=== design 1 ===
**Design 1: met1 routing**

Bar = 20 um.
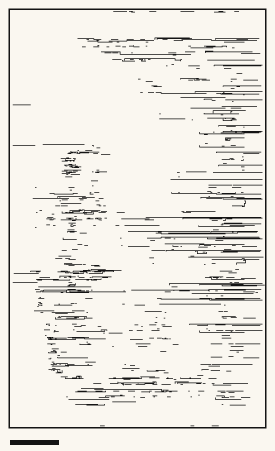
$ cat src/rtl/onchip_memory_arbiter.sv
// Two-master Avalon-MM arbiter in front of a single-port 1-cycle-latency on-chip RAM.
// Define ARB_B_PRIORITY_EN to give port B strict priority with a bounded A starvation window.
module onchip_memory_arbiter #(
  parameter int unsigned ADDR_W    = 17,
  parameter int unsigned DATA_W    = 32,
  parameter int unsigned MAX_BURST = 8
) (
  input  logic                  i_clk,
  input  logic                  i_reset_n,
  input  logic [ADDR_W-1:0]     i_a_address,
  input  logic [DATA_W/8-1:0]   i_a_byteenable,
  input  logic                  i_a_read,
  input  logic                  i_a_write,
  input  logic [DATA_W-1:0]     i_a_writedata,
  output logic                  o_a_waitrequest,
  output logic [DATA_W-1:0]     o_a_readdata,
  output logic                  o_a_readdatavalid,
  input  logic [ADDR_W-1:0]     i_b_address,
  input  logic [DATA_W/8-1:0]   i_b_byteenable,
  input  logic                  i_b_read,
  input  logic                  i_b_write,
  input  logic [DATA_W-1:0]     i_b_writedata,
  output logic                  o_b_waitrequest,
  output logic [DATA_W-1:0]     o_b_readdata,
  output logic                  o_b_readdatavalid,
  output logic [ADDR_W-1:0]     o_mem_address,
  output logic [DATA_W/8-1:0]   o_mem_byteenable,
  output logic                  o_mem_chipselect,
  output logic                  o_mem_write,
  output logic [DATA_W-1:0]     o_mem_writedata,
  output logic                  o_mem_clken,
  input  logic [DATA_W-1:0]     i_mem_readdata
);

  localparam logic [7:0] BurstLast = 8'(MAX_BURST - 1);

  typedef enum logic [1:0] {StIdle, StOwnA, StOwnB} state_e;

  state_e     r_state, w_state_d;
  logic [7:0] r_burst_cnt, w_burst_cnt_d, w_cnt_inc;
  logic       r_last_b, w_last_b_d;
  logic       r_rd_pend, r_rd_owner_b;
  logic       w_req_a, w_req_b, w_gnt_a, w_gnt_b, w_rd_acc;

  assign w_req_a = i_a_read | i_a_write;
  assign w_req_b = i_b_read | i_b_write;

  always_comb begin
    w_gnt_a       = 1'b0;
    w_gnt_b       = 1'b0;
    w_burst_cnt_d = 8'd0;
    // Counter holds (grants to current owner - 1), capped at the switch point
    w_cnt_inc     = (r_burst_cnt >= BurstLast) ? BurstLast : r_burst_cnt + 8'd1;
    if (w_req_a && w_req_b) begin
`ifdef ARB_B_PRIORITY_EN
      if (r_state == StOwnB && r_burst_cnt >= BurstLast) begin
        w_gnt_a = 1'b1;
      end else begin
        w_gnt_b = 1'b1;
        if (r_state == StOwnB) w_burst_cnt_d = w_cnt_inc;
      end
`else
      if (r_state == StOwnA) begin
        if (r_burst_cnt >= BurstLast) begin
          w_gnt_b = 1'b1;
        end else begin
          w_gnt_a       = 1'b1;
          w_burst_cnt_d = w_cnt_inc;
        end
      end else if (r_state == StOwnB) begin
        if (r_burst_cnt >= BurstLast) begin
          w_gnt_a = 1'b1;
        end else begin
          w_gnt_b       = 1'b1;
          w_burst_cnt_d = w_cnt_inc;
        end
      end else if (r_last_b) begin
        w_gnt_a = 1'b1;
      end else begin
        w_gnt_b = 1'b1;
      end
`endif
    end else if (w_req_a) begin
      w_gnt_a = 1'b1;
      if (r_state == StOwnA) w_burst_cnt_d = w_cnt_inc;
    end else if (w_req_b) begin
      w_gnt_b = 1'b1;
      if (r_state == StOwnB) w_burst_cnt_d = w_cnt_inc;
    end
  end

  always_comb begin
    w_state_d  = StIdle;
    w_last_b_d = r_last_b;
    if (w_gnt_a) begin
      w_state_d  = StOwnA;
      w_last_b_d = 1'b0;
    end else if (w_gnt_b) begin
      w_state_d  = StOwnB;
      w_last_b_d = 1'b1;
    end
  end

  // A simultaneous read+write is a write, so it never produces a read return
  assign w_rd_acc = (w_gnt_a & i_a_read & ~i_a_write) | (w_gnt_b & i_b_read & ~i_b_write);

  always_ff @(posedge i_clk or negedge i_reset_n) begin
    if (!i_reset_n) begin
      r_state      <= StIdle;
      r_burst_cnt  <= 8'd0;
      r_last_b     <= 1'b1;
      r_rd_pend    <= 1'b0;
      r_rd_owner_b <= 1'b0;
    end else begin
      r_state      <= w_state_d;
      r_burst_cnt  <= w_burst_cnt_d;
      r_last_b     <= w_last_b_d;
      r_rd_pend    <= w_rd_acc;
      r_rd_owner_b <= w_gnt_b;
    end
  end

  assign o_a_waitrequest   = w_req_a & ~w_gnt_a;
  assign o_b_waitrequest   = w_req_b & ~w_gnt_b;
  assign o_a_readdata      = i_mem_readdata;
  assign o_b_readdata      = i_mem_readdata;
  assign o_a_readdatavalid = r_rd_pend & ~r_rd_owner_b;
  assign o_b_readdatavalid = r_rd_pend & r_rd_owner_b;

  assign o_mem_address    = w_gnt_b ? i_b_address    : i_a_address;
  assign o_mem_byteenable = w_gnt_b ? i_b_byteenable : i_a_byteenable;
  assign o_mem_writedata  = w_gnt_b ? i_b_writedata  : i_a_writedata;
  assign o_mem_chipselect = w_gnt_a | w_gnt_b;
  assign o_mem_write      = (w_gnt_a & i_a_write) | (w_gnt_b & i_b_write);
  assign o_mem_clken      = 1'b1;

endmodule
$ cat config.mk
export PLATFORM = sky130hd
export DESIGN_NAME = onchip_memory_arbiter
export DESIGN_NICKNAME = d
export VERILOG_FILES = /design/src/rtl/onchip_memory_arbiter.sv
export SDC_FILE = /design/constraint.sdc
export NUM_CORES = 1
export LEC_CHECK = 0
export ABC_AREA = 0
export CELL_PAD_IN_SITES_DETAIL_PLACEMENT = 0
export CELL_PAD_IN_SITES_GLOBAL_PLACEMENT = 1
export CORE_ASPECT_RATIO = 1.75
export CORE_MARGIN = 8
export CORE_UTILIZATION = 15
export DETAILED_ROUTE_END_ITERATION = 8
export HOLD_SLACK_MARGIN = 0.08
export PLACE_DENSITY_LB_ADDON = 0.08
export SYNTH_ARGS = -nofsm -noshare
export SYNTH_HDL_FRONTEND = slang
export SYNTH_SLANG_ARGS = --single-unit
export TNS_END_PERCENT = 100
$ cat constraint.sdc
create_clock -name i_clk -period 2.5 [get_ports i_clk]
set_input_delay 0.375 -clock i_clk [delete_from_list [all_inputs] [get_ports i_clk]]
set_output_delay 0.375 -clock i_clk [all_outputs]
set_load 0.01 [all_outputs]
==> run_results.csv <==
group,metric,value,unit
run_status,outcome,"finished with violations",
run_status,failing_checks,"negative setup slack",
clock_network,cts_made_buffers,3,
final_layout,layout_top_cell,"clkdlybuf4s50_1",
global_routing,grt_first_pass_wirelength,12900,um
sta,report.final.slew_viol_count,0,
synth,netlist.top_cell.by_instances,"buf_4",
global_routing,all_layer_global_routing_usage,9.38,%
synth,synthTopCellsByCount,"65 x buf_4, 48 x mux2_4, 12 x dfrtp_1",
worst_hold_path,holdCritPathClass,"primary input to asynchronous set/reset pin",
routing,route.top_layer_used,"met4",
routing,number_of_drc_markers_after_the_initial_detailed_route_iteration,24,
global_routing,grt.met2_usage,18.0,%
global_routing,global_routing_usage_on_met3,2.81,%
synth,netlist_top_cells_area,"mux2_4 35%, buf_4 24%, dfrtp_1 15%",
sta,fin_tns_setup,-23.52,ns
sta,finalWorstSetupSlack,-0.503,ns
clock_network,max-clock-path-buffers,2,
global_routing,grt_util_met1,9.63,%
synth,synth_top_cell_by_area,"mux2_4",
global_routing,grt-busiest-layer,"met2",
die,die_height,171,um
job,warning_count,28,
global_routing,pin_count_of_the_biggest_net_entering_global_routing,15,
global_routing,grt_residual_overflow,0,
worst_setup_path,timing.critical_path.max_delay_family,"buffers and inverters",
final_layout,areaGrowthSynthToFinish,104,%
synth,fa_ha_area_share,0.604,%
routing,via_count,2027,
synth,synth.lib_cells_used.distinct,35,
pwr,peakVddDrop,417,uV
worst_setup_path,worstSetupStartpoint,"r_burst_cnt[0]$_DFF_PN0_",
pwr,leakage_power,0.00191,uW
routing,per_cell_routed_wire_length,17.3,um
worst_setup_path,slowest_delay,0.50,ns
sta,max-slew-margin-rel,57.7,%
worst_setup_path,timing.critical_path.buf_inv,5,
sta,timing.final.setup_violations,56,
## Picture notes: 'met1 routing' of design 1
- wire length on this layer: 3490 um
- nets with wire on the layer: 447
- share of all routed wire: 37%
- longest straight run: 47.4 um

[final timing paths]
path,endpoint,slack [ns]
max,o_mem_byteenable[3],-0.50
min,r_burst_cnt[2]$_DFF_PN0_,0.53
max reg2reg,r_last_b$_DFFE_PN1P_,0.43
min reg2reg,r_last_b$_DFFE_PN1P_,0.56
max in group asynchronous,r_burst_cnt[7]$_DFF_PN0_,1.56
min in group i_clk,r_last_b$_DFFE_PN1P_,0.56
[cell type report]
cell class                      count  area (um^2)
Multi-Input combinational cell    111         1220
Clock buffer                        4         78.8
Tap cell                          177          221
Fill cell                        1433         9470
Sequential cell                    13          327
Timing Repair Buffer              233         2370
Inverter                            3         11.3
[repair_timing]
item / 4_1_cts / 5_1_grt
endpoints found under the setup margin: 56 / 56
setup buffers: 17 / 12
pin swaps: 6 / 0
gates resized: 287 / 34
endpoints found under the hold margin: 0 / 0
gates cloned: 1 / 2
[sequential cells by signal (all words and copies together), names as in the netlist]
register,flops
r_rd_pend,1
r_burst_cnt,8
r_rd_owner_b,1
r_last_b,1
r_state,2
[where the power goes]
part | switching, uW | leakage (uW) | internal, uW
sequential | 40.6 | 0.000160 | 266
combinational | 1010 | 0.00171 | 1890
clock | 88.6 | 0.0000382 | 215

=== design 2 ===
**config.mk**
```make
export PLATFORM = sky130hd
export DESIGN_NAME = demux_y_out_32ch
export DESIGN_NICKNAME = d
export VERILOG_FILES = /design/src/rtl/demux_y_out_32ch.sv
export SDC_FILE = /design/constraint.sdc
export NUM_CORES = 2
export LEC_CHECK = 0
export ABC_AREA = 1
export CAP_MARGIN = 10
export CORE_MARGIN = 4
export CORE_UTILIZATION = 50
export CTS_CLUSTER_DIAMETER = 150
export DETAILED_ROUTE_END_ITERATION = 12
export GPL_TIMING_DRIVEN = 0
export MAX_ROUTING_LAYER = met4
export PLACE_DENSITY = 0.84
export SLEW_MARGIN = 15
export SYNTH_ARGS = -nofsm -noshare
export SYNTH_HDL_FRONTEND = slang
export SYNTH_SLANG_ARGS = --single-unit
```
**constraint.sdc**
```tcl
create_clock -name clk -period 2.3 [get_ports clk]
set_clock_uncertainty 0.15 [all_clocks]
set_input_delay 0.23 -clock clk [delete_from_list [all_inputs] [get_ports clk]]
set_output_delay 0.23 -clock clk [all_outputs]
set_load 0.05 [all_outputs]
```
**src/rtl/demux_y_out_32ch.sv**
```systemverilog
// demux_y_out_32ch
// Return path of the interleaved channel datapath. On a sample strobe it walks
// the shared input mux through every channel, one index per clock. Each issued
// index is carried down a PIPE_LAT-deep token line that matches the datapath
// latency. When a token comes out, the result on y_in belongs to that channel
// and goes into a shadow bank. The exit of the last channel's token commits the
// whole bank to y_out_flat in one edge and pulses frame_valid.
//
// Ports:
//   clk           rising-edge clock
//   GlobalReset   synchronous active-high reset
//   sample_start  one-cycle strobe that starts a frame (ignored while busy)
//   x_adc_select  registered channel select to the input mux
//   y_in          interleaved datapath result
//   busy          frame in progress
//   frame_valid   one-cycle pulse when y_out_flat has just been updated
//   overrun       one-cycle pulse when a sample_start was dropped while busy
//   y_out_flat    channel k at [k*DW +: DW], held between commits
module demux_y_out_32ch #(
    parameter int NUM_CH   = 32,
    parameter int SEL_W    = 5,
    parameter int DW       = 21,
    parameter int PIPE_LAT = 1
) (
    input  logic                 clk,
    input  logic                 GlobalReset,
    input  logic                 sample_start,
    output logic [SEL_W-1:0]     x_adc_select,
    input  logic [DW-1:0]        y_in,
    output logic                 busy,
    output logic                 frame_valid,
    output logic                 overrun,
    output logic [NUM_CH*DW-1:0] y_out_flat
);

    typedef enum logic [1:0] {
        IDLE,
        ISSUE,
        DRAIN
    } state_t;

    state_t state;

    // Token line: stage 0 holds the index issued at the most recent edge.
    // The last stage holds the index whose result is on y_in now.
    logic             tok_vld_p [PIPE_LAT];
    logic [SEL_W-1:0] tok_idx_p [PIPE_LAT];

    logic                 tok_in_vld;
    logic [SEL_W-1:0]     tok_in_idx;
    logic                 exit_vld;
    logic [SEL_W-1:0]     exit_idx;
    logic                 commit;
    logic [NUM_CH*DW-1:0] shadow;
    logic [NUM_CH*DW-1:0] shadow_next;

    always_comb begin
        tok_in_vld  = (state == ISSUE) || ((state == IDLE) && sample_start);
        tok_in_idx  = (state == ISSUE) ? (x_adc_select + SEL_W'(1)) : '0;
        exit_vld    = tok_vld_p[PIPE_LAT-1];
        exit_idx    = tok_idx_p[PIPE_LAT-1];
        commit      = exit_vld && (exit_idx == SEL_W'(NUM_CH - 1));
        // The commit must include the capture that happens on the same edge,
        // so the output bus loads from the merged view, not from the old bank.
        shadow_next = shadow;
        if (exit_vld) begin
            shadow_next[exit_idx*DW +: DW] = y_in;
        end
    end

    // ---- stage p0..p(PIPE_LAT-1): index token delay line ----
    always_ff @(posedge clk) begin
        if (GlobalReset) begin
            for (int i = 0; i < PIPE_LAT; i++) begin
                tok_vld_p[i] <= 1'b0;
            end
        end else begin
            tok_vld_p[0] <= tok_in_vld;
            for (int i = 1; i < PIPE_LAT; i++) begin
                tok_vld_p[i] <= tok_vld_p[i-1];
            end
        end
        tok_idx_p[0] <= tok_in_idx;
        for (int i = 1; i < PIPE_LAT; i++) begin
            tok_idx_p[i] <= tok_idx_p[i-1];
        end
    end

    // ---- capture stage: shadow bank ----
    always_ff @(posedge clk) begin
        if (GlobalReset) begin
            shadow <= '0;
        end else begin
            shadow <= shadow_next;
        end
    end

    // ---- control FSM and registered outputs ----
    always_ff @(posedge clk) begin
        if (GlobalReset) begin
            state        <= IDLE;
            x_adc_select <= '0;
            busy         <= 1'b0;
            frame_valid  <= 1'b0;
            overrun      <= 1'b0;
            y_out_flat   <= '0;
        end else begin
            frame_valid <= 1'b0;
            overrun     <= sample_start && busy;
            case (state)
                IDLE: begin
                    if (sample_start) begin
                        state        <= ISSUE;
                        x_adc_select <= '0;
                        busy         <= 1'b1;
                    end
                end
                ISSUE: begin
                    x_adc_select <= x_adc_select + SEL_W'(1);
                    // The select stops at NUM_CH-1, so unused codes never appear.
                    if (x_adc_select == SEL_W'(NUM_CH - 2)) begin
                        state <= DRAIN;
                    end
                end
                DRAIN: begin
                    if (commit) begin
                        state       <= IDLE;
                        busy        <= 1'b0;
                        frame_valid <= 1'b1;
                        y_out_flat  <= shadow_next;
                    end
                end
                default: begin
                    state <= IDLE;
                    busy  <= 1'b0;
                end
            endcase
        end
    end

endmodule

```
==> run_results.csv <==
group,metric,value,unit
die,die_area,0.113,mm^2
placed_design,numPlacedInstances,9042,
worst_setup_path,setup.worst_path.end,"shadow[421]$_SDFF_PP0_",
synth,area_fraction_in_xor_and_xnor_cells,0.0163,%
placed_design,buffer_ports.inserted,681,
worst_setup_path,critical_path_required,2.77,ns
sta,report.final.slew_viol_count,76,
pwr,cell_internal_power_dissipation,38500,uW
clock_network,cts_htree_levels,4,
clock_network,cts_setup_buffers,55,
synth,fa_ha_area_share,0.116,%
routing,drt_first_pass_iters,12,
run_status,failing_checks,"max-capacitance violations, max-slew violations, negative setup slack",
sta,timing.final.setup_violations,1103,
synth,synth_cells,6957,
sta,worst-slew-pin-transition,1.66,ns
synth,synth_top_cell_by_area,"dfxtp_1",
sta,finalWorstSetupSlack,-0.665,ns
synth,yosys-dominant-comb-family,"simple AND/OR/NAND/NOR gates",
routing,route.top_layer_used,"met4",
synth,synth.top_cell.area_share,50.7,%
synth,synth.cellmix.compoundShare,16.5,%
job,max_cap_viol_count,7,
pwr,post-layout-total-power,51400,uW
run_status,outcome,"finished with violations",
worst_setup_path,worstSetupStartpoint,"tok_idx_p[0][0]$_DFF_P_",
clock_network,clk_pin_slew_worst_paths,0.08,ns
worst_hold_path,holdCritPathClass,"primary input to register",
## sequential cells by signal, summed over array words and instances (netlist names)
| name | cells |
|---|---|
| overrun | 1 |
| shadow | 672 |
| y_out_flat | 672 |
| tok_vld_p | 1 |
| busy | 1 |
| x_adc_select | 5 |
| frame_valid | 1 |
| state | 2 |
| tok_idx_p | 5 |
## cells in the mapped netlist, drive strengths merged
master  number
nand3     1209
nor3        22
ha           5
xnor2        1
nand4       15
dfxtp     1360
and2         8
nand2     1511
buf        283
clkinv       1
o21a       672
nand3b       1
o21ai       86
a211oi       1
clkbuf     275
nor4         1
nor2        93
a21oi      680
inv        733
## placed cells by master (no fill, tap or decap), types with 64 or more instances in the layout
cell | synthesis | routed
clkbuf_1 | 275 | 213
buf_6 | 0 | 85
nand3_1 | 1208 | 848
nand2_4 | 0 | 87
a21oi_1 | 680 | 655
nand3_2 | 1 | 281
buf_4 | 4 | 106
o21a_1 | 672 | 672
buf_2 | 270 | 69
inv_1 | 729 | 696
nand2_1 | 1510 | 1300
clkbuf_4 | 0 | 64
nand3_4 | 0 | 81
clkbuf_16 | 0 | 179
nand2_2 | 1 | 101
dfxtp_1 | 1360 | 1356
clkdlybuf4s50_1 | 0 | 587
**Design 2: met1 routing**

Bar = 100 um.
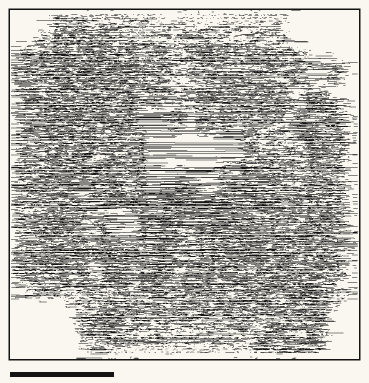
- wire length on this layer: 85.2 mm
- share of all routed wire: 34%
- main direction: horizontal

**Design 2: M2 wires**

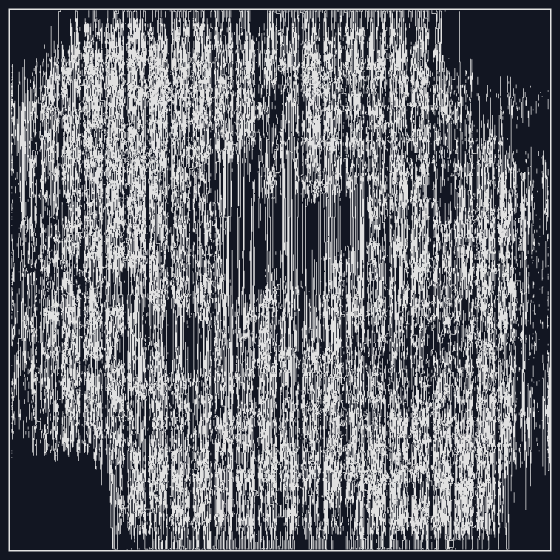
- nets with wire on the layer: 7061
- share of all routed wire: 43%
- main direction: vertical


=== design 3 ===
**Design 3: met1 routing**

Bar = 50 um.
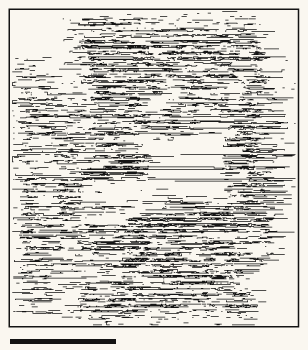
`src/rtl/mem_access_stage.sv`:
```
// Memory pipeline stage: issues load/store on a req/ack bus, aligns load data,
// and produces the write-back value. Flags misaligned accesses and ack timeouts.
module mem_access_stage #(
  parameter int ACK_TIMEOUT = 16,
  parameter int CNT_W       = 5
) (
  input  logic        clk,
  input  logic        rst,
  input  logic        in_valid,
  input  logic [5:0]  instr_id_in,
  input  logic [31:0] mem_addr_in,
  input  logic [31:0] rs2_value_in,
  input  logic [31:0] exec_output_in,
  input  logic [4:0]  rd_addr_in,
  input  logic        rd_valid_in,
  output logic        dmem_req,
  output logic        dmem_we,
  output logic [31:0] dmem_addr,
  output logic [31:0] dmem_wdata,
  output logic [3:0]  dmem_wstrb,
  input  logic        dmem_ack,
  input  logic [31:0] dmem_rdata,
  output logic        stall_out,
  output logic        wb_valid,
  output logic [4:0]  wb_rd_addr,
  output logic [31:0] wb_data,
  output logic        misaligned_exc,
  output logic        bus_err,
  output logic [31:0] exc_addr
);

  localparam logic [5:0] INSTR_LB  = 6'd10;
  localparam logic [5:0] INSTR_LH  = 6'd11;
  localparam logic [5:0] INSTR_LW  = 6'd12;
  localparam logic [5:0] INSTR_LBU = 6'd13;
  localparam logic [5:0] INSTR_LHU = 6'd14;
  localparam logic [5:0] INSTR_SB  = 6'd15;
  localparam logic [5:0] INSTR_SH  = 6'd16;
  localparam logic [5:0] INSTR_SW  = 6'd17;

  localparam logic [CNT_W-1:0] LP_CNT_LAST = CNT_W'(ACK_TIMEOUT - 1);

  typedef enum logic {S_IDLE, S_BUSY} state_t;

  state_t           r_state;
  logic [CNT_W-1:0] r_cnt;
  logic [5:0]       r_op;
  logic [31:0]      r_addr;
  logic [4:0]       r_rd;
  logic             r_rdv;

  logic        w_is_load;
  logic        w_is_store;
  logic        w_is_half;
  logic        w_is_word;
  logic        w_misaligned;
  logic        w_go;
  logic [31:0] w_wdata;
  logic [3:0]  w_wstrb;
  logic [7:0]  w_byte;
  logic [15:0] w_half;
  logic [31:0] w_load_data;

  assign w_is_load  = (instr_id_in >= INSTR_LB) && (instr_id_in <= INSTR_LHU);
  assign w_is_store = (instr_id_in >= INSTR_SB) && (instr_id_in <= INSTR_SW);
  assign w_is_half  = (instr_id_in == INSTR_LH) || (instr_id_in == INSTR_LHU) ||
                      (instr_id_in == INSTR_SH);
  assign w_is_word  = (instr_id_in == INSTR_LW) || (instr_id_in == INSTR_SW);
  assign w_misaligned = (w_is_half && mem_addr_in[0]) ||
                        (w_is_word && (mem_addr_in[1:0] != 2'b00));
  assign w_go = in_valid && (w_is_load || w_is_store) && !w_misaligned;

  // Stall is combinational so upstream holds the slot in the issue cycle itself.
  assign stall_out = (r_state == S_IDLE) ? w_go : !dmem_ack;

  always_comb begin
    w_wdata = rs2_value_in;
    w_wstrb = 4'b0000;
    if (instr_id_in == INSTR_SB) begin
      w_wdata = {4{rs2_value_in[7:0]}};
      w_wstrb = 4'b0001 << mem_addr_in[1:0];
    end else if (instr_id_in == INSTR_SH) begin
      w_wdata = {2{rs2_value_in[15:0]}};
      w_wstrb = mem_addr_in[1] ? 4'b1100 : 4'b0011;
    end else if (instr_id_in == INSTR_SW) begin
      w_wstrb = 4'b1111;
    end
  end

  always_comb begin
    w_byte = 8'h00;
    case (r_addr[1:0])
      2'b00:   w_byte = dmem_rdata[7:0];
      2'b01:   w_byte = dmem_rdata[15:8];
      2'b10:   w_byte = dmem_rdata[23:16];
      default: w_byte = dmem_rdata[31:24];
    endcase
    w_half = r_addr[1] ? dmem_rdata[31:16] : dmem_rdata[15:0];
    w_load_data = dmem_rdata;
    case (r_op)
      INSTR_LB:  w_load_data = {{24{w_byte[7]}}, w_byte};
      INSTR_LBU: w_load_data = {24'h0, w_byte};
      INSTR_LH:  w_load_data = {{16{w_half[15]}}, w_half};
      INSTR_LHU: w_load_data = {16'h0, w_half};
      default:   w_load_data = dmem_rdata;
    endcase
  end

  always_ff @(posedge clk or posedge rst) begin
    if (rst) begin
      r_state        <= S_IDLE;
      r_cnt          <= '0;
      r_op           <= '0;
      r_addr         <= '0;
      r_rd           <= '0;
      r_rdv          <= 1'b0;
      dmem_req       <= 1'b0;
      dmem_we        <= 1'b0;
      dmem_addr      <= '0;
      dmem_wdata     <= '0;
      dmem_wstrb     <= '0;
      wb_valid       <= 1'b0;
      wb_rd_addr     <= '0;
      wb_data        <= '0;
      misaligned_exc <= 1'b0;
      bus_err        <= 1'b0;
      exc_addr       <= '0;
    end else begin
      wb_valid       <= 1'b0;
      misaligned_exc <= 1'b0;
      bus_err        <= 1'b0;
      case (r_state)
        S_IDLE: begin
          if (in_valid) begin
            if (!(w_is_load || w_is_store)) begin
              wb_valid   <= rd_valid_in;
              wb_data    <= exec_output_in;
              wb_rd_addr <= rd_addr_in;
            end else if (w_misaligned) begin
              misaligned_exc <= 1'b1;
              exc_addr       <= mem_addr_in;
            end else begin
              r_state    <= S_BUSY;
              r_cnt      <= '0;
              r_op       <= instr_id_in;
              r_addr     <= mem_addr_in;
              r_rd       <= rd_addr_in;
              r_rdv      <= rd_valid_in;
              dmem_req   <= 1'b1;
              dmem_we    <= w_is_store;
              dmem_addr  <= {mem_addr_in[31:2], 2'b00};
              dmem_wdata <= w_wdata;
              dmem_wstrb <= w_wstrb;
            end
          end
        end
        S_BUSY: begin
          // An ack in the final countdown cycle still completes the access.
          if (dmem_ack) begin
            dmem_req <= 1'b0;
            r_state  <= S_IDLE;
            if (!dmem_we) begin
              wb_valid   <= r_rdv;
              wb_data    <= w_load_data;
              wb_rd_addr <= r_rd;
            end
          end else if (r_cnt == LP_CNT_LAST) begin
            bus_err  <= 1'b1;
            exc_addr <= r_addr;
            dmem_req <= 1'b0;
            r_state  <= S_IDLE;
          end else begin
            r_cnt <= r_cnt + 1'b1;
          end
        end
        default: r_state <= S_IDLE;
      endcase
    end
  end

endmodule
```
`config.mk`:
```
export PLATFORM = sky130hd
export DESIGN_NAME = mem_access_stage
export DESIGN_NICKNAME = d
export VERILOG_FILES = /design/src/rtl/mem_access_stage.sv
export SDC_FILE = /design/constraint.sdc
export NUM_CORES = 1
export LEC_CHECK = 0
export CAP_MARGIN = 5
export CORE_ASPECT_RATIO = 1.1
export CORE_UTILIZATION = 48
export DETAILED_ROUTE_END_ITERATION = 7
export GPL_ROUTABILITY_DRIVEN = 0
export HOLD_SLACK_MARGIN = 0.12
export PLACE_DENSITY = 0.82
export REMOVE_ABC_BUFFERS = 1
export SETUP_SLACK_MARGIN = 0.5
export SYNTH_ARGS = -nofsm -noshare
export SYNTH_HDL_FRONTEND = slang
export SYNTH_SLANG_ARGS = --single-unit
```
`constraint.sdc`:
```
create_clock -name clk -period 6.2 [get_ports clk]
set_input_delay 0.93 -clock clk [delete_from_list [all_inputs] [get_ports clk]]
set_output_delay 0.93 -clock clk [all_outputs]
set_load 0.02 [all_outputs]
```
==> run_results.csv <==
group,metric,value,unit
synth,postSynth.topFlopCell,"dfrtp_1",
synth,post_synth.cell_area_avg,10.0,um^2
pwr,pwr_density_cell,289,mW/mm^2
synth,synth_cells,946,
worst_setup_path,timing.critical_path.buf_inv,3,
final_layout,num_antenna_cells,0,
clock_network,clock_latency_late_sink,0.43,ns
run_status,outcome,"complete, no violations",
final_layout,areaGrowthSynthToFinish,33.7,%
global_routing,grt_residual_overflow,0,
die,die_height,149,um
sta,finalHoldViolCount,0,
clock_network,max-clock-path-buffers,2,
clock_network,cts.sink_count,160,
final_layout,nonClockInverterCount,11,
pwr,peakVddDrop,203,uV
sta,rsz0062_at_grt,"no",
synth,fa_ha_area_share,0.369,%
final_layout,seqAreaFraction,31.6,%
Notes on 'met1 routing' of design 3 above:
- share of all routed wire: 41%
- wire length on this layer: 12000 um
- longest straight run: 54.3 um
- main direction: horizontal

[synth_stat cells, drive strengths merged (10+ instances only)]
library cell,instances,area (um^2)
dfrtp,160,4000
nand3,145,726
mux2,86,1060
clkbuf,64,240
buf,57,404
nand2,42,158
a211oi,39,293
a21oi,33,165
and3,33,206
and4,33,289
and3b,31,272
nor2,27,109
o21ai,24,120
o31ai,19,170
o211ai,16,120
mux2i,15,150
nor2b,14,87.6
inv,11,41.3
nor3b,11,82.6
o22ai,10,62.6
[registers in the layout (all words and copies together) (netlist names), 5 cells and up]
register and flops:
dmem_wdata 32, exc_addr 32, r_addr 32, r_cnt 5
r_op 6, r_rd 5, wb_data 32, wb_rd_addr 5
[where the power goes]
part / switching (uW) / total (uW) / internal, uW
Combinational: 608 / 1240 / 630
Sequential: 162 / 1390 / 1230
Clock: 471 / 1030 / 562
[metrics by stage]
step	total power (uW)	hold slack (ns)	util (%)	instance area [um^2]	instances
global route	3820	0.498	66.0	12700	1402
detailed placement	2640	0.475	63.1	12100	1370
floorplan	2030	0.469	-	8850	826
finish	3660	0.491	66.0	12700	1402
global placement	2610	0.468	63.1	12100	1370
CTS	3670	0.491	66.0	12700	1402

=== design 4 ===
**Design 4: met1 routing**

Bar = 20 um.
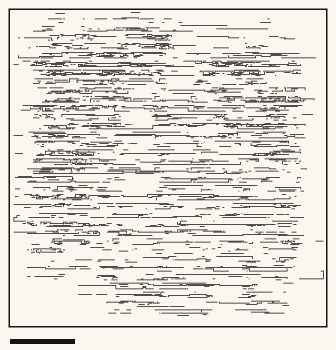
**Design 4: M2 wires**

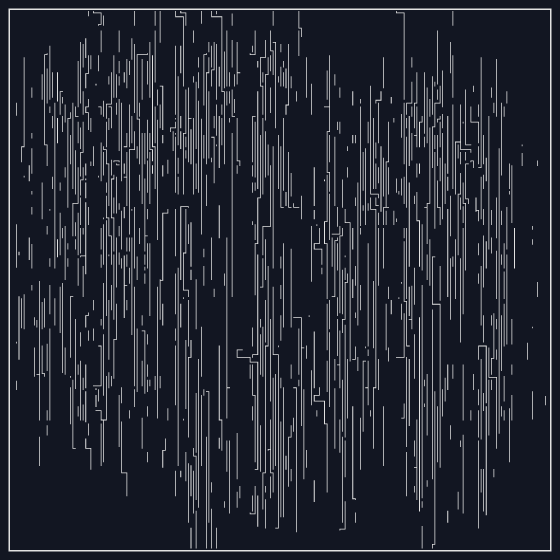
**Design 4: signal wires on met3**

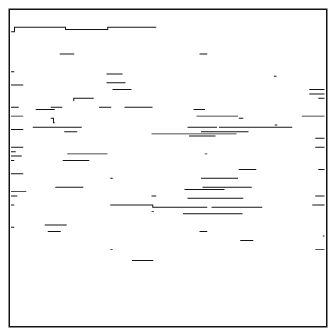
===== src/rtl/sar_pkg.sv =====
// Shared definitions for the SAR sample sequencer: FSM state type and default sizing.
package sar_pkg;

    localparam int unsigned SAR_DW      = 8;
    localparam int unsigned SAR_DEPTH   = 8;
    localparam int unsigned SAR_TMO_CYC = 64;

    typedef enum logic [2:0] {
        StIdle,
        StWait,
        StStart,
        StConv,
        StCapt
    } sar_state_e;

endpackage


===== src/rtl/sar_sample_seq_if.sv =====
// Handshake bundle between the sequencer, the SAR controller and the sample reader.
interface sar_sample_seq_if #(
    parameter int unsigned DW = sar_pkg::SAR_DW
);
    logic          adc_start;
    logic          adc_done;
    logic [DW-1:0] adc_data;
    logic          rd_valid;
    logic          rd_ready;
    logic [DW-1:0] rd_data;

    modport master (
        output adc_start,
        input  adc_done,
        input  adc_data,
        output rd_valid,
        input  rd_ready,
        output rd_data
    );

    modport slave (
        input  adc_start,
        output adc_done,
        output adc_data,
        input  rd_valid,
        output rd_ready,
        input  rd_data
    );
endinterface


===== src/rtl/sar_sample_fifo.sv =====
// Synchronous first-word-fall-through sample FIFO; a pop in the same cycle frees room for a push.
module sar_sample_fifo #(
    parameter int unsigned DW    = 8,
    parameter int unsigned DEPTH = 8
) (
    input  logic                     clk,
    input  logic                     rstn,
    input  logic                     clr,
    input  logic                     push,
    input  logic [DW-1:0]            wdata,
    input  logic                     pop,
    output logic                     valid,
    output logic [DW-1:0]            rdata,
    output logic [$clog2(DEPTH):0]   level,
    output logic                     drop
);
    localparam int unsigned AW = $clog2(DEPTH);
    localparam int unsigned CW = AW + 1;
    localparam logic [AW:0] FULL_LVL = CW'(DEPTH);

    logic [DW-1:0] mem [DEPTH];
    logic [AW:0]   wr_cnt_q, rd_cnt_q;
    logic          empty, full, do_push, do_pop;

    assign level   = wr_cnt_q - rd_cnt_q;
    assign empty   = (level == '0);
    assign full    = (level == FULL_LVL);
    assign do_pop  = pop & ~empty;
    assign do_push = push & (~full | do_pop);
    assign drop    = push & ~do_push;
    assign valid   = ~empty;
    assign rdata   = empty ? '0 : mem[rd_cnt_q[AW-1:0]];

    always_ff @(posedge clk or negedge rstn) begin
        if (!rstn) begin
            wr_cnt_q <= '0;
            rd_cnt_q <= '0;
        end else if (clr) begin
            wr_cnt_q <= '0;
            rd_cnt_q <= '0;
        end else begin
            if (do_push) wr_cnt_q <= wr_cnt_q + CW'(1);
            if (do_pop)  rd_cnt_q <= rd_cnt_q + CW'(1);
        end
    end

    always_ff @(posedge clk) begin
        if (do_push && !clr) mem[wr_cnt_q[AW-1:0]] <= wdata;
    end

endmodule


===== src/rtl/sar_sample_seq.sv =====
// SAR conversion sequencer: free-run / one-shot start pulses, done-edge capture into a FIFO.
module sar_sample_seq
    import sar_pkg::*;
#(
    parameter int unsigned DW      = SAR_DW,
    parameter int unsigned DEPTH   = SAR_DEPTH,
    parameter int unsigned TMO_CYC = SAR_TMO_CYC
) (
    input  logic                   clk,
    input  logic                   rstn,
    input  logic                   en,
    input  logic                   oneshot,
    input  logic [15:0]            period,
    input  logic                   clr,
    sar_sample_seq_if.master       bus,
    output logic [$clog2(DEPTH):0] level,
    output logic                   ovf,
    output logic                   tmo_err
);
    localparam int unsigned TW       = $clog2(TMO_CYC + 1);
    localparam int unsigned TMO_LAST = TMO_CYC - 1;
    localparam logic [TW-1:0] TMO_END = TMO_LAST[TW-1:0];

    sar_state_e    state_q, state_d;
    logic [15:0]   wait_q, wait_d;
    logic [TW-1:0] tmo_q, tmo_d;
    logic [DW-1:0] data_q, data_d;
    logic          done_q, done_rise, push, drop;
    logic          ovf_q, ovf_d, tmo_err_q, tmo_err_d;
    logic          fifo_valid;
    logic [DW-1:0] fifo_rdata;

    // Only a fresh 0->1 edge completes a conversion; a level left over from before does not.
    assign done_rise = bus.adc_done & ~done_q;
    assign push      = (state_q == StCapt);

    always_comb begin
        state_d   = state_q;
        wait_d    = wait_q;
        tmo_d     = tmo_q;
        data_d    = data_q;
        tmo_err_d = tmo_err_q;
        ovf_d     = ovf_q | drop;
        case (state_q)
            StIdle: begin
                if (en) begin
                    state_d = StWait;
                    wait_d  = period;
                end else if (oneshot) begin
                    state_d = StStart;
                end
            end
            StWait: begin
                if (!en)                 state_d = StIdle;
                else if (wait_q == '0)   state_d = StStart;
                else                     wait_d  = wait_q - 16'd1;
            end
            StStart: begin
                state_d = StConv;
                tmo_d   = '0;
            end
            StConv: begin
                tmo_d = tmo_q + TW'(1);
                if (done_rise) begin
                    state_d = StCapt;
                    data_d  = bus.adc_data;
                end else if (tmo_d == TMO_END) begin
                    state_d   = StIdle;
                    tmo_err_d = 1'b1;
                end
            end
            StCapt: begin
                if (en) begin
                    state_d = StWait;
                    wait_d  = period;
                end else begin
                    state_d = StIdle;
                end
            end
            default: state_d = StIdle;
        endcase
        if (clr) begin
            state_d   = StIdle;
            ovf_d     = 1'b0;
            tmo_err_d = 1'b0;
        end
    end

    always_ff @(posedge clk or negedge rstn) begin
        if (!rstn) begin
            state_q   <= StIdle;
            wait_q    <= '0;
            tmo_q     <= '0;
            data_q    <= '0;
            done_q    <= 1'b0;
            ovf_q     <= 1'b0;
            tmo_err_q <= 1'b0;
        end else begin
            state_q   <= state_d;
            wait_q    <= wait_d;
            tmo_q     <= tmo_d;
            data_q    <= data_d;
            done_q    <= bus.adc_done;
            ovf_q     <= ovf_d;
            tmo_err_q <= tmo_err_d;
        end
    end

    sar_sample_fifo #(
        .DW    (DW),
        .DEPTH (DEPTH)
    ) u_fifo (
        .clk   (clk),
        .rstn  (rstn),
        .clr   (clr),
        .push  (push),
        .wdata (data_q),
        .pop   (bus.rd_ready),
        .valid (fifo_valid),
        .rdata (fifo_rdata),
        .level (level),
        .drop  (drop)
    );

    assign bus.adc_start = (state_q == StStart);
    assign bus.rd_valid  = fifo_valid;
    assign bus.rd_data   = fifo_rdata;
    assign ovf           = ovf_q;
    assign tmo_err       = tmo_err_q;

endmodule


===== src/flat_wrapper.sv =====
// flat-port wrapper written by rule: the top's interface ports become plain ports
module sar_sample_seq_flat import sar_pkg::*;
#(
    parameter int unsigned DW      = SAR_DW,
    parameter int unsigned DEPTH   = SAR_DEPTH,
    parameter int unsigned TMO_CYC = SAR_TMO_CYC
)
  (clk, rstn, en, oneshot, period, clr, level, ovf, tmo_err, bus_adc_start, bus_adc_done, bus_adc_data, bus_rd_valid, bus_rd_ready, bus_rd_data);
  sar_sample_seq_if #(.DW(DW)) bus_i ();
  input  logic clk;
  input  logic rstn;
  input  logic en;
  input  logic oneshot;
  input  logic [15:0] period;
  input  logic clr;
  output logic [$clog2(DEPTH):0] level;
  output logic ovf;
  output logic tmo_err;
  output wire logic [$bits(bus_i.adc_start)-1:0] bus_adc_start;
  input wire logic [$bits(bus_i.adc_done)-1:0] bus_adc_done;
  input wire logic [$bits(bus_i.adc_data)-1:0] bus_adc_data;
  output wire logic [$bits(bus_i.rd_valid)-1:0] bus_rd_valid;
  input wire logic [$bits(bus_i.rd_ready)-1:0] bus_rd_ready;
  output wire logic [$bits(bus_i.rd_data)-1:0] bus_rd_data;
  assign bus_adc_start = bus_i.adc_start;
  assign bus_i.adc_done = bus_adc_done;
  assign bus_i.adc_data = bus_adc_data;
  assign bus_rd_valid = bus_i.rd_valid;
  assign bus_i.rd_ready = bus_rd_ready;
  assign bus_rd_data = bus_i.rd_data;
  sar_sample_seq #(.DW(DW), .DEPTH(DEPTH), .TMO_CYC(TMO_CYC)) u_core (.clk(clk), .rstn(rstn), .en(en), .oneshot(oneshot), .period(period), .clr(clr), .bus(bus_i), .level(level), .ovf(ovf), .tmo_err(tmo_err));
endmodule

===== config.mk =====
export PLATFORM = sky130hd
export DESIGN_NAME = sar_sample_seq_flat
export DESIGN_NICKNAME = d
export VERILOG_FILES = /design/src/rtl/sar_pkg.sv /design/src/rtl/sar_sample_seq_if.sv /design/src/rtl/sar_sample_fifo.sv /design/src/rtl/sar_sample_seq.sv /design/src/flat_wrapper.sv
export SDC_FILE = /design/constraint.sdc
export NUM_CORES = 1
export LEC_CHECK = 0
export CORE_UTILIZATION = 57
export DETAILED_ROUTE_END_ITERATION = 16
export PLACE_DENSITY = 0.79
export SYNTH_ARGS = -nofsm -noshare
export SYNTH_HDL_FRONTEND = slang
export SYNTH_SLANG_ARGS = --single-unit

===== constraint.sdc =====
create_clock -name clk -period 4.3 [get_ports clk]
set_input_delay 0.86 -clock clk [delete_from_list [all_inputs] [get_ports clk]]
set_output_delay 0.86 -clock clk [all_outputs]
set_load 0.1 [all_outputs]

==> run_results.csv <==
group,metric,value,unit
run_status,outcome,"complete, no violations",
worst_setup_path,reg2reg_end,"u_core.u_fifo.mem[2][4]$_DFFE_PP_",
synth,netlist_top_cells_area,"edfxtp_1 38%, dfrtp_1 22%, mux4_2 7.0%",
worst_setup_path,timing.critical_path.buf_inv,4,
final_layout,num_antenna_cells,0,
synth,synth_stat.cells,415,
synth,post_synth_edffs,64,
worst_setup_path,r2r.worst_path.cells,7,
routing,postRouteAntennaNets,0,
worst_setup_path,crit_arrival,3.14,ns
global_routing,pin_count_of_the_biggest_net_entering_global_routing,46,
clock_network,clk_pin_slew_worst_paths,0.11,ns
routing,route.met2.wl,5240,um
final_layout,areaGrowthSynthToFinish,18.7,%
sta,worst-slew-pin-transition,1.04,ns
global_routing,grt_util_met1,34.3,%
sta,layout_worst_path_cycle_share,93.1,%
sta,max_clock_freq,250,MHz
Notes on 'met1 routing' of design 4 above:
- share of all routed wire: 44%
- nets with wire on the layer: 456
- main direction: horizontal

Notes on 'M2 wires' of design 4 above:
- main direction: vertical
- nets with wire on the layer: 447
- share of all routed wire: 49%
- longest straight run: 51.0 um

Notes on 'signal wires on met3' of design 4 above:
- share of all routed wire: 4.3%
- wire length on this layer: 452 um
- longest straight run: 25.8 um
- main direction: horizontal

-- cell families after synthesis --
logic type                 synth area share, %
and+or+nand+nor                           12.6
DFF                                       59.6
AOI/OAI and AO/OA                         11.6
buffers and inverters                     3.06
muxes                                     9.39
adders and majority gates                 2.59
xor gates and xnor gates                  1.20
-- stage by stage --
| step | worst slack, ns | instances | util, % | power [uW] | area [um^2] |
|---|---|---|---|---|---|
| finish | 0.298 | 574 | 69.6 | 4280 | 6070 |
| global route | 0.135 | 574 | 69.6 | 4480 | 6070 |
| CTS | 0.287 | 574 | 69.6 | 4290 | 6070 |
| detailed placement | 0.718 | 558 | 67.4 | 3710 | 5880 |
| global placement | 0.819 | 558 | 67.4 | 3650 | 5880 |
| floorplan | 0.0166 | 415 | - | 3100 | 5240 |
-- area by class of cell --
cell class	count	share of cell area, %
clock inverters	7	1.09
inverters	16	1.05
flip-flops and latches	109	50.2
repair buffers	55	9.93
multi-input cells	270	33.5
clock buffers	9	2.04
well taps	108	2.23
-- where the power goes --
group | switching [uW] | internal [uW]
combinational | 1400 | 755
clock | 368 | 224
sequential | 205 | 1330

=== design 5 ===
**Design 5: met1 routing**

Bar = 20 um.
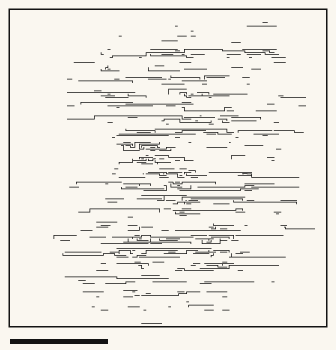
**Design 5: M2 wires**

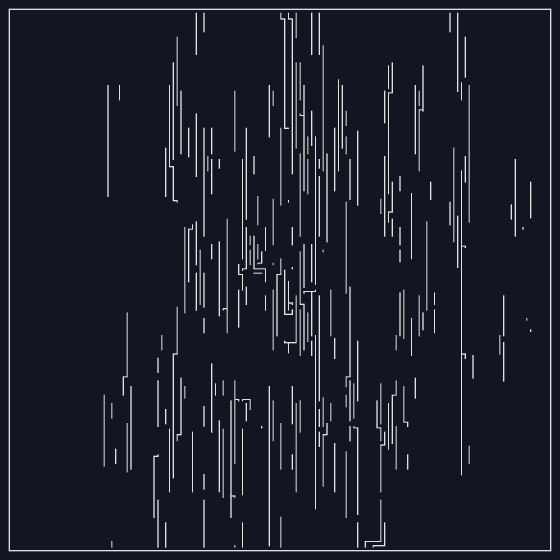
$ cat src/rtl/bitpair_pkg.sv
// Shared types and defaults for the bit-pair deserializer.
package bitpair_pkg;

  localparam int PAIRS_DEF  = 4;
  localparam int DROP_W_DEF = 8;

  typedef logic [1:0] pair_t;

  typedef enum logic [1:0] {
    ST_EMPTY = 2'd0,
    ST_FILL  = 2'd1,
    ST_LAST  = 2'd2
  } fill_st_e;

  function automatic pair_t pack_pair(input logic y, input logic z);
    return {y, z};
  endfunction

endpackage

$ cat src/rtl/bitpair_out_reg.sv
// Output word holding register with valid/ready handshake.
// Optional parity output when BITPAIR_PARITY_EN is defined.
module bitpair_out_reg
  import bitpair_pkg::*;
#(
  parameter int W = 8
) (
  input  logic         i_clk,
  input  logic         i_rst,
  input  logic         i_load,
  input  logic [W-1:0] i_data,
  input  logic         i_ready,
  output logic         o_valid,
`ifdef BITPAIR_PARITY_EN
  output logic         o_par,
`endif
  output logic [W-1:0] o_data
);

  logic         r_valid;
  logic [W-1:0] r_data;
`ifdef BITPAIR_PARITY_EN
  logic         r_par;
`endif

  // A load can only arrive when the held word is leaving or absent, so the
  // hold rule never has to arbitrate against a load.
  always_ff @(posedge i_clk or posedge i_rst) begin
    if (i_rst) begin
      r_valid <= 1'b0;
      r_data  <= '0;
`ifdef BITPAIR_PARITY_EN
      r_par   <= 1'b0;
`endif
    end else if (i_load) begin
      r_valid <= 1'b1;
      r_data  <= i_data;
`ifdef BITPAIR_PARITY_EN
      r_par   <= ^i_data;
`endif
    end else if (r_valid && i_ready) begin
      r_valid <= 1'b0;
    end
  end

  assign o_valid = r_valid;
  assign o_data  = r_data;
`ifdef BITPAIR_PARITY_EN
  assign o_par   = r_par;
`endif

endmodule

$ cat src/rtl/bitpair_deserializer.sv
// Packs PAIRS {y,z} bit pairs into one word with resync and a saturating drop counter.
// Define BITPAIR_PARITY_EN to add the registered o_out_par output.
//
// state    | meaning
// ST_EMPTY | no pairs held, next accept is pair 0
// ST_FILL  | 0 < cnt < PAIRS-1, accumulating middle pairs
// ST_LAST  | cnt = PAIRS-1, next non-sync accept completes the word
module bitpair_deserializer
  import bitpair_pkg::*;
#(
  parameter int PAIRS  = PAIRS_DEF,
  parameter int DROP_W = DROP_W_DEF
) (
  input  logic                i_clk,
  input  logic                i_rst,
  input  logic                i_in_valid,
  input  logic                i_in_y,
  input  logic                i_in_z,
  input  logic                i_in_sync,
  output logic                o_in_ready,
  output logic                o_out_valid,
  input  logic                i_out_ready,
  output logic [2*PAIRS-1:0]  o_out_data,
`ifdef BITPAIR_PARITY_EN
  output logic                o_out_par,
`endif
  output logic [DROP_W-1:0]   o_drop_cnt
);

  localparam int W  = 2 * PAIRS;
  localparam int CW = $clog2(PAIRS);
  localparam fill_st_e ST_AFTER0 = (PAIRS == 2) ? ST_LAST : ST_FILL;

  fill_st_e          r_state;
  logic [CW-1:0]     r_cnt;
  logic [W-3:0]      r_shift;
  logic [DROP_W-1:0] r_drop;

  pair_t             w_pair;
  logic              w_accept;
  logic              w_resync;
  logic              w_load;
  logic              w_out_valid;
  logic [W-1:0]      w_word;

  assign w_pair     = pack_pair(i_in_y, i_in_z);
  // Only the completing pair stalls; earlier pairs fill while a word is held.
  assign o_in_ready = !(r_state == ST_LAST && w_out_valid && !i_out_ready);
  assign w_accept   = i_in_valid & o_in_ready;
  assign w_resync   = w_accept & i_in_sync & (r_state != ST_EMPTY);
  assign w_load     = w_accept & !w_resync & (r_state == ST_LAST);
  assign w_word     = {w_pair, r_shift};

  always_ff @(posedge i_clk or posedge i_rst) begin
    if (i_rst) begin
      r_state <= ST_EMPTY;
      r_cnt   <= '0;
      r_shift <= '0;
      r_drop  <= '0;
    end else if (w_accept) begin
      if (w_resync) begin
        r_shift[1:0] <= w_pair;
        r_cnt        <= CW'(1);
        r_state      <= ST_AFTER0;
        if (r_drop != '1) r_drop <= r_drop + DROP_W'(1);
      end else begin
        case (r_state)
          ST_EMPTY: begin
            r_shift[1:0] <= w_pair;
            r_cnt        <= CW'(1);
            r_state      <= ST_AFTER0;
          end
          ST_FILL: begin
            r_shift[{r_cnt, 1'b0} +: 2] <= w_pair;
            r_cnt <= r_cnt + CW'(1);
            if (r_cnt == CW'(PAIRS - 2)) r_state <= ST_LAST;
          end
          ST_LAST: begin
            r_cnt   <= '0;
            r_state <= ST_EMPTY;
          end
          default: begin
            r_cnt   <= '0;
            r_state <= ST_EMPTY;
          end
        endcase
      end
    end
  end

  bitpair_out_reg #(.W(W)) u_out_reg (
    .i_clk   (i_clk),
    .i_rst   (i_rst),
    .i_load  (w_load),
    .i_data  (w_word),
    .i_ready (i_out_ready),
    .o_valid (w_out_valid),
`ifdef BITPAIR_PARITY_EN
    .o_par   (o_out_par),
`endif
    .o_data  (o_out_data)
  );

  assign o_out_valid = w_out_valid;
  assign o_drop_cnt  = r_drop;

endmodule
$ cat config.mk
export PLATFORM = sky130hd
export DESIGN_NAME = bitpair_deserializer
export DESIGN_NICKNAME = d
export VERILOG_FILES = /design/src/rtl/bitpair_pkg.sv /design/src/rtl/bitpair_out_reg.sv /design/src/rtl/bitpair_deserializer.sv
export SDC_FILE = /design/constraint.sdc
export NUM_CORES = 1
export LEC_CHECK = 0
export ABC_CLOCK_PERIOD_IN_PS = 1800
export CAP_MARGIN = 10
export CORE_MARGIN = 2
export CORE_UTILIZATION = 35
export CTS_CLUSTER_SIZE = 16
export DETAILED_ROUTE_END_ITERATION = 10
export MAX_ROUTING_LAYER = met4
export SLEW_MARGIN = 40
export SYNTH_ARGS = -nofsm -noshare
export SYNTH_HDL_FRONTEND = slang
export SYNTH_SLANG_ARGS = --single-unit
$ cat constraint.sdc
create_clock -name i_clk -period 1.8 [get_ports i_clk]
set_clock_uncertainty 0.05 [all_clocks]
set_input_delay 0.18 -clock i_clk [delete_from_list [all_inputs] [get_ports i_clk]]
set_output_delay 0.18 -clock i_clk [all_outputs]
set_load 0.01 [all_outputs]
==> run_results.csv <==
group,metric,value,unit
routing,wirelength,2560,um
worst_setup_path,slowest_delay,0.42,ns
pwr,p_seq,814,uW
worst_setup_path,timing.critical_path.buf_inv,0,
placed_design,dp_hpwl,1960,um
worst_setup_path,crit_fanout,5,
synth,number_of_warnings_printed_during_yosys_synthesis,0,
pwr,cell_internal_power_dissipation,1170,uW
die,die_area,0.00418,mm^2
routing,number_of_drc_markers_after_the_initial_detailed_route_iteration,17,
worst_setup_path,crit_arrival,1.79,ns
placed_design,buffer_ports.inserted,24,
synth,netlist_top_cells_area,"dfrtp_1 52%, mux2_2 9.6%, ha_1 5.8%",
pwr,pwr-share-seq,47.3,%
sta,finalWorstSetupSlack,0.125,ns
worst_setup_path,crit_path_top_delay_cell,"dfrtp_1",
synth,syn-cell-area,0.00129,mm^2
synth,async_reset_ff_share,100,%
global_routing,grt_residual_overflow,0,
synth,yosysChipArea,0.00129,mm^2
routing,drc_violations_left,0,
final_layout,num_antenna_cells,0,
placed_design,gp_congestion,0.894,
sta,finalCriticalPeriod,1.67,ns
synth,postSynth.topFlopCell,"dfrtp_1",
clock_network,cts.repair.resized,1,
sta,finalHoldViolCount,0,
placed_design,preCtsSetupSlack,-0.0237,ns
routing,detail_route.vias_per_cell,4.87,
synth,area_fraction_in_xor_and_xnor_cells,2.72,%
sta,worst-slew-pin-transition,0.333,ns
run_status,outcome,"complete, no violations",
synth,netlist.top_cell.by_instances,"dfrtp_1",
synth,post_synth.cell_area_avg,11.3,um^2
sta,timing.final.setup_violations,0,
synth,synth.net_count,127,
worst_setup_path,critical_path_required,1.92,ns
pwr,post-layout-total-power,1720,uW
synth,fa_ha_area_share,5.83,%
Notes on 'met1 routing' of design 5 above:
- main direction: horizontal
- nets with wire on the layer: 146

Notes on 'M2 wires' of design 5 above:
- main direction: vertical
- longest straight run: 36.4 um

==> through the flow <==
| step | hold WS [ns] | instance area [um^2] | std cells |
|---|---|---|---|
| global route | 0.268 | 1700 | 199 |
| CTS | 0.232 | 1700 | 199 |
| global placement | 0.414 | 1650 | 194 |
| floorplan | 0.183 | 1290 | 114 |
| detailed placement | 0.424 | 1650 | 194 |
| finish | 0.211 | 1700 | 199 |
==> final cells by class <==
| class | instances | area, um^2 | share of cell area, % |
|---|---|---|---|
| flip-flops and latches | 27 | 676 | 39.7 |
| multi-input cells | 81 | 589 | 34.7 |
| repair buffers | 33 | 307 | 18.0 |
| well taps | 48 | 60.1 | 3.53 |
| clock buffers | 3 | 41.3 | 2.43 |
| inverters | 6 | 22.5 | 1.32 |
| clock inverters | 1 | 5.00 | 0.294 |
==> per-layer routing <==
metal | up-vias | GRT usage, % | wire [um]
li1 | 477 | - | -
met1 | 473 | 18.9 | 1250
met2 | 14 | 21.2 | 1200
met3 | 5 | 1.56 | 48
met4 | 0 | 6.38 | 60
met5 | - | - | 0
==> sequential cells by signal, summed over array words and instances, names as in the netlist <==
register and count:
r_cnt 2, r_shift 6, u_out_reg.o_valid 1, u_out_reg.o_data 8
o_drop_cnt 8, r_state 2

=== design 6 ===
File: src/rtl/alu_op_sequencer_pkg.sv
// Shared opcode, select, state and control-bundle definitions for the ALU op sequencer.
package alu_pkg;

    localparam int unsigned OP_ADD  = 32'd0;
    localparam int unsigned OP_SUB  = 32'd1;
    localparam int unsigned OP_AND  = 32'd2;
    localparam int unsigned OP_OR   = 32'd3;
    localparam int unsigned OP_XOR  = 32'd4;
    localparam int unsigned OP_NOT  = 32'd5;
    localparam int unsigned OP_SHL  = 32'd6;
    localparam int unsigned OP_SHR  = 32'd7;
    localparam int unsigned OP_MUL  = 32'd8;
    localparam int unsigned OP_MOVA = 32'd9;
    localparam int unsigned OP_MOVB = 32'd10;
    localparam int unsigned OP_LAST = 32'd10;

    localparam logic [1:0] SEL_AND = 2'b00;
    localparam logic [1:0] SEL_OR  = 2'b01;
    localparam logic [1:0] SEL_XOR = 2'b10;
    localparam logic [1:0] SEL_NOT = 2'b11;

    localparam logic [1:0] ST_IDLE = 2'd0;
    localparam logic [1:0] ST_EXEC = 2'd1;
    localparam logic [1:0] ST_MUL  = 2'd2;
    localparam logic [1:0] ST_DONE = 2'd3;

    typedef struct packed {
        logic       arith;
        logic       sub;
        logic       logic_op;
        logic [1:0] sel;
        logic       shift;
        logic       shr;
        logic       mul;
        logic       trans;
        logic       tsel;
    } alu_ctrl_t;

    localparam alu_ctrl_t CTRL_NONE = 10'b0;

    // Number of primary strobes active in a bundle; a legal bundle has at most one.
    function automatic logic [2:0] strobe_count(input alu_ctrl_t c);
        return 3'(c.arith) + 3'(c.logic_op) + 3'(c.shift) + 3'(c.mul) + 3'(c.trans);
    endfunction

endpackage

File: src/rtl/alu_op_decode.sv
// Combinational opcode decoder: maps an opcode to a one-hot ALU control bundle.
module alu_op_decode
    import alu_pkg::*;
#(
    parameter int OP_W = 4
) (
    input  logic [OP_W-1:0] op,
    output alu_ctrl_t       ctrl,
    output logic            legal,
    output logic            is_mul
);

    // Decode table; anything past OP_LAST yields an empty bundle and legal=0.
    always_comb begin
        ctrl   = CTRL_NONE;
        legal  = 1'b1;
        is_mul = 1'b0;
        case (32'(op))
            OP_ADD:  ctrl.arith = 1'b1;
            OP_SUB:  begin ctrl.arith = 1'b1; ctrl.sub = 1'b1; end
            OP_AND:  begin ctrl.logic_op = 1'b1; ctrl.sel = SEL_AND; end
            OP_OR:   begin ctrl.logic_op = 1'b1; ctrl.sel = SEL_OR;  end
            OP_XOR:  begin ctrl.logic_op = 1'b1; ctrl.sel = SEL_XOR; end
            OP_NOT:  begin ctrl.logic_op = 1'b1; ctrl.sel = SEL_NOT; end
            OP_SHL:  ctrl.shift = 1'b1;
            OP_SHR:  begin ctrl.shift = 1'b1; ctrl.shr = 1'b1; end
            OP_MUL:  begin ctrl.mul = 1'b1; is_mul = 1'b1; end
            OP_MOVA: ctrl.trans = 1'b1;
            OP_MOVB: begin ctrl.trans = 1'b1; ctrl.tsel = 1'b1; end
            default: legal = 1'b0;
        endcase
    end

endmodule

File: src/rtl/alu_op_sequencer.sv
// Handshaked ALU control sequencer: one opcode per transaction, registered strobes,
// multi-cycle MUL hold, illegal-op flagging and a completed-op counter.
module alu_op_sequencer
    import alu_pkg::*;
#(
    parameter int OP_W       = 4,
    parameter int MUL_CYCLES = 4,
    parameter int CNT_W      = 16
) (
    input  logic             clk,
    input  logic             rst_n,
    input  logic             op_valid,
    output logic             op_ready,
    input  logic [OP_W-1:0]  op,
    input  logic             flush,
    output logic             arith_op,
    output logic             sub,
    output logic             logic_op,
    output logic [1:0]       logic_sel,
    output logic             shift_op,
    output logic             shift_right,
    output logic             mul_op,
    output logic             trans_op,
    output logic             trans_sel,
    output logic             res_valid,
    input  logic             res_ready,
    output logic             res_err,
    output logic             busy,
    output logic [CNT_W-1:0] done_cnt
);

    logic [1:0]       state_q, state_d;
    alu_ctrl_t        ctrl_q, ctrl_d;
    logic [7:0]       mul_cnt_q, mul_cnt_d;
    logic             res_valid_q, res_valid_d;
    logic             res_err_q, res_err_d;
    logic             busy_q, busy_d;
    logic [CNT_W-1:0] done_cnt_q, done_cnt_d;

    alu_ctrl_t dec_ctrl_s;
    logic      dec_legal_s;
    logic      dec_is_mul_s;
    logic      accept_s;

    alu_op_decode #(.OP_W(OP_W)) u_decode (
        .op     (op),
        .ctrl   (dec_ctrl_s),
        .legal  (dec_legal_s),
        .is_mul (dec_is_mul_s)
    );

    assign op_ready = (state_q == ST_IDLE) && !flush;
    assign accept_s = op_valid && op_ready;

    // Next-state logic; strobes are computed one cycle ahead so they come straight off flops.
    always_comb begin
        state_d     = state_q;
        ctrl_d      = ctrl_q;
        mul_cnt_d   = mul_cnt_q;
        res_valid_d = res_valid_q;
        res_err_d   = res_err_q;
        done_cnt_d  = done_cnt_q;
        case (state_q)
            ST_IDLE: begin
                if (accept_s) begin
                    if (!dec_legal_s) begin
                        state_d     = ST_DONE;
                        ctrl_d      = CTRL_NONE;
                        res_valid_d = 1'b1;
                        res_err_d   = 1'b1;
                    end else if (dec_is_mul_s) begin
                        state_d   = ST_MUL;
                        ctrl_d    = dec_ctrl_s;
                        mul_cnt_d = 8'(MUL_CYCLES - 1);
                    end else begin
                        state_d = ST_EXEC;
                        ctrl_d  = dec_ctrl_s;
                    end
                end else begin
                    state_d = ST_IDLE;
                end
            end
            ST_EXEC: begin
                state_d     = ST_DONE;
                ctrl_d      = CTRL_NONE;
                res_valid_d = 1'b1;
                res_err_d   = 1'b0;
            end
            ST_MUL: begin
                if (mul_cnt_q == 8'd0) begin
                    state_d     = ST_DONE;
                    ctrl_d      = CTRL_NONE;
                    res_valid_d = 1'b1;
                    res_err_d   = 1'b0;
                end else begin
                    mul_cnt_d = mul_cnt_q - 8'd1;
                end
            end
            ST_DONE: begin
                if (res_ready) begin
                    state_d     = ST_IDLE;
                    res_valid_d = 1'b0;
                    res_err_d   = 1'b0;
                    done_cnt_d  = done_cnt_q + {{(CNT_W-1){1'b0}}, 1'b1};
                end else begin
                    state_d = ST_DONE;
                end
            end
            default: begin
                state_d     = ST_IDLE;
                ctrl_d      = CTRL_NONE;
                res_valid_d = 1'b0;
                res_err_d   = 1'b0;
            end
        endcase
        // Flush overrides everything above, including a pending accept or handshake.
        if (flush) begin
            state_d     = ST_IDLE;
            ctrl_d      = CTRL_NONE;
            mul_cnt_d   = 8'd0;
            res_valid_d = 1'b0;
            res_err_d   = 1'b0;
            done_cnt_d  = done_cnt_q;
        end else begin
            mul_cnt_d = mul_cnt_d;
        end
        busy_d = (state_d != ST_IDLE);
    end

    // State and output registers.
    always_ff @(posedge clk or negedge rst_n) begin
        if (!rst_n) begin
            state_q     <= ST_IDLE;
            ctrl_q      <= CTRL_NONE;
            mul_cnt_q   <= 8'd0;
            res_valid_q <= 1'b0;
            res_err_q   <= 1'b0;
            busy_q      <= 1'b0;
            done_cnt_q  <= {CNT_W{1'b0}};
        end else begin
            state_q     <= state_d;
            ctrl_q      <= ctrl_d;
            mul_cnt_q   <= mul_cnt_d;
            res_valid_q <= res_valid_d;
            res_err_q   <= res_err_d;
            busy_q      <= busy_d;
            done_cnt_q  <= done_cnt_d;
        end
    end

    assign arith_op    = ctrl_q.arith;
    assign sub         = ctrl_q.sub;
    assign logic_op    = ctrl_q.logic_op;
    assign logic_sel   = ctrl_q.sel;
    assign shift_op    = ctrl_q.shift;
    assign shift_right = ctrl_q.shr;
    assign mul_op      = ctrl_q.mul;
    assign trans_op    = ctrl_q.trans;
    assign trans_sel   = ctrl_q.tsel;
    assign res_valid   = res_valid_q;
    assign res_err     = res_err_q;
    assign busy        = busy_q;
    assign done_cnt    = done_cnt_q;

endmodule

File: config.mk
export PLATFORM = sky130hd
export DESIGN_NAME = alu_op_sequencer
export DESIGN_NICKNAME = d
export VERILOG_FILES = /design/src/rtl/alu_op_sequencer_pkg.sv /design/src/rtl/alu_op_decode.sv /design/src/rtl/alu_op_sequencer.sv
export SDC_FILE = /design/constraint.sdc
export NUM_CORES = 1
export LEC_CHECK = 0
export CORE_MARGIN = 5
export CORE_UTILIZATION = 40
export DETAILED_ROUTE_END_ITERATION = 10
export PLACE_DENSITY = 0.71
export REMOVE_ABC_BUFFERS = 1
export SLEW_MARGIN = 20
export SYNTH_ARGS = -nofsm -noshare
export SYNTH_HDL_FRONTEND = slang
export SYNTH_SLANG_ARGS = --single-unit
export TNS_END_PERCENT = 1
File: constraint.sdc
create_clock -name clk -period 3.4 [get_ports clk]
set_input_delay 0.68 -clock clk [delete_from_list [all_inputs] [get_ports clk]]
set_output_delay 0.68 -clock clk [all_outputs]
set_load 0.03 [all_outputs]
**Design 6: congestion heat map**

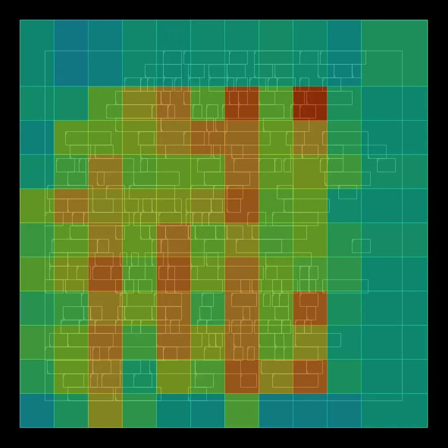
global routing usage on met3: 4.66%
met1 Usage GRT: 17.8%

**Design 6: met1 routing**

Bar = 20 um.
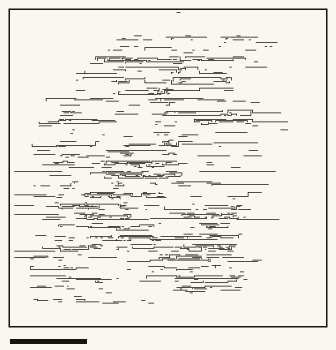
- main direction: horizontal
- share of all routed wire: 47%
- nets with wire on the layer: 220
- wire length on this layer: 2000 um

**Design 6: port wiring**

Bar = 20 um.
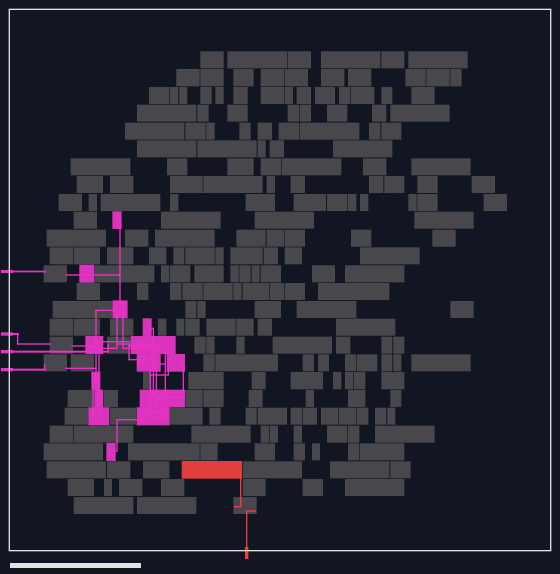
- magenta: op (direction input; edge left; end cells 18; buffers 4; wire 220 um)
- red: busy (direction output; edge bottom; end cells 1; buffers 1; wire 12.7 um)

==> run_results.csv <==
group,metric,value,unit
final_layout,largestClassByArea,"logic gates",
synth,fa_ha_area_share,4.18,%
worst_setup_path,end_kind,"primary output",
final_layout,num_antenna_cells,0,
sta,fin_worst_skew,0.00779,ns
routing,route.top_layer_used,"met4",
worst_setup_path,crit_fanout,4,
placed_design,area_of_placed_instances,0.00254,mm^2
routing,route.met2.wl,1990,um
worst_hold_path,worst_hold_path.endpoint,"done_cnt[15]$_DFFE_PN0P_",
run_status,outcome,"complete, no violations",
global_routing,all_layer_global_routing_usage,14.0,%
synth,yosysChipArea,0.00210,mm^2
sta,finalHoldWorstSlack,0.472,ns
routing,number_of_drc_markers_after_the_initial_detailed_route_iteration,68,
sta,report.final.slew_viol_count,0,
sta,finalHoldViolCount,0,
synth,yosys-dominant-comb-family,"simple AND/OR/NAND/NOR gates",
final_layout,final-comb-area,0.00105,mm^2
worst_setup_path,timing.critical_path.max_delay_family,"buffers and inverters",
worst_hold_path,worst_hold_startpoint,"done_cnt[15]$_DFFE_PN0P_",
worst_setup_path,r2r.worst_path.cells,6,
pwr,cell_internal_power_dissipation,1110,uW
worst_hold_path,min_delay_path_depth,1,
clock_network,clk_pin_slew_worst_paths,0.08,ns
final_layout,ff_latch_area,976,um^2
sta,timing.final.setup_violations,0,
sta,finalWorstSetupSlack,0.672,ns
pwr,leakage_power,0.00118,uW
job,max_cap_viol_count,0,
synth,synth_cells,203,
worst_setup_path,crit_arrival,2.05,ns
final_layout,nets,257,
clock_network,clock_latency_late_sink,0.29,ns
synth,async_reset_ff_share,100,%
worst_hold_path,holdCritPathClass,"register to register",
worst_setup_path,crit_chain,"clkdlybuf4s50_1 -> inv_1 -> nand2_1 -> inv_1 -> clkdlybuf4s50_1",
final_layout,final.fill_count,478,
clock_network,cts_root_buf,"clkbuf_8",
clock_network,max-clock-path-buffers,2,
placed_design,gp_congestion,0.767,
global_routing,grt_first_pass_wirelength,7270,um
worst_setup_path,regToRegSetupSlack,0.95,ns
placed_design,numPlacedInstances,304,
==> sequential cells by signal (all words and copies together), names as in the netlist <==
signal	cells
arith_op	1
busy	1
done_cnt	16
logic_op	1
logic_sel	2
mul_cnt_q	8
mul_op	1
res_err	1
res_valid	1
shift_op	1
shift_right	1
state_q	2
sub	1
trans_op	1
trans_sel	1
==> synthesized netlist by cell type (2+ instances only) <==
library cell	instances	share of area (%)
nor2_1	11	2.0
a21oi_1	9	2.1
nor3b_1	4	1.4
dfrtp_1	39	47
o41ai_1	4	1.7
mux2i_1	2	0.95
xor2_1	9	3.8
o221a_2	2	1.1
ha_1	7	4.2
and2_1	3	0.90
nand4_1	2	0.60
and3_1	3	0.90
xnor2_1	8	3.3
o21ai_0	10	2.4
nand3b_1	2	0.72
nor3_1	8	1.9
nor4_1	4	1.2
or2_2	2	0.60
nand3_1	7	1.7
a211o_1	2	0.84
nand2_1	16	2.9
mux2_2	9	4.8
clkbuf_1	6	1.1
inv_1	11	2.0
==> power groups by stage <==
stage                     registers [uW]  logic (uW)  clock network [uW]
after global routing                 601         745                 489
after detailed placement             600         685                   0
final                                592         681                 460
after CTS                            591         688                 471
after global placement               599         678                   0
after floorplan                      674         395                   0

=== design 7 ===
### src/rtl/reg_file_rename.sv
// rtl/reg_file_rename.sv - architectural register file with per-register rename tags
module reg_file_rename #(
  parameter int REG_NUM    = 32,
  parameter int DATA_WIDTH = 32,
  parameter int TAG_WIDTH  = 5,
  parameter int NO_RENAME  = 16
) (
  input  logic                  clk,
  input  logic                  rst,
  input  logic                  rdy,
  input  logic                  jump_wrong,
  input  logic                  enable_reg,
  input  logic [4:0]            to_reg_rd,
  input  logic [DATA_WIDTH-1:0] to_reg_value,
  input  logic [TAG_WIDTH-1:0]  to_reg_rename,
  input  logic                  decoder_rename_enable,
  input  logic [4:0]            decoder_rd,
  input  logic [TAG_WIDTH-1:0]  decoder_rd_rename,
  input  logic [4:0]            decoder_rs1,
  input  logic [4:0]            decoder_rs2,
  output logic [DATA_WIDTH-1:0] rs1_value,
  output logic [TAG_WIDTH-1:0]  rs1_rename,
  output logic [DATA_WIDTH-1:0] rs2_value,
  output logic [TAG_WIDTH-1:0]  rs2_rename,
  output logic [5:0]            renamed_count
);

  localparam logic [TAG_WIDTH-1:0] NR = TAG_WIDTH'(NO_RENAME);

  logic [DATA_WIDTH-1:0] value_q [REG_NUM];
  logic [TAG_WIDTH-1:0]  tag_q   [REG_NUM];

  logic                  commit_en;
  logic                  rename_en;
  logic [TAG_WIDTH-1:0]  commit_old_tag;
  logic [TAG_WIDTH-1:0]  rename_old_tag;
  logic                  commit_clear;
  logic                  inc_rename;
  logic                  dec_rename;
  logic                  dec_commit;
  logic [6:0]            count_sum;
  logic [6:0]            count_dec;
  logic [6:0]            count_diff;
  logic [5:0]            count_next;

  // Decode commit/rename qualifiers and the bookkeeping delta for renamed_count.
  // A rename of the committing register in the same cycle keeps the new tag, so
  // the commit's tag clear is suppressed and no decrement is taken for it.
  always_comb begin
    commit_en      = rdy && enable_reg && (to_reg_rd != 5'd0);
    rename_en      = rdy && decoder_rename_enable && (decoder_rd != 5'd0) && !jump_wrong;
    commit_old_tag = tag_q[to_reg_rd];
    rename_old_tag = tag_q[decoder_rd];
    commit_clear   = commit_en && (commit_old_tag == to_reg_rename)
                     && !(rename_en && (decoder_rd == to_reg_rd));
    inc_rename     = rename_en && (rename_old_tag == NR) && (decoder_rd_rename != NR);
    dec_rename     = rename_en && (rename_old_tag != NR) && (decoder_rd_rename == NR);
    dec_commit     = commit_clear && (commit_old_tag != NR);
    count_sum      = {1'b0, renamed_count} + {6'd0, inc_rename};
    count_dec      = {6'd0, dec_rename} + {6'd0, dec_commit};
    count_diff     = count_sum - count_dec;
    if (count_sum < count_dec) begin
      count_next = 6'd0;
    end else if (count_diff > 7'd31) begin
      count_next = 6'd31;
    end else begin
      count_next = count_diff[5:0];
    end
  end

  // Source 1 read with same-cycle commit bypass when the commit retires the owning tag.
  always_comb begin
    rs1_value  = value_q[decoder_rs1];
    rs1_rename = tag_q[decoder_rs1];
    if (decoder_rs1 == 5'd0) begin
      rs1_value  = '0;
      rs1_rename = NR;
    end else if (rdy && enable_reg && (to_reg_rd == decoder_rs1)
                 && (to_reg_rename == tag_q[decoder_rs1])) begin
      rs1_value  = to_reg_value;
      rs1_rename = NR;
    end
  end

  // Source 2 read with the same bypass rule as source 1.
  always_comb begin
    rs2_value  = value_q[decoder_rs2];
    rs2_rename = tag_q[decoder_rs2];
    if (decoder_rs2 == 5'd0) begin
      rs2_value  = '0;
      rs2_rename = NR;
    end else if (rdy && enable_reg && (to_reg_rd == decoder_rs2)
                 && (to_reg_rename == tag_q[decoder_rs2])) begin
      rs2_value  = to_reg_value;
      rs2_rename = NR;
    end
  end

  // Register state: reset clears all, flush drops every tag, otherwise commit then rename.
  always_ff @(posedge clk) begin
    if (rst) begin
      for (int i = 0; i < REG_NUM; i++) begin
        value_q[i] <= '0;
        tag_q[i]   <= NR;
      end
      renamed_count <= 6'd0;
    end else if (rdy) begin
      if (commit_en) begin
        value_q[to_reg_rd] <= to_reg_value;
      end
      if (jump_wrong) begin
        for (int i = 0; i < REG_NUM; i++) begin
          tag_q[i] <= NR;
        end
        renamed_count <= 6'd0;
      end else begin
        if (commit_clear) begin
          tag_q[to_reg_rd] <= NR;
        end
        if (rename_en) begin
          tag_q[decoder_rd] <= decoder_rd_rename;
        end
        renamed_count <= count_next;
      end
    end
  end

endmodule

### config.mk
export PLATFORM = sky130hd
export DESIGN_NAME = reg_file_rename
export DESIGN_NICKNAME = d
export VERILOG_FILES = /design/src/rtl/reg_file_rename.sv
export SDC_FILE = /design/constraint.sdc
export NUM_CORES = 2
export LEC_CHECK = 0
export CAP_MARGIN = 15
export CORE_UTILIZATION = 55
export DETAILED_ROUTE_END_ITERATION = 10
export PLACE_DENSITY = 0.8
export RECOVER_POWER = 100
export SETUP_SLACK_MARGIN = 0.3
export SYNTH_ARGS = -nofsm -noshare
export SYNTH_HDL_FRONTEND = slang
export SYNTH_SLANG_ARGS = --single-unit
### constraint.sdc
create_clock -name clk -period 10.5 [get_ports clk]
set_input_delay 2.1 -clock clk [delete_from_list [all_inputs] [get_ports clk]]
set_output_delay 2.1 -clock clk [all_outputs]
set_load 0.05 [all_outputs]
**Design 7: met1 routing**

Bar = 100 um.
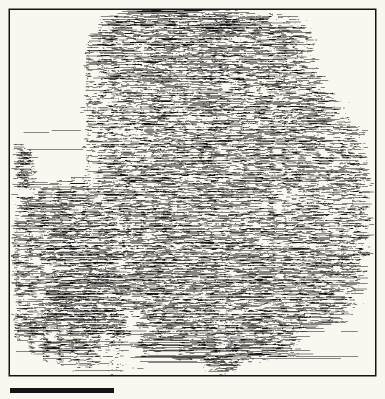
- nets with wire on the layer: 4226
- longest straight run: 88.8 um

==> run_results.csv <==
group,metric,value,unit
pwr,pwr_density_cell,162,mW/mm^2
placed_design,area_of_placed_instances,0.0696,mm^2
die,die_area,0.123,mm^2
final_layout,ff_latch_area,0.0357,mm^2
final_layout,fraction_of_final_layout_cells_with_drive_strength_greater_than_1,23.7,%
synth,mux_area_share,27.1,%
die,floorplan.tapcells,1612,
sta,layout_worst_path_cycle_share,94.7,%
pwr,p_sw_share,26.3,%
final_layout,final_standard_cell_count_with_taps_included_and_fillers_excluded,6017,
job,max_cap_viol_count,84,
synth,synth_cells,4339,
worst_setup_path,setup_crit_start_kind,"primary input",
sta,finalCriticalPeriod,9.95,ns
worst_hold_path,holdCritPathClass,"register to register",
synth,synth.lib_cells_used.distinct,62,
pwr,pwr-share-seq,47.9,%
final_layout,areaGrowthSynthToFinish,9.99,%
run_status,failing_checks,"max-capacitance violations, max-slew violations",
routing,wirelength,214000,um
global_routing,grt_first_pass_wirelength,305000,um
clock_network,cts_htree_levels,4,
placed_design,dp_hpwl,123000,um
pwr,power_switching,3120,uW
synth,synth_top_cell_by_area,"edfxtp_1",
worst_setup_path,slowest_delay,2.27,ns
run_status,outcome,"finished with violations",
global_routing,grt-busiest-layer,"met2",
clock_network,clock_latency_late_sink,0.76,ns
placed_design,gp_congestion,0.959,
synth,synthTopCellsByCount,"1184 x edfxtp_1, 1117 x and2_1, 755 x mux4_2",
sta,report.final.slew_viol_count,2164,
global_routing,grt_residual_overflow,0,
final_layout,final_layout_top_logic_cells,"1184 x edfxtp_1, 755 x mux4_2, 588 x and2_0",
routing,number_of_drc_markers_after_the_initial_detailed_route_iteration,7300,
sta,fin_tns_setup,0,ns
die,die_height,350,um
final_layout,seqAreaFraction,48.6,%
synth,netlist_top_cells_area,"edfxtp_1 53%, mux4_2 25%, and2_1 10%",
final_layout,n_all_buffers,256,
## routing by layer
layer | vias to the layer above | share of wire (%) | wire length [um]
met5 | - | 0.013 | 28
met4 | 4 | 7.1 | 15200
met3 | 786 | 14 | 29800
met2 | 3835 | 46 | 99300
met1 | 21900 | 32 | 69300
li1 | 16800 | - | -
## path summary, 6_finish.rpt
kind | start | endpoint | slack [ns] | cells after the start
worst max-delay path | rst | value_q[31][5]$_SDFFCE_PN0P_ | 0.55 | 7
worst max register to register | tag_q[30][3]$_SDFFCE_PN0P_ | renamed_count[3]$_SDFFE_PP0P_ | 5.14 | 18
worst min register to register | renamed_count[0]$_SDFFE_PP0P_ | renamed_count[0]$_SDFFE_PP0P_ | 0.54 | 2
worst min-delay path | renamed_count[0]$_SDFFE_PP0P_ | renamed_count[0]$_SDFFE_PP0P_ | 0.54 | 2
## worst max-delay path: cells and delay by family
kind / cells / cell delay, ns
buffers and inverters: 3 / 5.44
AND/OR/NAND/NOR: 4 / 2.61
## registers in the layout, summed over array words and instances, names as in the netlist
signal / count
renamed_count: 6
tag_q: 160
value_q: 1024

=== design 8 ===
**Design 8: met1 routing**

Bar = 20 um.
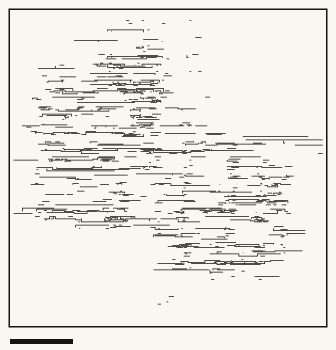
**Design 8: M2 wires**

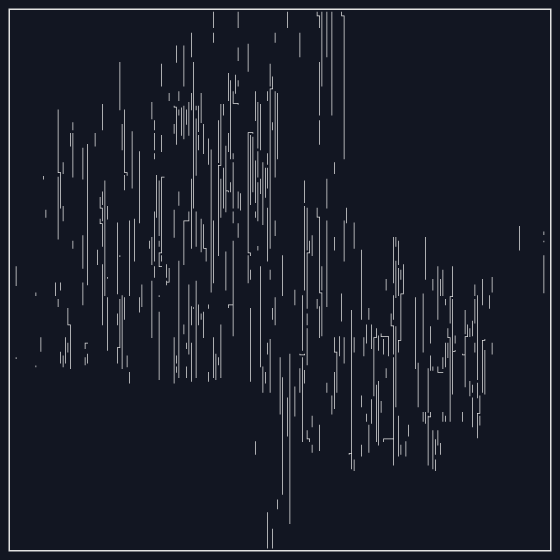
`config.mk`:
```
export PLATFORM = sky130hd
export DESIGN_NAME = keypad_ndigit_display
export DESIGN_NICKNAME = d
export VERILOG_FILES = /design/src/rtl/keypad_disp_pkg.sv /design/src/rtl/hex7seg.sv /design/src/rtl/keypad_ndigit_display.sv
export SDC_FILE = /design/constraint.sdc
export NUM_CORES = 1
export LEC_CHECK = 0
export CAP_MARGIN = 20
export CORE_MARGIN = 2
export CORE_UTILIZATION = 25
export CTS_CLUSTER_DIAMETER = 40
export DETAILED_ROUTE_END_ITERATION = 6
export PLACE_DENSITY = 0.49
export SKIP_CTS_REPAIR_TIMING = 1
export SLEW_MARGIN = 20
export SYNTH_ARGS = -nofsm -noshare
export SYNTH_HDL_FRONTEND = slang
export SYNTH_SLANG_ARGS = --single-unit
```
`constraint.sdc`:
```
create_clock -name clk -period 6 [get_ports clk]
set_input_delay 1.5 -clock clk [delete_from_list [all_inputs] [get_ports clk]]
set_output_delay 1.5 -clock clk [all_outputs]
set_load 0.02 [all_outputs]
```
`src/rtl/keypad_disp_pkg.sv`:
```
// Shared types, constants and helpers for the keypad N-digit display path.
// Segment patterns here are active-high, bit 0 = a ... bit 6 = g.
package keypad_disp_pkg;

  typedef logic [6:0] seg_t;

  localparam seg_t SEG_BLANK = 7'b000_0000;

  localparam seg_t HEX_SEG [16] = '{
    7'h3F, 7'h06, 7'h5B, 7'h4F, 7'h66, 7'h6D, 7'h7D, 7'h07,
    7'h7F, 7'h6F, 7'h77, 7'h7C, 7'h39, 7'h5E, 7'h79, 7'h71
  };

  // One-hot select of idx, limited to the n implemented anodes (max 8).
  function automatic logic [7:0] onehot_sel(input logic [2:0] idx, input int n);
    logic [7:0] sel;
    sel = '0;
    for (int i = 0; i < 8; i++) begin
      if ((i < n) && (idx == 3'(i))) sel[i] = 1'b1;
    end
    return sel;
  endfunction

endpackage

```
`src/rtl/hex7seg.sv`:
```
// Combinational hex digit to seven-segment decode with selectable polarity.
// Zero latency, no flow control.
module hex7seg
  import keypad_disp_pkg::*;
#(
  parameter int SEG_ACTIVE_LOW = 1
) (
  input  logic [3:0] hex,
  output logic [6:0] seg
);

  always_comb begin
    seg = (SEG_ACTIVE_LOW != 0) ? ~HEX_SEG[hex] : HEX_SEG[hex];
  end

endmodule

```
`src/rtl/keypad_ndigit_display.sv`:
```
// N-digit key-history display: shifts key codes into a history and scans it onto one
// shared segment bus; outputs registered, keys accepted every cycle (never stalls).
module keypad_ndigit_display
  import keypad_disp_pkg::*;
#(
  parameter int NDIG           = 4,
  parameter int REFRESH_DIV    = 100000,
  parameter int SEG_ACTIVE_LOW = 1,
  parameter int AN_ACTIVE_LOW  = 1,
  parameter int BLANK_UNFILLED = 1
) (
  input  logic                       clk,
  input  logic                       reset,
  input  logic                       key_valid,
  input  logic [3:0]                 key_code,
  input  logic                       clear,
  output logic [6:0]                 seg,
  output logic [NDIG-1:0]            an,
  output logic [$clog2(NDIG+1)-1:0]  fill
);

  localparam int IDXW  = $clog2(NDIG);
  localparam int CNTW  = $clog2(REFRESH_DIV);
  localparam int FILLW = $clog2(NDIG+1);

  localparam logic [NDIG-1:0] AN_OFF  = (AN_ACTIVE_LOW != 0) ? '1 : '0;
  localparam seg_t            SEG_OFF = (SEG_ACTIVE_LOW != 0) ? ~SEG_BLANK : SEG_BLANK;

  logic [CNTW-1:0]  cnt_q,  cnt_d;
  logic [IDXW-1:0]  idx_q,  idx_d;
  logic [FILLW-1:0] fill_q, fill_d;
  logic [3:0]       digits_q [NDIG];
  logic [3:0]       digits_d [NDIG];
  logic [NDIG-1:0]  an_q,   an_d;
  seg_t             seg_q,  seg_d;

  logic             tick;
  logic             blank;
  logic [3:0]       digit_cur;
  logic [NDIG-1:0]  an_sel;
  seg_t             seg_dec;

  assign digit_cur = digits_q[idx_q];

  hex7seg #(
    .SEG_ACTIVE_LOW(SEG_ACTIVE_LOW)
  ) u_hex7seg (
    .hex(digit_cur),
    .seg(seg_dec)
  );

  always_comb begin
    tick   = (cnt_q == CNTW'(REFRESH_DIV - 1));
    cnt_d  = tick ? '0 : cnt_q + 1'b1;
    idx_d  = idx_q;
    if (tick) begin
      idx_d = (idx_q == IDXW'(NDIG - 1)) ? '0 : idx_q + 1'b1;
    end

    // Clear has priority; a key arriving with it is dropped.
    digits_d = digits_q;
    fill_d   = fill_q;
    if (clear) begin
      for (int i = 0; i < NDIG; i++) digits_d[i] = '0;
      fill_d = '0;
    end else if (key_valid) begin
      for (int i = 1; i < NDIG; i++) digits_d[i] = digits_q[i-1];
      digits_d[0] = key_code;
      if (fill_q != FILLW'(NDIG)) fill_d = fill_q + 1'b1;
    end

    an_sel = NDIG'(onehot_sel(3'(idx_q), NDIG));
    blank  = (BLANK_UNFILLED != 0) && (FILLW'(idx_q) >= fill_q);

    // The tick cycle becomes a dead cycle so the old digit never ghosts onto the next anode.
    an_d  = AN_OFF;
    seg_d = SEG_OFF;
    if (!tick) begin
      an_d  = (AN_ACTIVE_LOW != 0) ? ~an_sel : an_sel;
      seg_d = blank ? SEG_OFF : seg_dec;
    end
  end

  always_ff @(posedge clk) begin
    if (!reset) begin
      cnt_q  <= '0;
      idx_q  <= '0;
      fill_q <= '0;
      for (int i = 0; i < NDIG; i++) digits_q[i] <= '0;
      an_q   <= AN_OFF;
      seg_q  <= SEG_OFF;
    end else begin
      cnt_q  <= cnt_d;
      idx_q  <= idx_d;
      fill_q <= fill_d;
      for (int i = 0; i < NDIG; i++) digits_q[i] <= digits_d[i];
      an_q   <= an_d;
      seg_q  <= seg_d;
    end
  end

  assign seg  = seg_q;
  assign an   = an_q;
  assign fill = fill_q;

endmodule

```
==> run_results.csv <==
group,metric,value,unit
run_status,outcome,"complete, no violations",
sta,finalHoldWorstSlack,0.481,ns
global_routing,grt_residual_overflow,0,
synth,post_synth_edffs,0,
routing,via_count,1721,
final_layout,final_design_area_no_fill,0.00277,mm^2
global_routing,grt.met2_usage,16.0,%
clock_network,cts_root_buf,"clkbuf_8",
die,design.portCount,22,
die,dieWidth,101,um
placed_design,area_of_placed_instances,0.00263,mm^2
sta,worst-slew-pin-transition,0.990,ns
job,warning_count,35,
worst_setup_path,crit_fanout,18,
global_routing,number_of_antenna_violations_at_the_first_check_in_global_routing,0,
die,floorplan.core_area,0.00915,mm^2
routing,wirelength,4550,um
worst_setup_path,critical_path_required,6.16,ns
sta,report.final.slew_viol_count,0,
final_layout,n_all_buffers,21,
final_layout,nets,284,
global_routing,grt-busiest-layer,"met2",
synth,synth_stat.cells,243,
global_routing,via_count_of_the_first_global_routing_pass,1698,
final_layout,sh_comb_area,45.9,%
sta,finalWorstSetupSlack,2.87,ns
synth,fraction_of_the_mapped_netlist_area_in_simple_logic_gates,18.8,%
final_layout,comb.multi_input.count,175,
synth,area_fraction_in_xor_and_xnor_cells,4.87,%
final_layout,final_standard_cell_count_with_taps_included_and_fillers_excluded,373,
pwr,leakage_power,0.00102,uW
global_routing,grt_first_pass_wirelength,7770,um
Notes on 'met1 routing' of design 8 above:
- main direction: horizontal
- longest straight run: 24.4 um
- wire length on this layer: 2250 um

Notes on 'M2 wires' of design 8 above:
- nets with wire on the layer: 228
- share of all routed wire: 46%
- main direction: vertical

power breakdown:
part	internal, uW	switching, uW
logic	18.2	20.2
registers	329	3.80
clock network	166	111
cell usage in the layout (no fill, tap or decap), drive strengths merged, types with 9 or more instances in the layout:
cell type      Yosys  routed
a21oi             10      10
clkdlybuf4s50      0      21
dfxtp             49      49
ha                15      15
inv                9       9
mux2i             21      21
nand2             16      16
nor2              33      33
o21ai             11      11
xor2              10      10
critical path, stage by stage:
cell and delay [ns]:
clkdlybuf4s50_1 1.12, a21boi_0 0.42, nor2_1 0.07, a21oi_1 0.12, nor2_1 0.05
path summary, 6_finish.rpt:
kind	from	slack (ns)	end	cells past startpoint
worst max-delay path	key_valid	2.87	fill[1]$_SDFFE_PP0P_	5
worst max register to register	idx_q[1]$_SDFFE_PN0N_	3.66	seg[0]$_SDFF_PP1_	7
worst min register to register	cnt_q[0]$_SDFF_PP0_	0.48	cnt_q[0]$_SDFF_PP0_	1
worst min-delay path	cnt_q[0]$_SDFF_PP0_	0.48	cnt_q[0]$_SDFF_PP0_	1
per-layer routing:
layer  vias up  wire length (um)
li1        882                 -
met1       815              2250
met2        19              2100
met3         5               158
met4         0                47
met5         -                 0

=== design 9 ===
--- config.mk ---
export PLATFORM = sky130hd
export DESIGN_NAME = irq_pending_dispatcher
export DESIGN_NICKNAME = d
export VERILOG_FILES = /design/src/rtl/irq_pending_dispatcher_pkg.sv /design/src/rtl/irq_pending_dispatcher_bank.sv /design/src/rtl/irq_pending_dispatcher.sv
export SDC_FILE = /design/constraint.sdc
export NUM_CORES = 1
export LEC_CHECK = 0
export ABC_CLOCK_PERIOD_IN_PS = 7500
export CAP_MARGIN = 20
export CELL_PAD_IN_SITES_DETAIL_PLACEMENT = 0
export CELL_PAD_IN_SITES_GLOBAL_PLACEMENT = 1
export CORE_MARGIN = 1.5
export CORE_UTILIZATION = 37
export CTS_CLUSTER_SIZE = 10
export DETAILED_ROUTE_END_ITERATION = 16
export PLACE_DENSITY_LB_ADDON = 0.3
export SYNTH_ARGS = -nofsm -noshare
export SYNTH_HDL_FRONTEND = slang
export SYNTH_SLANG_ARGS = --single-unit
--- constraint.sdc ---
create_clock -name clk -period 7.5 [get_ports clk]
set_clock_uncertainty 0.05 [all_clocks]
set_input_delay 1.5 -clock clk [delete_from_list [all_inputs] [get_ports clk]]
set_output_delay 1.5 -clock clk [all_outputs]
set_load 0.02 [all_outputs]
--- src/rtl/irq_pending_dispatcher_pkg.sv ---
// Shared types and constants for the interrupt pending dispatcher.
// Bus/channel geometry, FSM state encoding and request index helper.
package irq_pkg;

  localparam int NCH  = 9;
  localparam int NBUS = 3;
  localparam int CHW  = 4;
  localparam int NREQ = NBUS * NCH;

  localparam int BUS_A = 0;
  localparam int BUS_B = 1;
  localparam int BUS_C = 2;

  typedef enum logic [1:0] {
    IDLE,
    SETTLE_WAIT,
    DISPATCH
  } state_t;

  // Flat request index; 6 bits covers out-of-range channels too.
  function automatic logic [5:0] flat_idx(
    input logic [1:0]     bus,
    input logic [CHW-1:0] ch
  );
    return 6'(int'(bus) * NCH + int'(ch));
  endfunction

endpackage

--- src/rtl/irq_pending_dispatcher_bank.sv ---
// Pending request register bank for the interrupt dispatcher.
// Set beats clear on the same bit; reports any enabled pending request.
module irq_pending_bank
  import irq_pkg::*;
(
  input  logic            clk,
  input  logic            rst,
  input  logic [NREQ-1:0] set,
  input  logic [NREQ-1:0] clr,
  input  logic [NCH-1:0]  en,
  output logic [NREQ-1:0] pending,
  output logic            any_en
);

  // Pending bits: clear accepted request, then OR in new set pulses.
  always_ff @(posedge clk) begin
    if (rst) pending <= '0;
    else     pending <= (pending & ~clr) | set;
  end

  // Any pending request whose channel is currently enabled.
  always_comb begin
    any_en = |(pending & {NBUS{en}});
  end

endmodule

--- src/rtl/irq_pending_dispatcher.sv ---
// Requester side of the 27-channel priority interrupt encoder.
// Queues requests, samples the settled grant, offers it to a servicer.
module irq_pending_dispatcher
  import irq_pkg::*;
#(
  parameter int SETTLE = 1
) (
  input  logic            clk,
  input  logic            rst,
  input  logic [NREQ-1:0] req_set,
  input  logic [NCH-1:0]  chan_en,
  output logic [NREQ-1:0] ctl_req,
  output logic [NCH-1:0]  ctl_en,
  input  logic            ctl_pa,
  input  logic            ctl_pb,
  input  logic            ctl_pc,
  input  logic [CHW-1:0]  ctl_chan,
  output logic            ack_valid,
  output logic [1:0]      ack_bus,
  output logic [CHW-1:0]  ack_chan,
  input  logic            ack_ready,
  output logic            busy,
  output logic            err_pulse
);

  localparam logic [3:0] SETTLE_LD = 4'(SETTLE - 1);

  state_t          state;
  logic [3:0]      cnt;
  logic [NREQ-1:0] pending;
  logic [NREQ-1:0] clr;
  logic            any_en;
  logic            sel_hit;
  logic [1:0]      sel_bus;
  logic            grant_ok;

  irq_pending_bank u_bank (
    .clk     (clk),
    .rst     (rst),
    .set     (req_set),
    .clr     (clr),
    .en      (ctl_en),
    .pending (pending),
    .any_en  (any_en)
  );

  assign ctl_req = pending;
  assign busy    = (state != IDLE);

  // Enables reach the encoder one cycle late, alongside pending.
  always_ff @(posedge clk) begin
    if (rst) ctl_en <= '0;
    else     ctl_en <= chan_en;
  end

  // One-hot clear for the request accepted this cycle.
  always_comb begin
    clr = '0;
    if (ack_valid && ack_ready)
      clr = NREQ'(1) << flat_idx(ack_bus, ack_chan);
  end

  // Pick the highest-priority granted bus and validate the result.
  always_comb begin
    sel_hit = ctl_pa | ctl_pb | ctl_pc;
    sel_bus = 2'(BUS_C);
    priority case (1'b1)
      ctl_pa:  sel_bus = 2'(BUS_A);
      ctl_pb:  sel_bus = 2'(BUS_B);
      default: sel_bus = 2'(BUS_C);
    endcase
    grant_ok = sel_hit
      && (ctl_chan < CHW'(NCH))
      && |(pending & (NREQ'(1) << flat_idx(sel_bus, ctl_chan)))
      && |(ctl_en & (NCH'(1) << ctl_chan));
  end

  // Dispatch FSM: wait for settle, sample grant, hold offer until ready.
  always_ff @(posedge clk) begin
    if (rst) begin
      state     <= IDLE;
      cnt       <= '0;
      ack_valid <= 1'b0;
      ack_bus   <= '0;
      ack_chan  <= '0;
      err_pulse <= 1'b0;
    end else begin
      err_pulse <= 1'b0;
      unique case (state)
        IDLE: begin
          if (any_en) begin
            state <= SETTLE_WAIT;
            cnt   <= SETTLE_LD;
          end
        end
        SETTLE_WAIT: begin
          if (cnt != 4'd0) begin
            cnt <= cnt - 4'd1;
          end else if (grant_ok) begin
            state     <= DISPATCH;
            ack_valid <= 1'b1;
            ack_bus   <= sel_bus;
            ack_chan  <= ctl_chan;
          end else begin
            state     <= IDLE;
            err_pulse <= 1'b1;
          end
        end
        DISPATCH: begin
          if (ack_ready) begin
            state     <= IDLE;
            ack_valid <= 1'b0;
          end
        end
        default: begin
          state     <= IDLE;
          ack_valid <= 1'b0;
        end
      endcase
    end
  end

endmodule

**Design 9: met1 routing**

Bar = 20 um.
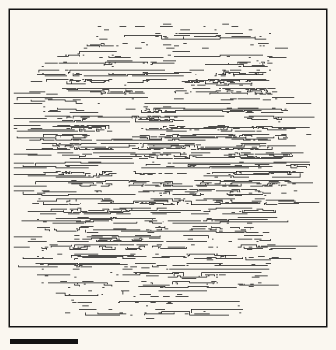
- longest straight run: 38.6 um
- share of all routed wire: 48%
- nets with wire on the layer: 436
- main direction: horizontal
- wire length on this layer: 4460 um

**Design 9: M2 wires**

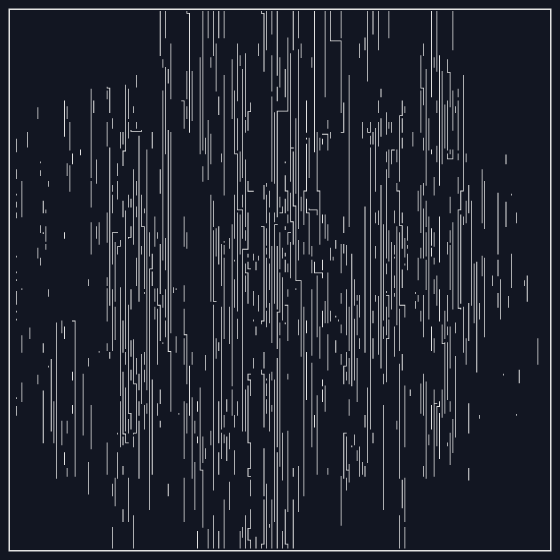
- wire length on this layer: 3990 um
- longest straight run: 48.6 um
- main direction: vertical
- share of all routed wire: 43%

==> run_results.csv <==
group,metric,value,unit
run_status,outcome,"complete, no violations",
die,dieWidth,93.4,um
worst_setup_path,crit_fanout,18,
clock_network,cts.sink_count,50,
clock_network,clk_pin_slew_worst_paths,0.09,ns
synth,syn-cell-area,0.00302,mm^2
final_layout,areaGrowthSynthToFinish,33.9,%
synth,synth_top_cell_by_area,"dfxtp_1",
routing,drc_violations_left,0,
die,die_height,93.4,um
global_routing,pin_count_of_the_biggest_net_entering_global_routing,57,
clock_network,tritoncts_clock_tree,"built",
sta,fin_tns_setup,0,ns
worst_setup_path,crit_arrival,5.92,ns
clock_network,clock_latency_late_sink,0.31,ns
pwr,pwr-share-seq,41.2,%
clock_network,cts_made_buffers,5,
clock_network,cts_setup_buffers,0,
final_layout,final-comb-area,0.00184,mm^2
synth,synth_cells,355,
synth,netlist_top_cells_area,"dfxtp_1 33%, a21oi_1 6.0%, nor2_1 4.8%",
final_layout,num_antenna_cells,0,
worst_hold_path,min_delay_path_depth,1,
final_layout,seqAreaFraction,24.7,%
pwr,cell_internal_power_dissipation,544,uW
synth,synth.net_count,414,
worst_hold_path,worst_hold_startpoint,"cnt[3]$_SDFFE_PP0P_",
final_layout,nets,493,
routing,drt_first_pass_iters,4,
synth,post_synth_edffs,0,
pwr,combinationalPowerShare,30.3,%
synth,synth_stat.cells,355,
global_routing,grt_util_met1,31.8,%
placed_design,numPlacedInstances,528,
die,floorplan.tapcells,102,
global_routing,grt_residual_overflow,0,
worst_setup_path,worstSetupStartpoint,"ctl_pb",
global_routing,all_layer_global_routing_usage,22.0,%
pwr,leakage_power,0.00159,uW
final_layout,biggestRegsByFlops,"u_bank.pending (27), ctl_en (9)",
pwr,peakVddDrop,118,uV
final_layout,comb.multi_input.count,277,
worst_setup_path,r2r_start,"ack_bus[1]$_SDFFE_PP0P_",
## synth_stat cells (6+ instances only)
library cell,n
nand2b_1,14
inv_1,8
o21ai_0,8
nor3_1,6
nor2_1,39
a21oi_1,36
clkbuf_1,8
nand2_1,28
nand4_1,6
mux2i_1,12
ha_1,11
o31ai_1,7
dfxtp_1,50
nand3_1,23
nor2b_1,17
## kinds of logic after synthesis
family	after synthesis	synth area share [%]
and+or+nand+nor	159	28.2
AOI/OAI and AO/OA	78	16.5
DFF	50	33.1
buffers and inverters	28	6.00
muxes	18	7.20
adders and majority gates	13	5.88
xor gates and xnor gates	9	3.10
## metrics by stage
stage / util, % / instance area, um^2 / hold WS (ns) / setup WS, ns / power (uW)
floorplan: - / 3020 / 0.400 / 2.69 / 479
global route: 51.9 / 4050 / 0.493 / 1.55 / 840
global placement: 50.0 / 3900 / 0.421 / 1.54 / 570
detailed placement: 50.0 / 3900 / 0.426 / 1.46 / 571
CTS: 51.8 / 4040 / 0.445 / 1.76 / 800
finish: 51.9 / 4050 / 0.447 / 1.73 / 794

=== design 10 ===
**Design 10: congestion heat map**

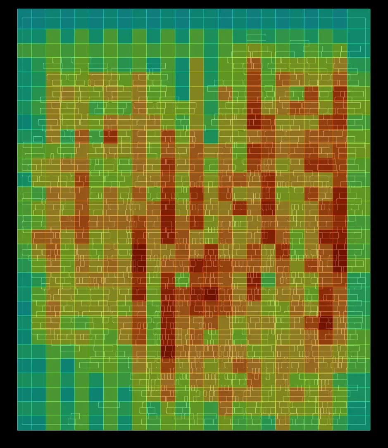
**Design 10: signal wires on met3**

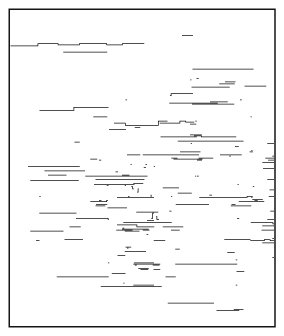
<file path="src/rtl/pipe5_fwd_core_if.sv">
// Core-side bundle for pipe5_fwd_core: instruction fetch port, retire port,
// pipeline hold request and interlock status.
interface pipe5_fwd_core_if #(
  parameter int DW   = 8,
  parameter int RAW  = 3,
  parameter int IMMW = 7,
  parameter int PCW  = 8
);
  localparam int IW = 4 + 3*RAW + IMMW;

  logic            hold;
  logic [PCW-1:0]  imem_addr;
  logic [IW-1:0]   imem_data;
  logic            wb_valid;
  logic [RAW-1:0]  wb_rd;
  logic [DW-1:0]   wb_data;
  logic            stall;

  modport master (
    input  hold, imem_data,
    output imem_addr, wb_valid, wb_rd, wb_data, stall
  );

  modport slave (
    output hold, imem_data,
    input  imem_addr, wb_valid, wb_rd, wb_data, stall
  );
endinterface

</file>
<file path="src/rtl/pipe5_fwd_core.sv">
// Five-stage IF/ID/EX/MEM/WB integer pipeline with EX/MEM and MEM/WB operand
// forwarding, a one-cycle load-use interlock, internal regfile and data memory.
module pipe5_fwd_core #(
  parameter int DW   = 8,
  parameter int RAW  = 3,
  parameter int IMMW = 7,
  parameter int PCW  = 8,
  parameter int DMAW = 4
) (
  input  logic             clk,
  input  logic             rst,
  pipe5_fwd_core_if.master bus
);
  localparam int IW   = 4 + 3*RAW + IMMW;
  localparam int NREG = 2**RAW;
  localparam int NMEM = 2**DMAW;

  typedef enum logic [3:0] {
    OP_NOP = 4'd0, OP_ADD = 4'd1, OP_SUB = 4'd2, OP_AND = 4'd3, OP_OR = 4'd4,
    OP_XOR = 4'd5, OP_ADDI = 4'd6, OP_LD = 4'd7, OP_ST = 4'd8
  } op_e;

  logic [PCW-1:0] pc;
  logic [IW-1:0]  ifid_instr;
  logic [DW-1:0]  rf   [NREG];
  logic [DW-1:0]  dmem [NMEM];

  op_e            idex_op;
  logic [RAW-1:0] idex_rs, idex_rt, idex_rd;
  logic [DW-1:0]  idex_rs_val, idex_rt_val, idex_simm;
  logic           idex_wr, idex_ld, idex_st;

  logic           exmem_wr, exmem_ld, exmem_st;
  logic [RAW-1:0] exmem_rd;
  logic [DW-1:0]  exmem_alu, exmem_stdata;

  logic           memwb_wr;
  logic [RAW-1:0] memwb_rd;
  logic [DW-1:0]  memwb_data;

  logic [3:0]     id_raw_op;
  op_e            id_op;
  logic [RAW-1:0] id_rs, id_rt, id_rd;
  logic [IMMW-1:0] id_imm;
  logic [DW-1:0]  id_simm, id_rs_val, id_rt_val;
  logic           id_wr, id_use_rs, id_use_rt, load_use, stall;

  logic [DW-1:0]  ex_a, ex_b, ex_res;
  logic [DMAW-1:0] mem_addr;
  logic [DW-1:0]  mem_result;

  assign id_raw_op = ifid_instr[IW-1 -: 4];
  assign id_rs     = ifid_instr[IW-5 -: RAW];
  assign id_rt     = ifid_instr[IW-5-RAW -: RAW];
  assign id_rd     = ifid_instr[IMMW +: RAW];
  assign id_imm    = ifid_instr[IMMW-1:0];
  assign id_simm   = DW'($signed(id_imm));

  // Decode, regfile read with WB write-through, and load-use detection.
  always_comb begin
    id_op = OP_NOP;
    if (id_raw_op <= 4'd8) id_op = op_e'(id_raw_op);
    id_wr     = (id_op inside {[OP_ADD:OP_LD]}) && (id_rd != '0);
    id_use_rs = (id_op != OP_NOP);
    id_use_rt = (id_op inside {[OP_ADD:OP_XOR], OP_ST});
    id_rs_val = rf[id_rs];
    id_rt_val = rf[id_rt];
    if (memwb_wr && memwb_rd == id_rs) id_rs_val = memwb_data;
    if (memwb_wr && memwb_rd == id_rt) id_rt_val = memwb_data;
    load_use = idex_ld && ((id_use_rs && id_rs == idex_rd) ||
                           (id_use_rt && id_rt == idex_rd));
    stall = load_use && !bus.hold;
  end

  // Operand forwarding: later assignments take priority, so EX/MEM beats MEM/WB.
  // A load in EX/MEM has no data yet; the interlock guarantees nobody needs it.
  always_comb begin
    ex_a = idex_rs_val;
    ex_b = idex_rt_val;
    if (memwb_wr && memwb_rd == idex_rs) ex_a = memwb_data;
    if (memwb_wr && memwb_rd == idex_rt) ex_b = memwb_data;
    if (exmem_wr && !exmem_ld && exmem_rd == idex_rs) ex_a = exmem_alu;
    if (exmem_wr && !exmem_ld && exmem_rd == idex_rt) ex_b = exmem_alu;
    case (idex_op)
      OP_ADD:                ex_res = ex_a + ex_b;
      OP_SUB:                ex_res = ex_a - ex_b;
      OP_AND:                ex_res = ex_a & ex_b;
      OP_OR:                 ex_res = ex_a | ex_b;
      OP_XOR:                ex_res = ex_a ^ ex_b;
      OP_ADDI, OP_LD, OP_ST: ex_res = ex_a + idex_simm;
      default:               ex_res = '0;
    endcase
  end

  assign mem_addr   = exmem_alu[DMAW-1:0];
  assign mem_result = exmem_ld ? dmem[mem_addr] : exmem_alu;

  always_ff @(posedge clk or posedge rst) begin
    if (rst) begin
      pc           <= '0;
      ifid_instr   <= '0;
      idex_op      <= OP_NOP;
      idex_rs      <= '0;
      idex_rt      <= '0;
      idex_rd      <= '0;
      idex_rs_val  <= '0;
      idex_rt_val  <= '0;
      idex_simm    <= '0;
      idex_wr      <= 1'b0;
      idex_ld      <= 1'b0;
      idex_st      <= 1'b0;
      exmem_wr     <= 1'b0;
      exmem_ld     <= 1'b0;
      exmem_st     <= 1'b0;
      exmem_rd     <= '0;
      exmem_alu    <= '0;
      exmem_stdata <= '0;
      memwb_wr     <= 1'b0;
      memwb_rd     <= '0;
      memwb_data   <= '0;
      for (int i = 0; i < NREG; i++) rf[i] <= '0;
      for (int i = 0; i < NMEM; i++) dmem[i] <= '0;
    end else if (!bus.hold) begin
      if (stall) begin
        idex_op     <= OP_NOP;
        idex_rs     <= '0;
        idex_rt     <= '0;
        idex_rd     <= '0;
        idex_rs_val <= '0;
        idex_rt_val <= '0;
        idex_simm   <= '0;
        idex_wr     <= 1'b0;
        idex_ld     <= 1'b0;
        idex_st     <= 1'b0;
      end else begin
        pc          <= pc + PCW'(1);
        ifid_instr  <= bus.imem_data;
        idex_op     <= id_op;
        idex_rs     <= id_rs;
        idex_rt     <= id_rt;
        idex_rd     <= id_rd;
        idex_rs_val <= id_rs_val;
        idex_rt_val <= id_rt_val;
        idex_simm   <= id_simm;
        idex_wr     <= id_wr;
        idex_ld     <= id_wr && (id_op == OP_LD);
        idex_st     <= (id_op == OP_ST);
      end
      exmem_wr     <= idex_wr;
      exmem_ld     <= idex_ld;
      exmem_st     <= idex_st;
      exmem_rd     <= idex_rd;
      exmem_alu    <= ex_res;
      exmem_stdata <= ex_b;
      memwb_wr     <= exmem_wr;
      memwb_rd     <= exmem_rd;
      memwb_data   <= mem_result;
      if (exmem_st) dmem[mem_addr] <= exmem_stdata;
      if (memwb_wr) rf[memwb_rd] <= memwb_data;
    end
  end

  assign bus.imem_addr = pc;
  assign bus.wb_valid  = memwb_wr && !bus.hold;
  assign bus.wb_rd     = memwb_rd;
  assign bus.wb_data   = memwb_data;
  assign bus.stall     = stall;
endmodule
</file>
<file path="src/flat_wrapper.sv">
// flat-port wrapper written by rule: the top's interface ports become plain ports
module pipe5_fwd_core_flat 
#(
  parameter int DW   = 8,
  parameter int RAW  = 3,
  parameter int IMMW = 7,
  parameter int PCW  = 8,
  parameter int DMAW = 4
)
  (clk, rst, bus_hold, bus_imem_data, bus_imem_addr, bus_wb_valid, bus_wb_rd, bus_wb_data, bus_stall);
  pipe5_fwd_core_if #(.DW(DW), .RAW(RAW), .IMMW(IMMW), .PCW(PCW)) bus_i ();
  input  logic clk;
  input  logic rst;
  input wire logic [$bits(bus_i.hold)-1:0] bus_hold;
  input wire logic [$bits(bus_i.imem_data)-1:0] bus_imem_data;
  output wire logic [$bits(bus_i.imem_addr)-1:0] bus_imem_addr;
  output wire logic [$bits(bus_i.wb_valid)-1:0] bus_wb_valid;
  output wire logic [$bits(bus_i.wb_rd)-1:0] bus_wb_rd;
  output wire logic [$bits(bus_i.wb_data)-1:0] bus_wb_data;
  output wire logic [$bits(bus_i.stall)-1:0] bus_stall;
  assign bus_i.hold = bus_hold;
  assign bus_i.imem_data = bus_imem_data;
  assign bus_imem_addr = bus_i.imem_addr;
  assign bus_wb_valid = bus_i.wb_valid;
  assign bus_wb_rd = bus_i.wb_rd;
  assign bus_wb_data = bus_i.wb_data;
  assign bus_stall = bus_i.stall;
  pipe5_fwd_core #(.DW(DW), .RAW(RAW), .IMMW(IMMW), .PCW(PCW), .DMAW(DMAW)) u_core (.clk(clk), .rst(rst), .bus(bus_i));
endmodule
</file>
<file path="config.mk">
export PLATFORM = sky130hd
export DESIGN_NAME = pipe5_fwd_core_flat
export DESIGN_NICKNAME = d
export VERILOG_FILES = /design/src/rtl/pipe5_fwd_core_if.sv /design/src/rtl/pipe5_fwd_core.sv /design/src/flat_wrapper.sv
export SDC_FILE = /design/constraint.sdc
export NUM_CORES = 1
export LEC_CHECK = 0
export CAP_MARGIN = 20
export CORE_ASPECT_RATIO = 1.2
export CORE_MARGIN = 2
export CORE_UTILIZATION = 45
export CTS_BUF_LIST = sky130_fd_sc_hd__clkbuf_16
export CTS_CLUSTER_SIZE = 40
export DETAILED_ROUTE_END_ITERATION = 8
export GPL_TIMING_DRIVEN = 0
export PLACE_DENSITY = 0.63
export SYNTH_ARGS = -nofsm -noshare
export SYNTH_HDL_FRONTEND = slang
export SYNTH_SLANG_ARGS = --single-unit
</file>
<file path="constraint.sdc">
create_clock -name clk -period 11.1 [get_ports clk]
set_clock_uncertainty 0.1 [all_clocks]
set_input_delay 2.22 -clock clk [delete_from_list [all_inputs] [get_ports clk]]
set_output_delay 2.22 -clock clk [all_outputs]
set_load 0.05 [all_outputs]
</file>
==> run_results.csv <==
group,metric,value,unit
synth,post_synth.cell_area_avg,12.9,um^2
global_routing,grt_residual_overflow,0,
pwr,cell_internal_power_dissipation,2120,uW
pwr,leakage_power,0.00788,uW
worst_setup_path,setup.worst_path.end,"bus_stall",
clock_network,cts.sink_count,293,
final_layout,sequential_cell_count_of_the_final_layout,293,
sta,worst-slew-pin-transition,1.09,ns
worst_hold_path,holdCritPathClass,"register to register",
global_routing,global_routing_usage_on_met3,3.00,%
final_layout,final_design_area_no_fill,0.0170,mm^2
final_layout,num_antenna_cells,0,
die,design.portCount,44,
worst_setup_path,path_class,"primary input to primary output",
worst_setup_path,slowest_delay,0.71,ns
worst_hold_path,min_delay_path_depth,1,
placed_design,gp_congestion,0.864,
worst_setup_path,critical_path_required,8.78,ns
worst_setup_path,crit_chain,"clkdlybuf4s50_1 -> clkbuf_1 -> clkbuf_1 -> clkbuf_1 -> nor2_1 -> clkdlybuf4s50_1",
final_layout,nonClockInverterCount,21,
global_routing,number_of_antenna_violations_at_the_first_check_in_global_routing,0,
run_status,outcome,"complete, no violations",
die,dieWidth,170,um
die,die_area,0.0344,mm^2
global_routing,grt_first_pass_wirelength,59600,um
worst_setup_path,crit_fanout,10,
final_layout,biggestRegsByFlops,"u_core.dmem (128), u_core.rf (64), u_core.ifid_instr (20)",
synth,synth.lib_cells_used.distinct,62,
clock_network,tritoncts_clock_tree,"built",
final_layout,n_all_buffers,132,
job,warning_count,36,
worst_setup_path,worstSetupStartpoint,"bus_hold",
clock_network,cts_setup_buffers,0,
worst_setup_path,end_kind,"primary output",
clock_network,cts_hold_buffers,0,
pwr,power_leader,"sequential cells",
clock_network,cts.repair.resized,0,
routing,drc_violations_left,0,
final_layout,final-comb-area,0.00711,mm^2
placed_design,buffer_ports.inserted,43,
## Picture notes: 'congestion heat map' of design 10
per-cell routed wire length: 22.6 um
end-of-flow core utilization: 52.5%
all-layer global routing usage: 22.7%
global routing usage on met2: 39.0%
busiest layer in global routing: met2

## Picture notes: 'signal wires on met3' of design 10
- share of all routed wire: 4.5%
- main direction: horizontal

==> logic make-up (layout without fill, tap and decap cells) <==
logic type,count (synthesis),in the layout,share of synthesized area (%)
compound gates,154,154,6.86
xor+xnor,39,39,2.35
fa+ha+maj,23,23,1.99
buf+inv,103,210,2.71
flops,293,293,49.4
mux,328,328,29.9
simple gates,214,214,6.73
==> Yosys cell counts (5+ instances only) <==
cell type / n / area [um^2]
nor2_1: 42 / 158
inv_1: 20 / 75.1
mux2_2: 224 / 2520
nand2_1: 103 / 387
ha_1: 22 / 275
buf_2: 5 / 25.0
nand4_1: 6 / 37.5
o22ai_1: 5 / 31.3
nand2b_1: 5 / 31.3
o21a_1: 6 / 45.0
clkbuf_1: 63 / 236
a21oi_1: 29 / 145
xor2_1: 18 / 158
nor4_1: 8 / 50.1
a22o_1: 25 / 219
mux2i_1: 34 / 340
buf_1: 12 / 45.0
mux4_2: 70 / 1580
nor3_1: 9 / 45.0
xnor2_1: 20 / 175
nor2b_1: 17 / 106
o21ai_0: 53 / 265
dfrtp_1: 293 / 7330

=== design 11 ===
### src/rtl/vector_mem_sequencer.sv
// Splits 256-bit vector loads/stores into 128-bit read beats and 64-bit write
// beats for the memory stage, reassembles load data and stalls the pipeline meanwhile.
module vector_mem_sequencer #(
  parameter int READ_LATENCY     = 1,
  parameter int LOAD_BEAT_BYTES  = 16,
  parameter int STORE_BEAT_BYTES = 8
) (
  input  logic         clk,
  input  logic         reset,
  input  logic         start_load,
  input  logic         start_store,
  input  logic [31:0]  base_address,
  input  logic [255:0] store_data,
  input  logic [127:0] vector_output,
  output logic [31:0]  mem_address,
  output logic [63:0]  mem_vector_input,
  output logic         mem_write_enable,
  output logic [255:0] load_data,
  output logic         busy,
  output logic         done,
  output logic         stall
);

  typedef enum logic [2:0] {IDLE, LD_ISSUE, LD_DRAIN, ST_WRITE, DONE} state_e;

  state_e                  state_q, state_d;
  logic [1:0]              cnt_q, cnt_d;
  logic [31:0]             addr_q, addr_d;
  logic [63:0]             wdat_q, wdat_d;
  logic                    we_q, we_d;
  logic [255:0]            ld_q, ld_d;
  logic [255:0]            sdat_q, sdat_d;
  logic [READ_LATENCY-1:0] tvld_q, ttag_q;
  logic                    issue_d, issue_tag_d;
  logic                    cap_vld, cap_tag;
  logic [31:0]             aligned;

  assign aligned = {base_address[31:4], 4'b0000};
  // The oldest tag stage lines up with the data returned for that beat's address.
  assign cap_vld = tvld_q[READ_LATENCY-1];
  assign cap_tag = ttag_q[READ_LATENCY-1];

  always_comb begin
    state_d     = state_q;
    cnt_d       = cnt_q;
    addr_d      = addr_q;
    wdat_d      = wdat_q;
    we_d        = 1'b0;
    ld_d        = ld_q;
    sdat_d      = sdat_q;
    issue_d     = 1'b0;
    issue_tag_d = 1'b0;
    if (cap_vld) begin
      if (cap_tag) ld_d[255:128] = vector_output;
      else         ld_d[127:0]   = vector_output;
    end
    case (state_q)
      IDLE: begin
        if (start_load) begin
          state_d = LD_ISSUE;
          cnt_d   = 2'd0;
          addr_d  = aligned;
          issue_d = 1'b1;
        end else if (start_store) begin
          state_d = ST_WRITE;
          cnt_d   = 2'd0;
          addr_d  = aligned;
          wdat_d  = store_data[63:0];
          sdat_d  = {64'd0, store_data[255:64]};
          we_d    = 1'b1;
        end
      end
      LD_ISSUE: begin
        if (cnt_q == 2'd0) begin
          cnt_d       = 2'd1;
          addr_d      = addr_q + 32'(LOAD_BEAT_BYTES);
          issue_d     = 1'b1;
          issue_tag_d = 1'b1;
        end else begin
          state_d = (cap_vld && cap_tag) ? DONE : LD_DRAIN;
        end
      end
      LD_DRAIN: if (cap_vld && cap_tag) state_d = DONE;
      ST_WRITE: begin
        if (cnt_q == 2'd3) begin
          state_d = DONE;
        end else begin
          cnt_d  = cnt_q + 2'd1;
          addr_d = addr_q + 32'(STORE_BEAT_BYTES);
          wdat_d = sdat_q[63:0];
          sdat_d = {64'd0, sdat_q[255:64]};
          we_d   = 1'b1;
        end
      end
      DONE:    state_d = IDLE;
      default: state_d = IDLE;
    endcase
  end

  always_ff @(posedge clk) begin
    if (reset) begin
      state_q <= IDLE;
      cnt_q   <= 2'd0;
      addr_q  <= 32'd0;
      wdat_q  <= 64'd0;
      we_q    <= 1'b0;
      ld_q    <= 256'd0;
      tvld_q  <= '0;
    end else begin
      state_q   <= state_d;
      cnt_q     <= cnt_d;
      addr_q    <= addr_d;
      wdat_q    <= wdat_d;
      we_q      <= we_d;
      ld_q      <= ld_d;
      tvld_q[0] <= issue_d;
      for (int i = 1; i < READ_LATENCY; i++) tvld_q[i] <= tvld_q[i-1];
    end
  end

  // Payload registers: qualified by state/tvld, so they need no reset.
  always_ff @(posedge clk) begin
    sdat_q    <= sdat_d;
    ttag_q[0] <= issue_tag_d;
    for (int i = 1; i < READ_LATENCY; i++) ttag_q[i] <= ttag_q[i-1];
  end

  assign mem_address      = addr_q;
  assign mem_vector_input = wdat_q;
  assign mem_write_enable = we_q;
  assign load_data        = ld_q;
  assign busy             = (state_q != IDLE);
  assign done             = (state_q == DONE);
  assign stall            = ((state_q == IDLE) && (start_load || start_store)) ||
                            ((state_q != IDLE) && (state_q != DONE));

endmodule

### config.mk
export PLATFORM = sky130hd
export DESIGN_NAME = vector_mem_sequencer
export DESIGN_NICKNAME = d
export VERILOG_FILES = /design/src/rtl/vector_mem_sequencer.sv
export SDC_FILE = /design/constraint.sdc
export NUM_CORES = 1
export LEC_CHECK = 0
export ABC_AREA = 1
export CAP_MARGIN = 10
export CORE_AREA = 10 10 298 300
export DETAILED_ROUTE_END_ITERATION = 8
export DIE_AREA = 0 0 308 310
export MAX_ROUTING_LAYER = met4
export PLACE_DENSITY_LB_ADDON = 0.1
export SLEW_MARGIN = 20
export SYNTH_ARGS = -nofsm -noshare
export SYNTH_HDL_FRONTEND = slang
export SYNTH_SLANG_ARGS = --single-unit
### constraint.sdc
create_clock -name clk -period 7.4 [get_ports clk]
set_clock_uncertainty 0.15 [all_clocks]
set_input_delay 1.48 -clock clk [delete_from_list [all_inputs] [get_ports clk]]
set_output_delay 1.48 -clock clk [all_outputs]
set_load 0.005 [all_outputs]
==> run_results.csv <==
group,metric,value,unit
sta,fin_tns_setup,0,ns
run_status,outcome,"complete, no violations",
die,design.portCount,776,
pwr,combinationalPowerShare,30.9,%
global_routing,grt_first_pass_wirelength,136000,um
worst_setup_path,crit_fanout,4,
clock_network,cts_root_buf,"clkbuf_16",
routing,wl_met1,37700,um
routing,postRouteAntennaNets,0,
sta,finalHoldViolCount,0,
final_layout,fraction_of_final_layout_cells_with_drive_strength_greater_than_1,3.67,%
placed_design,gp_congestion,0.889,
global_routing,number_of_antenna_violations_at_the_first_check_in_global_routing,22,
sta,report.final.slew_viol_count,0,
pwr,leakage_power,0.0128,uW
job,warning_count,44,
synth,netlist_top_cells_area,"dfxtp_1 32%, edfxtp_1 26%, nand2_1 12%",
global_routing,global_routing_usage_on_met3,5.74,%
sta,timing.final.setup_violations,0,
pwr,p_seq,4460,uW
worst_setup_path,setup.worst_path.end,"stall",
worst_hold_path,min_delay_path_depth,2,
sta,max_clock_freq,221,MHz
synth,yosysChipArea,0.0222,mm^2
synth,area_fraction_in_xor_and_xnor_cells,0.118,%
routing,via_count,20900,
sta,worst-slew-pin-transition,1.14,ns
final_layout,final_layout_top_logic_cells,"768 x clkdlybuf4s50_1, 687 x nand2_1, 640 x nor2_1",
global_routing,via_count_of_the_first_global_routing_pass,20300,
==> per-stage QoR <==
| stage | setup WS, ns | instances | hold WS, ns | total power, uW | util [%] |
|---|---|---|---|---|---|
| after CTS | 2.87 | 4566 | 0.334 | 11300 | 39.6 |
| after floorplan | 2.58 | 2758 | 0.308 | 5990 | - |
| final | 2.88 | 4585 | 0.329 | 11100 | 39.7 |
| after global routing | 2.80 | 4585 | 0.345 | 11800 | 39.7 |
| after detailed placement | 2.87 | 4444 | 0.321 | 8010 | 37.0 |
| after global placement | 2.91 | 4444 | 0.314 | 7970 | 37.0 |
==> layout make-up <==
cell class / count / area (um^2)
diodes: 19 / 47.5
clock buffers: 106 / 1970
clock inverters: 16 / 176
fillers: 8493 / 50000
inverters: 121 / 474
multi-input cells: 1914 / 8160
flip-flops and latches: 549 / 12900
well taps: 1080 / 1350
repair buffers: 780 / 7820
==> worst max-delay path, cell delays in order <==
cell	delay [ns]
clkdlybuf4s50_1	0.53
nor2_1	0.08
o21ai_0	0.20
clkdlybuf4s50_1	0.60
**Design 11: met1 routing**

Bar = 100 um.
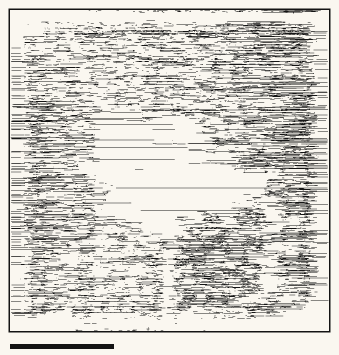
- nets with wire on the layer: 3611
- main direction: horizontal
- longest straight run: 167 um
- wire length on this layer: 37.7 mm
- share of all routed wire: 39%

**Design 11: M2 wires**

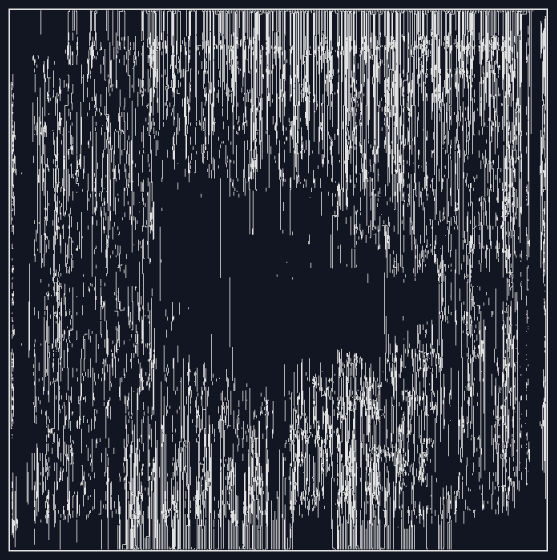
- share of all routed wire: 49%
- main direction: vertical


=== design 12 ===
**Design 12: met1 routing**

Bar = 200 um.
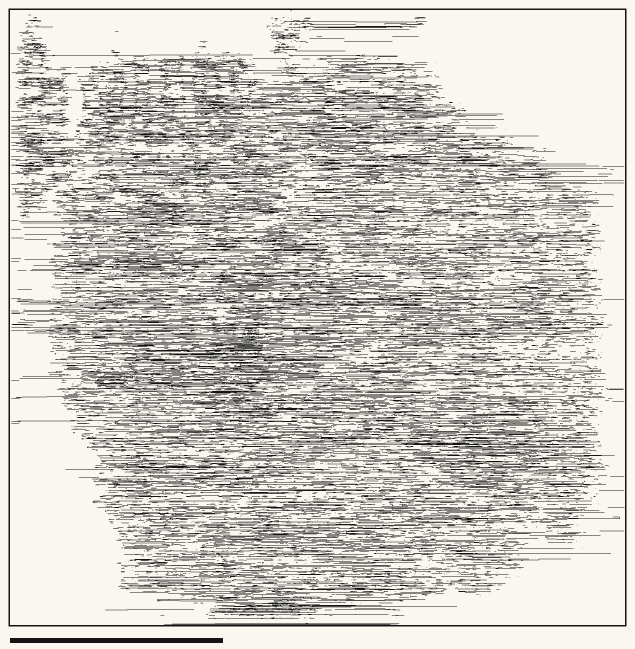
**Design 12: M2 wires**

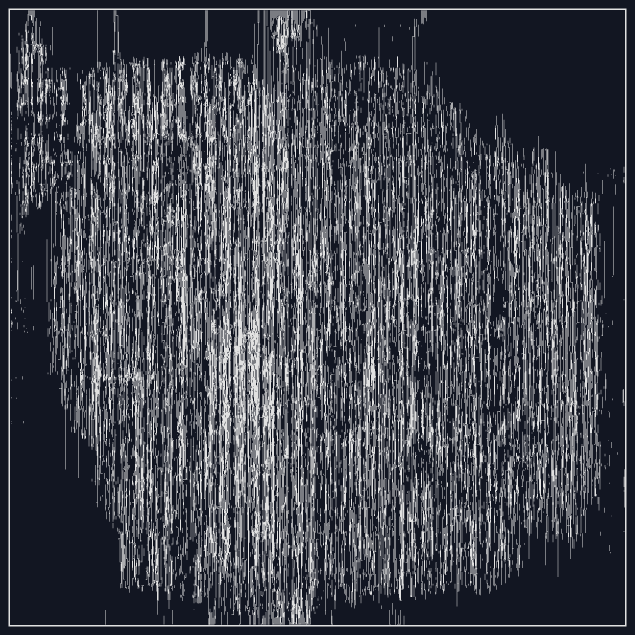
## config.mk

```make
export PLATFORM = sky130hd
export DESIGN_NAME = branch_predictor
export DESIGN_NICKNAME = d
export VERILOG_FILES = /design/src/rtl/bp_pkg.sv /design/src/rtl/bp_btb.sv /design/src/rtl/branch_predictor.sv
export SDC_FILE = /design/constraint.sdc
export NUM_CORES = 2
export LEC_CHECK = 0
export CORE_MARGIN = 5
export CORE_UTILIZATION = 35
export CTS_CLUSTER_SIZE = 12
export DETAILED_ROUTE_END_ITERATION = 10
export HOLD_SLACK_MARGIN = 0.08
export PLACE_DENSITY = 0.49
export SETUP_SLACK_MARGIN = 0.05
export SYNTH_ARGS = -nofsm -noshare
export SYNTH_HDL_FRONTEND = slang
export SYNTH_MEMORY_MAX_BITS = 65536
export SYNTH_SLANG_ARGS = --single-unit
```

## constraint.sdc

```tcl
create_clock -name clk_i -period 7.4 [get_ports clk_i]
set_input_delay 1.48 -clock clk_i [delete_from_list [all_inputs] [get_ports clk_i]]
set_output_delay 1.48 -clock clk_i [all_outputs]
set_load 0.02 [all_outputs]
```

## src/rtl/bp_pkg.sv

```systemverilog
// Shared types and helpers for the branch predictor.
//   bp_cnt_t    : 2-bit saturating direction counter (SNT/WNT/WT/ST)
//   btb_entry_t : one BTB line. Tag and target are held at the widest supported
//                 size. Narrower configurations zero-extend into them, so the
//                 unused upper bits are constant and synthesis removes them.
//   sat_update  : next counter state for a resolved direction
package bp_pkg;

  localparam int BP_MAX_PC_W  = 32;
  localparam int BP_MAX_TAG_W = 30;

  typedef enum logic [1:0] {
    SNT = 2'b00,
    WNT = 2'b01,
    WT  = 2'b10,
    ST  = 2'b11
  } bp_cnt_t;

  typedef struct packed {
    logic                    valid;
    logic                    is_jump;
    logic [BP_MAX_TAG_W-1:0] tag;
    logic [BP_MAX_PC_W-1:0]  target;
  } btb_entry_t;

  // Move one step toward the resolved direction; the strong states hold.
  function automatic bp_cnt_t sat_update(bp_cnt_t cnt, logic taken);
    bp_cnt_t nxt;
    nxt = cnt;
    if (taken) begin
      if (cnt != ST) nxt = bp_cnt_t'(cnt + 2'd1);
    end else begin
      if (cnt != SNT) nxt = bp_cnt_t'(cnt - 2'd1);
    end
    return nxt;
  endfunction

endpackage

```

## src/rtl/bp_btb.sv

```systemverilog
// Direct-mapped branch target buffer.
//   clk_i, rst_i : clock, synchronous active-low clear of all valid bits
//   rd_idx_i     : combinational read index (fetch side)
//   rd_entry_o   : entry at rd_idx_i; shows the contents from before any
//                  write that is happening in the same cycle
//   wr_en_i      : write wr_entry_i to wr_idx_i at the clock edge
//   wr_idx_i     : write index
//   wr_entry_i   : entry to write; an existing entry at that index is overwritten
module bp_btb
  import bp_pkg::*;
#(
  parameter int IDX_WIDTH = 6
) (
  input  logic                 clk_i,
  input  logic                 rst_i,
  input  logic [IDX_WIDTH-1:0] rd_idx_i,
  output btb_entry_t           rd_entry_o,
  input  logic                 wr_en_i,
  input  logic [IDX_WIDTH-1:0] wr_idx_i,
  input  btb_entry_t           wr_entry_i
);

  localparam int DEPTH = 1 << IDX_WIDTH;

  btb_entry_t mem_q [DEPTH];

  // Only the valid bits are cleared; tag/target are don't-care while invalid.
  always_ff @(posedge clk_i) begin
    if (!rst_i) begin
      for (int i = 0; i < DEPTH; i++) mem_q[i].valid <= 1'b0;
    end else if (wr_en_i) begin
      mem_q[wr_idx_i] <= wr_entry_i;
    end
  end

  assign rd_entry_o = mem_q[rd_idx_i];

endmodule

```

## src/rtl/branch_predictor.sv

```systemverilog
// Dynamic branch predictor for the pipelined RV32I core.
//   Fetch side   : pcF_i -> predict_taken_o / predict_target_o / predict_idx_o (comb)
//   Execute side : upd_* describe the resolved control-flow instruction.
//                  The block trains the BTB, the counter table and the GHR.
//                  It also produces mispredict_o and redirect_pc_o (comb).
//   Perf         : br_count_o counts resolved branches and JALs,
//                  miss_count_o counts mispredicts; both saturate.
//   clk_i / rst_i: rising-edge clock, synchronous active-low reset.
// GSHARE=0 indexes the counter table with pc[IDX_WIDTH+1:2].
// GSHARE=1 XORs that index with the global history register.
module branch_predictor
  import bp_pkg::*;
#(
  parameter int PC_WIDTH  = 32,
  parameter int IDX_WIDTH = 6,
  parameter int TAG_WIDTH = 8,
  parameter int GSHARE    = 0,
  parameter int CNT_WIDTH = 32
) (
  input  logic                 clk_i,
  input  logic                 rst_i,
  input  logic [PC_WIDTH-1:0]  pcF_i,
  output logic                 predict_taken_o,
  output logic [PC_WIDTH-1:0]  predict_target_o,
  output logic [IDX_WIDTH-1:0] predict_idx_o,
  input  logic                 upd_valid_i,
  input  logic [PC_WIDTH-1:0]  upd_pc_i,
  input  logic [IDX_WIDTH-1:0] upd_idx_i,
  input  logic                 upd_is_branch_i,
  input  logic                 upd_is_jump_i,
  input  logic                 upd_taken_i,
  input  logic [PC_WIDTH-1:0]  upd_target_i,
  input  logic                 upd_pred_taken_i,
  input  logic [PC_WIDTH-1:0]  upd_pred_target_i,
  output logic                 mispredict_o,
  output logic [PC_WIDTH-1:0]  redirect_pc_o,
  output logic [CNT_WIDTH-1:0] br_count_o,
  output logic [CNT_WIDTH-1:0] miss_count_o
);

  localparam int DEPTH = 1 << IDX_WIDTH;

  if (IDX_WIDTH + TAG_WIDTH + 2 > PC_WIDTH) begin : g_bad_geometry
    $error("branch_predictor: IDX_WIDTH+TAG_WIDTH+2 must not exceed PC_WIDTH");
  end
  if (PC_WIDTH > BP_MAX_PC_W || TAG_WIDTH > BP_MAX_TAG_W) begin : g_bad_width
    $error("branch_predictor: PC_WIDTH/TAG_WIDTH exceed the BTB entry size");
  end
  if (IDX_WIDTH < 2) begin : g_bad_idx
    $error("branch_predictor: IDX_WIDTH must be at least 2");
  end

  function automatic logic [CNT_WIDTH-1:0] sat_inc(logic [CNT_WIDTH-1:0] v);
    return (&v) ? v : v + CNT_WIDTH'(1);
  endfunction

  bp_cnt_t              cnt_q [DEPTH];
  logic [IDX_WIDTH-1:0] ghr_q;

  // ---- fetch: combinational lookup ----
  logic [IDX_WIDTH-1:0] f_bidx;
  logic [TAG_WIDTH-1:0] f_tag;
  btb_entry_t           f_entry;
  logic                 f_hit;
  logic                 unused_pcf;

  assign f_bidx     = pcF_i[IDX_WIDTH+1:2];
  assign f_tag      = pcF_i[IDX_WIDTH+TAG_WIDTH+1:IDX_WIDTH+2];
  // pc[1:0] and the bits above the tag do not take part in the lookup.
  assign unused_pcf = ^pcF_i;

  assign predict_idx_o    = (GSHARE != 0) ? (f_bidx ^ ghr_q) : f_bidx;
  assign f_hit            = f_entry.valid && (f_entry.tag == BP_MAX_TAG_W'(f_tag));
  // JAL entries redirect unconditionally; branches need a taken-leaning counter.
  assign predict_taken_o  = f_hit && (f_entry.is_jump || cnt_q[predict_idx_o][1]);
  assign predict_target_o = f_entry.target[PC_WIDTH-1:0];

  // ---- execute: resolution and training ----
  logic                 e_qual;
  logic [IDX_WIDTH-1:0] e_bidx;
  logic [TAG_WIDTH-1:0] e_tag;
  btb_entry_t           e_entry;

  // JALR arrives with both type flags low and is neither trained nor checked.
  assign e_qual = upd_valid_i && (upd_is_branch_i || upd_is_jump_i);
  assign e_bidx = upd_pc_i[IDX_WIDTH+1:2];
  assign e_tag  = upd_pc_i[IDX_WIDTH+TAG_WIDTH+1:IDX_WIDTH+2];

  assign mispredict_o = e_qual &&
                        ((upd_taken_i != upd_pred_taken_i) ||
                         (upd_taken_i && (upd_target_i != upd_pred_target_i)));
  assign redirect_pc_o = upd_taken_i ? upd_target_i : upd_pc_i + PC_WIDTH'(4);

  always_comb begin
    e_entry         = '0;
    e_entry.valid   = 1'b1;
    e_entry.is_jump = upd_is_jump_i;
    e_entry.tag     = BP_MAX_TAG_W'(e_tag);
    e_entry.target  = BP_MAX_PC_W'(upd_target_i);
  end

  // Only taken outcomes allocate; a not-taken outcome leaves the BTB alone.
  bp_btb #(
    .IDX_WIDTH (IDX_WIDTH)
  ) u_btb (
    .clk_i      (clk_i),
    .rst_i      (rst_i),
    .rd_idx_i   (f_bidx),
    .rd_entry_o (f_entry),
    .wr_en_i    (e_qual && upd_taken_i),
    .wr_idx_i   (e_bidx),
    .wr_entry_i (e_entry)
  );

  // ---- state update at the clock edge (reset wins over a same-cycle update) ----
  always_ff @(posedge clk_i) begin
    if (!rst_i) begin
      for (int i = 0; i < DEPTH; i++) cnt_q[i] <= WNT;
      ghr_q        <= '0;
      br_count_o   <= '0;
      miss_count_o <= '0;
    end else begin
      if (e_qual && upd_is_branch_i) begin
        cnt_q[upd_idx_i] <= sat_update(cnt_q[upd_idx_i], upd_taken_i);
        if (GSHARE != 0) ghr_q <= {ghr_q[IDX_WIDTH-2:0], upd_taken_i};
      end
      if (e_qual)       br_count_o   <= sat_inc(br_count_o);
      if (mispredict_o) miss_count_o <= sat_inc(miss_count_o);
    end
  end

endmodule

```

==> run_results.csv <==
group,metric,value,unit
run_status,outcome,"complete, no violations",
routing,wl_met3,20500,um
pwr,pwr_density_cell,264,mW/mm^2
synth,synth_top_cell_by_area,"edfxtp_1",
final_layout,areaGrowthSynthToFinish,17.4,%
clock_network,cts_hold_buffers,0,
final_layout,end_of_flow_core_utilization,41.2,%
pwr,pwr-share-seq,51.4,%
clock_network,cts_root_buf,"clkbuf_16",
final_layout,clock_cell_area_share,7.38,%
global_routing,global_routing_usage_on_met3,2.62,%
final_layout,comb.multi_input.count,2174,
placed_design,area_of_placed_instances,0.122,mm^2
synth,netlist_top_cells_area,"edfxtp_1 73%, mux4_2 16%, dfxtp_1 2.3%",
worst_setup_path,crit_fanout,55,
die,die_height,578,um
global_routing,pin_count_of_the_biggest_net_entering_global_routing,84,
final_layout,sh_comb_area,20.1,%
clock_network,cts_htree_levels,5,
die,num_rows,208,
synth,mux_area_share,16.5,%
synth,post_synth.cell_area_avg,20.9,um^2
synth,synth.net_count,5538,
global_routing,grt_residual_overflow,0,
routing,per_cell_routed_wire_length,33.7,um
worst_setup_path,end_kind,"primary output",
placed_design,gp_congestion,0.792,
die,floorplan.tapcells,4305,
die,floorplan.core_area,0.321,mm^2
synth,fa_ha_area_share,0.0511,%
pwr,post-layout-total-power,34900,uW
global_routing,grt.met2_usage,33.7,%
final_layout,n_all_buffers,545,
sta,finalHoldViolCount,0,
die,initial_utilization,35.1,%
placed_design,numPlacedInstances,9921,
synth,synth_stat.cells,5394,
routing,route.met2.wl,170000,um
sta,timing.final.setup_violations,0,
final_layout,final.fill_count,28200,
clock_network,max-clock-path-buffers,4,
Notes on 'met1 routing' of design 12 above:
- wire length on this layer: 152 mm
- main direction: horizontal
- nets with wire on the layer: 5884
- longest straight run: 213 um

Notes on 'M2 wires' of design 12 above:
- main direction: vertical
- nets with wire on the layer: 5493
- wire length on this layer: 170 mm
- share of all routed wire: 48%
- longest straight run: 507 um

[flip-flops by register name, summed over array words and instances, names as in the netlist]
signal,cells
br_count_o,32
cnt_q,128
miss_count_o,32
u_btb.mem_q,2688
[path summary, 6_finish.rpt]
kind | from | endpoint | slack (ns) | depth (start not counted)
setup / recovery | pcF_i[3] | predict_taken_o | 0.57 | 11
hold / removal | u_btb.mem_q[54][41]$_SDFF_PP1_ | u_btb.mem_q[54][41]$_SDFF_PP1_ | 0.45 | 1
setup reg to reg | cnt_q[56][1]$_SDFFCE_PN0P_ | cnt_q[27][0]$_SDFFCE_PN1P_ | 4.01 | 8
hold reg to reg | u_btb.mem_q[54][41]$_SDFF_PP1_ | u_btb.mem_q[54][41]$_SDFF_PP1_ | 0.45 | 1
[power groups by stage]
stage / combinational (uW) / sequential, uW / clock (uW)
detailed placement: 1960 / 18200 / 0
floorplan: 1010 / 18200 / 0
finish: 1920 / 17900 / 15000
global route: 2040 / 17900 / 16000
CTS: 1960 / 17900 / 15400
global placement: 1940 / 18200 / 0

=== design 13 ===
**Design 13: met1 routing**

Bar = 100 um.
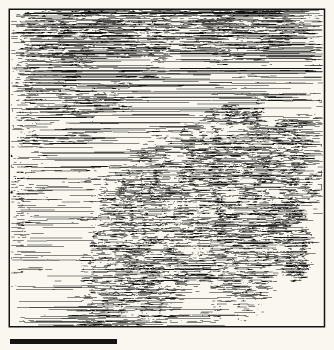
**Design 13: M2 wires**

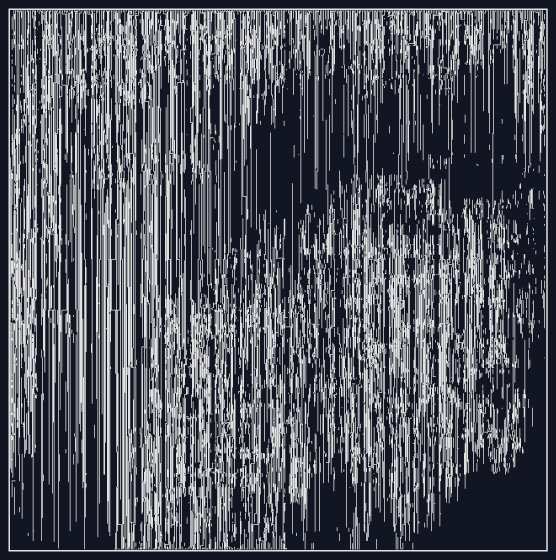
**Design 13: signal wires on met3**

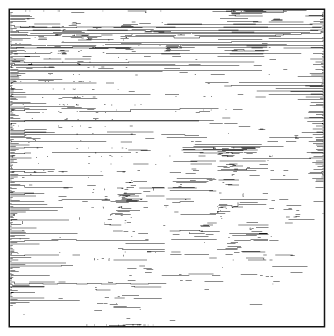
### src/rtl/tl_tx_credit_arbiter.sv
// rtl/tl_tx_credit_arbiter.sv - N-source TLP arbiter with per-type flow-control credit gating
//
// Purpose:
//   Picks one of NUM_SRC TLP producers (round-robin or fixed priority), but only
//   among sources whose TLP type has enough header and data credits. The winning
//   source gets a single-cycle grant pulse, its credit needs are charged to the
//   type's consumed counters, and its beats are then streamed downstream with a
//   ready/valid handshake until the beat flagged last is accepted.
//
// Ports:
//   clk, arst          clock, synchronous active-high reset
//   src_valid/type/has_data/len/data/last   per-source request and beat inputs
//   src_grant          one-hot grant pulse, one cycle after the eligible cycle
//   src_ready          beat accepted from the granted source
//   fc_upd_*           credit-limit/infinite-flag load for one TLP type
//   out_valid/sop/eop/data/src, out_ready   downstream beat stream
//   credit_blocked     source is requesting but lacks credits
module tl_tx_credit_arbiter #(
  parameter int NUM_SRC       = 4,
  parameter int DATA_W        = 128,
  parameter int FC_HDR_WIDTH  = 8,
  parameter int FC_DATA_WIDTH = 12,
  parameter int PRIORITY_MODE = 0
) (
  input  logic                        clk,
  input  logic                        arst,
  input  logic [NUM_SRC-1:0]          src_valid,
  input  logic [2*NUM_SRC-1:0]        src_type,
  input  logic [NUM_SRC-1:0]          src_has_data,
  input  logic [10*NUM_SRC-1:0]       src_len,
  input  logic [DATA_W*NUM_SRC-1:0]   src_data,
  input  logic [NUM_SRC-1:0]          src_last,
  output logic [NUM_SRC-1:0]          src_grant,
  output logic [NUM_SRC-1:0]          src_ready,
  input  logic                        fc_upd_valid,
  input  logic [1:0]                  fc_upd_type,
  input  logic [FC_HDR_WIDTH-1:0]     fc_hdr_limit,
  input  logic [FC_DATA_WIDTH-1:0]    fc_data_limit,
  input  logic                        fc_hdr_inf,
  input  logic                        fc_data_inf,
  output logic                        out_valid,
  output logic                        out_sop,
  output logic                        out_eop,
  output logic [DATA_W-1:0]           out_data,
  output logic [$clog2(NUM_SRC)-1:0]  out_src,
  input  logic                        out_ready,
  output logic [NUM_SRC-1:0]          credit_blocked
);

  localparam int IDX_W = $clog2(NUM_SRC);
  localparam logic [FC_HDR_WIDTH-1:0]  HDR_ONE   = {{(FC_HDR_WIDTH-1){1'b0}}, 1'b1};
  localparam logic [FC_HDR_WIDTH-1:0]  HDR_HALF  = {1'b1, {(FC_HDR_WIDTH-1){1'b0}}};
  localparam logic [FC_DATA_WIDTH-1:0] DATA_HALF = {1'b1, {(FC_DATA_WIDTH-1){1'b0}}};

  typedef enum logic {S_IDLE = 1'b0, S_XFER = 1'b1} state_t;

  // Data credits for a TLP: one credit per 4 DW, rounded up; len 0 means 1024 DW.
  function automatic logic [FC_DATA_WIDTH-1:0] data_need(input logic has_data,
                                                         input logic [9:0] len);
    logic [10:0] dw;
    dw = (len == 10'd0) ? 11'd1024 : {1'b0, len};
    dw = (dw + 11'd3) >> 2;
    return has_data ? FC_DATA_WIDTH'(dw) : '0;
  endfunction

  state_t                   state_q;
  logic [IDX_W-1:0]         win_q;
  logic [IDX_W-1:0]         rr_ptr_q;
  logic [NUM_SRC-1:0]       grant_q;
  logic                     first_q;

  // Credit state indexed by TLP type; slot 3 (reserved type) is never loaded.
  logic [FC_HDR_WIDTH-1:0]  hdr_limit_q  [4];
  logic [FC_HDR_WIDTH-1:0]  hdr_cons_q   [4];
  logic [FC_DATA_WIDTH-1:0] data_limit_q [4];
  logic [FC_DATA_WIDTH-1:0] data_cons_q  [4];
  logic [3:0]               hdr_inf_q;
  logic [3:0]               data_inf_q;

  logic [1:0]               typ_a  [NUM_SRC];
  logic [FC_DATA_WIDTH-1:0] dneed  [NUM_SRC];
  logic [DATA_W-1:0]        sdata  [NUM_SRC];
  logic [NUM_SRC-1:0]       eligible;

  for (genvar g = 0; g < NUM_SRC; g++) begin : g_src
    logic [1:0]               typ;
    logic                     rsv;
    logic [FC_HDR_WIDTH-1:0]  hdr_room;
    logic [FC_DATA_WIDTH-1:0] data_room;
    logic                     hdr_ok;
    logic                     data_ok;

    assign typ       = src_type[2*g +: 2];
    assign rsv       = (typ == 2'b11);
    assign typ_a[g]  = typ;
    assign dneed[g]  = data_need(src_has_data[g], src_len[10*g +: 10]);
    assign sdata[g]  = src_data[DATA_W*g +: DATA_W];

    // Modular distance from (consumed + need) up to limit; a result in the
    // lower half of the counter range means the limit has not been passed,
    // which stays correct when consumed wraps.
    assign hdr_room  = hdr_limit_q[typ] - (hdr_cons_q[typ] + HDR_ONE);
    assign data_room = data_limit_q[typ] - (data_cons_q[typ] + dneed[g]);
    assign hdr_ok    = hdr_inf_q[typ]  | (hdr_room  <= HDR_HALF);
    assign data_ok   = data_inf_q[typ] | (data_room <= DATA_HALF);

    assign eligible[g]       = src_valid[g] & ~rsv & hdr_ok & data_ok;
    assign credit_blocked[g] = src_valid[g] & ~rsv & ~eligible[g];
  end

  logic [IDX_W-1:0]   win_d;
  logic               found;
  logic [IDX_W-1:0]   idx;

  always_comb begin
    win_d = '0;
    found = 1'b0;
    idx   = '0;
    for (int k = 0; k < NUM_SRC; k++) begin
      if (PRIORITY_MODE != 0) idx = IDX_W'(k);
      else                    idx = IDX_W'((int'(rr_ptr_q) + k) % NUM_SRC);
      if (!found && eligible[idx]) begin
        found = 1'b1;
        win_d = idx;
      end
    end
  end

  logic               any_elig;
  logic [NUM_SRC-1:0] win_oh;
  logic [1:0]         win_typ;
  logic [IDX_W-1:0]   rr_nxt;
  logic               xfer;
  logic               beat_acc;

  assign any_elig = |eligible;
  assign win_oh   = {{(NUM_SRC-1){1'b0}}, 1'b1} << win_d;
  assign win_typ  = typ_a[win_d];
  assign rr_nxt   = (win_d == IDX_W'(NUM_SRC-1)) ? '0 : win_d + 1'b1;
  assign xfer     = (state_q == S_XFER);
  assign beat_acc = xfer & src_valid[win_q] & out_ready;

  always_ff @(posedge clk) begin
    if (arst) begin
      state_q    <= S_IDLE;
      win_q      <= '0;
      rr_ptr_q   <= '0;
      grant_q    <= '0;
      first_q    <= 1'b0;
      hdr_inf_q  <= '0;
      data_inf_q <= '0;
      for (int t = 0; t < 4; t++) begin
        hdr_limit_q[t]  <= '0;
        hdr_cons_q[t]   <= '0;
        data_limit_q[t] <= '0;
        data_cons_q[t]  <= '0;
      end
    end else begin
      // Limit loads and consumption touch different registers, so both land
      // when they coincide; eligibility this cycle already used the old limits.
      if (fc_upd_valid && (fc_upd_type != 2'b11)) begin
        hdr_limit_q[fc_upd_type]  <= fc_hdr_limit;
        data_limit_q[fc_upd_type] <= fc_data_limit;
        hdr_inf_q[fc_upd_type]    <= fc_hdr_inf;
        data_inf_q[fc_upd_type]   <= fc_data_inf;
      end

      grant_q <= '0;

      case (state_q)
        S_IDLE: begin
          if (any_elig) begin
            state_q              <= S_XFER;
            win_q                <= win_d;
            grant_q              <= win_oh;
            first_q              <= 1'b1;
            rr_ptr_q             <= rr_nxt;
            hdr_cons_q[win_typ]  <= hdr_cons_q[win_typ] + HDR_ONE;
            data_cons_q[win_typ] <= data_cons_q[win_typ] + dneed[win_d];
          end
        end
        S_XFER: begin
          if (beat_acc) begin
            first_q <= 1'b0;
            if (src_last[win_q]) state_q <= S_IDLE;
          end
        end
        default: state_q <= S_IDLE;
      endcase
    end
  end

  assign src_grant = grant_q;
  assign out_src   = win_q;
  assign out_valid = xfer & src_valid[win_q];
  assign out_sop   = out_valid & first_q;
  assign out_eop   = out_valid & src_last[win_q];
  assign out_data  = xfer ? sdata[win_q] : '0;
  assign src_ready = xfer ? ({{(NUM_SRC-1){1'b0}}, out_ready} << win_q) : '0;

endmodule

### config.mk
export PLATFORM = sky130hd
export DESIGN_NAME = tl_tx_credit_arbiter
export DESIGN_NICKNAME = d
export VERILOG_FILES = /design/src/rtl/tl_tx_credit_arbiter.sv
export SDC_FILE = /design/constraint.sdc
export NUM_CORES = 1
export LEC_CHECK = 0
export CORE_AREA = 2 2 291 293
export DETAILED_ROUTE_END_ITERATION = 12
export DIE_AREA = 0 0 293 295
export PLACE_DENSITY = 0.6
export SLEW_MARGIN = 40
export SYNTH_ARGS = -nofsm -noshare
export SYNTH_HDL_FRONTEND = slang
export SYNTH_SLANG_ARGS = --single-unit
export TNS_END_PERCENT = 1
### constraint.sdc
create_clock -name clk -period 12.8 [get_ports clk]
set_input_delay 2.56 -clock clk [delete_from_list [all_inputs] [get_ports clk]]
set_output_delay 2.56 -clock clk [all_outputs]
set_load 0.02 [all_outputs]
==> run_results.csv <==
group,metric,value,unit
worst_hold_path,holdCritPathClass,"register to register",
worst_setup_path,crit_fanout,16,
die,design.portCount,745,
global_routing,number_of_antenna_violations_at_the_first_check_in_global_routing,157,
global_routing,grt_first_pass_wirelength,189000,um
run_status,outcome,"complete, no violations",
synth,number_of_warnings_printed_during_yosys_synthesis,0,
worst_setup_path,critical_path_required,12.99,ns
worst_setup_path,end_kind,"register",
synth,synth_cells,1957,
clock_network,cts.repair.resized,0,
routing,detail_route.vias_per_cell,5.63,
pwr,power_leader,"combinational cells",
synth,mux_area_share,34.0,%
synth,synth.cellmix.compoundShare,8.77,%
synth,fa_ha_area_share,9.06,%
final_layout,nonClockInverterCount,158,
pwr,cell_internal_power_dissipation,2780,uW
sta,max-slew-margin-rel,40.5,%
clock_network,cts_root_buf,"clkbuf_16",
pwr,power_clock,558,uW
final_layout,seqAreaFraction,16.8,%
die,dieWidth,293,um
pwr,pwr-share-seq,17.4,%
sta,finalHoldViolCount,0,
routing,per_cell_routed_wire_length,39.1,um
clock_network,max-clock-path-buffers,2,
synth,postSynth.topFlopCell,"edfxtp_1",
final_layout,final.fill_count,8282,
routing,number_of_drc_markers_after_the_initial_detailed_route_iteration,2157,
die,num_rows,106,
sta,report.final.slew_viol_count,0,
pwr,combinationalPower,3930,uW
pwr,pwr_density_cell,176,mW/mm^2
die,die_area,0.0864,mm^2
synth,synth_top_cell_by_area,"mux4_2",
routing,via_count,21300,
clock_network,cts_setup_buffers,0,
synth,synth.net_count,2688,
final_layout,n_all_buffers,785,
final_layout,sh_comb_area,49.3,%
synth,synth_stat.cells,1957,
final_layout,nets,3362,
synth,postSynthSeqShare,24.0,%
About 'met1 routing' of design 13:
- nets with wire on the layer: 3146
- wire length on this layer: 54.2 mm
- longest straight run: 250 um
- share of all routed wire: 37%

About 'M2 wires' of design 13:
- longest straight run: 193 um
- share of all routed wire: 47%

About 'signal wires on met3' of design 13:
- main direction: horizontal
- nets with wire on the layer: 672
- longest straight run: 235 um

[per-stage QoR]
stage | instances | util (%) | setup WS, ns | total power (uW)
after global routing | 3765 | 37.1 | 1.14 | 5770
after global placement | 3689 | 36.1 | 1.44 | 4810
after floorplan | 1957 | - | 2.12 | 3510
after detailed placement | 3692 | 36.2 | 1.16 | 4820
final | 3779 | 37.1 | 1.69 | 5440
after CTS | 3724 | 36.9 | 1.65 | 5390
[worst paths after layout]
| path | to | slack, ns | cells past startpoint | start |
|---|---|---|---|---|
| setup / recovery | data_cons_q[2][10]$_SDFFCE_PN0P_ | 1.69 | 35 | src_len[20] |
| hold / removal | first_q$_SDFFE_PP0P_ | 0.49 | 2 | first_q$_SDFFE_PP0P_ |
| setup reg to reg | data_cons_q[2][10]$_SDFFCE_PN0P_ | 4.21 | 29 | data_cons_q[3][2]$_DFFE_PP_ |
| hold reg to reg | first_q$_SDFFE_PP0P_ | 0.49 | 2 | first_q$_SDFFE_PP0P_ |
[per-layer routing]
metal | vias to the layer above | global-route usage, %
met1 | 10600 | 38.4
met2 | 1344 | 53.9
li1 | 8896 | -
met3 | 364 | 11.3
met5 | - | 1.39
met4 | 68 | 19.5

=== design 14 ===
## src/rtl/offsets.sv

```systemverilog
// offsets: vector bias adder that adds a per-lane offset to a data vector and
// registers the result with one cycle of latency.
//
// Ports:
//   clk_i    - system clock; all state updates on the rising edge
//   rst_i    - asynchronous active-low reset; clears data_o immediately
//   data_i   - input data vector, IN_SIZE signed elements
//   offset_i - offset (bias) vector, one signed element per lane
//   data_o   - registered element-wise sums
//
// SATURATE=0 wraps modulo 2^DATA_W; SATURATE=1 clamps to the signed range.

package types;
    typedef logic signed [15:0] data_type;
endpackage

// One lane: a sign-extended add followed by an optional clamp, then a register.
module offsets_lane #(
    parameter int DATA_W   = 16,
    parameter int SATURATE = 0
) (
    input  logic                     clk,
    input  logic                     rst_n,
    input  logic signed [DATA_W-1:0] data,
    input  logic signed [DATA_W-1:0] offset,
    output logic signed [DATA_W-1:0] sum
);
    localparam logic signed [DATA_W-1:0] MAX_VAL = {1'b0, {(DATA_W-1){1'b1}}};
    localparam logic signed [DATA_W-1:0] MIN_VAL = {1'b1, {(DATA_W-1){1'b0}}};

    logic signed [DATA_W:0]   wide;
    logic signed [DATA_W-1:0] nxt;
    logic                     ovf;

    always_comb begin
        wide = {data[DATA_W-1], data} + {offset[DATA_W-1], offset};
        // The two top bits of the extended sum disagree only on overflow;
        // the extra top bit then carries the true sign of the result.
        ovf  = wide[DATA_W] ^ wide[DATA_W-1];
        nxt  = wide[DATA_W-1:0];
        if (SATURATE != 0 && ovf)
            nxt = wide[DATA_W] ? MIN_VAL : MAX_VAL;
    end

    always_ff @(posedge clk or negedge rst_n) begin
        if (!rst_n) sum <= '0;
        else        sum <= nxt;
    end
endmodule

module offsets #(
    parameter int IN_SIZE  = 16,
    parameter int DATA_W   = 16,
    parameter int SATURATE = 0
) (
    input  logic           clk_i,
    input  logic           rst_i,
    input  types::data_type data_i   [0:IN_SIZE-1],
    input  types::data_type offset_i [0:IN_SIZE-1],
    output types::data_type data_o   [0:IN_SIZE-1]
);
    for (genvar g = 0; g < IN_SIZE; g++) begin : g_lane
        offsets_lane #(
            .DATA_W   (DATA_W),
            .SATURATE (SATURATE)
        ) u_lane (
            .clk    (clk_i),
            .rst_n  (rst_i),
            .data   (data_i[g]),
            .offset (offset_i[g]),
            .sum    (data_o[g])
        );
    end
endmodule

```

## config.mk

```make
export PLATFORM = sky130hd
export DESIGN_NAME = offsets
export DESIGN_NICKNAME = d
export VERILOG_FILES = /design/src/rtl/offsets.sv
export SDC_FILE = /design/constraint.sdc
export NUM_CORES = 1
export LEC_CHECK = 0
export CAP_MARGIN = 25
export CORE_AREA = 2 2 298 300
export DETAILED_ROUTE_END_ITERATION = 10
export DIE_AREA = 0 0 300 302
export PLACE_DENSITY = 0.56
export SYNTH_ARGS = -nofsm -noshare
export SYNTH_HDL_FRONTEND = slang
export SYNTH_HIERARCHICAL = 1
export SYNTH_SLANG_ARGS = --single-unit
```

## constraint.sdc

```tcl
create_clock -name clk_i -period 0.8 [get_ports clk_i]
set_input_delay 0.12 -clock clk_i [delete_from_list [all_inputs] [get_ports clk_i]]
set_output_delay 0.12 -clock clk_i [all_outputs]
set_load 0.01 [all_outputs]
```

**Design 14: signal wires on met3**

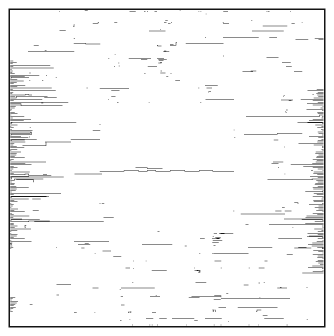
- nets with wire on the layer: 414
- wire length on this layer: 4560 um

==> run_results.csv <==
group,metric,value,unit
run_status,outcome,"finished with violations",
run_status,failing_checks,"negative hold slack, negative setup slack",
final_layout,max_flop_register,"g_lane.u_lane/sum",
die,dieWidth,300,um
placed_design,area_of_placed_instances,0.0353,mm^2
die,design.portCount,770,
synth,post_synth.cell_area_avg,9.99,um^2
placed_design,dp_hpwl,72400,um
pwr,clock_power_share,27.3,%
final_layout,areaGrowthSynthToFinish,123,%
worst_setup_path,crit_arrival,1.91,ns
placed_design,buffer_ports.inserted,769,
sta,report.final.slew_viol_count,0,
clock_network,cts.sink_count,256,
sta,finalHoldViolCount,17,
synth,postSynthSeqShare,34.1,%
die,num_rows,109,
sta,finalWorstSetupSlack,-0.657,ns
placed_design,numPlacedInstances,4355,
sta,finalHoldWorstSlack,-0.141,ns
sta,timing.final.setup_violations,441,
clock_network,tritoncts_clock_tree,"built",
routing,detail_route.vias_per_cell,4.62,
final_layout,nets,4250,
-- layer usage --
| layer | vias up | wire length, um | global-route usage (%) |
|---|---|---|---|
| met5 | - | 30 | 0 |
| met1 | 10600 | 35800 | 21.8 |
| met3 | 171 | 4560 | 3.43 |
| met2 | 595 | 49800 | 35.6 |
| met4 | 4 | 3450 | 7.13 |
| li1 | 10200 | - | - |
-- critical path, delay by kind of cell --
| kind | cells | cell delay, ns |
|---|---|---|
| fa+ha+maj | 2 | 0.52 |
| compound gates | 3 | 0.78 |
| simple gates | 1 | 0.04 |
| xor+xnor | 1 | 0.17 |
| buf+inv | 2 | 0.28 |
-- layout make-up --
class / instances / share of cell area, %
tap: 1165 / 3.48
multi-input combinational: 1542 / 44.4
antenna: 8 / 0.0478
inverter: 35 / 0.350
clock buffer: 55 / 2.79
timing repair buffer: 1606 / 33.1
sequential: 256 / 15.3
clock inverter: 13 / 0.484
-- per-stage QoR --
| stage | hold WS (ns) | power (uW) |
|---|---|---|
| finish | -0.141 | 68700 |
| global route | -0.173 | 72100 |
| global placement | 0.0506 | 44400 |
| floorplan | -0.176 | 28700 |
| detailed placement | 0.0522 | 44700 |
| CTS | -0.170 | 66800 |

=== design 15 ===
**Design 15: met1 routing**

Bar = 20 um.
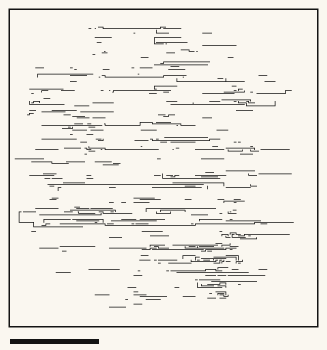
**Design 15: M2 wires**

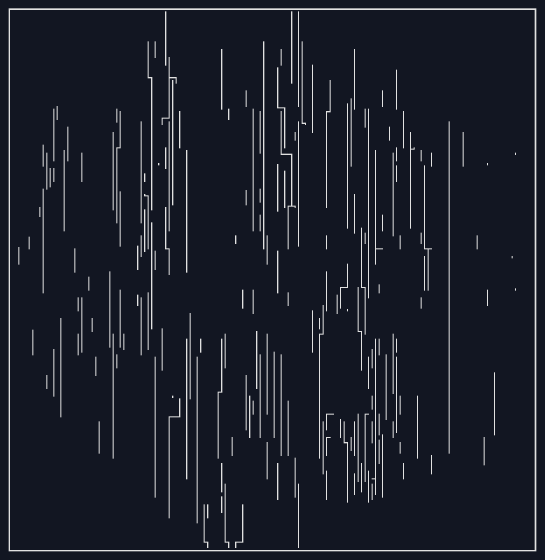
**Design 15: signal wires on met3**

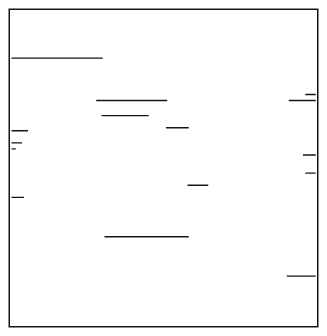
File: src/rtl/mux_sync_tx_if.sv
`default_nettype none
// ============================================================================
// Module : mux_sync_tx_if
// Brief  : Stream-in / synchronizer-out signal bundle for mux_sync_tx.
// Rev    : 1.0  initial release
// ============================================================================
interface mux_sync_tx_if #(
  parameter int WIDTH = 4
);
  logic [WIDTH-1:0] in_data;
  logic             in_valid;
  logic             in_ready;
  logic [WIDTH-1:0] data_out;
  logic             data_en;

  modport master (
    output in_data,
    output in_valid,
    input  in_ready,
    input  data_out,
    input  data_en
  );

  modport slave (
    input  in_data,
    input  in_valid,
    output in_ready,
    output data_out,
    output data_en
  );
endinterface
`default_nettype wire

File: src/rtl/mux_sync_tx.sv
`default_nettype none
// ============================================================================
// Module : mux_sync_tx
// Brief  : Source-domain transmitter feeding a mux-based CDC synchronizer.
// Rev    : 1.0  initial release
// ============================================================================
module mux_sync_tx #(
  parameter int WIDTH       = 4,
  parameter int DEPTH       = 4,
  parameter int HOLD_CYCLES = 8,
  parameter int GAP_CYCLES  = 8
) (
  input  wire logic               clk_a,
  input  wire logic               arstn,
  mux_sync_tx_if.slave            bus,
  output logic                    busy,
  output logic [$clog2(DEPTH):0]  fifo_count
);

  localparam int AW    = $clog2(DEPTH);
  localparam int MAXHG = (HOLD_CYCLES > GAP_CYCLES) ? HOLD_CYCLES : GAP_CYCLES;
  localparam int CW    = $clog2(MAXHG) + 1;

  localparam logic [CW-1:0] c_hold_load = CW'(HOLD_CYCLES - 1);
  localparam logic [CW-1:0] c_gap_load  = CW'(GAP_CYCLES - 1);
  localparam logic [AW:0]   c_full      = (AW+1)'(DEPTH);

  typedef enum logic [1:0] {
    S_IDLE  = 2'd0,
    S_SETUP = 2'd1,
    S_HOLD  = 2'd2,
    S_GAP   = 2'd3
  } state_t;

  state_t           r_state, w_state_nxt;
  logic [CW-1:0]    r_cnt, w_cnt_nxt;
  logic             r_data_en, w_data_en_nxt;
  logic [WIDTH-1:0] r_data_out;
  logic             w_pop, w_push;

  logic [WIDTH-1:0] r_mem [DEPTH];
  logic [AW-1:0]    r_wr_ptr, r_rd_ptr;
  logic [AW:0]      r_count;

  // Ready masked by reset so nothing upstream sees a false accept while held.
  assign bus.in_ready = arstn && (r_count < c_full);
  assign w_push       = bus.in_valid && bus.in_ready;
  assign bus.data_out = r_data_out;
  assign bus.data_en  = r_data_en;
  assign fifo_count   = r_count;
  assign busy         = (r_state != S_IDLE) || (r_count != '0);

  always_ff @(posedge clk_a) begin
    if (w_push) begin
      r_mem[r_wr_ptr] <= bus.in_data;
    end
  end

  always_ff @(posedge clk_a or negedge arstn) begin
    if (!arstn) begin
      r_wr_ptr <= '0;
      r_rd_ptr <= '0;
      r_count  <= '0;
    end else begin
      if (w_push) r_wr_ptr <= r_wr_ptr + 1'b1;
      if (w_pop)  r_rd_ptr <= r_rd_ptr + 1'b1;
      case ({w_push, w_pop})
        2'b10:   r_count <= r_count + 1'b1;
        2'b01:   r_count <= r_count - 1'b1;
        default: r_count <= r_count;
      endcase
    end
  end

  always_ff @(posedge clk_a or negedge arstn) begin
    if (!arstn) begin
      r_state    <= S_IDLE;
      r_cnt      <= '0;
      r_data_en  <= 1'b0;
      r_data_out <= '0;
    end else begin
      r_state   <= w_state_nxt;
      r_cnt     <= w_cnt_nxt;
      r_data_en <= w_data_en_nxt;
      if (w_pop) r_data_out <= r_mem[r_rd_ptr];
    end
  end

  // data_out is loaded only on a pop, so it stays frozen through SETUP/HOLD/GAP.
  always_comb begin
    w_state_nxt   = r_state;
    w_cnt_nxt     = r_cnt;
    w_data_en_nxt = r_data_en;
    w_pop         = 1'b0;
    case (r_state)
      S_IDLE: begin
        w_data_en_nxt = 1'b0;
        if (r_count != '0) begin
          w_pop       = 1'b1;
          w_state_nxt = S_SETUP;
        end
      end
      S_SETUP: begin
        w_data_en_nxt = 1'b1;
        w_cnt_nxt     = c_hold_load;
        w_state_nxt   = S_HOLD;
      end
      S_HOLD: begin
        if (r_cnt == '0) begin
          w_data_en_nxt = 1'b0;
          w_cnt_nxt     = c_gap_load;
          w_state_nxt   = S_GAP;
        end else begin
          w_cnt_nxt = r_cnt - 1'b1;
        end
      end
      S_GAP: begin
        if (r_cnt == '0) begin
          w_state_nxt = S_IDLE;
        end else begin
          w_cnt_nxt = r_cnt - 1'b1;
        end
      end
      default: begin
        w_state_nxt   = S_IDLE;
        w_data_en_nxt = 1'b0;
      end
    endcase
  end

endmodule
`default_nettype wire

File: src/flat_wrapper.sv
// flat-port wrapper written by rule: the top's interface ports become plain ports
module mux_sync_tx_flat 
#(
  parameter int WIDTH       = 4,
  parameter int DEPTH       = 4,
  parameter int HOLD_CYCLES = 8,
  parameter int GAP_CYCLES  = 8
)
  (clk_a, arstn, busy, fifo_count, bus_in_data, bus_in_valid, bus_in_ready, bus_data_out, bus_data_en);
  mux_sync_tx_if #(.WIDTH(WIDTH)) bus_i ();
  input  wire logic clk_a;
  input  wire logic arstn;
  output logic busy;
  output logic [$clog2(DEPTH):0] fifo_count;
  input wire logic [$bits(bus_i.in_data)-1:0] bus_in_data;
  input wire logic [$bits(bus_i.in_valid)-1:0] bus_in_valid;
  output wire logic [$bits(bus_i.in_ready)-1:0] bus_in_ready;
  output wire logic [$bits(bus_i.data_out)-1:0] bus_data_out;
  output wire logic [$bits(bus_i.data_en)-1:0] bus_data_en;
  assign bus_i.in_data = bus_in_data;
  assign bus_i.in_valid = bus_in_valid;
  assign bus_in_ready = bus_i.in_ready;
  assign bus_data_out = bus_i.data_out;
  assign bus_data_en = bus_i.data_en;
  mux_sync_tx #(.WIDTH(WIDTH), .DEPTH(DEPTH), .HOLD_CYCLES(HOLD_CYCLES), .GAP_CYCLES(GAP_CYCLES)) u_core (.clk_a(clk_a), .arstn(arstn), .bus(bus_i), .busy(busy), .fifo_count(fifo_count));
endmodule
File: config.mk
export PLATFORM = sky130hd
export DESIGN_NAME = mux_sync_tx_flat
export DESIGN_NICKNAME = d
export VERILOG_FILES = /design/src/rtl/mux_sync_tx_if.sv /design/src/rtl/mux_sync_tx.sv /design/src/flat_wrapper.sv
export SDC_FILE = /design/constraint.sdc
export NUM_CORES = 1
export LEC_CHECK = 0
export CORE_AREA = 2 2 67 69
export DETAILED_ROUTE_END_ITERATION = 7
export DIE_AREA = 0 0 69 71
export GPL_ROUTABILITY_DRIVEN = 0
export PLACE_DENSITY = 0.55
export SLEW_MARGIN = 20
export SYNTH_ARGS = -nofsm -noshare
export SYNTH_HDL_FRONTEND = slang
export SYNTH_SLANG_ARGS = --single-unit
File: constraint.sdc
create_clock -name clk_a -period 2.26 [get_ports clk_a]
set_clock_uncertainty 0.05 [all_clocks]
set_input_delay 0.452 -clock clk_a [delete_from_list [all_inputs] [get_ports clk_a]]
set_output_delay 0.452 -clock clk_a [all_outputs]
set_load 0.02 [all_outputs]
==> run_results.csv <==
group,metric,value,unit
clock_network,cts.repair.resized,1,
synth,postSynthSeqShare,58.9,%
pwr,post-layout-total-power,2640,uW
synth,fraction_of_the_mapped_netlist_area_in_simple_logic_gates,12.7,%
routing,via_count,931,
worst_setup_path,worstSetupStartpoint,"u_core.r_state[0]$_DFFE_PN0P_",
synth,yosys-dominant-comb-family,"simple AND/OR/NAND/NOR gates",
die,die_area,0.00490,mm^2
worst_setup_path,critical_path_depth,4,
routing,wl_met3,101,um
placed_design,dp_hpwl,1960,um
synth,synth_cells,120,
sta,finalHoldViolCount,0,
final_layout,areaGrowthSynthToFinish,23.0,%
synth,fa_ha_area_share,9.18,%
synth,synth_top_cell_by_area,"edfxtp_1",
worst_setup_path,r2r_start,"u_core.r_state[0]$_DFFE_PN0P_",
worst_setup_path,critical_path_required,1.76,ns
sta,finalCriticalPeriod,2.15,ns
pwr,clock_power_share,20.2,%
job,max_cap_viol_count,0,
clock_network,cts_setup_buffers,0,
global_routing,all_layer_global_routing_usage,11.9,%
job,warning_count,32,
routing,postRouteAntennaNets,0,
sta,layout_worst_path_cycle_share,95.2,%
run_status,outcome,"complete, no violations",
synth,synth.net_count,138,
pwr,peakVddDrop,536,uV
worst_setup_path,path_class,"register to primary output",
Notes on 'met1 routing' of design 15 above:
- main direction: horizontal
- longest straight run: 35.0 um

Notes on 'M2 wires' of design 15 above:
- main direction: vertical
- share of all routed wire: 48%
- wire length on this layer: 1250 um
- nets with wire on the layer: 141

Notes on 'signal wires on met3' of design 15 above:
- main direction: horizontal
- share of all routed wire: 3.9%
- longest straight run: 20.2 um
- nets with wire on the layer: 11
- wire length on this layer: 101 um

-- power groups by stage --
stage	logic (uW)	clock network (uW)	registers, uW
finish	1100	534	1000
global route	1240	576	1030
global placement	1080	0	1010
floorplan	724	0	1050
detailed placement	1120	0	1020
CTS	1120	548	1010
-- area by class of cell --
type | count | area, um^2
well taps | 52 | 65.1
clock buffers | 6 | 72.6
inverters | 12 | 47.5
repair buffers | 22 | 206
multi-input cells | 72 | 589
clock inverters | 2 | 33.8
flip-flops and latches | 34 | 931
fillers | 396 | 2260
-- sequential cells by signal (all words and copies together) (netlist names) --
name / flops
u_core.r_wr_ptr: 2
u_core.r_rd_ptr: 2
u_core.r_mem: 16
u_core.fifo_count: 3
u_core.r_cnt: 4
u_core.r_state: 2
u_core.bus.data_en: 1
u_core.bus.data_out: 4
-- per-stage QoR --
stage	cell area (um^2)	hold slack, ns	utilization (%)	setup WS (ns)
finish	1950	0.174	46.3	0.109
global route	1950	0.222	46.3	0.0105
CTS	1940	0.431	46.2	0.0127
detailed placement	1840	0.414	43.7	-0.203
global placement	1840	0.409	43.7	-0.158
floorplan	1580	0.106	-	0.0737

=== design 16 ===
**Design 16: met1 routing**

Bar = 20 um.
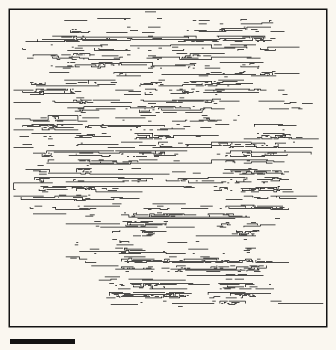
**Design 16: M2 wires**

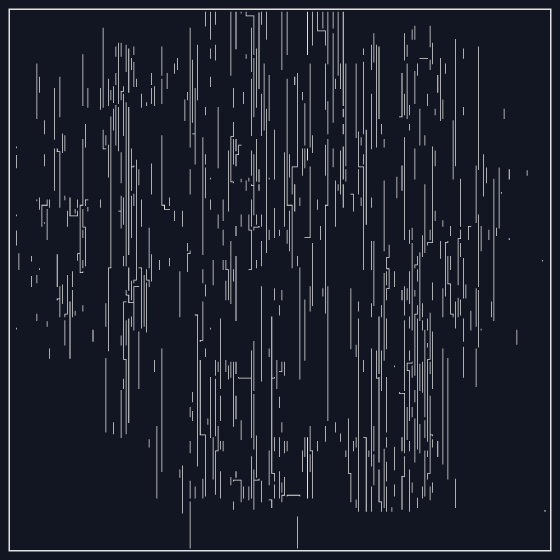
<file path="src/rtl/spmv_iter_ctrl.sv">
// Iteration controller for an SpMV solver: runs the kernel num_iters times,
// flipping the x / x_n ping-pong select between iterations and guarding each one with a timeout.
module spmv_iter_ctrl #(
    parameter int ITER_WIDTH     = 16,
    parameter int TIMEOUT_CYCLES = 65536
) (
    input  logic                  clk,
    input  logic                  rst_n,
    input  logic                  start,
    input  logic                  abort,
    input  logic [ITER_WIDTH-1:0] num_iters,
    output logic                  kernel_en,
    input  logic                  kernel_done,
    output logic                  ping,
    output logic                  busy,
    output logic                  finished,
    output logic                  error,
    output logic [ITER_WIDTH-1:0] iter_count
);

    localparam int TW = (TIMEOUT_CYCLES > 1) ? $clog2(TIMEOUT_CYCLES) : 1;
    localparam logic [TW-1:0] TIMEOUT_TERM = TW'((TIMEOUT_CYCLES > 0) ? TIMEOUT_CYCLES - 1 : 0);

    typedef enum logic [2:0] {IDLE, RUN, SWAP, DONE, ERR} state_t;

    state_t                state;
    logic [ITER_WIDTH-1:0] iter_target;
    logic [TW-1:0]         tmo_count;
    logic                  timeout_hit;

    assign timeout_hit = (TIMEOUT_CYCLES != 0) && (tmo_count == TIMEOUT_TERM);

    // Priority inside RUN: abort, then kernel_done, then timeout, so a completion
    // landing on the terminal count still counts as a good iteration.
    always_ff @(posedge clk or negedge rst_n) begin
        if (!rst_n) begin
            state       <= IDLE;
            iter_target <= '0;
            tmo_count   <= '0;
            kernel_en   <= 1'b0;
            ping        <= 1'b0;
            busy        <= 1'b0;
            finished    <= 1'b0;
            error       <= 1'b0;
            iter_count  <= '0;
        end else begin
            finished <= 1'b0;
            case (state)
                IDLE, ERR: begin
                    if (start) begin
                        iter_target <= num_iters;
                        iter_count  <= '0;
                        ping        <= 1'b0;
                        error       <= 1'b0;
                        tmo_count   <= '0;
                        if (num_iters != '0) begin
                            state     <= RUN;
                            kernel_en <= 1'b1;
                            busy      <= 1'b1;
                        end else begin
                            state    <= DONE;
                            finished <= 1'b1;
                            busy     <= 1'b0;
                        end
                    end
                end
                RUN: begin
                    if (abort) begin
                        state     <= IDLE;
                        kernel_en <= 1'b0;
                        busy      <= 1'b0;
                    end else if (kernel_done) begin
                        state      <= SWAP;
                        kernel_en  <= 1'b0;
                        ping       <= ~ping;
                        iter_count <= iter_count + 1'b1;
                    end else if (timeout_hit) begin
                        state     <= ERR;
                        kernel_en <= 1'b0;
                        busy      <= 1'b0;
                        error     <= 1'b1;
                    end else begin
                        tmo_count <= tmo_count + 1'b1;
                    end
                end
                SWAP: begin
                    if (abort) begin
                        state <= IDLE;
                        busy  <= 1'b0;
                    end else if (iter_count < iter_target) begin
                        state     <= RUN;
                        kernel_en <= 1'b1;
                        tmo_count <= '0;
                    end else begin
                        state    <= DONE;
                        finished <= 1'b1;
                        busy     <= 1'b0;
                    end
                end
                DONE: begin
                    state <= IDLE;
                end
                default: begin
                    state <= IDLE;
                end
            endcase
        end
    end

endmodule
</file>
<file path="config.mk">
export PLATFORM = sky130hd
export DESIGN_NAME = spmv_iter_ctrl
export DESIGN_NICKNAME = d
export VERILOG_FILES = /design/src/rtl/spmv_iter_ctrl.sv
export SDC_FILE = /design/constraint.sdc
export NUM_CORES = 1
export LEC_CHECK = 0
export CAP_MARGIN = 20
export CORE_UTILIZATION = 35
export DETAILED_ROUTE_END_ITERATION = 6
export GPL_ROUTABILITY_DRIVEN = 0
export PLACE_DENSITY = 0.52
export SKIP_CTS_REPAIR_TIMING = 1
export SLEW_MARGIN = 10
export SYNTH_ARGS = -nofsm -noshare
export SYNTH_HDL_FRONTEND = slang
export SYNTH_SLANG_ARGS = --single-unit
</file>
<file path="constraint.sdc">
create_clock -name clk -period 2.7 [get_ports clk]
set_clock_uncertainty 0.2 [all_clocks]
set_input_delay 0.54 -clock clk [delete_from_list [all_inputs] [get_ports clk]]
set_output_delay 0.54 -clock clk [all_outputs]
set_load 0.02 [all_outputs]
</file>
==> run_results.csv <==
group,metric,value,unit
run_status,outcome,"complete, no violations",
clock_network,max-clock-path-buffers,2,
clock_network,cts_root_buf,"clkbuf_8",
final_layout,nets,425,
final_layout,biggestRegsByFlops,"iter_count (16), iter_target (16), tmo_count (16)",
pwr,combinationalPowerShare,39.8,%
routing,wirelength,7290,um
clock_network,clk_pin_slew_worst_paths,0.11,ns
worst_setup_path,timing.critical_path.max_delay_family,"AND-OR/OR-AND gates",
worst_setup_path,setup.worst_path.end,"tmo_count[7]$_DFFE_PN0P_",
global_routing,grt_util_met1,24.9,%
pwr,clock_power_share,17.1,%
worst_setup_path,setup_crit_start_kind,"register",
routing,detail_route.vias_per_cell,5.15,
worst_setup_path,regToRegSetupSlack,0.19,ns
sta,finalHoldViolCount,0,
synth,synth_stat.cells,332,
worst_setup_path,timing.critical_path.buf_inv,0,
pwr,power_switching,1050,uW
synth,synth.cellmix.compoundShare,16.0,%
sta,finalWorstSetupSlack,0.186,ns
clock_network,cts_htree_levels,2,
final_layout,fraction_of_final_layout_cells_with_drive_strength_greater_than_1,10.8,%
synth,synth.net_count,370,
## Picture notes: 'met1 routing' of design 16
- share of all routed wire: 53%
- longest straight run: 37.3 um
- nets with wire on the layer: 385

## Picture notes: 'M2 wires' of design 16
- longest straight run: 34.7 um
- wire length on this layer: 3200 um

==> synth_stat cells (2+ instances only) <==
cell type / count / area share, %
mux2i_1: 2 / 0.63
xor2_1: 12 / 3.3
nand3_1: 18 / 2.8
and2_1: 4 / 0.79
o21a_1: 2 / 0.47
nor3_1: 5 / 0.79
o21ai_0: 24 / 3.8
inv_1: 21 / 2.5
o22a_1: 2 / 0.55
a211o_1: 3 / 0.83
o31ai_1: 4 / 0.95
buf_2: 3 / 0.47
nand2b_1: 5 / 0.98
nand2b_4: 2 / 0.87
nor4_1: 5 / 0.98
nand2_1: 38 / 4.5
nand4_1: 11 / 2.2
and4_1: 5 / 1.4
a21o_1: 6 / 1.4
ha_1: 17 / 6.7
dfrtp_1: 56 / 44
a21oi_1: 10 / 1.6
and3_1: 9 / 1.8
clkbuf_1: 5 / 0.59
nor2_1: 25 / 3.0
or3_1: 3 / 0.59
a221o_1: 3 / 0.95
nor3b_1: 3 / 0.71
==> worst reg2reg max path: stages, from the launching register on <==
cell	delay, ns
dfrtp_1	0.40
ha_1	0.31
and3_1	0.20
a221oi_1	0.29
o32a_2	0.24
a31oi_2	0.12
nand2b_4	0.26
a221o_1	0.39

=== design 17 ===
**Design 17: met1 routing**

Bar = 20 um.
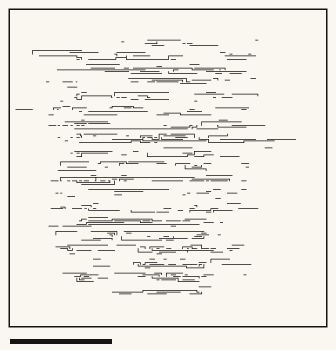
**Design 17: M2 wires**

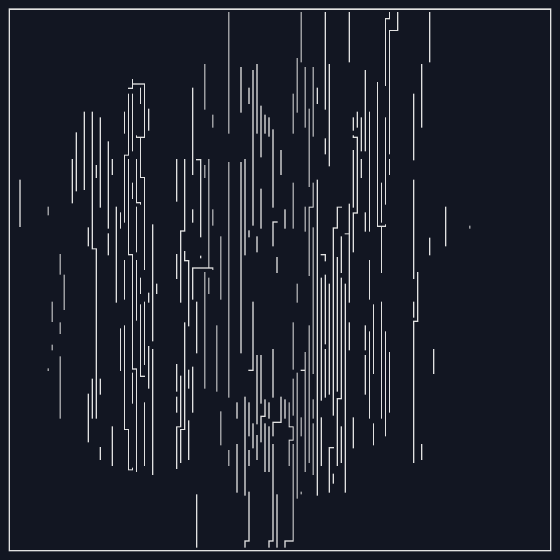
**Design 17: signal wires on met3**

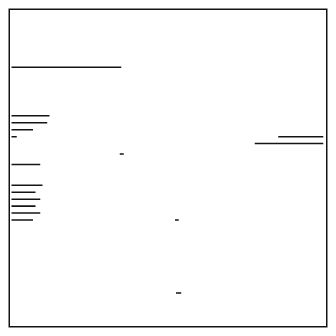
===== src/rtl/serial_magnitude_comparator.sv =====
// Multi-cycle MSB-first magnitude comparator: STEP bits per clock, registered g/e/l
// flags with a one-cycle done pulse, signed or unsigned per operation.

module serial_magnitude_comparator_chk (
  input logic clk,
  input logic rst_n,
  input logic g,
  input logic e,
  input logic l,
  input logic busy,
  input logic done
);

  // Flag/done invariants: at most one flag ever, exactly one on completion, single-cycle done
  a_onehot0: assert property (@(posedge clk) disable iff (!rst_n) $onehot0({g, e, l}));
  a_done_onehot: assert property (@(posedge clk) disable iff (!rst_n) done |-> $onehot({g, e, l}));
  a_done_idle: assert property (@(posedge clk) disable iff (!rst_n) done |-> !busy);
  a_done_pulse: assert property (@(posedge clk) disable iff (!rst_n) done |=> !done);

endmodule

module serial_magnitude_comparator #(
  parameter int WIDTH      = 8,
  parameter int STEP       = 1,
  parameter bit EARLY_EXIT = 1'b1
) (
  input  logic             clk,
  input  logic             rst_n,
  input  logic             start,
  input  logic             sgn,
  input  logic             clr,
  input  logic [WIDTH-1:0] a,
  input  logic [WIDTH-1:0] b,
  output logic             g,
  output logic             e,
  output logic             l,
  output logic             busy,
  output logic             done
);

  localparam int CHUNKS = WIDTH / STEP;
  localparam int CW = (CHUNKS > 1) ? $clog2(CHUNKS) : 1;
  localparam logic [CW-1:0] CNT_LOAD = CW'(CHUNKS - 1);
  // Flipping the sign bit maps two's-complement order onto unsigned order
  localparam logic [WIDTH-1:0] MSB_MASK = {1'b1, {(WIDTH-1){1'b0}}};

  typedef enum logic [0:0] {
    IDLE = 1'b0,
    RUN  = 1'b1
  } state_t;

  state_t           state_r, state_s;
  logic [WIDTH-1:0] sa_r, sb_r, sa_s, sb_s;
  logic [CW-1:0]    cnt_r, cnt_s;
  logic             sticky_vld_r, sticky_gt_r, sticky_vld_s, sticky_gt_s;
  logic             g_r, e_r, l_r, done_r;
  logic             g_s, e_s, l_s, done_s;
  logic [STEP-1:0]  ca_s, cb_s;
  logic             chunk_gt_s, chunk_lt_s;

  assign ca_s       = sa_r[WIDTH-1 -: STEP];
  assign cb_s       = sb_r[WIDTH-1 -: STEP];
  assign chunk_gt_s = (ca_s > cb_s);
  assign chunk_lt_s = (ca_s < cb_s);

  // Next-state, datapath and flag logic
  always_comb begin
    state_s      = state_r;
    sa_s         = sa_r;
    sb_s         = sb_r;
    cnt_s        = cnt_r;
    sticky_vld_s = sticky_vld_r;
    sticky_gt_s  = sticky_gt_r;
    g_s          = g_r;
    e_s          = e_r;
    l_s          = l_r;
    done_s       = 1'b0;
    case (state_r)
      IDLE: begin
        if (start && !clr) begin
          state_s      = RUN;
          sa_s         = sgn ? (a ^ MSB_MASK) : a;
          sb_s         = sgn ? (b ^ MSB_MASK) : b;
          cnt_s        = CNT_LOAD;
          sticky_vld_s = 1'b0;
          sticky_gt_s  = 1'b0;
        end else begin
          state_s = IDLE;
        end
      end
      RUN: begin
        if (clr) begin
          state_s = IDLE;
        end else if (EARLY_EXIT && (chunk_gt_s || chunk_lt_s)) begin
          state_s = IDLE;
          done_s  = 1'b1;
          g_s     = chunk_gt_s;
          e_s     = 1'b0;
          l_s     = chunk_lt_s;
        end else if (cnt_r == {CW{1'b0}}) begin
          state_s = IDLE;
          done_s  = 1'b1;
          // An earlier differing chunk outranks the final one
          if (sticky_vld_r) begin
            g_s = sticky_gt_r;
            e_s = 1'b0;
            l_s = !sticky_gt_r;
          end else begin
            g_s = chunk_gt_s;
            e_s = !(chunk_gt_s || chunk_lt_s);
            l_s = chunk_lt_s;
          end
        end else begin
          sa_s  = sa_r << STEP;
          sb_s  = sb_r << STEP;
          cnt_s = cnt_r - CW'(1'b1);
          if (!sticky_vld_r && (chunk_gt_s || chunk_lt_s)) begin
            sticky_vld_s = 1'b1;
            sticky_gt_s  = chunk_gt_s;
          end else begin
            sticky_vld_s = sticky_vld_r;
            sticky_gt_s  = sticky_gt_r;
          end
        end
      end
      default: begin
        state_s = IDLE;
      end
    endcase
  end

  // State, operand shifters and result registers
  always_ff @(posedge clk or negedge rst_n) begin
    if (!rst_n) begin
      state_r      <= IDLE;
      sa_r         <= {WIDTH{1'b0}};
      sb_r         <= {WIDTH{1'b0}};
      cnt_r        <= {CW{1'b0}};
      sticky_vld_r <= 1'b0;
      sticky_gt_r  <= 1'b0;
      g_r          <= 1'b0;
      e_r          <= 1'b0;
      l_r          <= 1'b0;
      done_r       <= 1'b0;
    end else begin
      state_r      <= state_s;
      sa_r         <= sa_s;
      sb_r         <= sb_s;
      cnt_r        <= cnt_s;
      sticky_vld_r <= sticky_vld_s;
      sticky_gt_r  <= sticky_gt_s;
      g_r          <= g_s;
      e_r          <= e_s;
      l_r          <= l_s;
      done_r       <= done_s;
    end
  end

  assign g    = g_r;
  assign e    = e_r;
  assign l    = l_r;
  assign done = done_r;
  assign busy = (state_r == RUN);

  serial_magnitude_comparator_chk u_chk (
    .clk  (clk),
    .rst_n(rst_n),
    .g    (g_r),
    .e    (e_r),
    .l    (l_r),
    .busy (busy),
    .done (done_r)
  );

endmodule


===== config.mk =====
export PLATFORM = sky130hd
export DESIGN_NAME = serial_magnitude_comparator
export DESIGN_NICKNAME = d
export VERILOG_FILES = /design/src/rtl/serial_magnitude_comparator.sv
export SDC_FILE = /design/constraint.sdc
export NUM_CORES = 1
export LEC_CHECK = 0
export ABC_AREA = 0
export CAP_MARGIN = 20
export CORE_MARGIN = 4
export CORE_UTILIZATION = 45
export DETAILED_ROUTE_END_ITERATION = 10
export PLACE_DENSITY = 0.82
export SYNTH_ARGS = -nofsm -noshare
export SYNTH_HDL_FRONTEND = slang
export SYNTH_SLANG_ARGS = --single-unit

===== constraint.sdc =====
create_clock -name clk -period 1.9 [get_ports clk]
set_clock_uncertainty 0.2 [all_clocks]
set_input_delay 0.57 -clock clk [delete_from_list [all_inputs] [get_ports clk]]
set_output_delay 0.57 -clock clk [all_outputs]
set_load 0.1 [all_outputs]

==> run_results.csv <==
group,metric,value,unit
synth,netlist.top_cell.by_instances,"dfrtp_1",
pwr,pwr_density_cell,1450,mW/mm^2
final_layout,final-comb-area,606,um^2
die,initial_utilization,47.3,%
final_layout,buf_share,21.9,%
die,die_height,61.9,um
final_layout,final.fill_count,212,
die,floorplan.tapcells,31,
global_routing,number_of_antenna_violations_at_the_first_check_in_global_routing,0,
final_layout,final_standard_cell_count_with_taps_included_and_fillers_excluded,172,
die,dieWidth,61.9,um
sta,finalWorstSetupSlack,0.0549,ns
final_layout,fraction_of_final_layout_cells_with_drive_strength_greater_than_1,30.5,%
final_layout,clkbuf_count,3,
synth,synth_stat.cells,108,
worst_setup_path,end_kind,"primary output",
sta,timing.final.setup_violations,0,
run_status,outcome,"complete, no violations",
clock_network,clock_latency_late_sink,0.32,ns
routing,route.met2.wl,1400,um
global_routing,pin_count_of_the_biggest_net_entering_global_routing,27,
clock_network,cts_hold_buffers,0,
routing,wirelength,2630,um
routing,drc_violations_left,0,
synth,postSynth.topFlopCell,"dfrtp_1",
routing,detail_route.vias_per_cell,5.44,
sta,finalHoldWorstSlack,0.338,ns
synth,syn-cell-area,0.00131,mm^2
clock_network,clk_pin_slew_worst_paths,0.15,ns
placed_design,dp_hpwl,1980,um
sta,max-slew-margin-rel,78.6,%
clock_network,cts_made_buffers,3,
worst_hold_path,worst_hold_path.endpoint,"cnt_r[2]$_DFFE_PN0P_",
synth,numSynthFlops,26,
worst_setup_path,setup.worst_path.end,"busy",
worst_setup_path,r2r.worst_path.cells,5,
placed_design,gp_congestion,0.773,
worst_hold_path,min_delay_path_depth,1,
Notes on 'met1 routing' of design 17 above:
- longest straight run: 26.2 um
- share of all routed wire: 42%
- main direction: horizontal
- wire length on this layer: 1100 um

Notes on 'M2 wires' of design 17 above:
- wire length on this layer: 1400 um
- main direction: vertical
- share of all routed wire: 53%

Notes on 'signal wires on met3' of design 17 above:
- share of all routed wire: 3.7%
- wire length on this layer: 96.6 um
- longest straight run: 21.2 um
- nets with wire on the layer: 15
- main direction: horizontal

repair_timing:
action,4_1_cts,5_1_grt
gates resized,0,6
setup buffers,0,1
setup endpoints to repair,0,16
worst register-to-register path, cell delays in order, from the launching register on:
cell	delay [ns]
dfrtp_1	0.38
inv_1	0.06
ha_1	0.33
buf_4	0.19
a31o_4	0.29
mux2_4	0.27
per-layer routing:
layer  GRT usage, %  vias up
met3           2.69        4
met5              0        -
met1           20.4      458
met4           7.88        0
met2           27.4       16
li1               -      457
kinds of logic after synthesis:
kind of cell    share of synthesized area [%]
mux                                      6.14
xor+xnor                                 1.34
simple gates                             16.8
flops                                    49.9
fa+ha+maj                                3.84
compound gates                           17.2
buf+inv                                  4.89
registers in the layout (all words and copies together) (netlist names):
| signal | cells |
|---|---|
| sticky_vld_r | 1 |
| e | 1 |
| sticky_gt_r | 1 |
| cnt_r | 3 |
| l | 1 |
| busy | 1 |
| g | 1 |
| sb_r | 8 |
| sa_r | 8 |
| done | 1 |
report_power, final:
group          leakage, uW  switching, uW  internal, uW
clock network    0.0000279            167           213
logic             0.000428            651           574
registers         0.000298            177           777
total             0.000753            995          1560

=== design 18 ===
**Design 18: met1 routing**

Bar = 50 um.
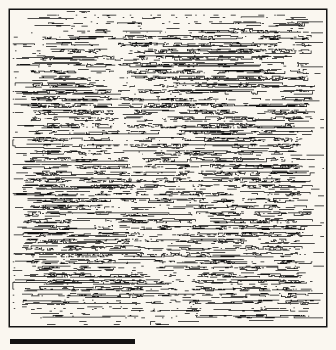
**Design 18: M2 wires**

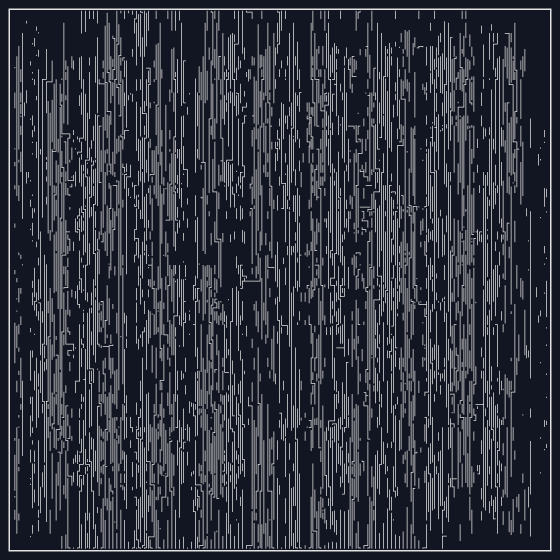
**Design 18: signal wires on met3**

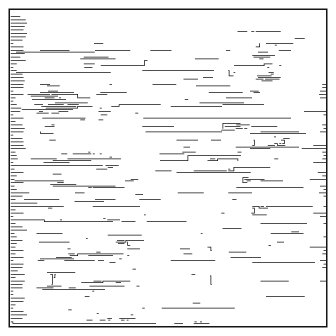
### src/rtl/writeback_retire_unit_pkg.sv
// -----------------------------------------------------------------------------
// writeback_retire_unit_pkg
// Shared pipeline definitions used by the writeback/retire stage:
//   - RV32 major opcode constants (OPCODE_*)
//   - load funct3 encodings (FUNCT3_LB/LH/LW/LBU/LHU)
//   - default register-file geometry (REGISTER_WIDTH / REGISTER_DEPTH)
//   - helpers that classify an opcode's writeback behaviour
// -----------------------------------------------------------------------------
package writeback_retire_unit_pkg;

  localparam int BYTE_WIDTH     = 8;
  localparam int REGISTER_WIDTH = 32;
  localparam int REGISTER_DEPTH = 32;

  localparam logic [6:0] OPCODE_LOAD       = 7'b0000011;
  localparam logic [6:0] OPCODE_STORE      = 7'b0100011;
  localparam logic [6:0] OPCODE_BRANCH     = 7'b1100011;
  localparam logic [6:0] OPCODE_JAL        = 7'b1101111;
  localparam logic [6:0] OPCODE_JALR       = 7'b1100111;
  localparam logic [6:0] OPCODE_ARITHMETIC = 7'b0110011;
  localparam logic [6:0] OPCODE_ARITH_IMM  = 7'b0010011;
  localparam logic [6:0] OPCODE_LUI        = 7'b0110111;
  localparam logic [6:0] OPCODE_AUIPC      = 7'b0010111;
  localparam logic [6:0] OPCODE_SYSTEM     = 7'b1110011;
  localparam logic [6:0] OPCODE_FENCE      = 7'b0001111;

  localparam logic [2:0] FUNCT3_LB  = 3'b000;
  localparam logic [2:0] FUNCT3_LH  = 3'b001;
  localparam logic [2:0] FUNCT3_LW  = 3'b010;
  localparam logic [2:0] FUNCT3_LBU = 3'b100;
  localparam logic [2:0] FUNCT3_LHU = 3'b101;

  // Source of the value written back for a retiring instruction.
  typedef enum logic [1:0] {
    SRC_ALU  = 2'd0,
    SRC_LINK = 2'd1,
    SRC_LOAD = 2'd2,
    SRC_NONE = 2'd3
  } wb_src_e;

  // Classify an opcode by where its writeback value comes from.
  // SRC_NONE covers stores, branches, system, fence and unknown opcodes.
  function automatic wb_src_e opcode_wb_src(input logic [6:0] opcode);
    wb_src_e src;
    case (opcode)
      OPCODE_ARITHMETIC,
      OPCODE_ARITH_IMM,
      OPCODE_LUI,
      OPCODE_AUIPC:      src = SRC_ALU;
      OPCODE_JAL,
      OPCODE_JALR:       src = SRC_LINK;
      OPCODE_LOAD:       src = SRC_LOAD;
      default:           src = SRC_NONE;
    endcase
    return src;
  endfunction

  // True when the opcode architecturally writes rd.
  function automatic logic opcode_writes_rd(input logic [6:0] opcode);
    return (opcode_wb_src(opcode) != SRC_NONE);
  endfunction

endpackage

### src/rtl/writeback_retire_unit_load_extender.sv
// -----------------------------------------------------------------------------
// writeback_retire_unit_load_extender
// Combinational load alignment and extension for any load path.
// Ports:
//   raw_i    [DATA_WIDTH-1:0]  raw memory read word
//   offset_i [1:0]             load address bits [1:0]
//   funct3_i [2:0]             load width / signedness select
//   data_o   [DATA_WIDTH-1:0]  aligned, extended load value
// Alignment acts on the low 32 bits of the raw word. A reserved funct3
// passes the raw word through untouched.
// -----------------------------------------------------------------------------
module writeback_retire_unit_load_extender
  import writeback_retire_unit_pkg::*;
#(
  parameter int DATA_WIDTH = REGISTER_WIDTH
) (
  input  logic [DATA_WIDTH-1:0] raw_i,
  input  logic [1:0]            offset_i,
  input  logic [2:0]            funct3_i,
  output logic [DATA_WIDTH-1:0] data_o
);

  logic [31:0]           low_word_s;
  logic [BYTE_WIDTH-1:0] byte_s;
  logic [15:0]           half_s;

  assign low_word_s = raw_i[31:0];
  // Byte lane chosen by the full offset; halfword lane uses offset[1] only.
  assign byte_s     = low_word_s[{offset_i, 3'b000} +: BYTE_WIDTH];
  assign half_s     = low_word_s[{offset_i[1], 4'b0000} +: 16];

  // Select width and extension by funct3.
  always_comb begin
    data_o = raw_i;
    case (funct3_i)
      FUNCT3_LB:  data_o = DATA_WIDTH'($signed(byte_s));
      FUNCT3_LH:  data_o = DATA_WIDTH'($signed(half_s));
      // Word loads sign-extend when the datapath is wider than 32 bits.
      FUNCT3_LW:  data_o = DATA_WIDTH'($signed(low_word_s));
      FUNCT3_LBU: data_o = DATA_WIDTH'(byte_s);
      FUNCT3_LHU: data_o = DATA_WIDTH'(half_s);
      default:    data_o = raw_i;
    endcase
  end

endmodule

### src/rtl/writeback_retire_unit.sv
// -----------------------------------------------------------------------------
// writeback_retire_unit
// Writeback/retire stage after the memory stage. Accepts one instruction per
// cycle through a valid/ready handshake, waits for late load data in
// WAIT_MEM, and drives a registered register-file write one cycle after
// completion, plus a matching forwarding view and a retired-instruction count.
// Ports:
//   clk, rst                 clock, synchronous active-high reset
//   s_tvalid / s_tready      upstream handshake (ready only in IDLE)
//   s_opcode, s_funct3, s_rd instruction fields
//   s_alu_result, s_link_addr candidate write values
//   s_mem_byte_offset, s_mem_data, s_mem_data_valid   load data path
//   rf_we, rf_waddr, rf_wdata register-file write port (registered)
//   bypass_valid/rd/data      forwarding view of the write port
//   pending_load, pending_rd  load waiting for memory data
//   retired_count             retired-instruction counter (wraps)
// -----------------------------------------------------------------------------
module writeback_retire_unit
  import writeback_retire_unit_pkg::*;
#(
  parameter int DATA_WIDTH     = REGISTER_WIDTH,
  parameter int REG_ADDR_WIDTH = $clog2(REGISTER_DEPTH),
  parameter int COUNTER_WIDTH  = 64,
  parameter int BYPASS_ENABLE  = 1
) (
  input  logic                      clk,
  input  logic                      rst,
  input  logic                      s_tvalid,
  output logic                      s_tready,
  input  logic [6:0]                s_opcode,
  input  logic [2:0]                s_funct3,
  input  logic [REG_ADDR_WIDTH-1:0] s_rd,
  input  logic [DATA_WIDTH-1:0]     s_alu_result,
  input  logic [DATA_WIDTH-1:0]     s_link_addr,
  input  logic [1:0]                s_mem_byte_offset,
  input  logic [DATA_WIDTH-1:0]     s_mem_data,
  input  logic                      s_mem_data_valid,
  output logic                      rf_we,
  output logic [REG_ADDR_WIDTH-1:0] rf_waddr,
  output logic [DATA_WIDTH-1:0]     rf_wdata,
  output logic                      bypass_valid,
  output logic [REG_ADDR_WIDTH-1:0] bypass_rd,
  output logic [DATA_WIDTH-1:0]     bypass_data,
  output logic                      pending_load,
  output logic [REG_ADDR_WIDTH-1:0] pending_rd,
  output logic [COUNTER_WIDTH-1:0]  retired_count
);

  localparam logic [0:0] ST_IDLE     = 1'b0;
  localparam logic [0:0] ST_WAIT_MEM = 1'b1;

  localparam logic [REG_ADDR_WIDTH-1:0] RD_ZERO = {REG_ADDR_WIDTH{1'b0}};

  logic [0:0]                state_q,      state_d;
  logic [REG_ADDR_WIDTH-1:0] cap_rd_q,     cap_rd_d;
  logic [2:0]                cap_funct3_q, cap_funct3_d;
  logic [1:0]                cap_offset_q, cap_offset_d;
  logic                      rf_we_q,      rf_we_d;
  logic [REG_ADDR_WIDTH-1:0] rf_waddr_q,   rf_waddr_d;
  logic [DATA_WIDTH-1:0]     rf_wdata_q,   rf_wdata_d;
  logic [COUNTER_WIDTH-1:0]  count_q,      count_d;

  logic                      waiting_s;
  logic [1:0]                ext_offset_s;
  logic [2:0]                ext_funct3_s;
  logic [DATA_WIDTH-1:0]     ext_data_s;

  assign waiting_s = (state_q == ST_WAIT_MEM);

  // A waiting load aligns with its captured fields; the live fields by then
  // belong to the next instruction the upstream is holding.
  assign ext_offset_s = waiting_s ? cap_offset_q : s_mem_byte_offset;
  assign ext_funct3_s = waiting_s ? cap_funct3_q : s_funct3;

  writeback_retire_unit_load_extender #(
    .DATA_WIDTH (DATA_WIDTH)
  ) u_load_extender (
    .raw_i    (s_mem_data),
    .offset_i (ext_offset_s),
    .funct3_i (ext_funct3_s),
    .data_o   (ext_data_s)
  );

  // Next-state: handshake, load wait, and completion of one instruction.
  always_comb begin
    state_d      = state_q;
    cap_rd_d     = cap_rd_q;
    cap_funct3_d = cap_funct3_q;
    cap_offset_d = cap_offset_q;
    rf_we_d      = 1'b0;
    rf_waddr_d   = rf_waddr_q;
    rf_wdata_d   = rf_wdata_q;
    count_d      = count_q;
    case (state_q)
      ST_IDLE: begin
        if (s_tvalid) begin
          if ((s_opcode == OPCODE_LOAD) && !s_mem_data_valid) begin
            state_d      = ST_WAIT_MEM;
            cap_rd_d     = s_rd;
            cap_funct3_d = s_funct3;
            cap_offset_d = s_mem_byte_offset;
          end else begin
            // Writes to x0 still retire but never reach the register file.
            rf_we_d    = opcode_writes_rd(s_opcode) && (s_rd != RD_ZERO);
            rf_waddr_d = s_rd;
            case (opcode_wb_src(s_opcode))
              SRC_LINK: rf_wdata_d = s_link_addr;
              SRC_LOAD: rf_wdata_d = ext_data_s;
              default:  rf_wdata_d = s_alu_result;
            endcase
            count_d = count_q + COUNTER_WIDTH'(1);
          end
        end else begin
          state_d = ST_IDLE;
        end
      end
      ST_WAIT_MEM: begin
        if (s_mem_data_valid) begin
          state_d    = ST_IDLE;
          rf_we_d    = (cap_rd_q != RD_ZERO);
          rf_waddr_d = cap_rd_q;
          rf_wdata_d = ext_data_s;
          count_d    = count_q + COUNTER_WIDTH'(1);
        end else begin
          state_d = ST_WAIT_MEM;
        end
      end
      default: begin
        state_d = ST_IDLE;
      end
    endcase
  end

  // State and output registers with synchronous reset.
  always_ff @(posedge clk) begin
    if (rst) begin
      state_q      <= ST_IDLE;
      cap_rd_q     <= RD_ZERO;
      cap_funct3_q <= 3'b000;
      cap_offset_q <= 2'b00;
      rf_we_q      <= 1'b0;
      rf_waddr_q   <= RD_ZERO;
      rf_wdata_q   <= {DATA_WIDTH{1'b0}};
      count_q      <= {COUNTER_WIDTH{1'b0}};
    end else begin
      state_q      <= state_d;
      cap_rd_q     <= cap_rd_d;
      cap_funct3_q <= cap_funct3_d;
      cap_offset_q <= cap_offset_d;
      rf_we_q      <= rf_we_d;
      rf_waddr_q   <= rf_waddr_d;
      rf_wdata_q   <= rf_wdata_d;
      count_q      <= count_d;
    end
  end

  assign s_tready      = (state_q == ST_IDLE);
  assign rf_we         = rf_we_q;
  assign rf_waddr      = rf_waddr_q;
  assign rf_wdata      = rf_wdata_q;
  assign pending_load  = waiting_s;
  assign pending_rd    = waiting_s ? cap_rd_q : RD_ZERO;
  assign retired_count = count_q;

  if (BYPASS_ENABLE != 0) begin : g_bypass
    assign bypass_valid = rf_we_q;
    assign bypass_rd    = rf_waddr_q;
    assign bypass_data  = rf_wdata_q;
  end else begin : g_no_bypass
    assign bypass_valid = 1'b0;
    assign bypass_rd    = RD_ZERO;
    assign bypass_data  = {DATA_WIDTH{1'b0}};
  end

endmodule

### config.mk
export PLATFORM = sky130hd
export DESIGN_NAME = writeback_retire_unit
export DESIGN_NICKNAME = d
export VERILOG_FILES = /design/src/rtl/writeback_retire_unit_pkg.sv /design/src/rtl/writeback_retire_unit_load_extender.sv /design/src/rtl/writeback_retire_unit.sv
export SDC_FILE = /design/constraint.sdc
export NUM_CORES = 1
export LEC_CHECK = 0
export ABC_AREA = 1
export CAP_MARGIN = 0
export CORE_UTILIZATION = 52
export CTS_BUF_LIST = sky130_fd_sc_hd__clkbuf_8
export DETAILED_ROUTE_END_ITERATION = 10
export MAX_ROUTING_LAYER = met4
export PLACE_DENSITY_LB_ADDON = 0.12
export SYNTH_ARGS = -nofsm -noshare
export SYNTH_HDL_FRONTEND = slang
export SYNTH_SLANG_ARGS = --single-unit
### constraint.sdc
create_clock -name clk -period 5.93 [get_ports clk]
set_clock_uncertainty 0.1 [all_clocks]
set_input_delay 0.8895 -clock clk [delete_from_list [all_inputs] [get_ports clk]]
set_output_delay 0.8895 -clock clk [all_outputs]
set_load 0.03 [all_outputs]
==> run_results.csv <==
group,metric,value,unit
clock_network,tritoncts_clock_tree,"built",
final_layout,final_design_area_no_fill,0.0108,mm^2
final_layout,end_of_flow_core_utilization,71.3,%
worst_hold_path,min_delay_path_depth,2,
pwr,peakVddDrop,134,uV
worst_hold_path,worst_hold_startpoint,"cap_funct3_q[0]$_SDFFE_PP0P_",
final_layout,seqAreaFraction,20.9,%
worst_setup_path,setup_crit_start_kind,"primary input",
synth,yosysChipArea,0.00808,mm^2
final_layout,num_antenna_cells,0,
synth,mux_area_share,0,%
final_layout,layout_top_cell,"nand2_1",
pwr,leakage_power,0.00396,uW
placed_design,preCtsSetupSlack,1.75,ns
worst_setup_path,reg2reg_end,"bypass_data[23]$_SDFFE_PP0P_",
sta,finalHoldWorstSlack,0.383,ns
die,floorplan.tapcells,188,
synth,postSynthSeqShare,28.0,%
sta,report.final.slew_viol_count,0,
pwr,pwr_density_cell,179,mW/mm^2
final_layout,areaGrowthSynthToFinish,34.1,%
synth,async_reset_ff_share,0,%
clock_network,clock_latency_late_sink,0.45,ns
final_layout,clock_cell_area_share,3.71,%
sta,fin_tns_setup,0,ns
final_layout,nonClockInverterCount,105,
synth,synth_stat.cells,1382,
worst_setup_path,critical_path_required,6.21,ns
final_layout,clkbuf_count,17,
synth,postSynth.topFlopCell,"dfxtp_1",
die,dieWidth,127,um
run_status,outcome,"complete, no violations",
routing,wirelength,28800,um
placed_design,buffer_ports.inserted,263,
worst_setup_path,setup.worst_path.end,"bypass_data[23]$_SDFFE_PP0P_",
worst_setup_path,regToRegSetupSlack,2.63,ns
Notes on 'met1 routing' of design 18 above:
- wire length on this layer: 11500 um
- main direction: horizontal

Notes on 'M2 wires' of design 18 above:
- wire length on this layer: 13700 um
- nets with wire on the layer: 1349
- main direction: vertical

Notes on 'signal wires on met3' of design 18 above:
- share of all routed wire: 8.3%
- main direction: horizontal
- nets with wire on the layer: 275
- wire length on this layer: 2390 um

-- report_power, final --
group	internal [uW]	total, uW	switching [uW]
registers	778	799	20.2
clock network	411	764	353
logic	167	376	209
total	1360	1940	582
-- synth_stat cells (2+ instances only) --
library cell / number / share of area, %
nand3b_1: 6 / 0.56
xor2_1: 8 / 0.87
o211ai_1: 2 / 0.19
o21ai_0: 139 / 8.6
buf_4: 39 / 3.6
buf_1: 2 / 0.093
clkbuf_1: 44 / 2.0
nor2_1: 207 / 9.6
o21a_1: 2 / 0.19
inv_1: 101 / 4.7
or2_2: 6 / 0.46
inv_2: 4 / 0.19
buf_2: 14 / 0.87
nand2_2: 14 / 1.1
a21oi_2: 10 / 1.1
nor3_1: 34 / 2.1
a21oi_1: 136 / 8.4
xnor2_1: 19 / 2.1
nand2_4: 3 / 0.42
dfxtp_1: 113 / 28
nand2_1: 405 / 19
ha_1: 4 / 0.62
nand4_1: 17 / 1.3
nand3_1: 37 / 2.3
nor2_2: 4 / 0.31
-- state kept, by name, summed over array words and instances (netlist names) --
signal,flops
pending_load,1
bypass_valid,1
cap_offset_q,2
retired_count,64
bypass_data,32
bypass_rd,5
cap_rd_q,5
cap_funct3_q,3

=== design 19 ===
**Design 19: met1 routing**

Bar = 10 um.
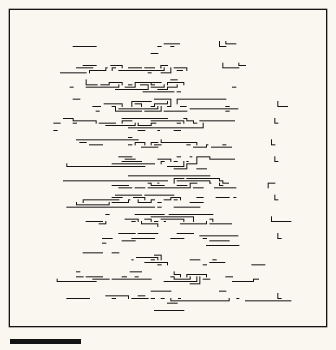
**Design 19: M2 wires**

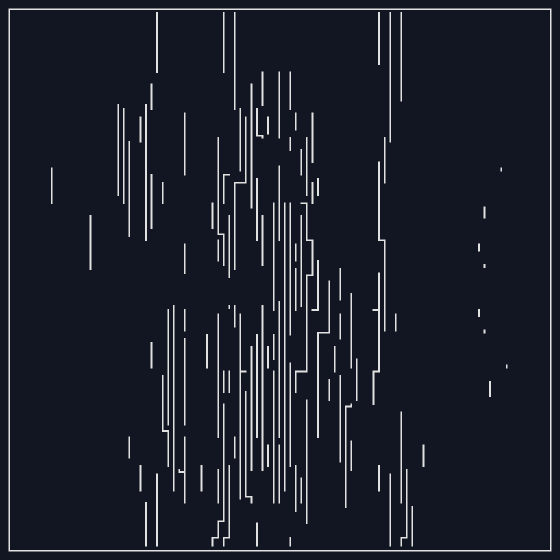
### config.mk
export PLATFORM = sky130hd
export DESIGN_NAME = dual_7_seg
export DESIGN_NICKNAME = d
export VERILOG_FILES = /design/src/rtl/dual_7_seg.sv
export SDC_FILE = /design/constraint.sdc
export NUM_CORES = 1
export LEC_CHECK = 0
export ABC_AREA = 1
export CORE_MARGIN = 2
export CORE_UTILIZATION = 43
export DETAILED_ROUTE_END_ITERATION = 10
export PLACE_DENSITY = 0.84
export SYNTH_ARGS = -nofsm -noshare
export SYNTH_HDL_FRONTEND = slang
export SYNTH_SLANG_ARGS = --single-unit
### constraint.sdc
create_clock -name clk_i -period 1.1 [get_ports clk_i]
set_input_delay 0.22 -clock clk_i [delete_from_list [all_inputs] [get_ports clk_i]]
set_output_delay 0.22 -clock clk_i [all_outputs]
set_load 0.03 [all_outputs]
### src/rtl/dual_7_seg.sv
// dual_7_seg
// Two-digit BCD to seven-segment display driver. Each digit has its own
// combinational decoder followed by an output register, so the outputs
// change only on the rising clock edge, one cycle after the inputs are sampled.
//
// Ports
//   clk_i       in   1  system clock, all state updates on the rising edge
//   rst_i       in   1  synchronous active-low reset (outputs -> all segments off)
//   tens_i      in   4  BCD tens digit (0-9 legal, 10-15 shown as a dash)
//   ones_i      in   4  BCD ones digit (0-9 legal, 10-15 shown as a dash)
//   seg_tens_o  out  7  tens segments, bit0=a .. bit6=g, active-high
//   seg_ones_o  out  7  ones segments, bit0=a .. bit6=g, active-high

module dual_7_seg (
  input  logic       clk_i,
  input  logic       rst_i,
  input  logic [3:0] tens_i,
  input  logic [3:0] ones_i,
  output logic [6:0] seg_tens_o,
  output logic [6:0] seg_ones_o
);

  // Index 0 is the ones digit, index 1 is the tens digit.
  logic [3:0] w_digit [2];
  logic [6:0] w_seg   [2];
  logic [6:0] r_seg   [2];

  assign w_digit[0] = ones_i;
  assign w_digit[1] = tens_i;

  genvar gi;
  generate
    for (gi = 0; gi < 2; gi++) begin : g_digit
      // Independent decoder per digit; out-of-range codes show segment g only.
      always_comb begin
        w_seg[gi] = 7'h40;
        case (w_digit[gi])
          4'd0:    w_seg[gi] = 7'h3F;
          4'd1:    w_seg[gi] = 7'h06;
          4'd2:    w_seg[gi] = 7'h5B;
          4'd3:    w_seg[gi] = 7'h4F;
          4'd4:    w_seg[gi] = 7'h66;
          4'd5:    w_seg[gi] = 7'h6D;
          4'd6:    w_seg[gi] = 7'h7D;
          4'd7:    w_seg[gi] = 7'h07;
          4'd8:    w_seg[gi] = 7'h7F;
          4'd9:    w_seg[gi] = 7'h6F;
          default: w_seg[gi] = 7'h40;
        endcase
      end

      always_ff @(posedge clk_i) begin
        if (!rst_i) begin
          r_seg[gi] <= 7'h00;
        end else begin
          r_seg[gi] <= w_seg[gi];
        end
      end
    end
  endgenerate

  assign seg_ones_o = r_seg[0];
  assign seg_tens_o = r_seg[1];

endmodule

==> run_results.csv <==
group,metric,value,unit
die,initial_utilization,46.9,%
run_status,outcome,"complete, no violations",
routing,postRouteAntennaNets,0,
placed_design,buffer_ports.inserted,23,
synth,yosysChipArea,714,um^2
clock_network,tritoncts_clock_tree,"built",
synth,synth_top_cell_by_area,"dfxtp_1",
clock_network,clk_pin_slew_worst_paths,0.07,ns
pwr,leakage_power,0.000610,uW
worst_setup_path,setup.worst_path.end,"r_seg[1][5]$_SDFF_PN0_",
die,die_area,0.00200,mm^2
final_layout,fraction_of_final_layout_cells_with_drive_strength_greater_than_1,25.7,%
routing,number_of_drc_markers_after_the_initial_detailed_route_iteration,7,
routing,wirelength,1240,um
global_routing,all_layer_global_routing_usage,14.0,%
final_layout,num_antenna_cells,0,
## Picture notes: 'met1 routing' of design 19
- share of all routed wire: 45%
- main direction: horizontal
- nets with wire on the layer: 134
- wire length on this layer: 555 um
- longest straight run: 14.7 um

## Picture notes: 'M2 wires' of design 19
- nets with wire on the layer: 101
- share of all routed wire: 50%
- longest straight run: 23.8 um
- wire length on this layer: 613 um

==> worst min path at each step <==
| stage | startpoint | end | slack (ns) |
|---|---|---|---|
| detailed placement | r_seg[0][6]$_SDFF_PN0_ | seg_ones_o[6] | 0.65 |
| finish | ones_i[2] | r_seg[0][1]$_SDFF_PN0_ | 0.40 |
| global placement | r_seg[0][2]$_SDFF_PN0_ | seg_ones_o[2] | 0.65 |
| CTS | tens_i[1] | r_seg[1][6]$_SDFF_PN0_ | 0.55 |
| global route | ones_i[2] | r_seg[0][1]$_SDFF_PN0_ | 0.46 |
| floorplan | rst_i | r_seg[0][6]$_SDFF_PN0_ | 0.32 |
==> final cells by class <==
class	instances	area [um^2]
Clock buffer	4	36.3
Fill cell	118	473
Inverter	19	71.3
Multi-Input combinational cell	66	375
Sequential cell	14	280
Tap cell	16	20.0
Timing Repair Buffer	33	268
==> worst min-delay path: cells and delay by family <==
kind	cells	cell delay, ns
buffers and inverters	2	0.25
and+or+nand+nor	2	0.15
==> where the power goes <==
group          total, uW  internal [uW]  leakage [uW]  switching, uW
Clock                339            201     0.0000210            138
Sequential           549            541      0.000116           7.40
Combinational        313            131      0.000473            182

=== design 20 ===
**Design 20: met1 routing**

Bar = 50 um.
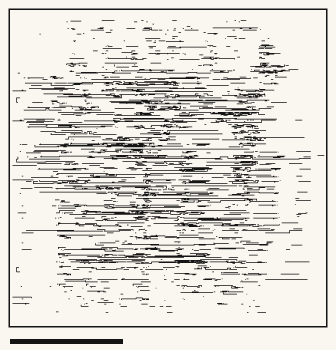
--- config.mk ---
export PLATFORM = sky130hd
export DESIGN_NAME = pad_cfg_ctrl
export DESIGN_NICKNAME = d
export VERILOG_FILES = /design/src/rtl/pad_cfg_ctrl.sv
export SDC_FILE = /design/constraint.sdc
export NUM_CORES = 1
export LEC_CHECK = 0
export CAP_MARGIN = 25
export CORE_MARGIN = 3
export CORE_UTILIZATION = 35
export DETAILED_ROUTE_END_ITERATION = 10
export GPL_TIMING_DRIVEN = 0
export HOLD_SLACK_MARGIN = 0.03
export PLACE_DENSITY_LB_ADDON = 0.15
export SYNTH_ARGS = -nofsm -noshare
export SYNTH_HDL_FRONTEND = slang
export SYNTH_SLANG_ARGS = --single-unit
--- constraint.sdc ---
create_clock -name clk -period 3.55 [get_ports clk]
set_clock_uncertainty 0.2 [all_clocks]
set_input_delay 0.71 -clock clk [delete_from_list [all_inputs] [get_ports clk]]
set_output_delay 0.71 -clock clk [all_outputs]
set_load 0.02 [all_outputs]
--- src/rtl/pad_cfg_ctrl.sv ---
// Pad-ring electrical control register block: shadow config written over a simple bus,
// committed to the active vectors by a one-pad-per-cycle sweep. Optional LOCK register: PAD_CFG_LOCK_EN.
module pad_cfg_ctrl #(
  parameter int         NUM_PAD     = 10,
  parameter int         HOLD_CYCLES = 16,
  parameter logic [5:0] DEFAULT_CFG = 6'b000001
) (
  input  logic               clk,
  input  logic               rst_n,
  input  logic               req,
  input  logic               we,
  input  logic [7:0]         addr,
  input  logic [31:0]        wdata,
  output logic [31:0]        rdata,
  output logic               ack,
  output logic [NUM_PAD-1:0] control_DS0,
  output logic [NUM_PAD-1:0] control_DS1,
  output logic [NUM_PAD-1:0] control_PE,
  output logic [NUM_PAD-1:0] control_PS,
  output logic [NUM_PAD-1:0] control_IS,
  output logic [NUM_PAD-1:0] control_SR,
  output logic               pad_hold,
  output logic               busy
);

  localparam int IW = (NUM_PAD > 1) ? $clog2(NUM_PAD) : 1;
  localparam int HW = (HOLD_CYCLES > 1) ? $clog2(HOLD_CYCLES) : 1;
  localparam logic [IW-1:0] LAST_IDX  = IW'(NUM_PAD - 1);
  localparam logic [HW-1:0] LAST_HOLD = HW'(HOLD_CYCLES - 1);
  localparam logic [7:0] ADDR_COMMIT = 8'h80;
  localparam logic [7:0] ADDR_STATUS = 8'h81;
  localparam logic [7:0] ADDR_LOCK   = 8'h82;

  typedef enum logic [1:0] {
    ST_HOLD  = 2'd0,
    ST_IDLE  = 2'd1,
    ST_SWEEP = 2'd2
  } state_t;

  state_t        state, state_nxt;
  logic [HW-1:0] hold_cnt;
  logic [IW-1:0] idx;
  logic          pending;
  logic          lock;
  logic          sweep_en;
  logic          sweep_start;
  logic          wr_en;
  logic          cfg_wr_ok;
  logic          commit_wr;
  logic [31:0]   rd_val;
  logic [5:0]    shadow [NUM_PAD];
  logic [5:0]    active [NUM_PAD];
  logic          unused_wdata;

  assign unused_wdata = &{1'b0, wdata[31:6]};

  assign wr_en     = req & we;
  assign cfg_wr_ok = wr_en & ~lock;
  assign commit_wr = cfg_wr_ok & (addr == ADDR_COMMIT) & wdata[0];

`ifdef PAD_CFG_LOCK_EN
  // Lock is sticky: only reset clears it.
  always_ff @(posedge clk) begin
    if (!rst_n)
      lock <= 1'b0;
    else if (wr_en && addr == ADDR_LOCK && wdata[0])
      lock <= 1'b1;
  end
`else
  assign lock = 1'b0;
`endif

  always_ff @(posedge clk) begin
    if (!rst_n)
      state <= ST_HOLD;
    else
      state <= state_nxt;
  end

  always_comb begin
    state_nxt = state;
    case (state)
      ST_HOLD:  if (hold_cnt == LAST_HOLD) state_nxt = ST_IDLE;
      ST_IDLE:  if (pending) state_nxt = ST_SWEEP;
      ST_SWEEP: if (idx == LAST_IDX) state_nxt = ST_IDLE;
      default:  state_nxt = ST_HOLD;
    endcase
  end

  always_comb begin
    pad_hold    = (state == ST_HOLD);
    sweep_en    = (state == ST_SWEEP);
    sweep_start = (state == ST_IDLE) & pending;
    busy        = (state != ST_IDLE) | pending;
  end

  // A commit write in the same cycle the FSM consumes pending wins, queueing one more sweep.
  always_ff @(posedge clk) begin
    if (!rst_n) begin
      hold_cnt <= '0;
      idx      <= '0;
      pending  <= 1'b0;
    end else begin
      if (state == ST_HOLD && hold_cnt != LAST_HOLD)
        hold_cnt <= hold_cnt + 1'b1;
      if (sweep_start)
        idx <= '0;
      else if (sweep_en)
        idx <= (idx == LAST_IDX) ? '0 : idx + 1'b1;
      if (commit_wr)
        pending <= 1'b1;
      else if (sweep_start)
        pending <= 1'b0;
    end
  end

  // Sweep copies the pre-edge shadow, so a same-cycle write to the visited pad waits for the next commit.
  always_ff @(posedge clk) begin
    if (!rst_n) begin
      for (int i = 0; i < NUM_PAD; i++) begin
        shadow[i] <= DEFAULT_CFG;
        active[i] <= DEFAULT_CFG;
      end
    end else begin
      for (int i = 0; i < NUM_PAD; i++) begin
        if (cfg_wr_ok && addr == 8'(i))
          shadow[i] <= wdata[5:0];
        if (sweep_en && idx == IW'(i))
          active[i] <= shadow[i];
      end
    end
  end

  always_comb begin
    rd_val = '0;
    for (int i = 0; i < NUM_PAD; i++) begin
      if (addr == 8'(i))
        rd_val[5:0] = shadow[i];
    end
    if (addr == ADDR_STATUS)
      rd_val = {29'b0, lock, pending, busy};
`ifdef PAD_CFG_LOCK_EN
    if (addr == ADDR_LOCK)
      rd_val = {31'b0, lock};
`endif
  end

  always_ff @(posedge clk) begin
    if (!rst_n) begin
      ack   <= 1'b0;
      rdata <= '0;
    end else begin
      ack   <= req;
      rdata <= (req && !we) ? rd_val : '0;
    end
  end

  always_comb begin
    for (int i = 0; i < NUM_PAD; i++) begin
      control_DS0[i] = active[i][0];
      control_DS1[i] = active[i][1];
      control_PE[i]  = active[i][2];
      control_PS[i]  = active[i][3];
      control_IS[i]  = active[i][4];
      control_SR[i]  = active[i][5];
    end
  end

endmodule

==> run_results.csv <==
group,metric,value,unit
placed_design,area_of_placed_instances,0.00752,mm^2
worst_hold_path,holdCritPathClass,"register to register",
die,floorplan.core_area,0.0174,mm^2
global_routing,grt_util_met1,22.6,%
synth,mux_area_share,3.26,%
final_layout,n_all_buffers,131,
sta,layout_worst_path_cycle_share,91.6,%
synth,fraction_of_the_mapped_netlist_area_in_simple_logic_gates,21.0,%
die,num_rows,48,
clock_network,clock_latency_late_sink,0.42,ns
die,initial_utilization,36.1,%
synth,post_synth_edffs,120,
final_layout,ff_latch_area,0.00396,mm^2
pwr,leakage_power,0.00287,uW
clock_network,cts.sink_count,138,
global_routing,pin_count_of_the_biggest_net_entering_global_routing,17,
final_layout,final_standard_cell_count_with_taps_included_and_fillers_excluded,874,
worst_setup_path,critical_path_required,3.39,ns
sta,max-slew-margin-rel,31.6,%
global_routing,all_layer_global_routing_usage,17.3,%
final_layout,sequential_cell_count_of_the_final_layout,138,
worst_setup_path,r2r_start,"idx[1]$_SDFFE_PP0P_",
run_status,outcome,"complete, no violations",
final_layout,comb.multi_input.count,343,
routing,per_cell_routed_wire_length,19.3,um
clock_network,clk_pin_slew_worst_paths,0.05,ns
clock_network,cts.repair.resized,0,
final_layout,final_design_area_no_fill,0.00805,mm^2
synth,synth.cellmix.compoundShare,7.22,%
global_routing,grt.met2_usage,28.2,%
synth,yosys-dominant-comb-family,"simple AND/OR/NAND/NOR gates",
sta,rsz0062_at_grt,"no",
final_layout,final-comb-area,0.00213,mm^2
routing,route.top_layer_used,"met4",
sta,max_clock_freq,308,MHz
About 'met1 routing' of design 20:
- main direction: horizontal
- longest straight run: 59.3 um
- share of all routed wire: 43%

-- path summary, 6_finish.rpt --
| kind | to | slack, ns | depth (start not counted) |
|---|---|---|---|
| min | idx[3]$_SDFFE_PP0P_ | 0.34 | 2 |
| min reg2reg | idx[3]$_SDFFE_PP0P_ | 0.34 | 2 |
| max | shadow[4][3]$_SDFFCE_PN0P_ | 0.30 | 5 |
| max reg2reg | active[0][19]$_SDFFCE_PN0P_ | 1.13 | 3 |
-- power breakdown --
| group | switching (uW) | internal [uW] |
|---|---|---|
| Sequential | 33.4 | 1820 |
| Combinational | 174 | 109 |
| Clock | 639 | 947 |
| Total | 847 | 2870 |
-- cells in the mapped netlist (all sizes together), types with 2 or more instances --
master	n
a21o	2
inv	6
xnor2	2
dfxtp	18
nand2	24
nand4	3
nand3	8
a211oi	2
nand3b	2
a21oi	13
o31ai	5
a221oi	4
mux2	2
o21ai	29
and3	3
and2	105
mux2i	7
nand2b	11
clkbuf	6
or3	16
nor2	30
mux4	5
buf	38
edfxtp	120
nor3	11
nor2b	9
o41ai	2
-- registers in the layout (all words and copies together), names as in the netlist --
name      count
hold_cnt      4
shadow       60
ack           1
pending       1
rdata         6
state         2
active       60
idx           4

=== design 21 ===
**Design 21: met1 routing**

Bar = 20 um.
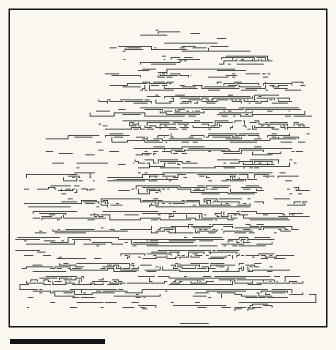
**Design 21: M2 wires**

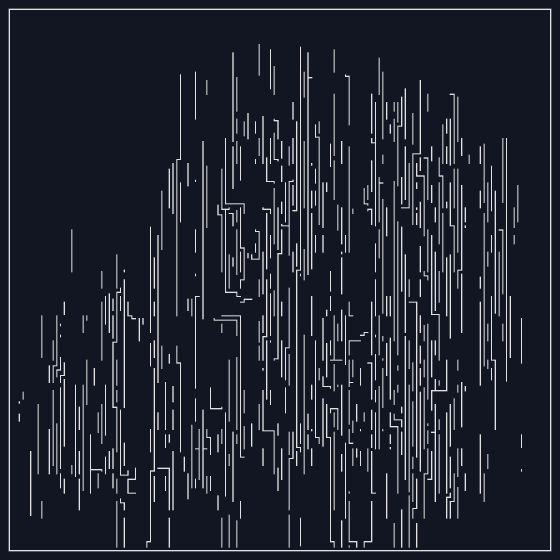
**Design 21: signal wires on met3**

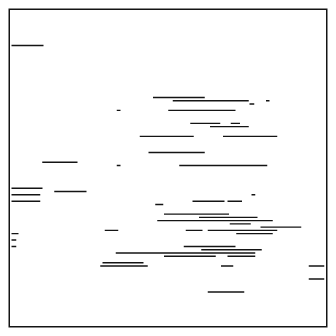
===== src/rtl/exp7_sequenciador_pkg.sv =====
// Shared definitions for the memory-game round sequencer:
// state codes, round limits and default phase timings.
package exp7_pkg;

   localparam int TIMER_W = 13;

   localparam int T_MOSTRA_DEF = 1000;
   localparam int T_APAGA_DEF  = 250;
   localparam int T_LONGO_DEF  = 5000;
   localparam int T_CURTO_DEF  = 2000;

   localparam logic [3:0] ULTIMA_CURTO = 4'd7;
   localparam logic [3:0] ULTIMA_LONGO = 4'd15;

   // Encodings double as the db_estado debug code.
   typedef enum logic [3:0] {
      ST_INICIAL        = 4'h0,
      ST_PREPARACAO     = 4'h1,
      ST_MOSTRA         = 4'h2,
      ST_APAGA          = 4'h3,
      ST_ESPERA         = 4'h4,
      ST_REGISTRA       = 4'h5,
      ST_COMPARA        = 4'h6,
      ST_PROXIMA_JOGADA = 4'h7,
      ST_PROXIMA_RODADA = 4'h8,
      ST_FIM_ACERTOU    = 4'hA,
      ST_FIM_TIMEOUT    = 4'hD,
      ST_FIM_ERROU      = 4'hE
   } estado_t;

endpackage


===== src/rtl/exp7_sequenciador_if.sv =====
// Link between the sequencer and the game datapath: memory address,
// LED source select and jogada register controls out; move flags back.
interface exp7_sequenciador_if;

   logic [3:0] endereco;
   logic       mostra_leds;
   logic       zeraR;
   logic       registraR;
   logic       jogada_feita;
   logic       jogada_correta;

   modport master (
      output endereco,
      output mostra_leds,
      output zeraR,
      output registraR,
      input  jogada_feita,
      input  jogada_correta
   );

   modport slave (
      input  endereco,
      input  mostra_leds,
      input  zeraR,
      input  registraR,
      output jogada_feita,
      output jogada_correta
   );

endinterface


===== src/rtl/exp7_sequenciador_contador_m.sv =====
// Phase timer: counts while conta is high and flags the last cycle of the
// currently selected limit, then wraps back to zero.
module contador_m #(
   parameter int WIDTH = 13
) (
   input  logic             clock,
   input  logic             reset,
   input  logic             zera,
   input  logic             conta,
   input  logic [WIDTH-1:0] limite,
   output logic             fim
);

   logic [WIDTH-1:0] valor;

   assign fim = conta && (valor == (limite - WIDTH'(1)));

   always_ff @(posedge clock) begin
      if (reset || zera) begin
         valor <= '0;
      end else if (conta) begin
         valor <= fim ? '0 : valor + WIDTH'(1);
      end
   end

endmodule


===== src/rtl/exp7_sequenciador.sv =====
// Round sequencer for the memory game: replays the stored sequence on the
// LEDs each round, then collects the player's moves under a per-move timeout.
module exp7_sequenciador
   import exp7_pkg::*;
#(
   parameter int T_MOSTRA = T_MOSTRA_DEF,
   parameter int T_APAGA  = T_APAGA_DEF,
   parameter int T_LONGO  = T_LONGO_DEF,
   parameter int T_CURTO  = T_CURTO_DEF
) (
   input  logic                       clock,
   input  logic                       reset,
   input  logic                       iniciar,
   input  logic                       nivel_jogadas,
   input  logic                       nivel_tempo,
   exp7_sequenciador_if.master        dp,
   output logic                       acertou,
   output logic                       errou,
   output logic                       timeout,
   output logic                       pronto,
   output logic [3:0]                 db_estado,
   output logic [3:0]                 db_rodada
);

   estado_t              estado;
   estado_t              estado_next;
   logic [3:0]           rodada;
   logic [3:0]           endereco;
   logic [3:0]           ultima;
   logic                 nivel_jogadas_reg;
   logic                 nivel_tempo_reg;
   logic [TIMER_W-1:0]   limite;
   logic                 timer_zera;
   logic                 timer_conta;
   logic                 timer_fim;

   assign ultima    = nivel_jogadas_reg ? ULTIMA_LONGO : ULTIMA_CURTO;
   assign db_estado = estado;
   assign db_rodada = rodada;
   assign dp.endereco = endereco;

   // One timer serves all three timed phases; it restarts on every state change.
   always_comb begin
      limite      = TIMER_W'(T_MOSTRA);
      timer_conta = 1'b0;
      case (estado)
         ST_MOSTRA: begin
            limite      = TIMER_W'(T_MOSTRA);
            timer_conta = 1'b1;
         end
         ST_APAGA: begin
            limite      = TIMER_W'(T_APAGA);
            timer_conta = 1'b1;
         end
         ST_ESPERA: begin
            limite      = nivel_tempo_reg ? TIMER_W'(T_CURTO) : TIMER_W'(T_LONGO);
            timer_conta = 1'b1;
         end
         default: ;
      endcase
   end

   assign timer_zera = (estado_next != estado);

   contador_m #(
      .WIDTH (TIMER_W)
   ) u_timer (
      .clock  (clock),
      .reset  (reset),
      .zera   (timer_zera),
      .conta  (timer_conta),
      .limite (limite),
      .fim    (timer_fim)
   );

   always_ff @(posedge clock) begin
      if (reset) begin
         estado            <= ST_INICIAL;
         rodada            <= '0;
         endereco          <= '0;
         nivel_jogadas_reg <= 1'b0;
         nivel_tempo_reg   <= 1'b0;
      end else begin
         estado <= estado_next;
         case (estado)
            ST_PREPARACAO: begin
               rodada            <= '0;
               endereco          <= '0;
               nivel_jogadas_reg <= nivel_jogadas;
               nivel_tempo_reg   <= nivel_tempo;
            end
            ST_APAGA: begin
               if (timer_fim) begin
                  endereco <= (endereco == rodada) ? 4'd0 : endereco + 4'd1;
               end
            end
            ST_PROXIMA_JOGADA: endereco <= endereco + 4'd1;
            ST_PROXIMA_RODADA: begin
               rodada   <= rodada + 4'd1;
               endereco <= '0;
            end
            default: ;
         endcase
      end
   end

   // Next-state logic plus Moore decode of every output from the state register.
   always_comb begin
      estado_next    = estado;
      dp.mostra_leds = 1'b0;
      dp.zeraR       = 1'b0;
      dp.registraR   = 1'b0;
      acertou        = 1'b0;
      errou          = 1'b0;
      timeout        = 1'b0;
      pronto         = 1'b0;
      case (estado)
         ST_INICIAL: begin
            if (iniciar) estado_next = ST_PREPARACAO;
         end
         ST_PREPARACAO: begin
            dp.zeraR    = 1'b1;
            estado_next = ST_MOSTRA;
         end
         ST_MOSTRA: begin
            dp.mostra_leds = 1'b1;
            if (timer_fim) estado_next = ST_APAGA;
         end
         ST_APAGA: begin
            if (timer_fim) begin
               estado_next = (endereco == rodada) ? ST_ESPERA : ST_MOSTRA;
            end
         end
         ST_ESPERA: begin
            if (dp.jogada_feita) estado_next = ST_REGISTRA;
            else if (timer_fim)  estado_next = ST_FIM_TIMEOUT;
         end
         ST_REGISTRA: begin
            dp.registraR = 1'b1;
            estado_next  = ST_COMPARA;
         end
         ST_COMPARA: begin
            if (!dp.jogada_correta)     estado_next = ST_FIM_ERROU;
            else if (endereco != rodada) estado_next = ST_PROXIMA_JOGADA;
            else if (rodada == ultima)   estado_next = ST_FIM_ACERTOU;
            else                         estado_next = ST_PROXIMA_RODADA;
         end
         ST_PROXIMA_JOGADA: estado_next = ST_ESPERA;
         ST_PROXIMA_RODADA: estado_next = ST_MOSTRA;
         ST_FIM_ACERTOU: begin
            acertou = 1'b1;
            pronto  = 1'b1;
            if (iniciar) estado_next = ST_PREPARACAO;
         end
         ST_FIM_ERROU: begin
            errou  = 1'b1;
            pronto = 1'b1;
            if (iniciar) estado_next = ST_PREPARACAO;
         end
         ST_FIM_TIMEOUT: begin
            timeout = 1'b1;
            pronto  = 1'b1;
            if (iniciar) estado_next = ST_PREPARACAO;
         end
         default: estado_next = ST_INICIAL;
      endcase
   end

endmodule


===== src/flat_wrapper.sv =====
// flat-port wrapper written by rule: the top's interface ports become plain ports
module exp7_sequenciador_flat import exp7_pkg::*;
#(
   parameter int T_MOSTRA = T_MOSTRA_DEF,
   parameter int T_APAGA  = T_APAGA_DEF,
   parameter int T_LONGO  = T_LONGO_DEF,
   parameter int T_CURTO  = T_CURTO_DEF
)
  (clock, reset, iniciar, nivel_jogadas, nivel_tempo, acertou, errou, timeout, pronto, db_estado, db_rodada, dp_endereco, dp_mostra_leds, dp_zeraR, dp_registraR, dp_jogada_feita, dp_jogada_correta);
  exp7_sequenciador_if dp_i ();
  input  logic clock;
  input  logic reset;
  input  logic iniciar;
  input  logic nivel_jogadas;
  input  logic nivel_tempo;
  output logic acertou;
  output logic errou;
  output logic timeout;
  output logic pronto;
  output logic [3:0] db_estado;
  output logic [3:0] db_rodada;
  output wire logic [$bits(dp_i.endereco)-1:0] dp_endereco;
  output wire logic [$bits(dp_i.mostra_leds)-1:0] dp_mostra_leds;
  output wire logic [$bits(dp_i.zeraR)-1:0] dp_zeraR;
  output wire logic [$bits(dp_i.registraR)-1:0] dp_registraR;
  input wire logic [$bits(dp_i.jogada_feita)-1:0] dp_jogada_feita;
  input wire logic [$bits(dp_i.jogada_correta)-1:0] dp_jogada_correta;
  assign dp_endereco = dp_i.endereco;
  assign dp_mostra_leds = dp_i.mostra_leds;
  assign dp_zeraR = dp_i.zeraR;
  assign dp_registraR = dp_i.registraR;
  assign dp_i.jogada_feita = dp_jogada_feita;
  assign dp_i.jogada_correta = dp_jogada_correta;
  exp7_sequenciador #(.T_MOSTRA(T_MOSTRA), .T_APAGA(T_APAGA), .T_LONGO(T_LONGO), .T_CURTO(T_CURTO)) u_core (.clock(clock), .reset(reset), .iniciar(iniciar), .nivel_jogadas(nivel_jogadas), .nivel_tempo(nivel_tempo), .dp(dp_i), .acertou(acertou), .errou(errou), .timeout(timeout), .pronto(pronto), .db_estado(db_estado), .db_rodada(db_rodada));
endmodule

===== config.mk =====
export PLATFORM = sky130hd
export DESIGN_NAME = exp7_sequenciador_flat
export DESIGN_NICKNAME = d
export VERILOG_FILES = /design/src/rtl/exp7_sequenciador_pkg.sv /design/src/rtl/exp7_sequenciador_if.sv /design/src/rtl/exp7_sequenciador_contador_m.sv /design/src/rtl/exp7_sequenciador.sv /design/src/flat_wrapper.sv
export SDC_FILE = /design/constraint.sdc
export NUM_CORES = 1
export LEC_CHECK = 0
export ABC_AREA = 1
export CAP_MARGIN = 20
export CORE_MARGIN = 2
export CORE_UTILIZATION = 55
export DETAILED_ROUTE_END_ITERATION = 10
export PLACE_DENSITY = 0.91
export SYNTH_ARGS = -nofsm -noshare
export SYNTH_HDL_FRONTEND = slang
export SYNTH_SLANG_ARGS = --single-unit
export TNS_END_PERCENT = 1

===== constraint.sdc =====
create_clock -name clock -period 3.5 [get_ports clock]
set_clock_uncertainty 0.05 [all_clocks]
set_input_delay 0.525 -clock clock [delete_from_list [all_inputs] [get_ports clock]]
set_output_delay 0.525 -clock clock [all_outputs]
set_load 0.1 [all_outputs]

==> run_results.csv <==
group,metric,value,unit
routing,number_of_drc_markers_after_the_initial_detailed_route_iteration,269,
worst_setup_path,slowest_delay,0.70,ns
clock_network,cts_htree_levels,1,
sta,fin_tns_setup,0,ns
placed_design,area_of_placed_instances,0.00238,mm^2
worst_setup_path,critical_path_required,3.63,ns
sta,worst-slew-pin-transition,0.985,ns
synth,synth_stat.cells,328,
global_routing,grt_residual_overflow,0,
routing,detail_route.vias_per_cell,5.55,
synth,synth_top_cell_by_area,"dfxtp_1",
synth,fa_ha_area_share,2.35,%
final_layout,max_flop_register,"u_core.u_timer.valor",
synth,synthTopCellsByCount,"68 x nand2_1, 48 x inv_1, 36 x nand3_1",
run_status,outcome,"complete, no violations",
worst_hold_path,worst_hold_startpoint,"u_core.nivel_jogadas_reg$_SDFFE_PP0P_",
final_layout,sh_comb_area,55.6,%
synth,fraction_of_the_mapped_netlist_area_in_simple_logic_gates,47.4,%
synth,synth_cells,328,
synth,postSynth.topFlopCell,"dfxtp_1",
worst_hold_path,worst_hold_path.endpoint,"u_core.nivel_jogadas_reg$_SDFFE_PP0P_",
Notes on 'met1 routing' of design 21 above:
- wire length on this layer: 2530 um
- nets with wire on the layer: 339

Notes on 'M2 wires' of design 21 above:
- share of all routed wire: 43%
- wire length on this layer: 2250 um
- nets with wire on the layer: 300

Notes on 'signal wires on met3' of design 21 above:
- main direction: horizontal
- longest straight run: 29.0 um

## stage by stage
step | cells | power [uW] | hold slack (ns) | util, % | setup slack, ns
detailed placement | 395 | 672 | 0.426 | 64.6 | 0.350
global route | 399 | 886 | 0.467 | 65.8 | 0.0370
floorplan | 328 | 615 | 0.399 | - | 0.0802
global placement | 395 | 666 | 0.416 | 64.6 | 0.519
CTS | 399 | 843 | 0.438 | 65.8 | 0.340
finish | 399 | 843 | 0.441 | 65.8 | 0.299
## power groups by stage
| stage | logic (uW) | registers (uW) | clock network [uW] |
|---|---|---|---|
| finish | 326 | 343 | 174 |
| floorplan | 211 | 403 | 0 |
| global route | 352 | 345 | 189 |
| detailed placement | 323 | 349 | 0 |
| global placement | 317 | 350 | 0 |
| CTS | 324 | 342 | 177 |
## routing by layer
metal	wire length [um]	up-vias	GRT usage [%]
li1	-	1114	-
met1	2530	1007	36.3
met2	2250	82	38.6
met3	350	11	2.73
met4	98	0	10.5
met5	0	-	0

=== design 22 ===
--- config.mk ---
export PLATFORM = sky130hd
export DESIGN_NAME = serial_subtractor_8bit
export DESIGN_NICKNAME = d
export VERILOG_FILES = /design/src/rtl/serial_subtractor_8bit.sv
export SDC_FILE = /design/constraint.sdc
export NUM_CORES = 1
export LEC_CHECK = 0
export CAP_MARGIN = 30
export CORE_UTILIZATION = 65
export DETAILED_ROUTE_END_ITERATION = 6
export DONT_BUFFER_PORTS = 1
export GPL_ROUTABILITY_DRIVEN = 0
export HOLD_SLACK_MARGIN = 0.15
export PLACE_DENSITY = 0.81
export SYNTH_ARGS = -nofsm -noshare
export SYNTH_HDL_FRONTEND = slang
export SYNTH_SLANG_ARGS = --single-unit
--- constraint.sdc ---
create_clock -name clk -period 1.5 [get_ports clk]
set_input_delay 0.3 -clock clk [delete_from_list [all_inputs] [get_ports clk]]
set_output_delay 0.3 -clock clk [all_outputs]
set_load 0.005 [all_outputs]
--- src/rtl/serial_subtractor_8bit.sv ---
// rtl/serial_subtractor_8bit.sv - bit-serial x - y - bin subtractor with start/busy/done handshake
//
// One full-subtractor cell is reused LSB->MSB, one bit per clock, with the
// borrow held in a register between bits. The result is held until the next
// accepted start.
//
// Optional feature: define SERIAL_SUB_OVF_EN to add the signed-overflow
// output ovf. Without it there is no ovf port and no extra register.
//
// Parameters:
//   WIDTH  operand/result width in bits (>= 2), default 8
//
// Ports:
//   clk    in   1      clock, all state updates on rising edge
//   rst    in   1      synchronous active-high reset, dominates all inputs
//   start  in   1      request, sampled only in IDLE or DONE
//   x      in   WIDTH  minuend
//   y      in   WIDTH  subtrahend
//   bin    in   1      borrow-in
//   busy   out  1      high while bits are being processed
//   done   out  1      one-cycle pulse, diff/bout valid
//   diff   out  WIDTH  x - y - bin mod 2^WIDTH
//   bout   out  1      final borrow
//   ovf    out  1      signed overflow (SERIAL_SUB_OVF_EN only)

module serial_subtractor_8bit #(
    parameter int WIDTH = 8
) (
    input  logic             clk,
    input  logic             rst,
    input  logic             start,
    input  logic [WIDTH-1:0] x,
    input  logic [WIDTH-1:0] y,
    input  logic             bin,
    output logic             busy,
    output logic             done,
    output logic [WIDTH-1:0] diff,
    output logic             bout
`ifdef SERIAL_SUB_OVF_EN
    ,
    output logic             ovf
`endif
);

    localparam int CW = (WIDTH > 2) ? $clog2(WIDTH) : 1;
    localparam logic [CW-1:0] LAST_BIT = CW'(WIDTH - 1);

    typedef enum logic [1:0] {
        IDLE  = 2'd0,
        SHIFT = 2'd1,
        DONE  = 2'd2
    } state_t;

    state_t           state;
    logic [WIDTH-1:0] a_reg;
    logic [WIDTH-1:0] b_reg;
    logic             borrow;
    logic [CW-1:0]    cnt;

    // Full-subtractor cell on the current LSBs of the shifting operands.
    logic bit_a;
    logic bit_b;
    logic bit_d;
    logic borrow_next;

    always_comb begin
        bit_a       = a_reg[0];
        bit_b       = b_reg[0];
        bit_d       = bit_a ^ bit_b ^ borrow;
        borrow_next = (~bit_a & bit_b) | (~(bit_a ^ bit_b) & borrow);
    end

    always_ff @(posedge clk) begin
        if (rst) begin
            state  <= IDLE;
            a_reg  <= '0;
            b_reg  <= '0;
            borrow <= 1'b0;
            cnt    <= '0;
            busy   <= 1'b0;
            done   <= 1'b0;
            diff   <= '0;
            bout   <= 1'b0;
`ifdef SERIAL_SUB_OVF_EN
            ovf    <= 1'b0;
`endif
        end else begin
            case (state)
                IDLE, DONE: begin
                    done <= 1'b0;
                    if (start) begin
                        // Operands are captured here so x/y/bin may change freely afterwards.
                        a_reg  <= x;
                        b_reg  <= y;
                        borrow <= bin;
                        cnt    <= '0;
                        busy   <= 1'b1;
                        state  <= SHIFT;
                    end else begin
                        state <= IDLE;
                    end
                end

                SHIFT: begin
                    // New bit enters at the MSB; after WIDTH shifts the LSB lands at diff[0].
                    diff   <= {bit_d, diff[WIDTH-1:1]};
                    a_reg  <= a_reg >> 1;
                    b_reg  <= b_reg >> 1;
                    borrow <= borrow_next;
                    cnt    <= cnt + 1'b1;
                    if (cnt == LAST_BIT) begin
                        bout  <= borrow_next;
                        busy  <= 1'b0;
                        done  <= 1'b1;
                        state <= DONE;
`ifdef SERIAL_SUB_OVF_EN
                        // On the last bit a_reg[0]/b_reg[0] are the latched operand MSBs
                        // and bit_d is the result MSB, so no separate MSB registers are needed.
                        ovf   <= (bit_a != bit_b) && (bit_d != bit_a);
`endif
                    end
                end

                default: begin
                    state <= IDLE;
                    busy  <= 1'b0;
                    done  <= 1'b0;
                end
            endcase
        end
    end

endmodule

**Design 22: signal wires on met3**

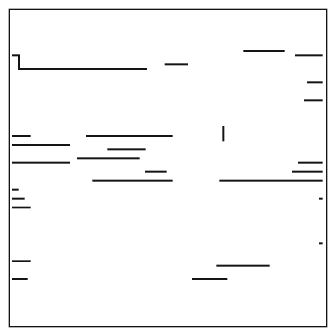
- nets with wire on the layer: 24
- longest straight run: 19.3 um
- main direction: horizontal
- wire length on this layer: 150 um
- share of all routed wire: 6.1%

**Design 22: met1 routing**

Bar = 10 um.
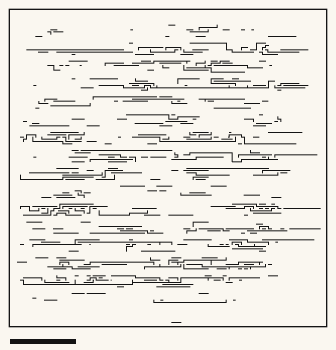
- nets with wire on the layer: 171
- wire length on this layer: 1060 um
- main direction: horizontal
- longest straight run: 17.9 um
- share of all routed wire: 43%

==> run_results.csv <==
group,metric,value,unit
die,initial_utilization,69.6,%
sta,report.final.slew_viol_count,0,
sta,max-slew-margin-rel,76.9,%
run_status,outcome,"complete, no violations",
synth,postSynthSeqShare,47.9,%
synth,synth_top_cell_by_area,"dfxtp_1",
worst_setup_path,path_class,"register to register",
clock_network,cts_htree_levels,2,
synth,area_fraction_in_xor_and_xnor_cells,0,%
sta,finalWorstSetupSlack,0.217,ns
clock_network,cts.sink_count,33,
synth,synth_cells,164,
final_layout,final-comb-area,603,um^2
final_layout,num_antenna_cells,0,
final_layout,areaGrowthSynthToFinish,6.81,%
sta,worst-slew-pin-transition,0.346,ns
synth,post_synth.cell_area_avg,8.41,um^2
worst_setup_path,reg2reg_end,"a_reg[5]$_SDFFE_PP0P_",
clock_network,cts_made_buffers,5,
worst_setup_path,setup_crit_start_kind,"register",
worst_setup_path,regToRegSetupSlack,0.22,ns
routing,route.top_layer_used,"met4",
job,max_cap_viol_count,0,
pwr,pwr_density_cell,1120,mW/mm^2
routing,route.met2.wl,1250,um
routing,drc_violations_left,0,
routing,wirelength,2480,um
die,dieWidth,48.1,um
sta,finalCriticalPeriod,1.28,ns
placed_design,dp_hpwl,1700,um
final_layout,end_of_flow_core_utilization,74.3,%
worst_setup_path,crit_fanout,21,
global_routing,grt-busiest-layer,"met2",
clock_network,tritoncts_clock_tree,"built",
sta,layout_worst_path_cycle_share,85.5,%
worst_setup_path,setup.worst_path.end,"a_reg[5]$_SDFFE_PP0P_",
clock_network,clock_latency_late_sink,0.31,ns
worst_hold_path,holdCritPathClass,"primary input to register",
synth,number_of_warnings_printed_during_yosys_synthesis,0,
clock_network,cts.repair.resized,0,
worst_setup_path,critical_path_depth,3,
worst_setup_path,crit_chain,"or2b_2 -> nand2_1 -> a311oi_1",
worst_setup_path,slowest_delay,0.40,ns
worst_hold_path,worst_hold_startpoint,"x[4]",
worst_setup_path,critical_path_required,1.72,ns
==> worst min path at each step <==
stage | endpoint | cells past startpoint
2_1_floorplan | a_reg[7]$_SDFFE_PP0P_ | 2
6_report | a_reg[4]$_SDFFE_PP0P_ | 2
3_3_place_gp | diff[1]$_SDFFE_PP0P_ | 1
5_1_grt | a_reg[1]$_SDFFE_PP0P_ | 2
4_1_cts | cnt[2]$_SDFFE_PP0P_ | 1
3_5_place_dp | diff[5]$_SDFFE_PP0P_ | 1
==> cells in the mapped netlist, drive strengths merged <==
master and number:
a2bb2oi 1, nor3b 1, buf 11, nor2 17
nand3 6, dfxtp 33, fa 1, o21ai 1
or2b 1, a21oi 16, and2b 1, ha 2
clkbuf 3, o21a 1, nor3 1, inv 2
nand2b 2, a311oi 15, nor2b 1, nand2 48
==> power by group <==
| group | total (uW) | switching, uW | internal (uW) |
|---|---|---|---|
| Combinational | 211 | 121 | 90.1 |
| Sequential | 961 | 31.2 | 930 |
| Clock | 479 | 258 | 221 |
| Total | 1650 | 410 | 1240 |
==> layout make-up <==
cell class,instances,area share [%]
clock buffers,7,3.74
inverters,2,0.510
multi-input cells,115,41.0
flip-flops and latches,33,44.9
well taps,27,2.29
repair buffers,10,7.65


==> layout pictures side by side <==
Port wiring.
Plate I
Bar = 20 um.
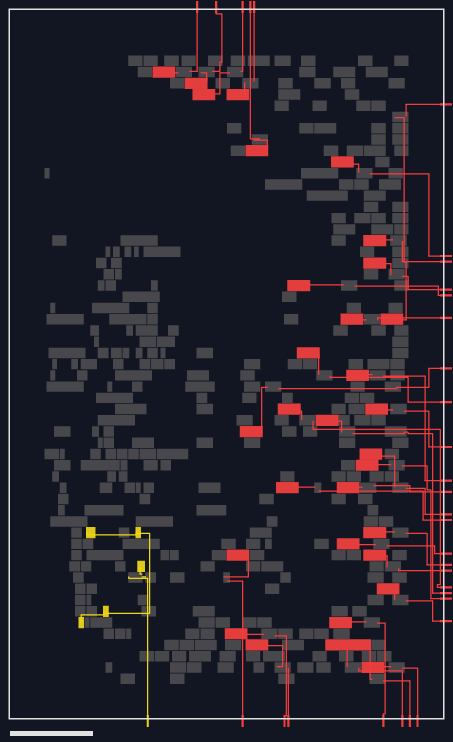
Plate II
Bar = 10 um.
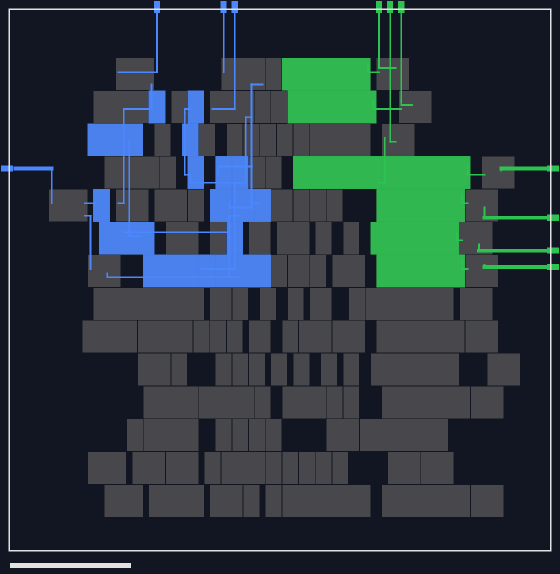
Plate III
Bar = 20 um.
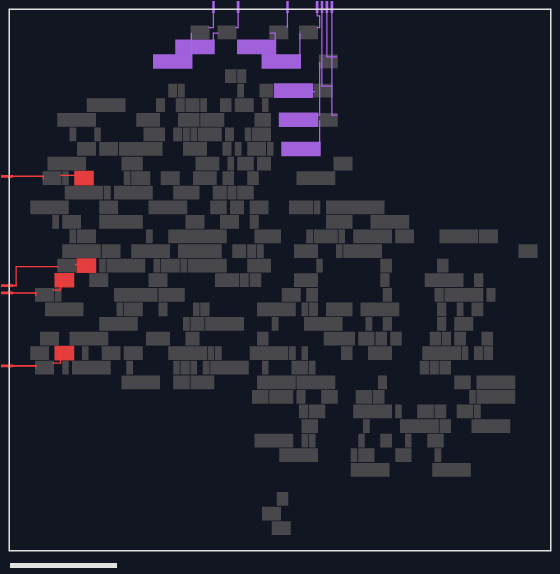
Plate IV
Bar = 20 um.
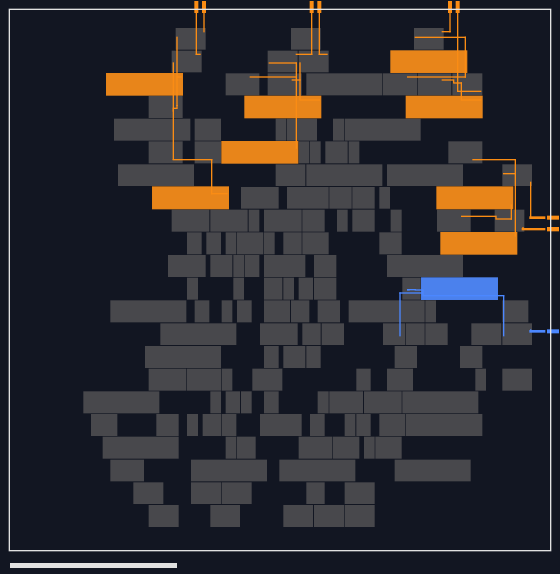
Plate V
Bar = 20 um.
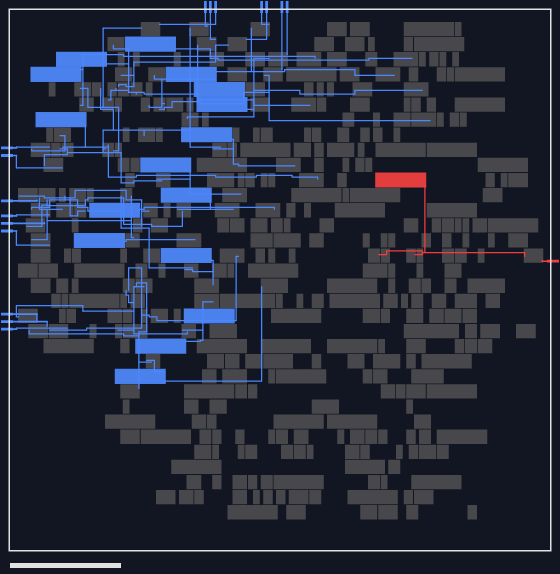
Plate VI
Bar = 10 um.
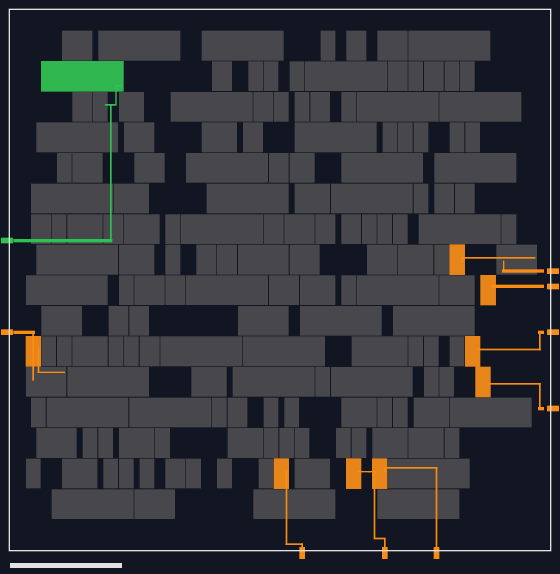
Plate IV is design 5.
Plate II is design 19.
Plate VI is design 22.
Plate V is design 16.
Plate III is design 8.
Plate I is design 1.
The one with the largest die is Plate I.


==> screenshots <==
Port wiring.
Bar = 20 um.
(a)
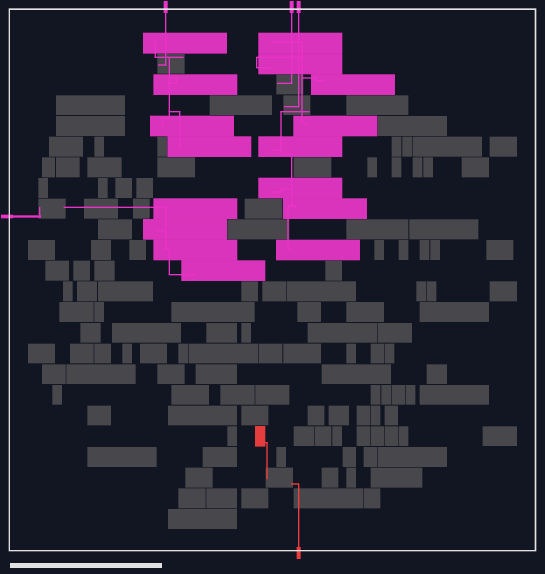
(b)
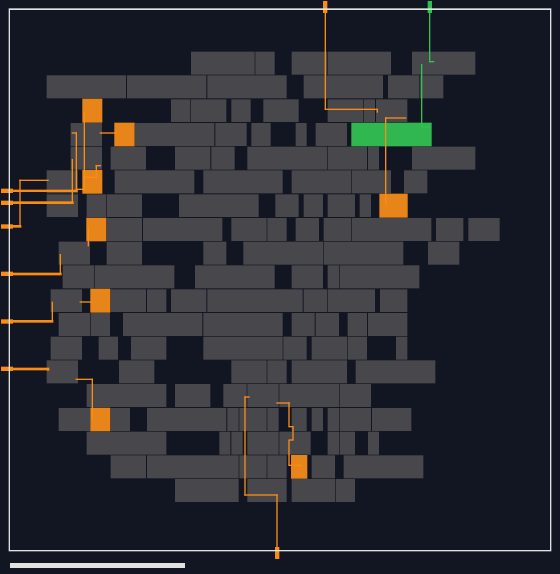
(c)
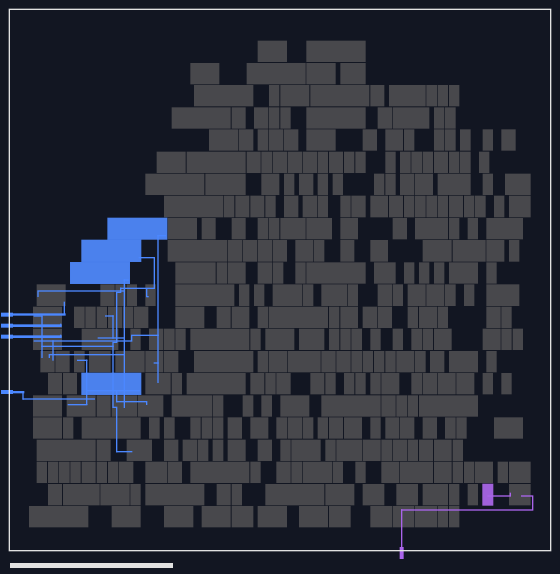
- (c) = design 21
- (a) = design 15
- (b) = design 17

Key to (a):
- magenta: bus_in_data (direction input; edge 3 top, 1 left; end cells 16; buffers 4; wire 147 um)
- red: busy (direction output; edge bottom; end cells 1; buffers 1; wire 14.5 um)

Power is estimated from default activity; no workload was simulated.
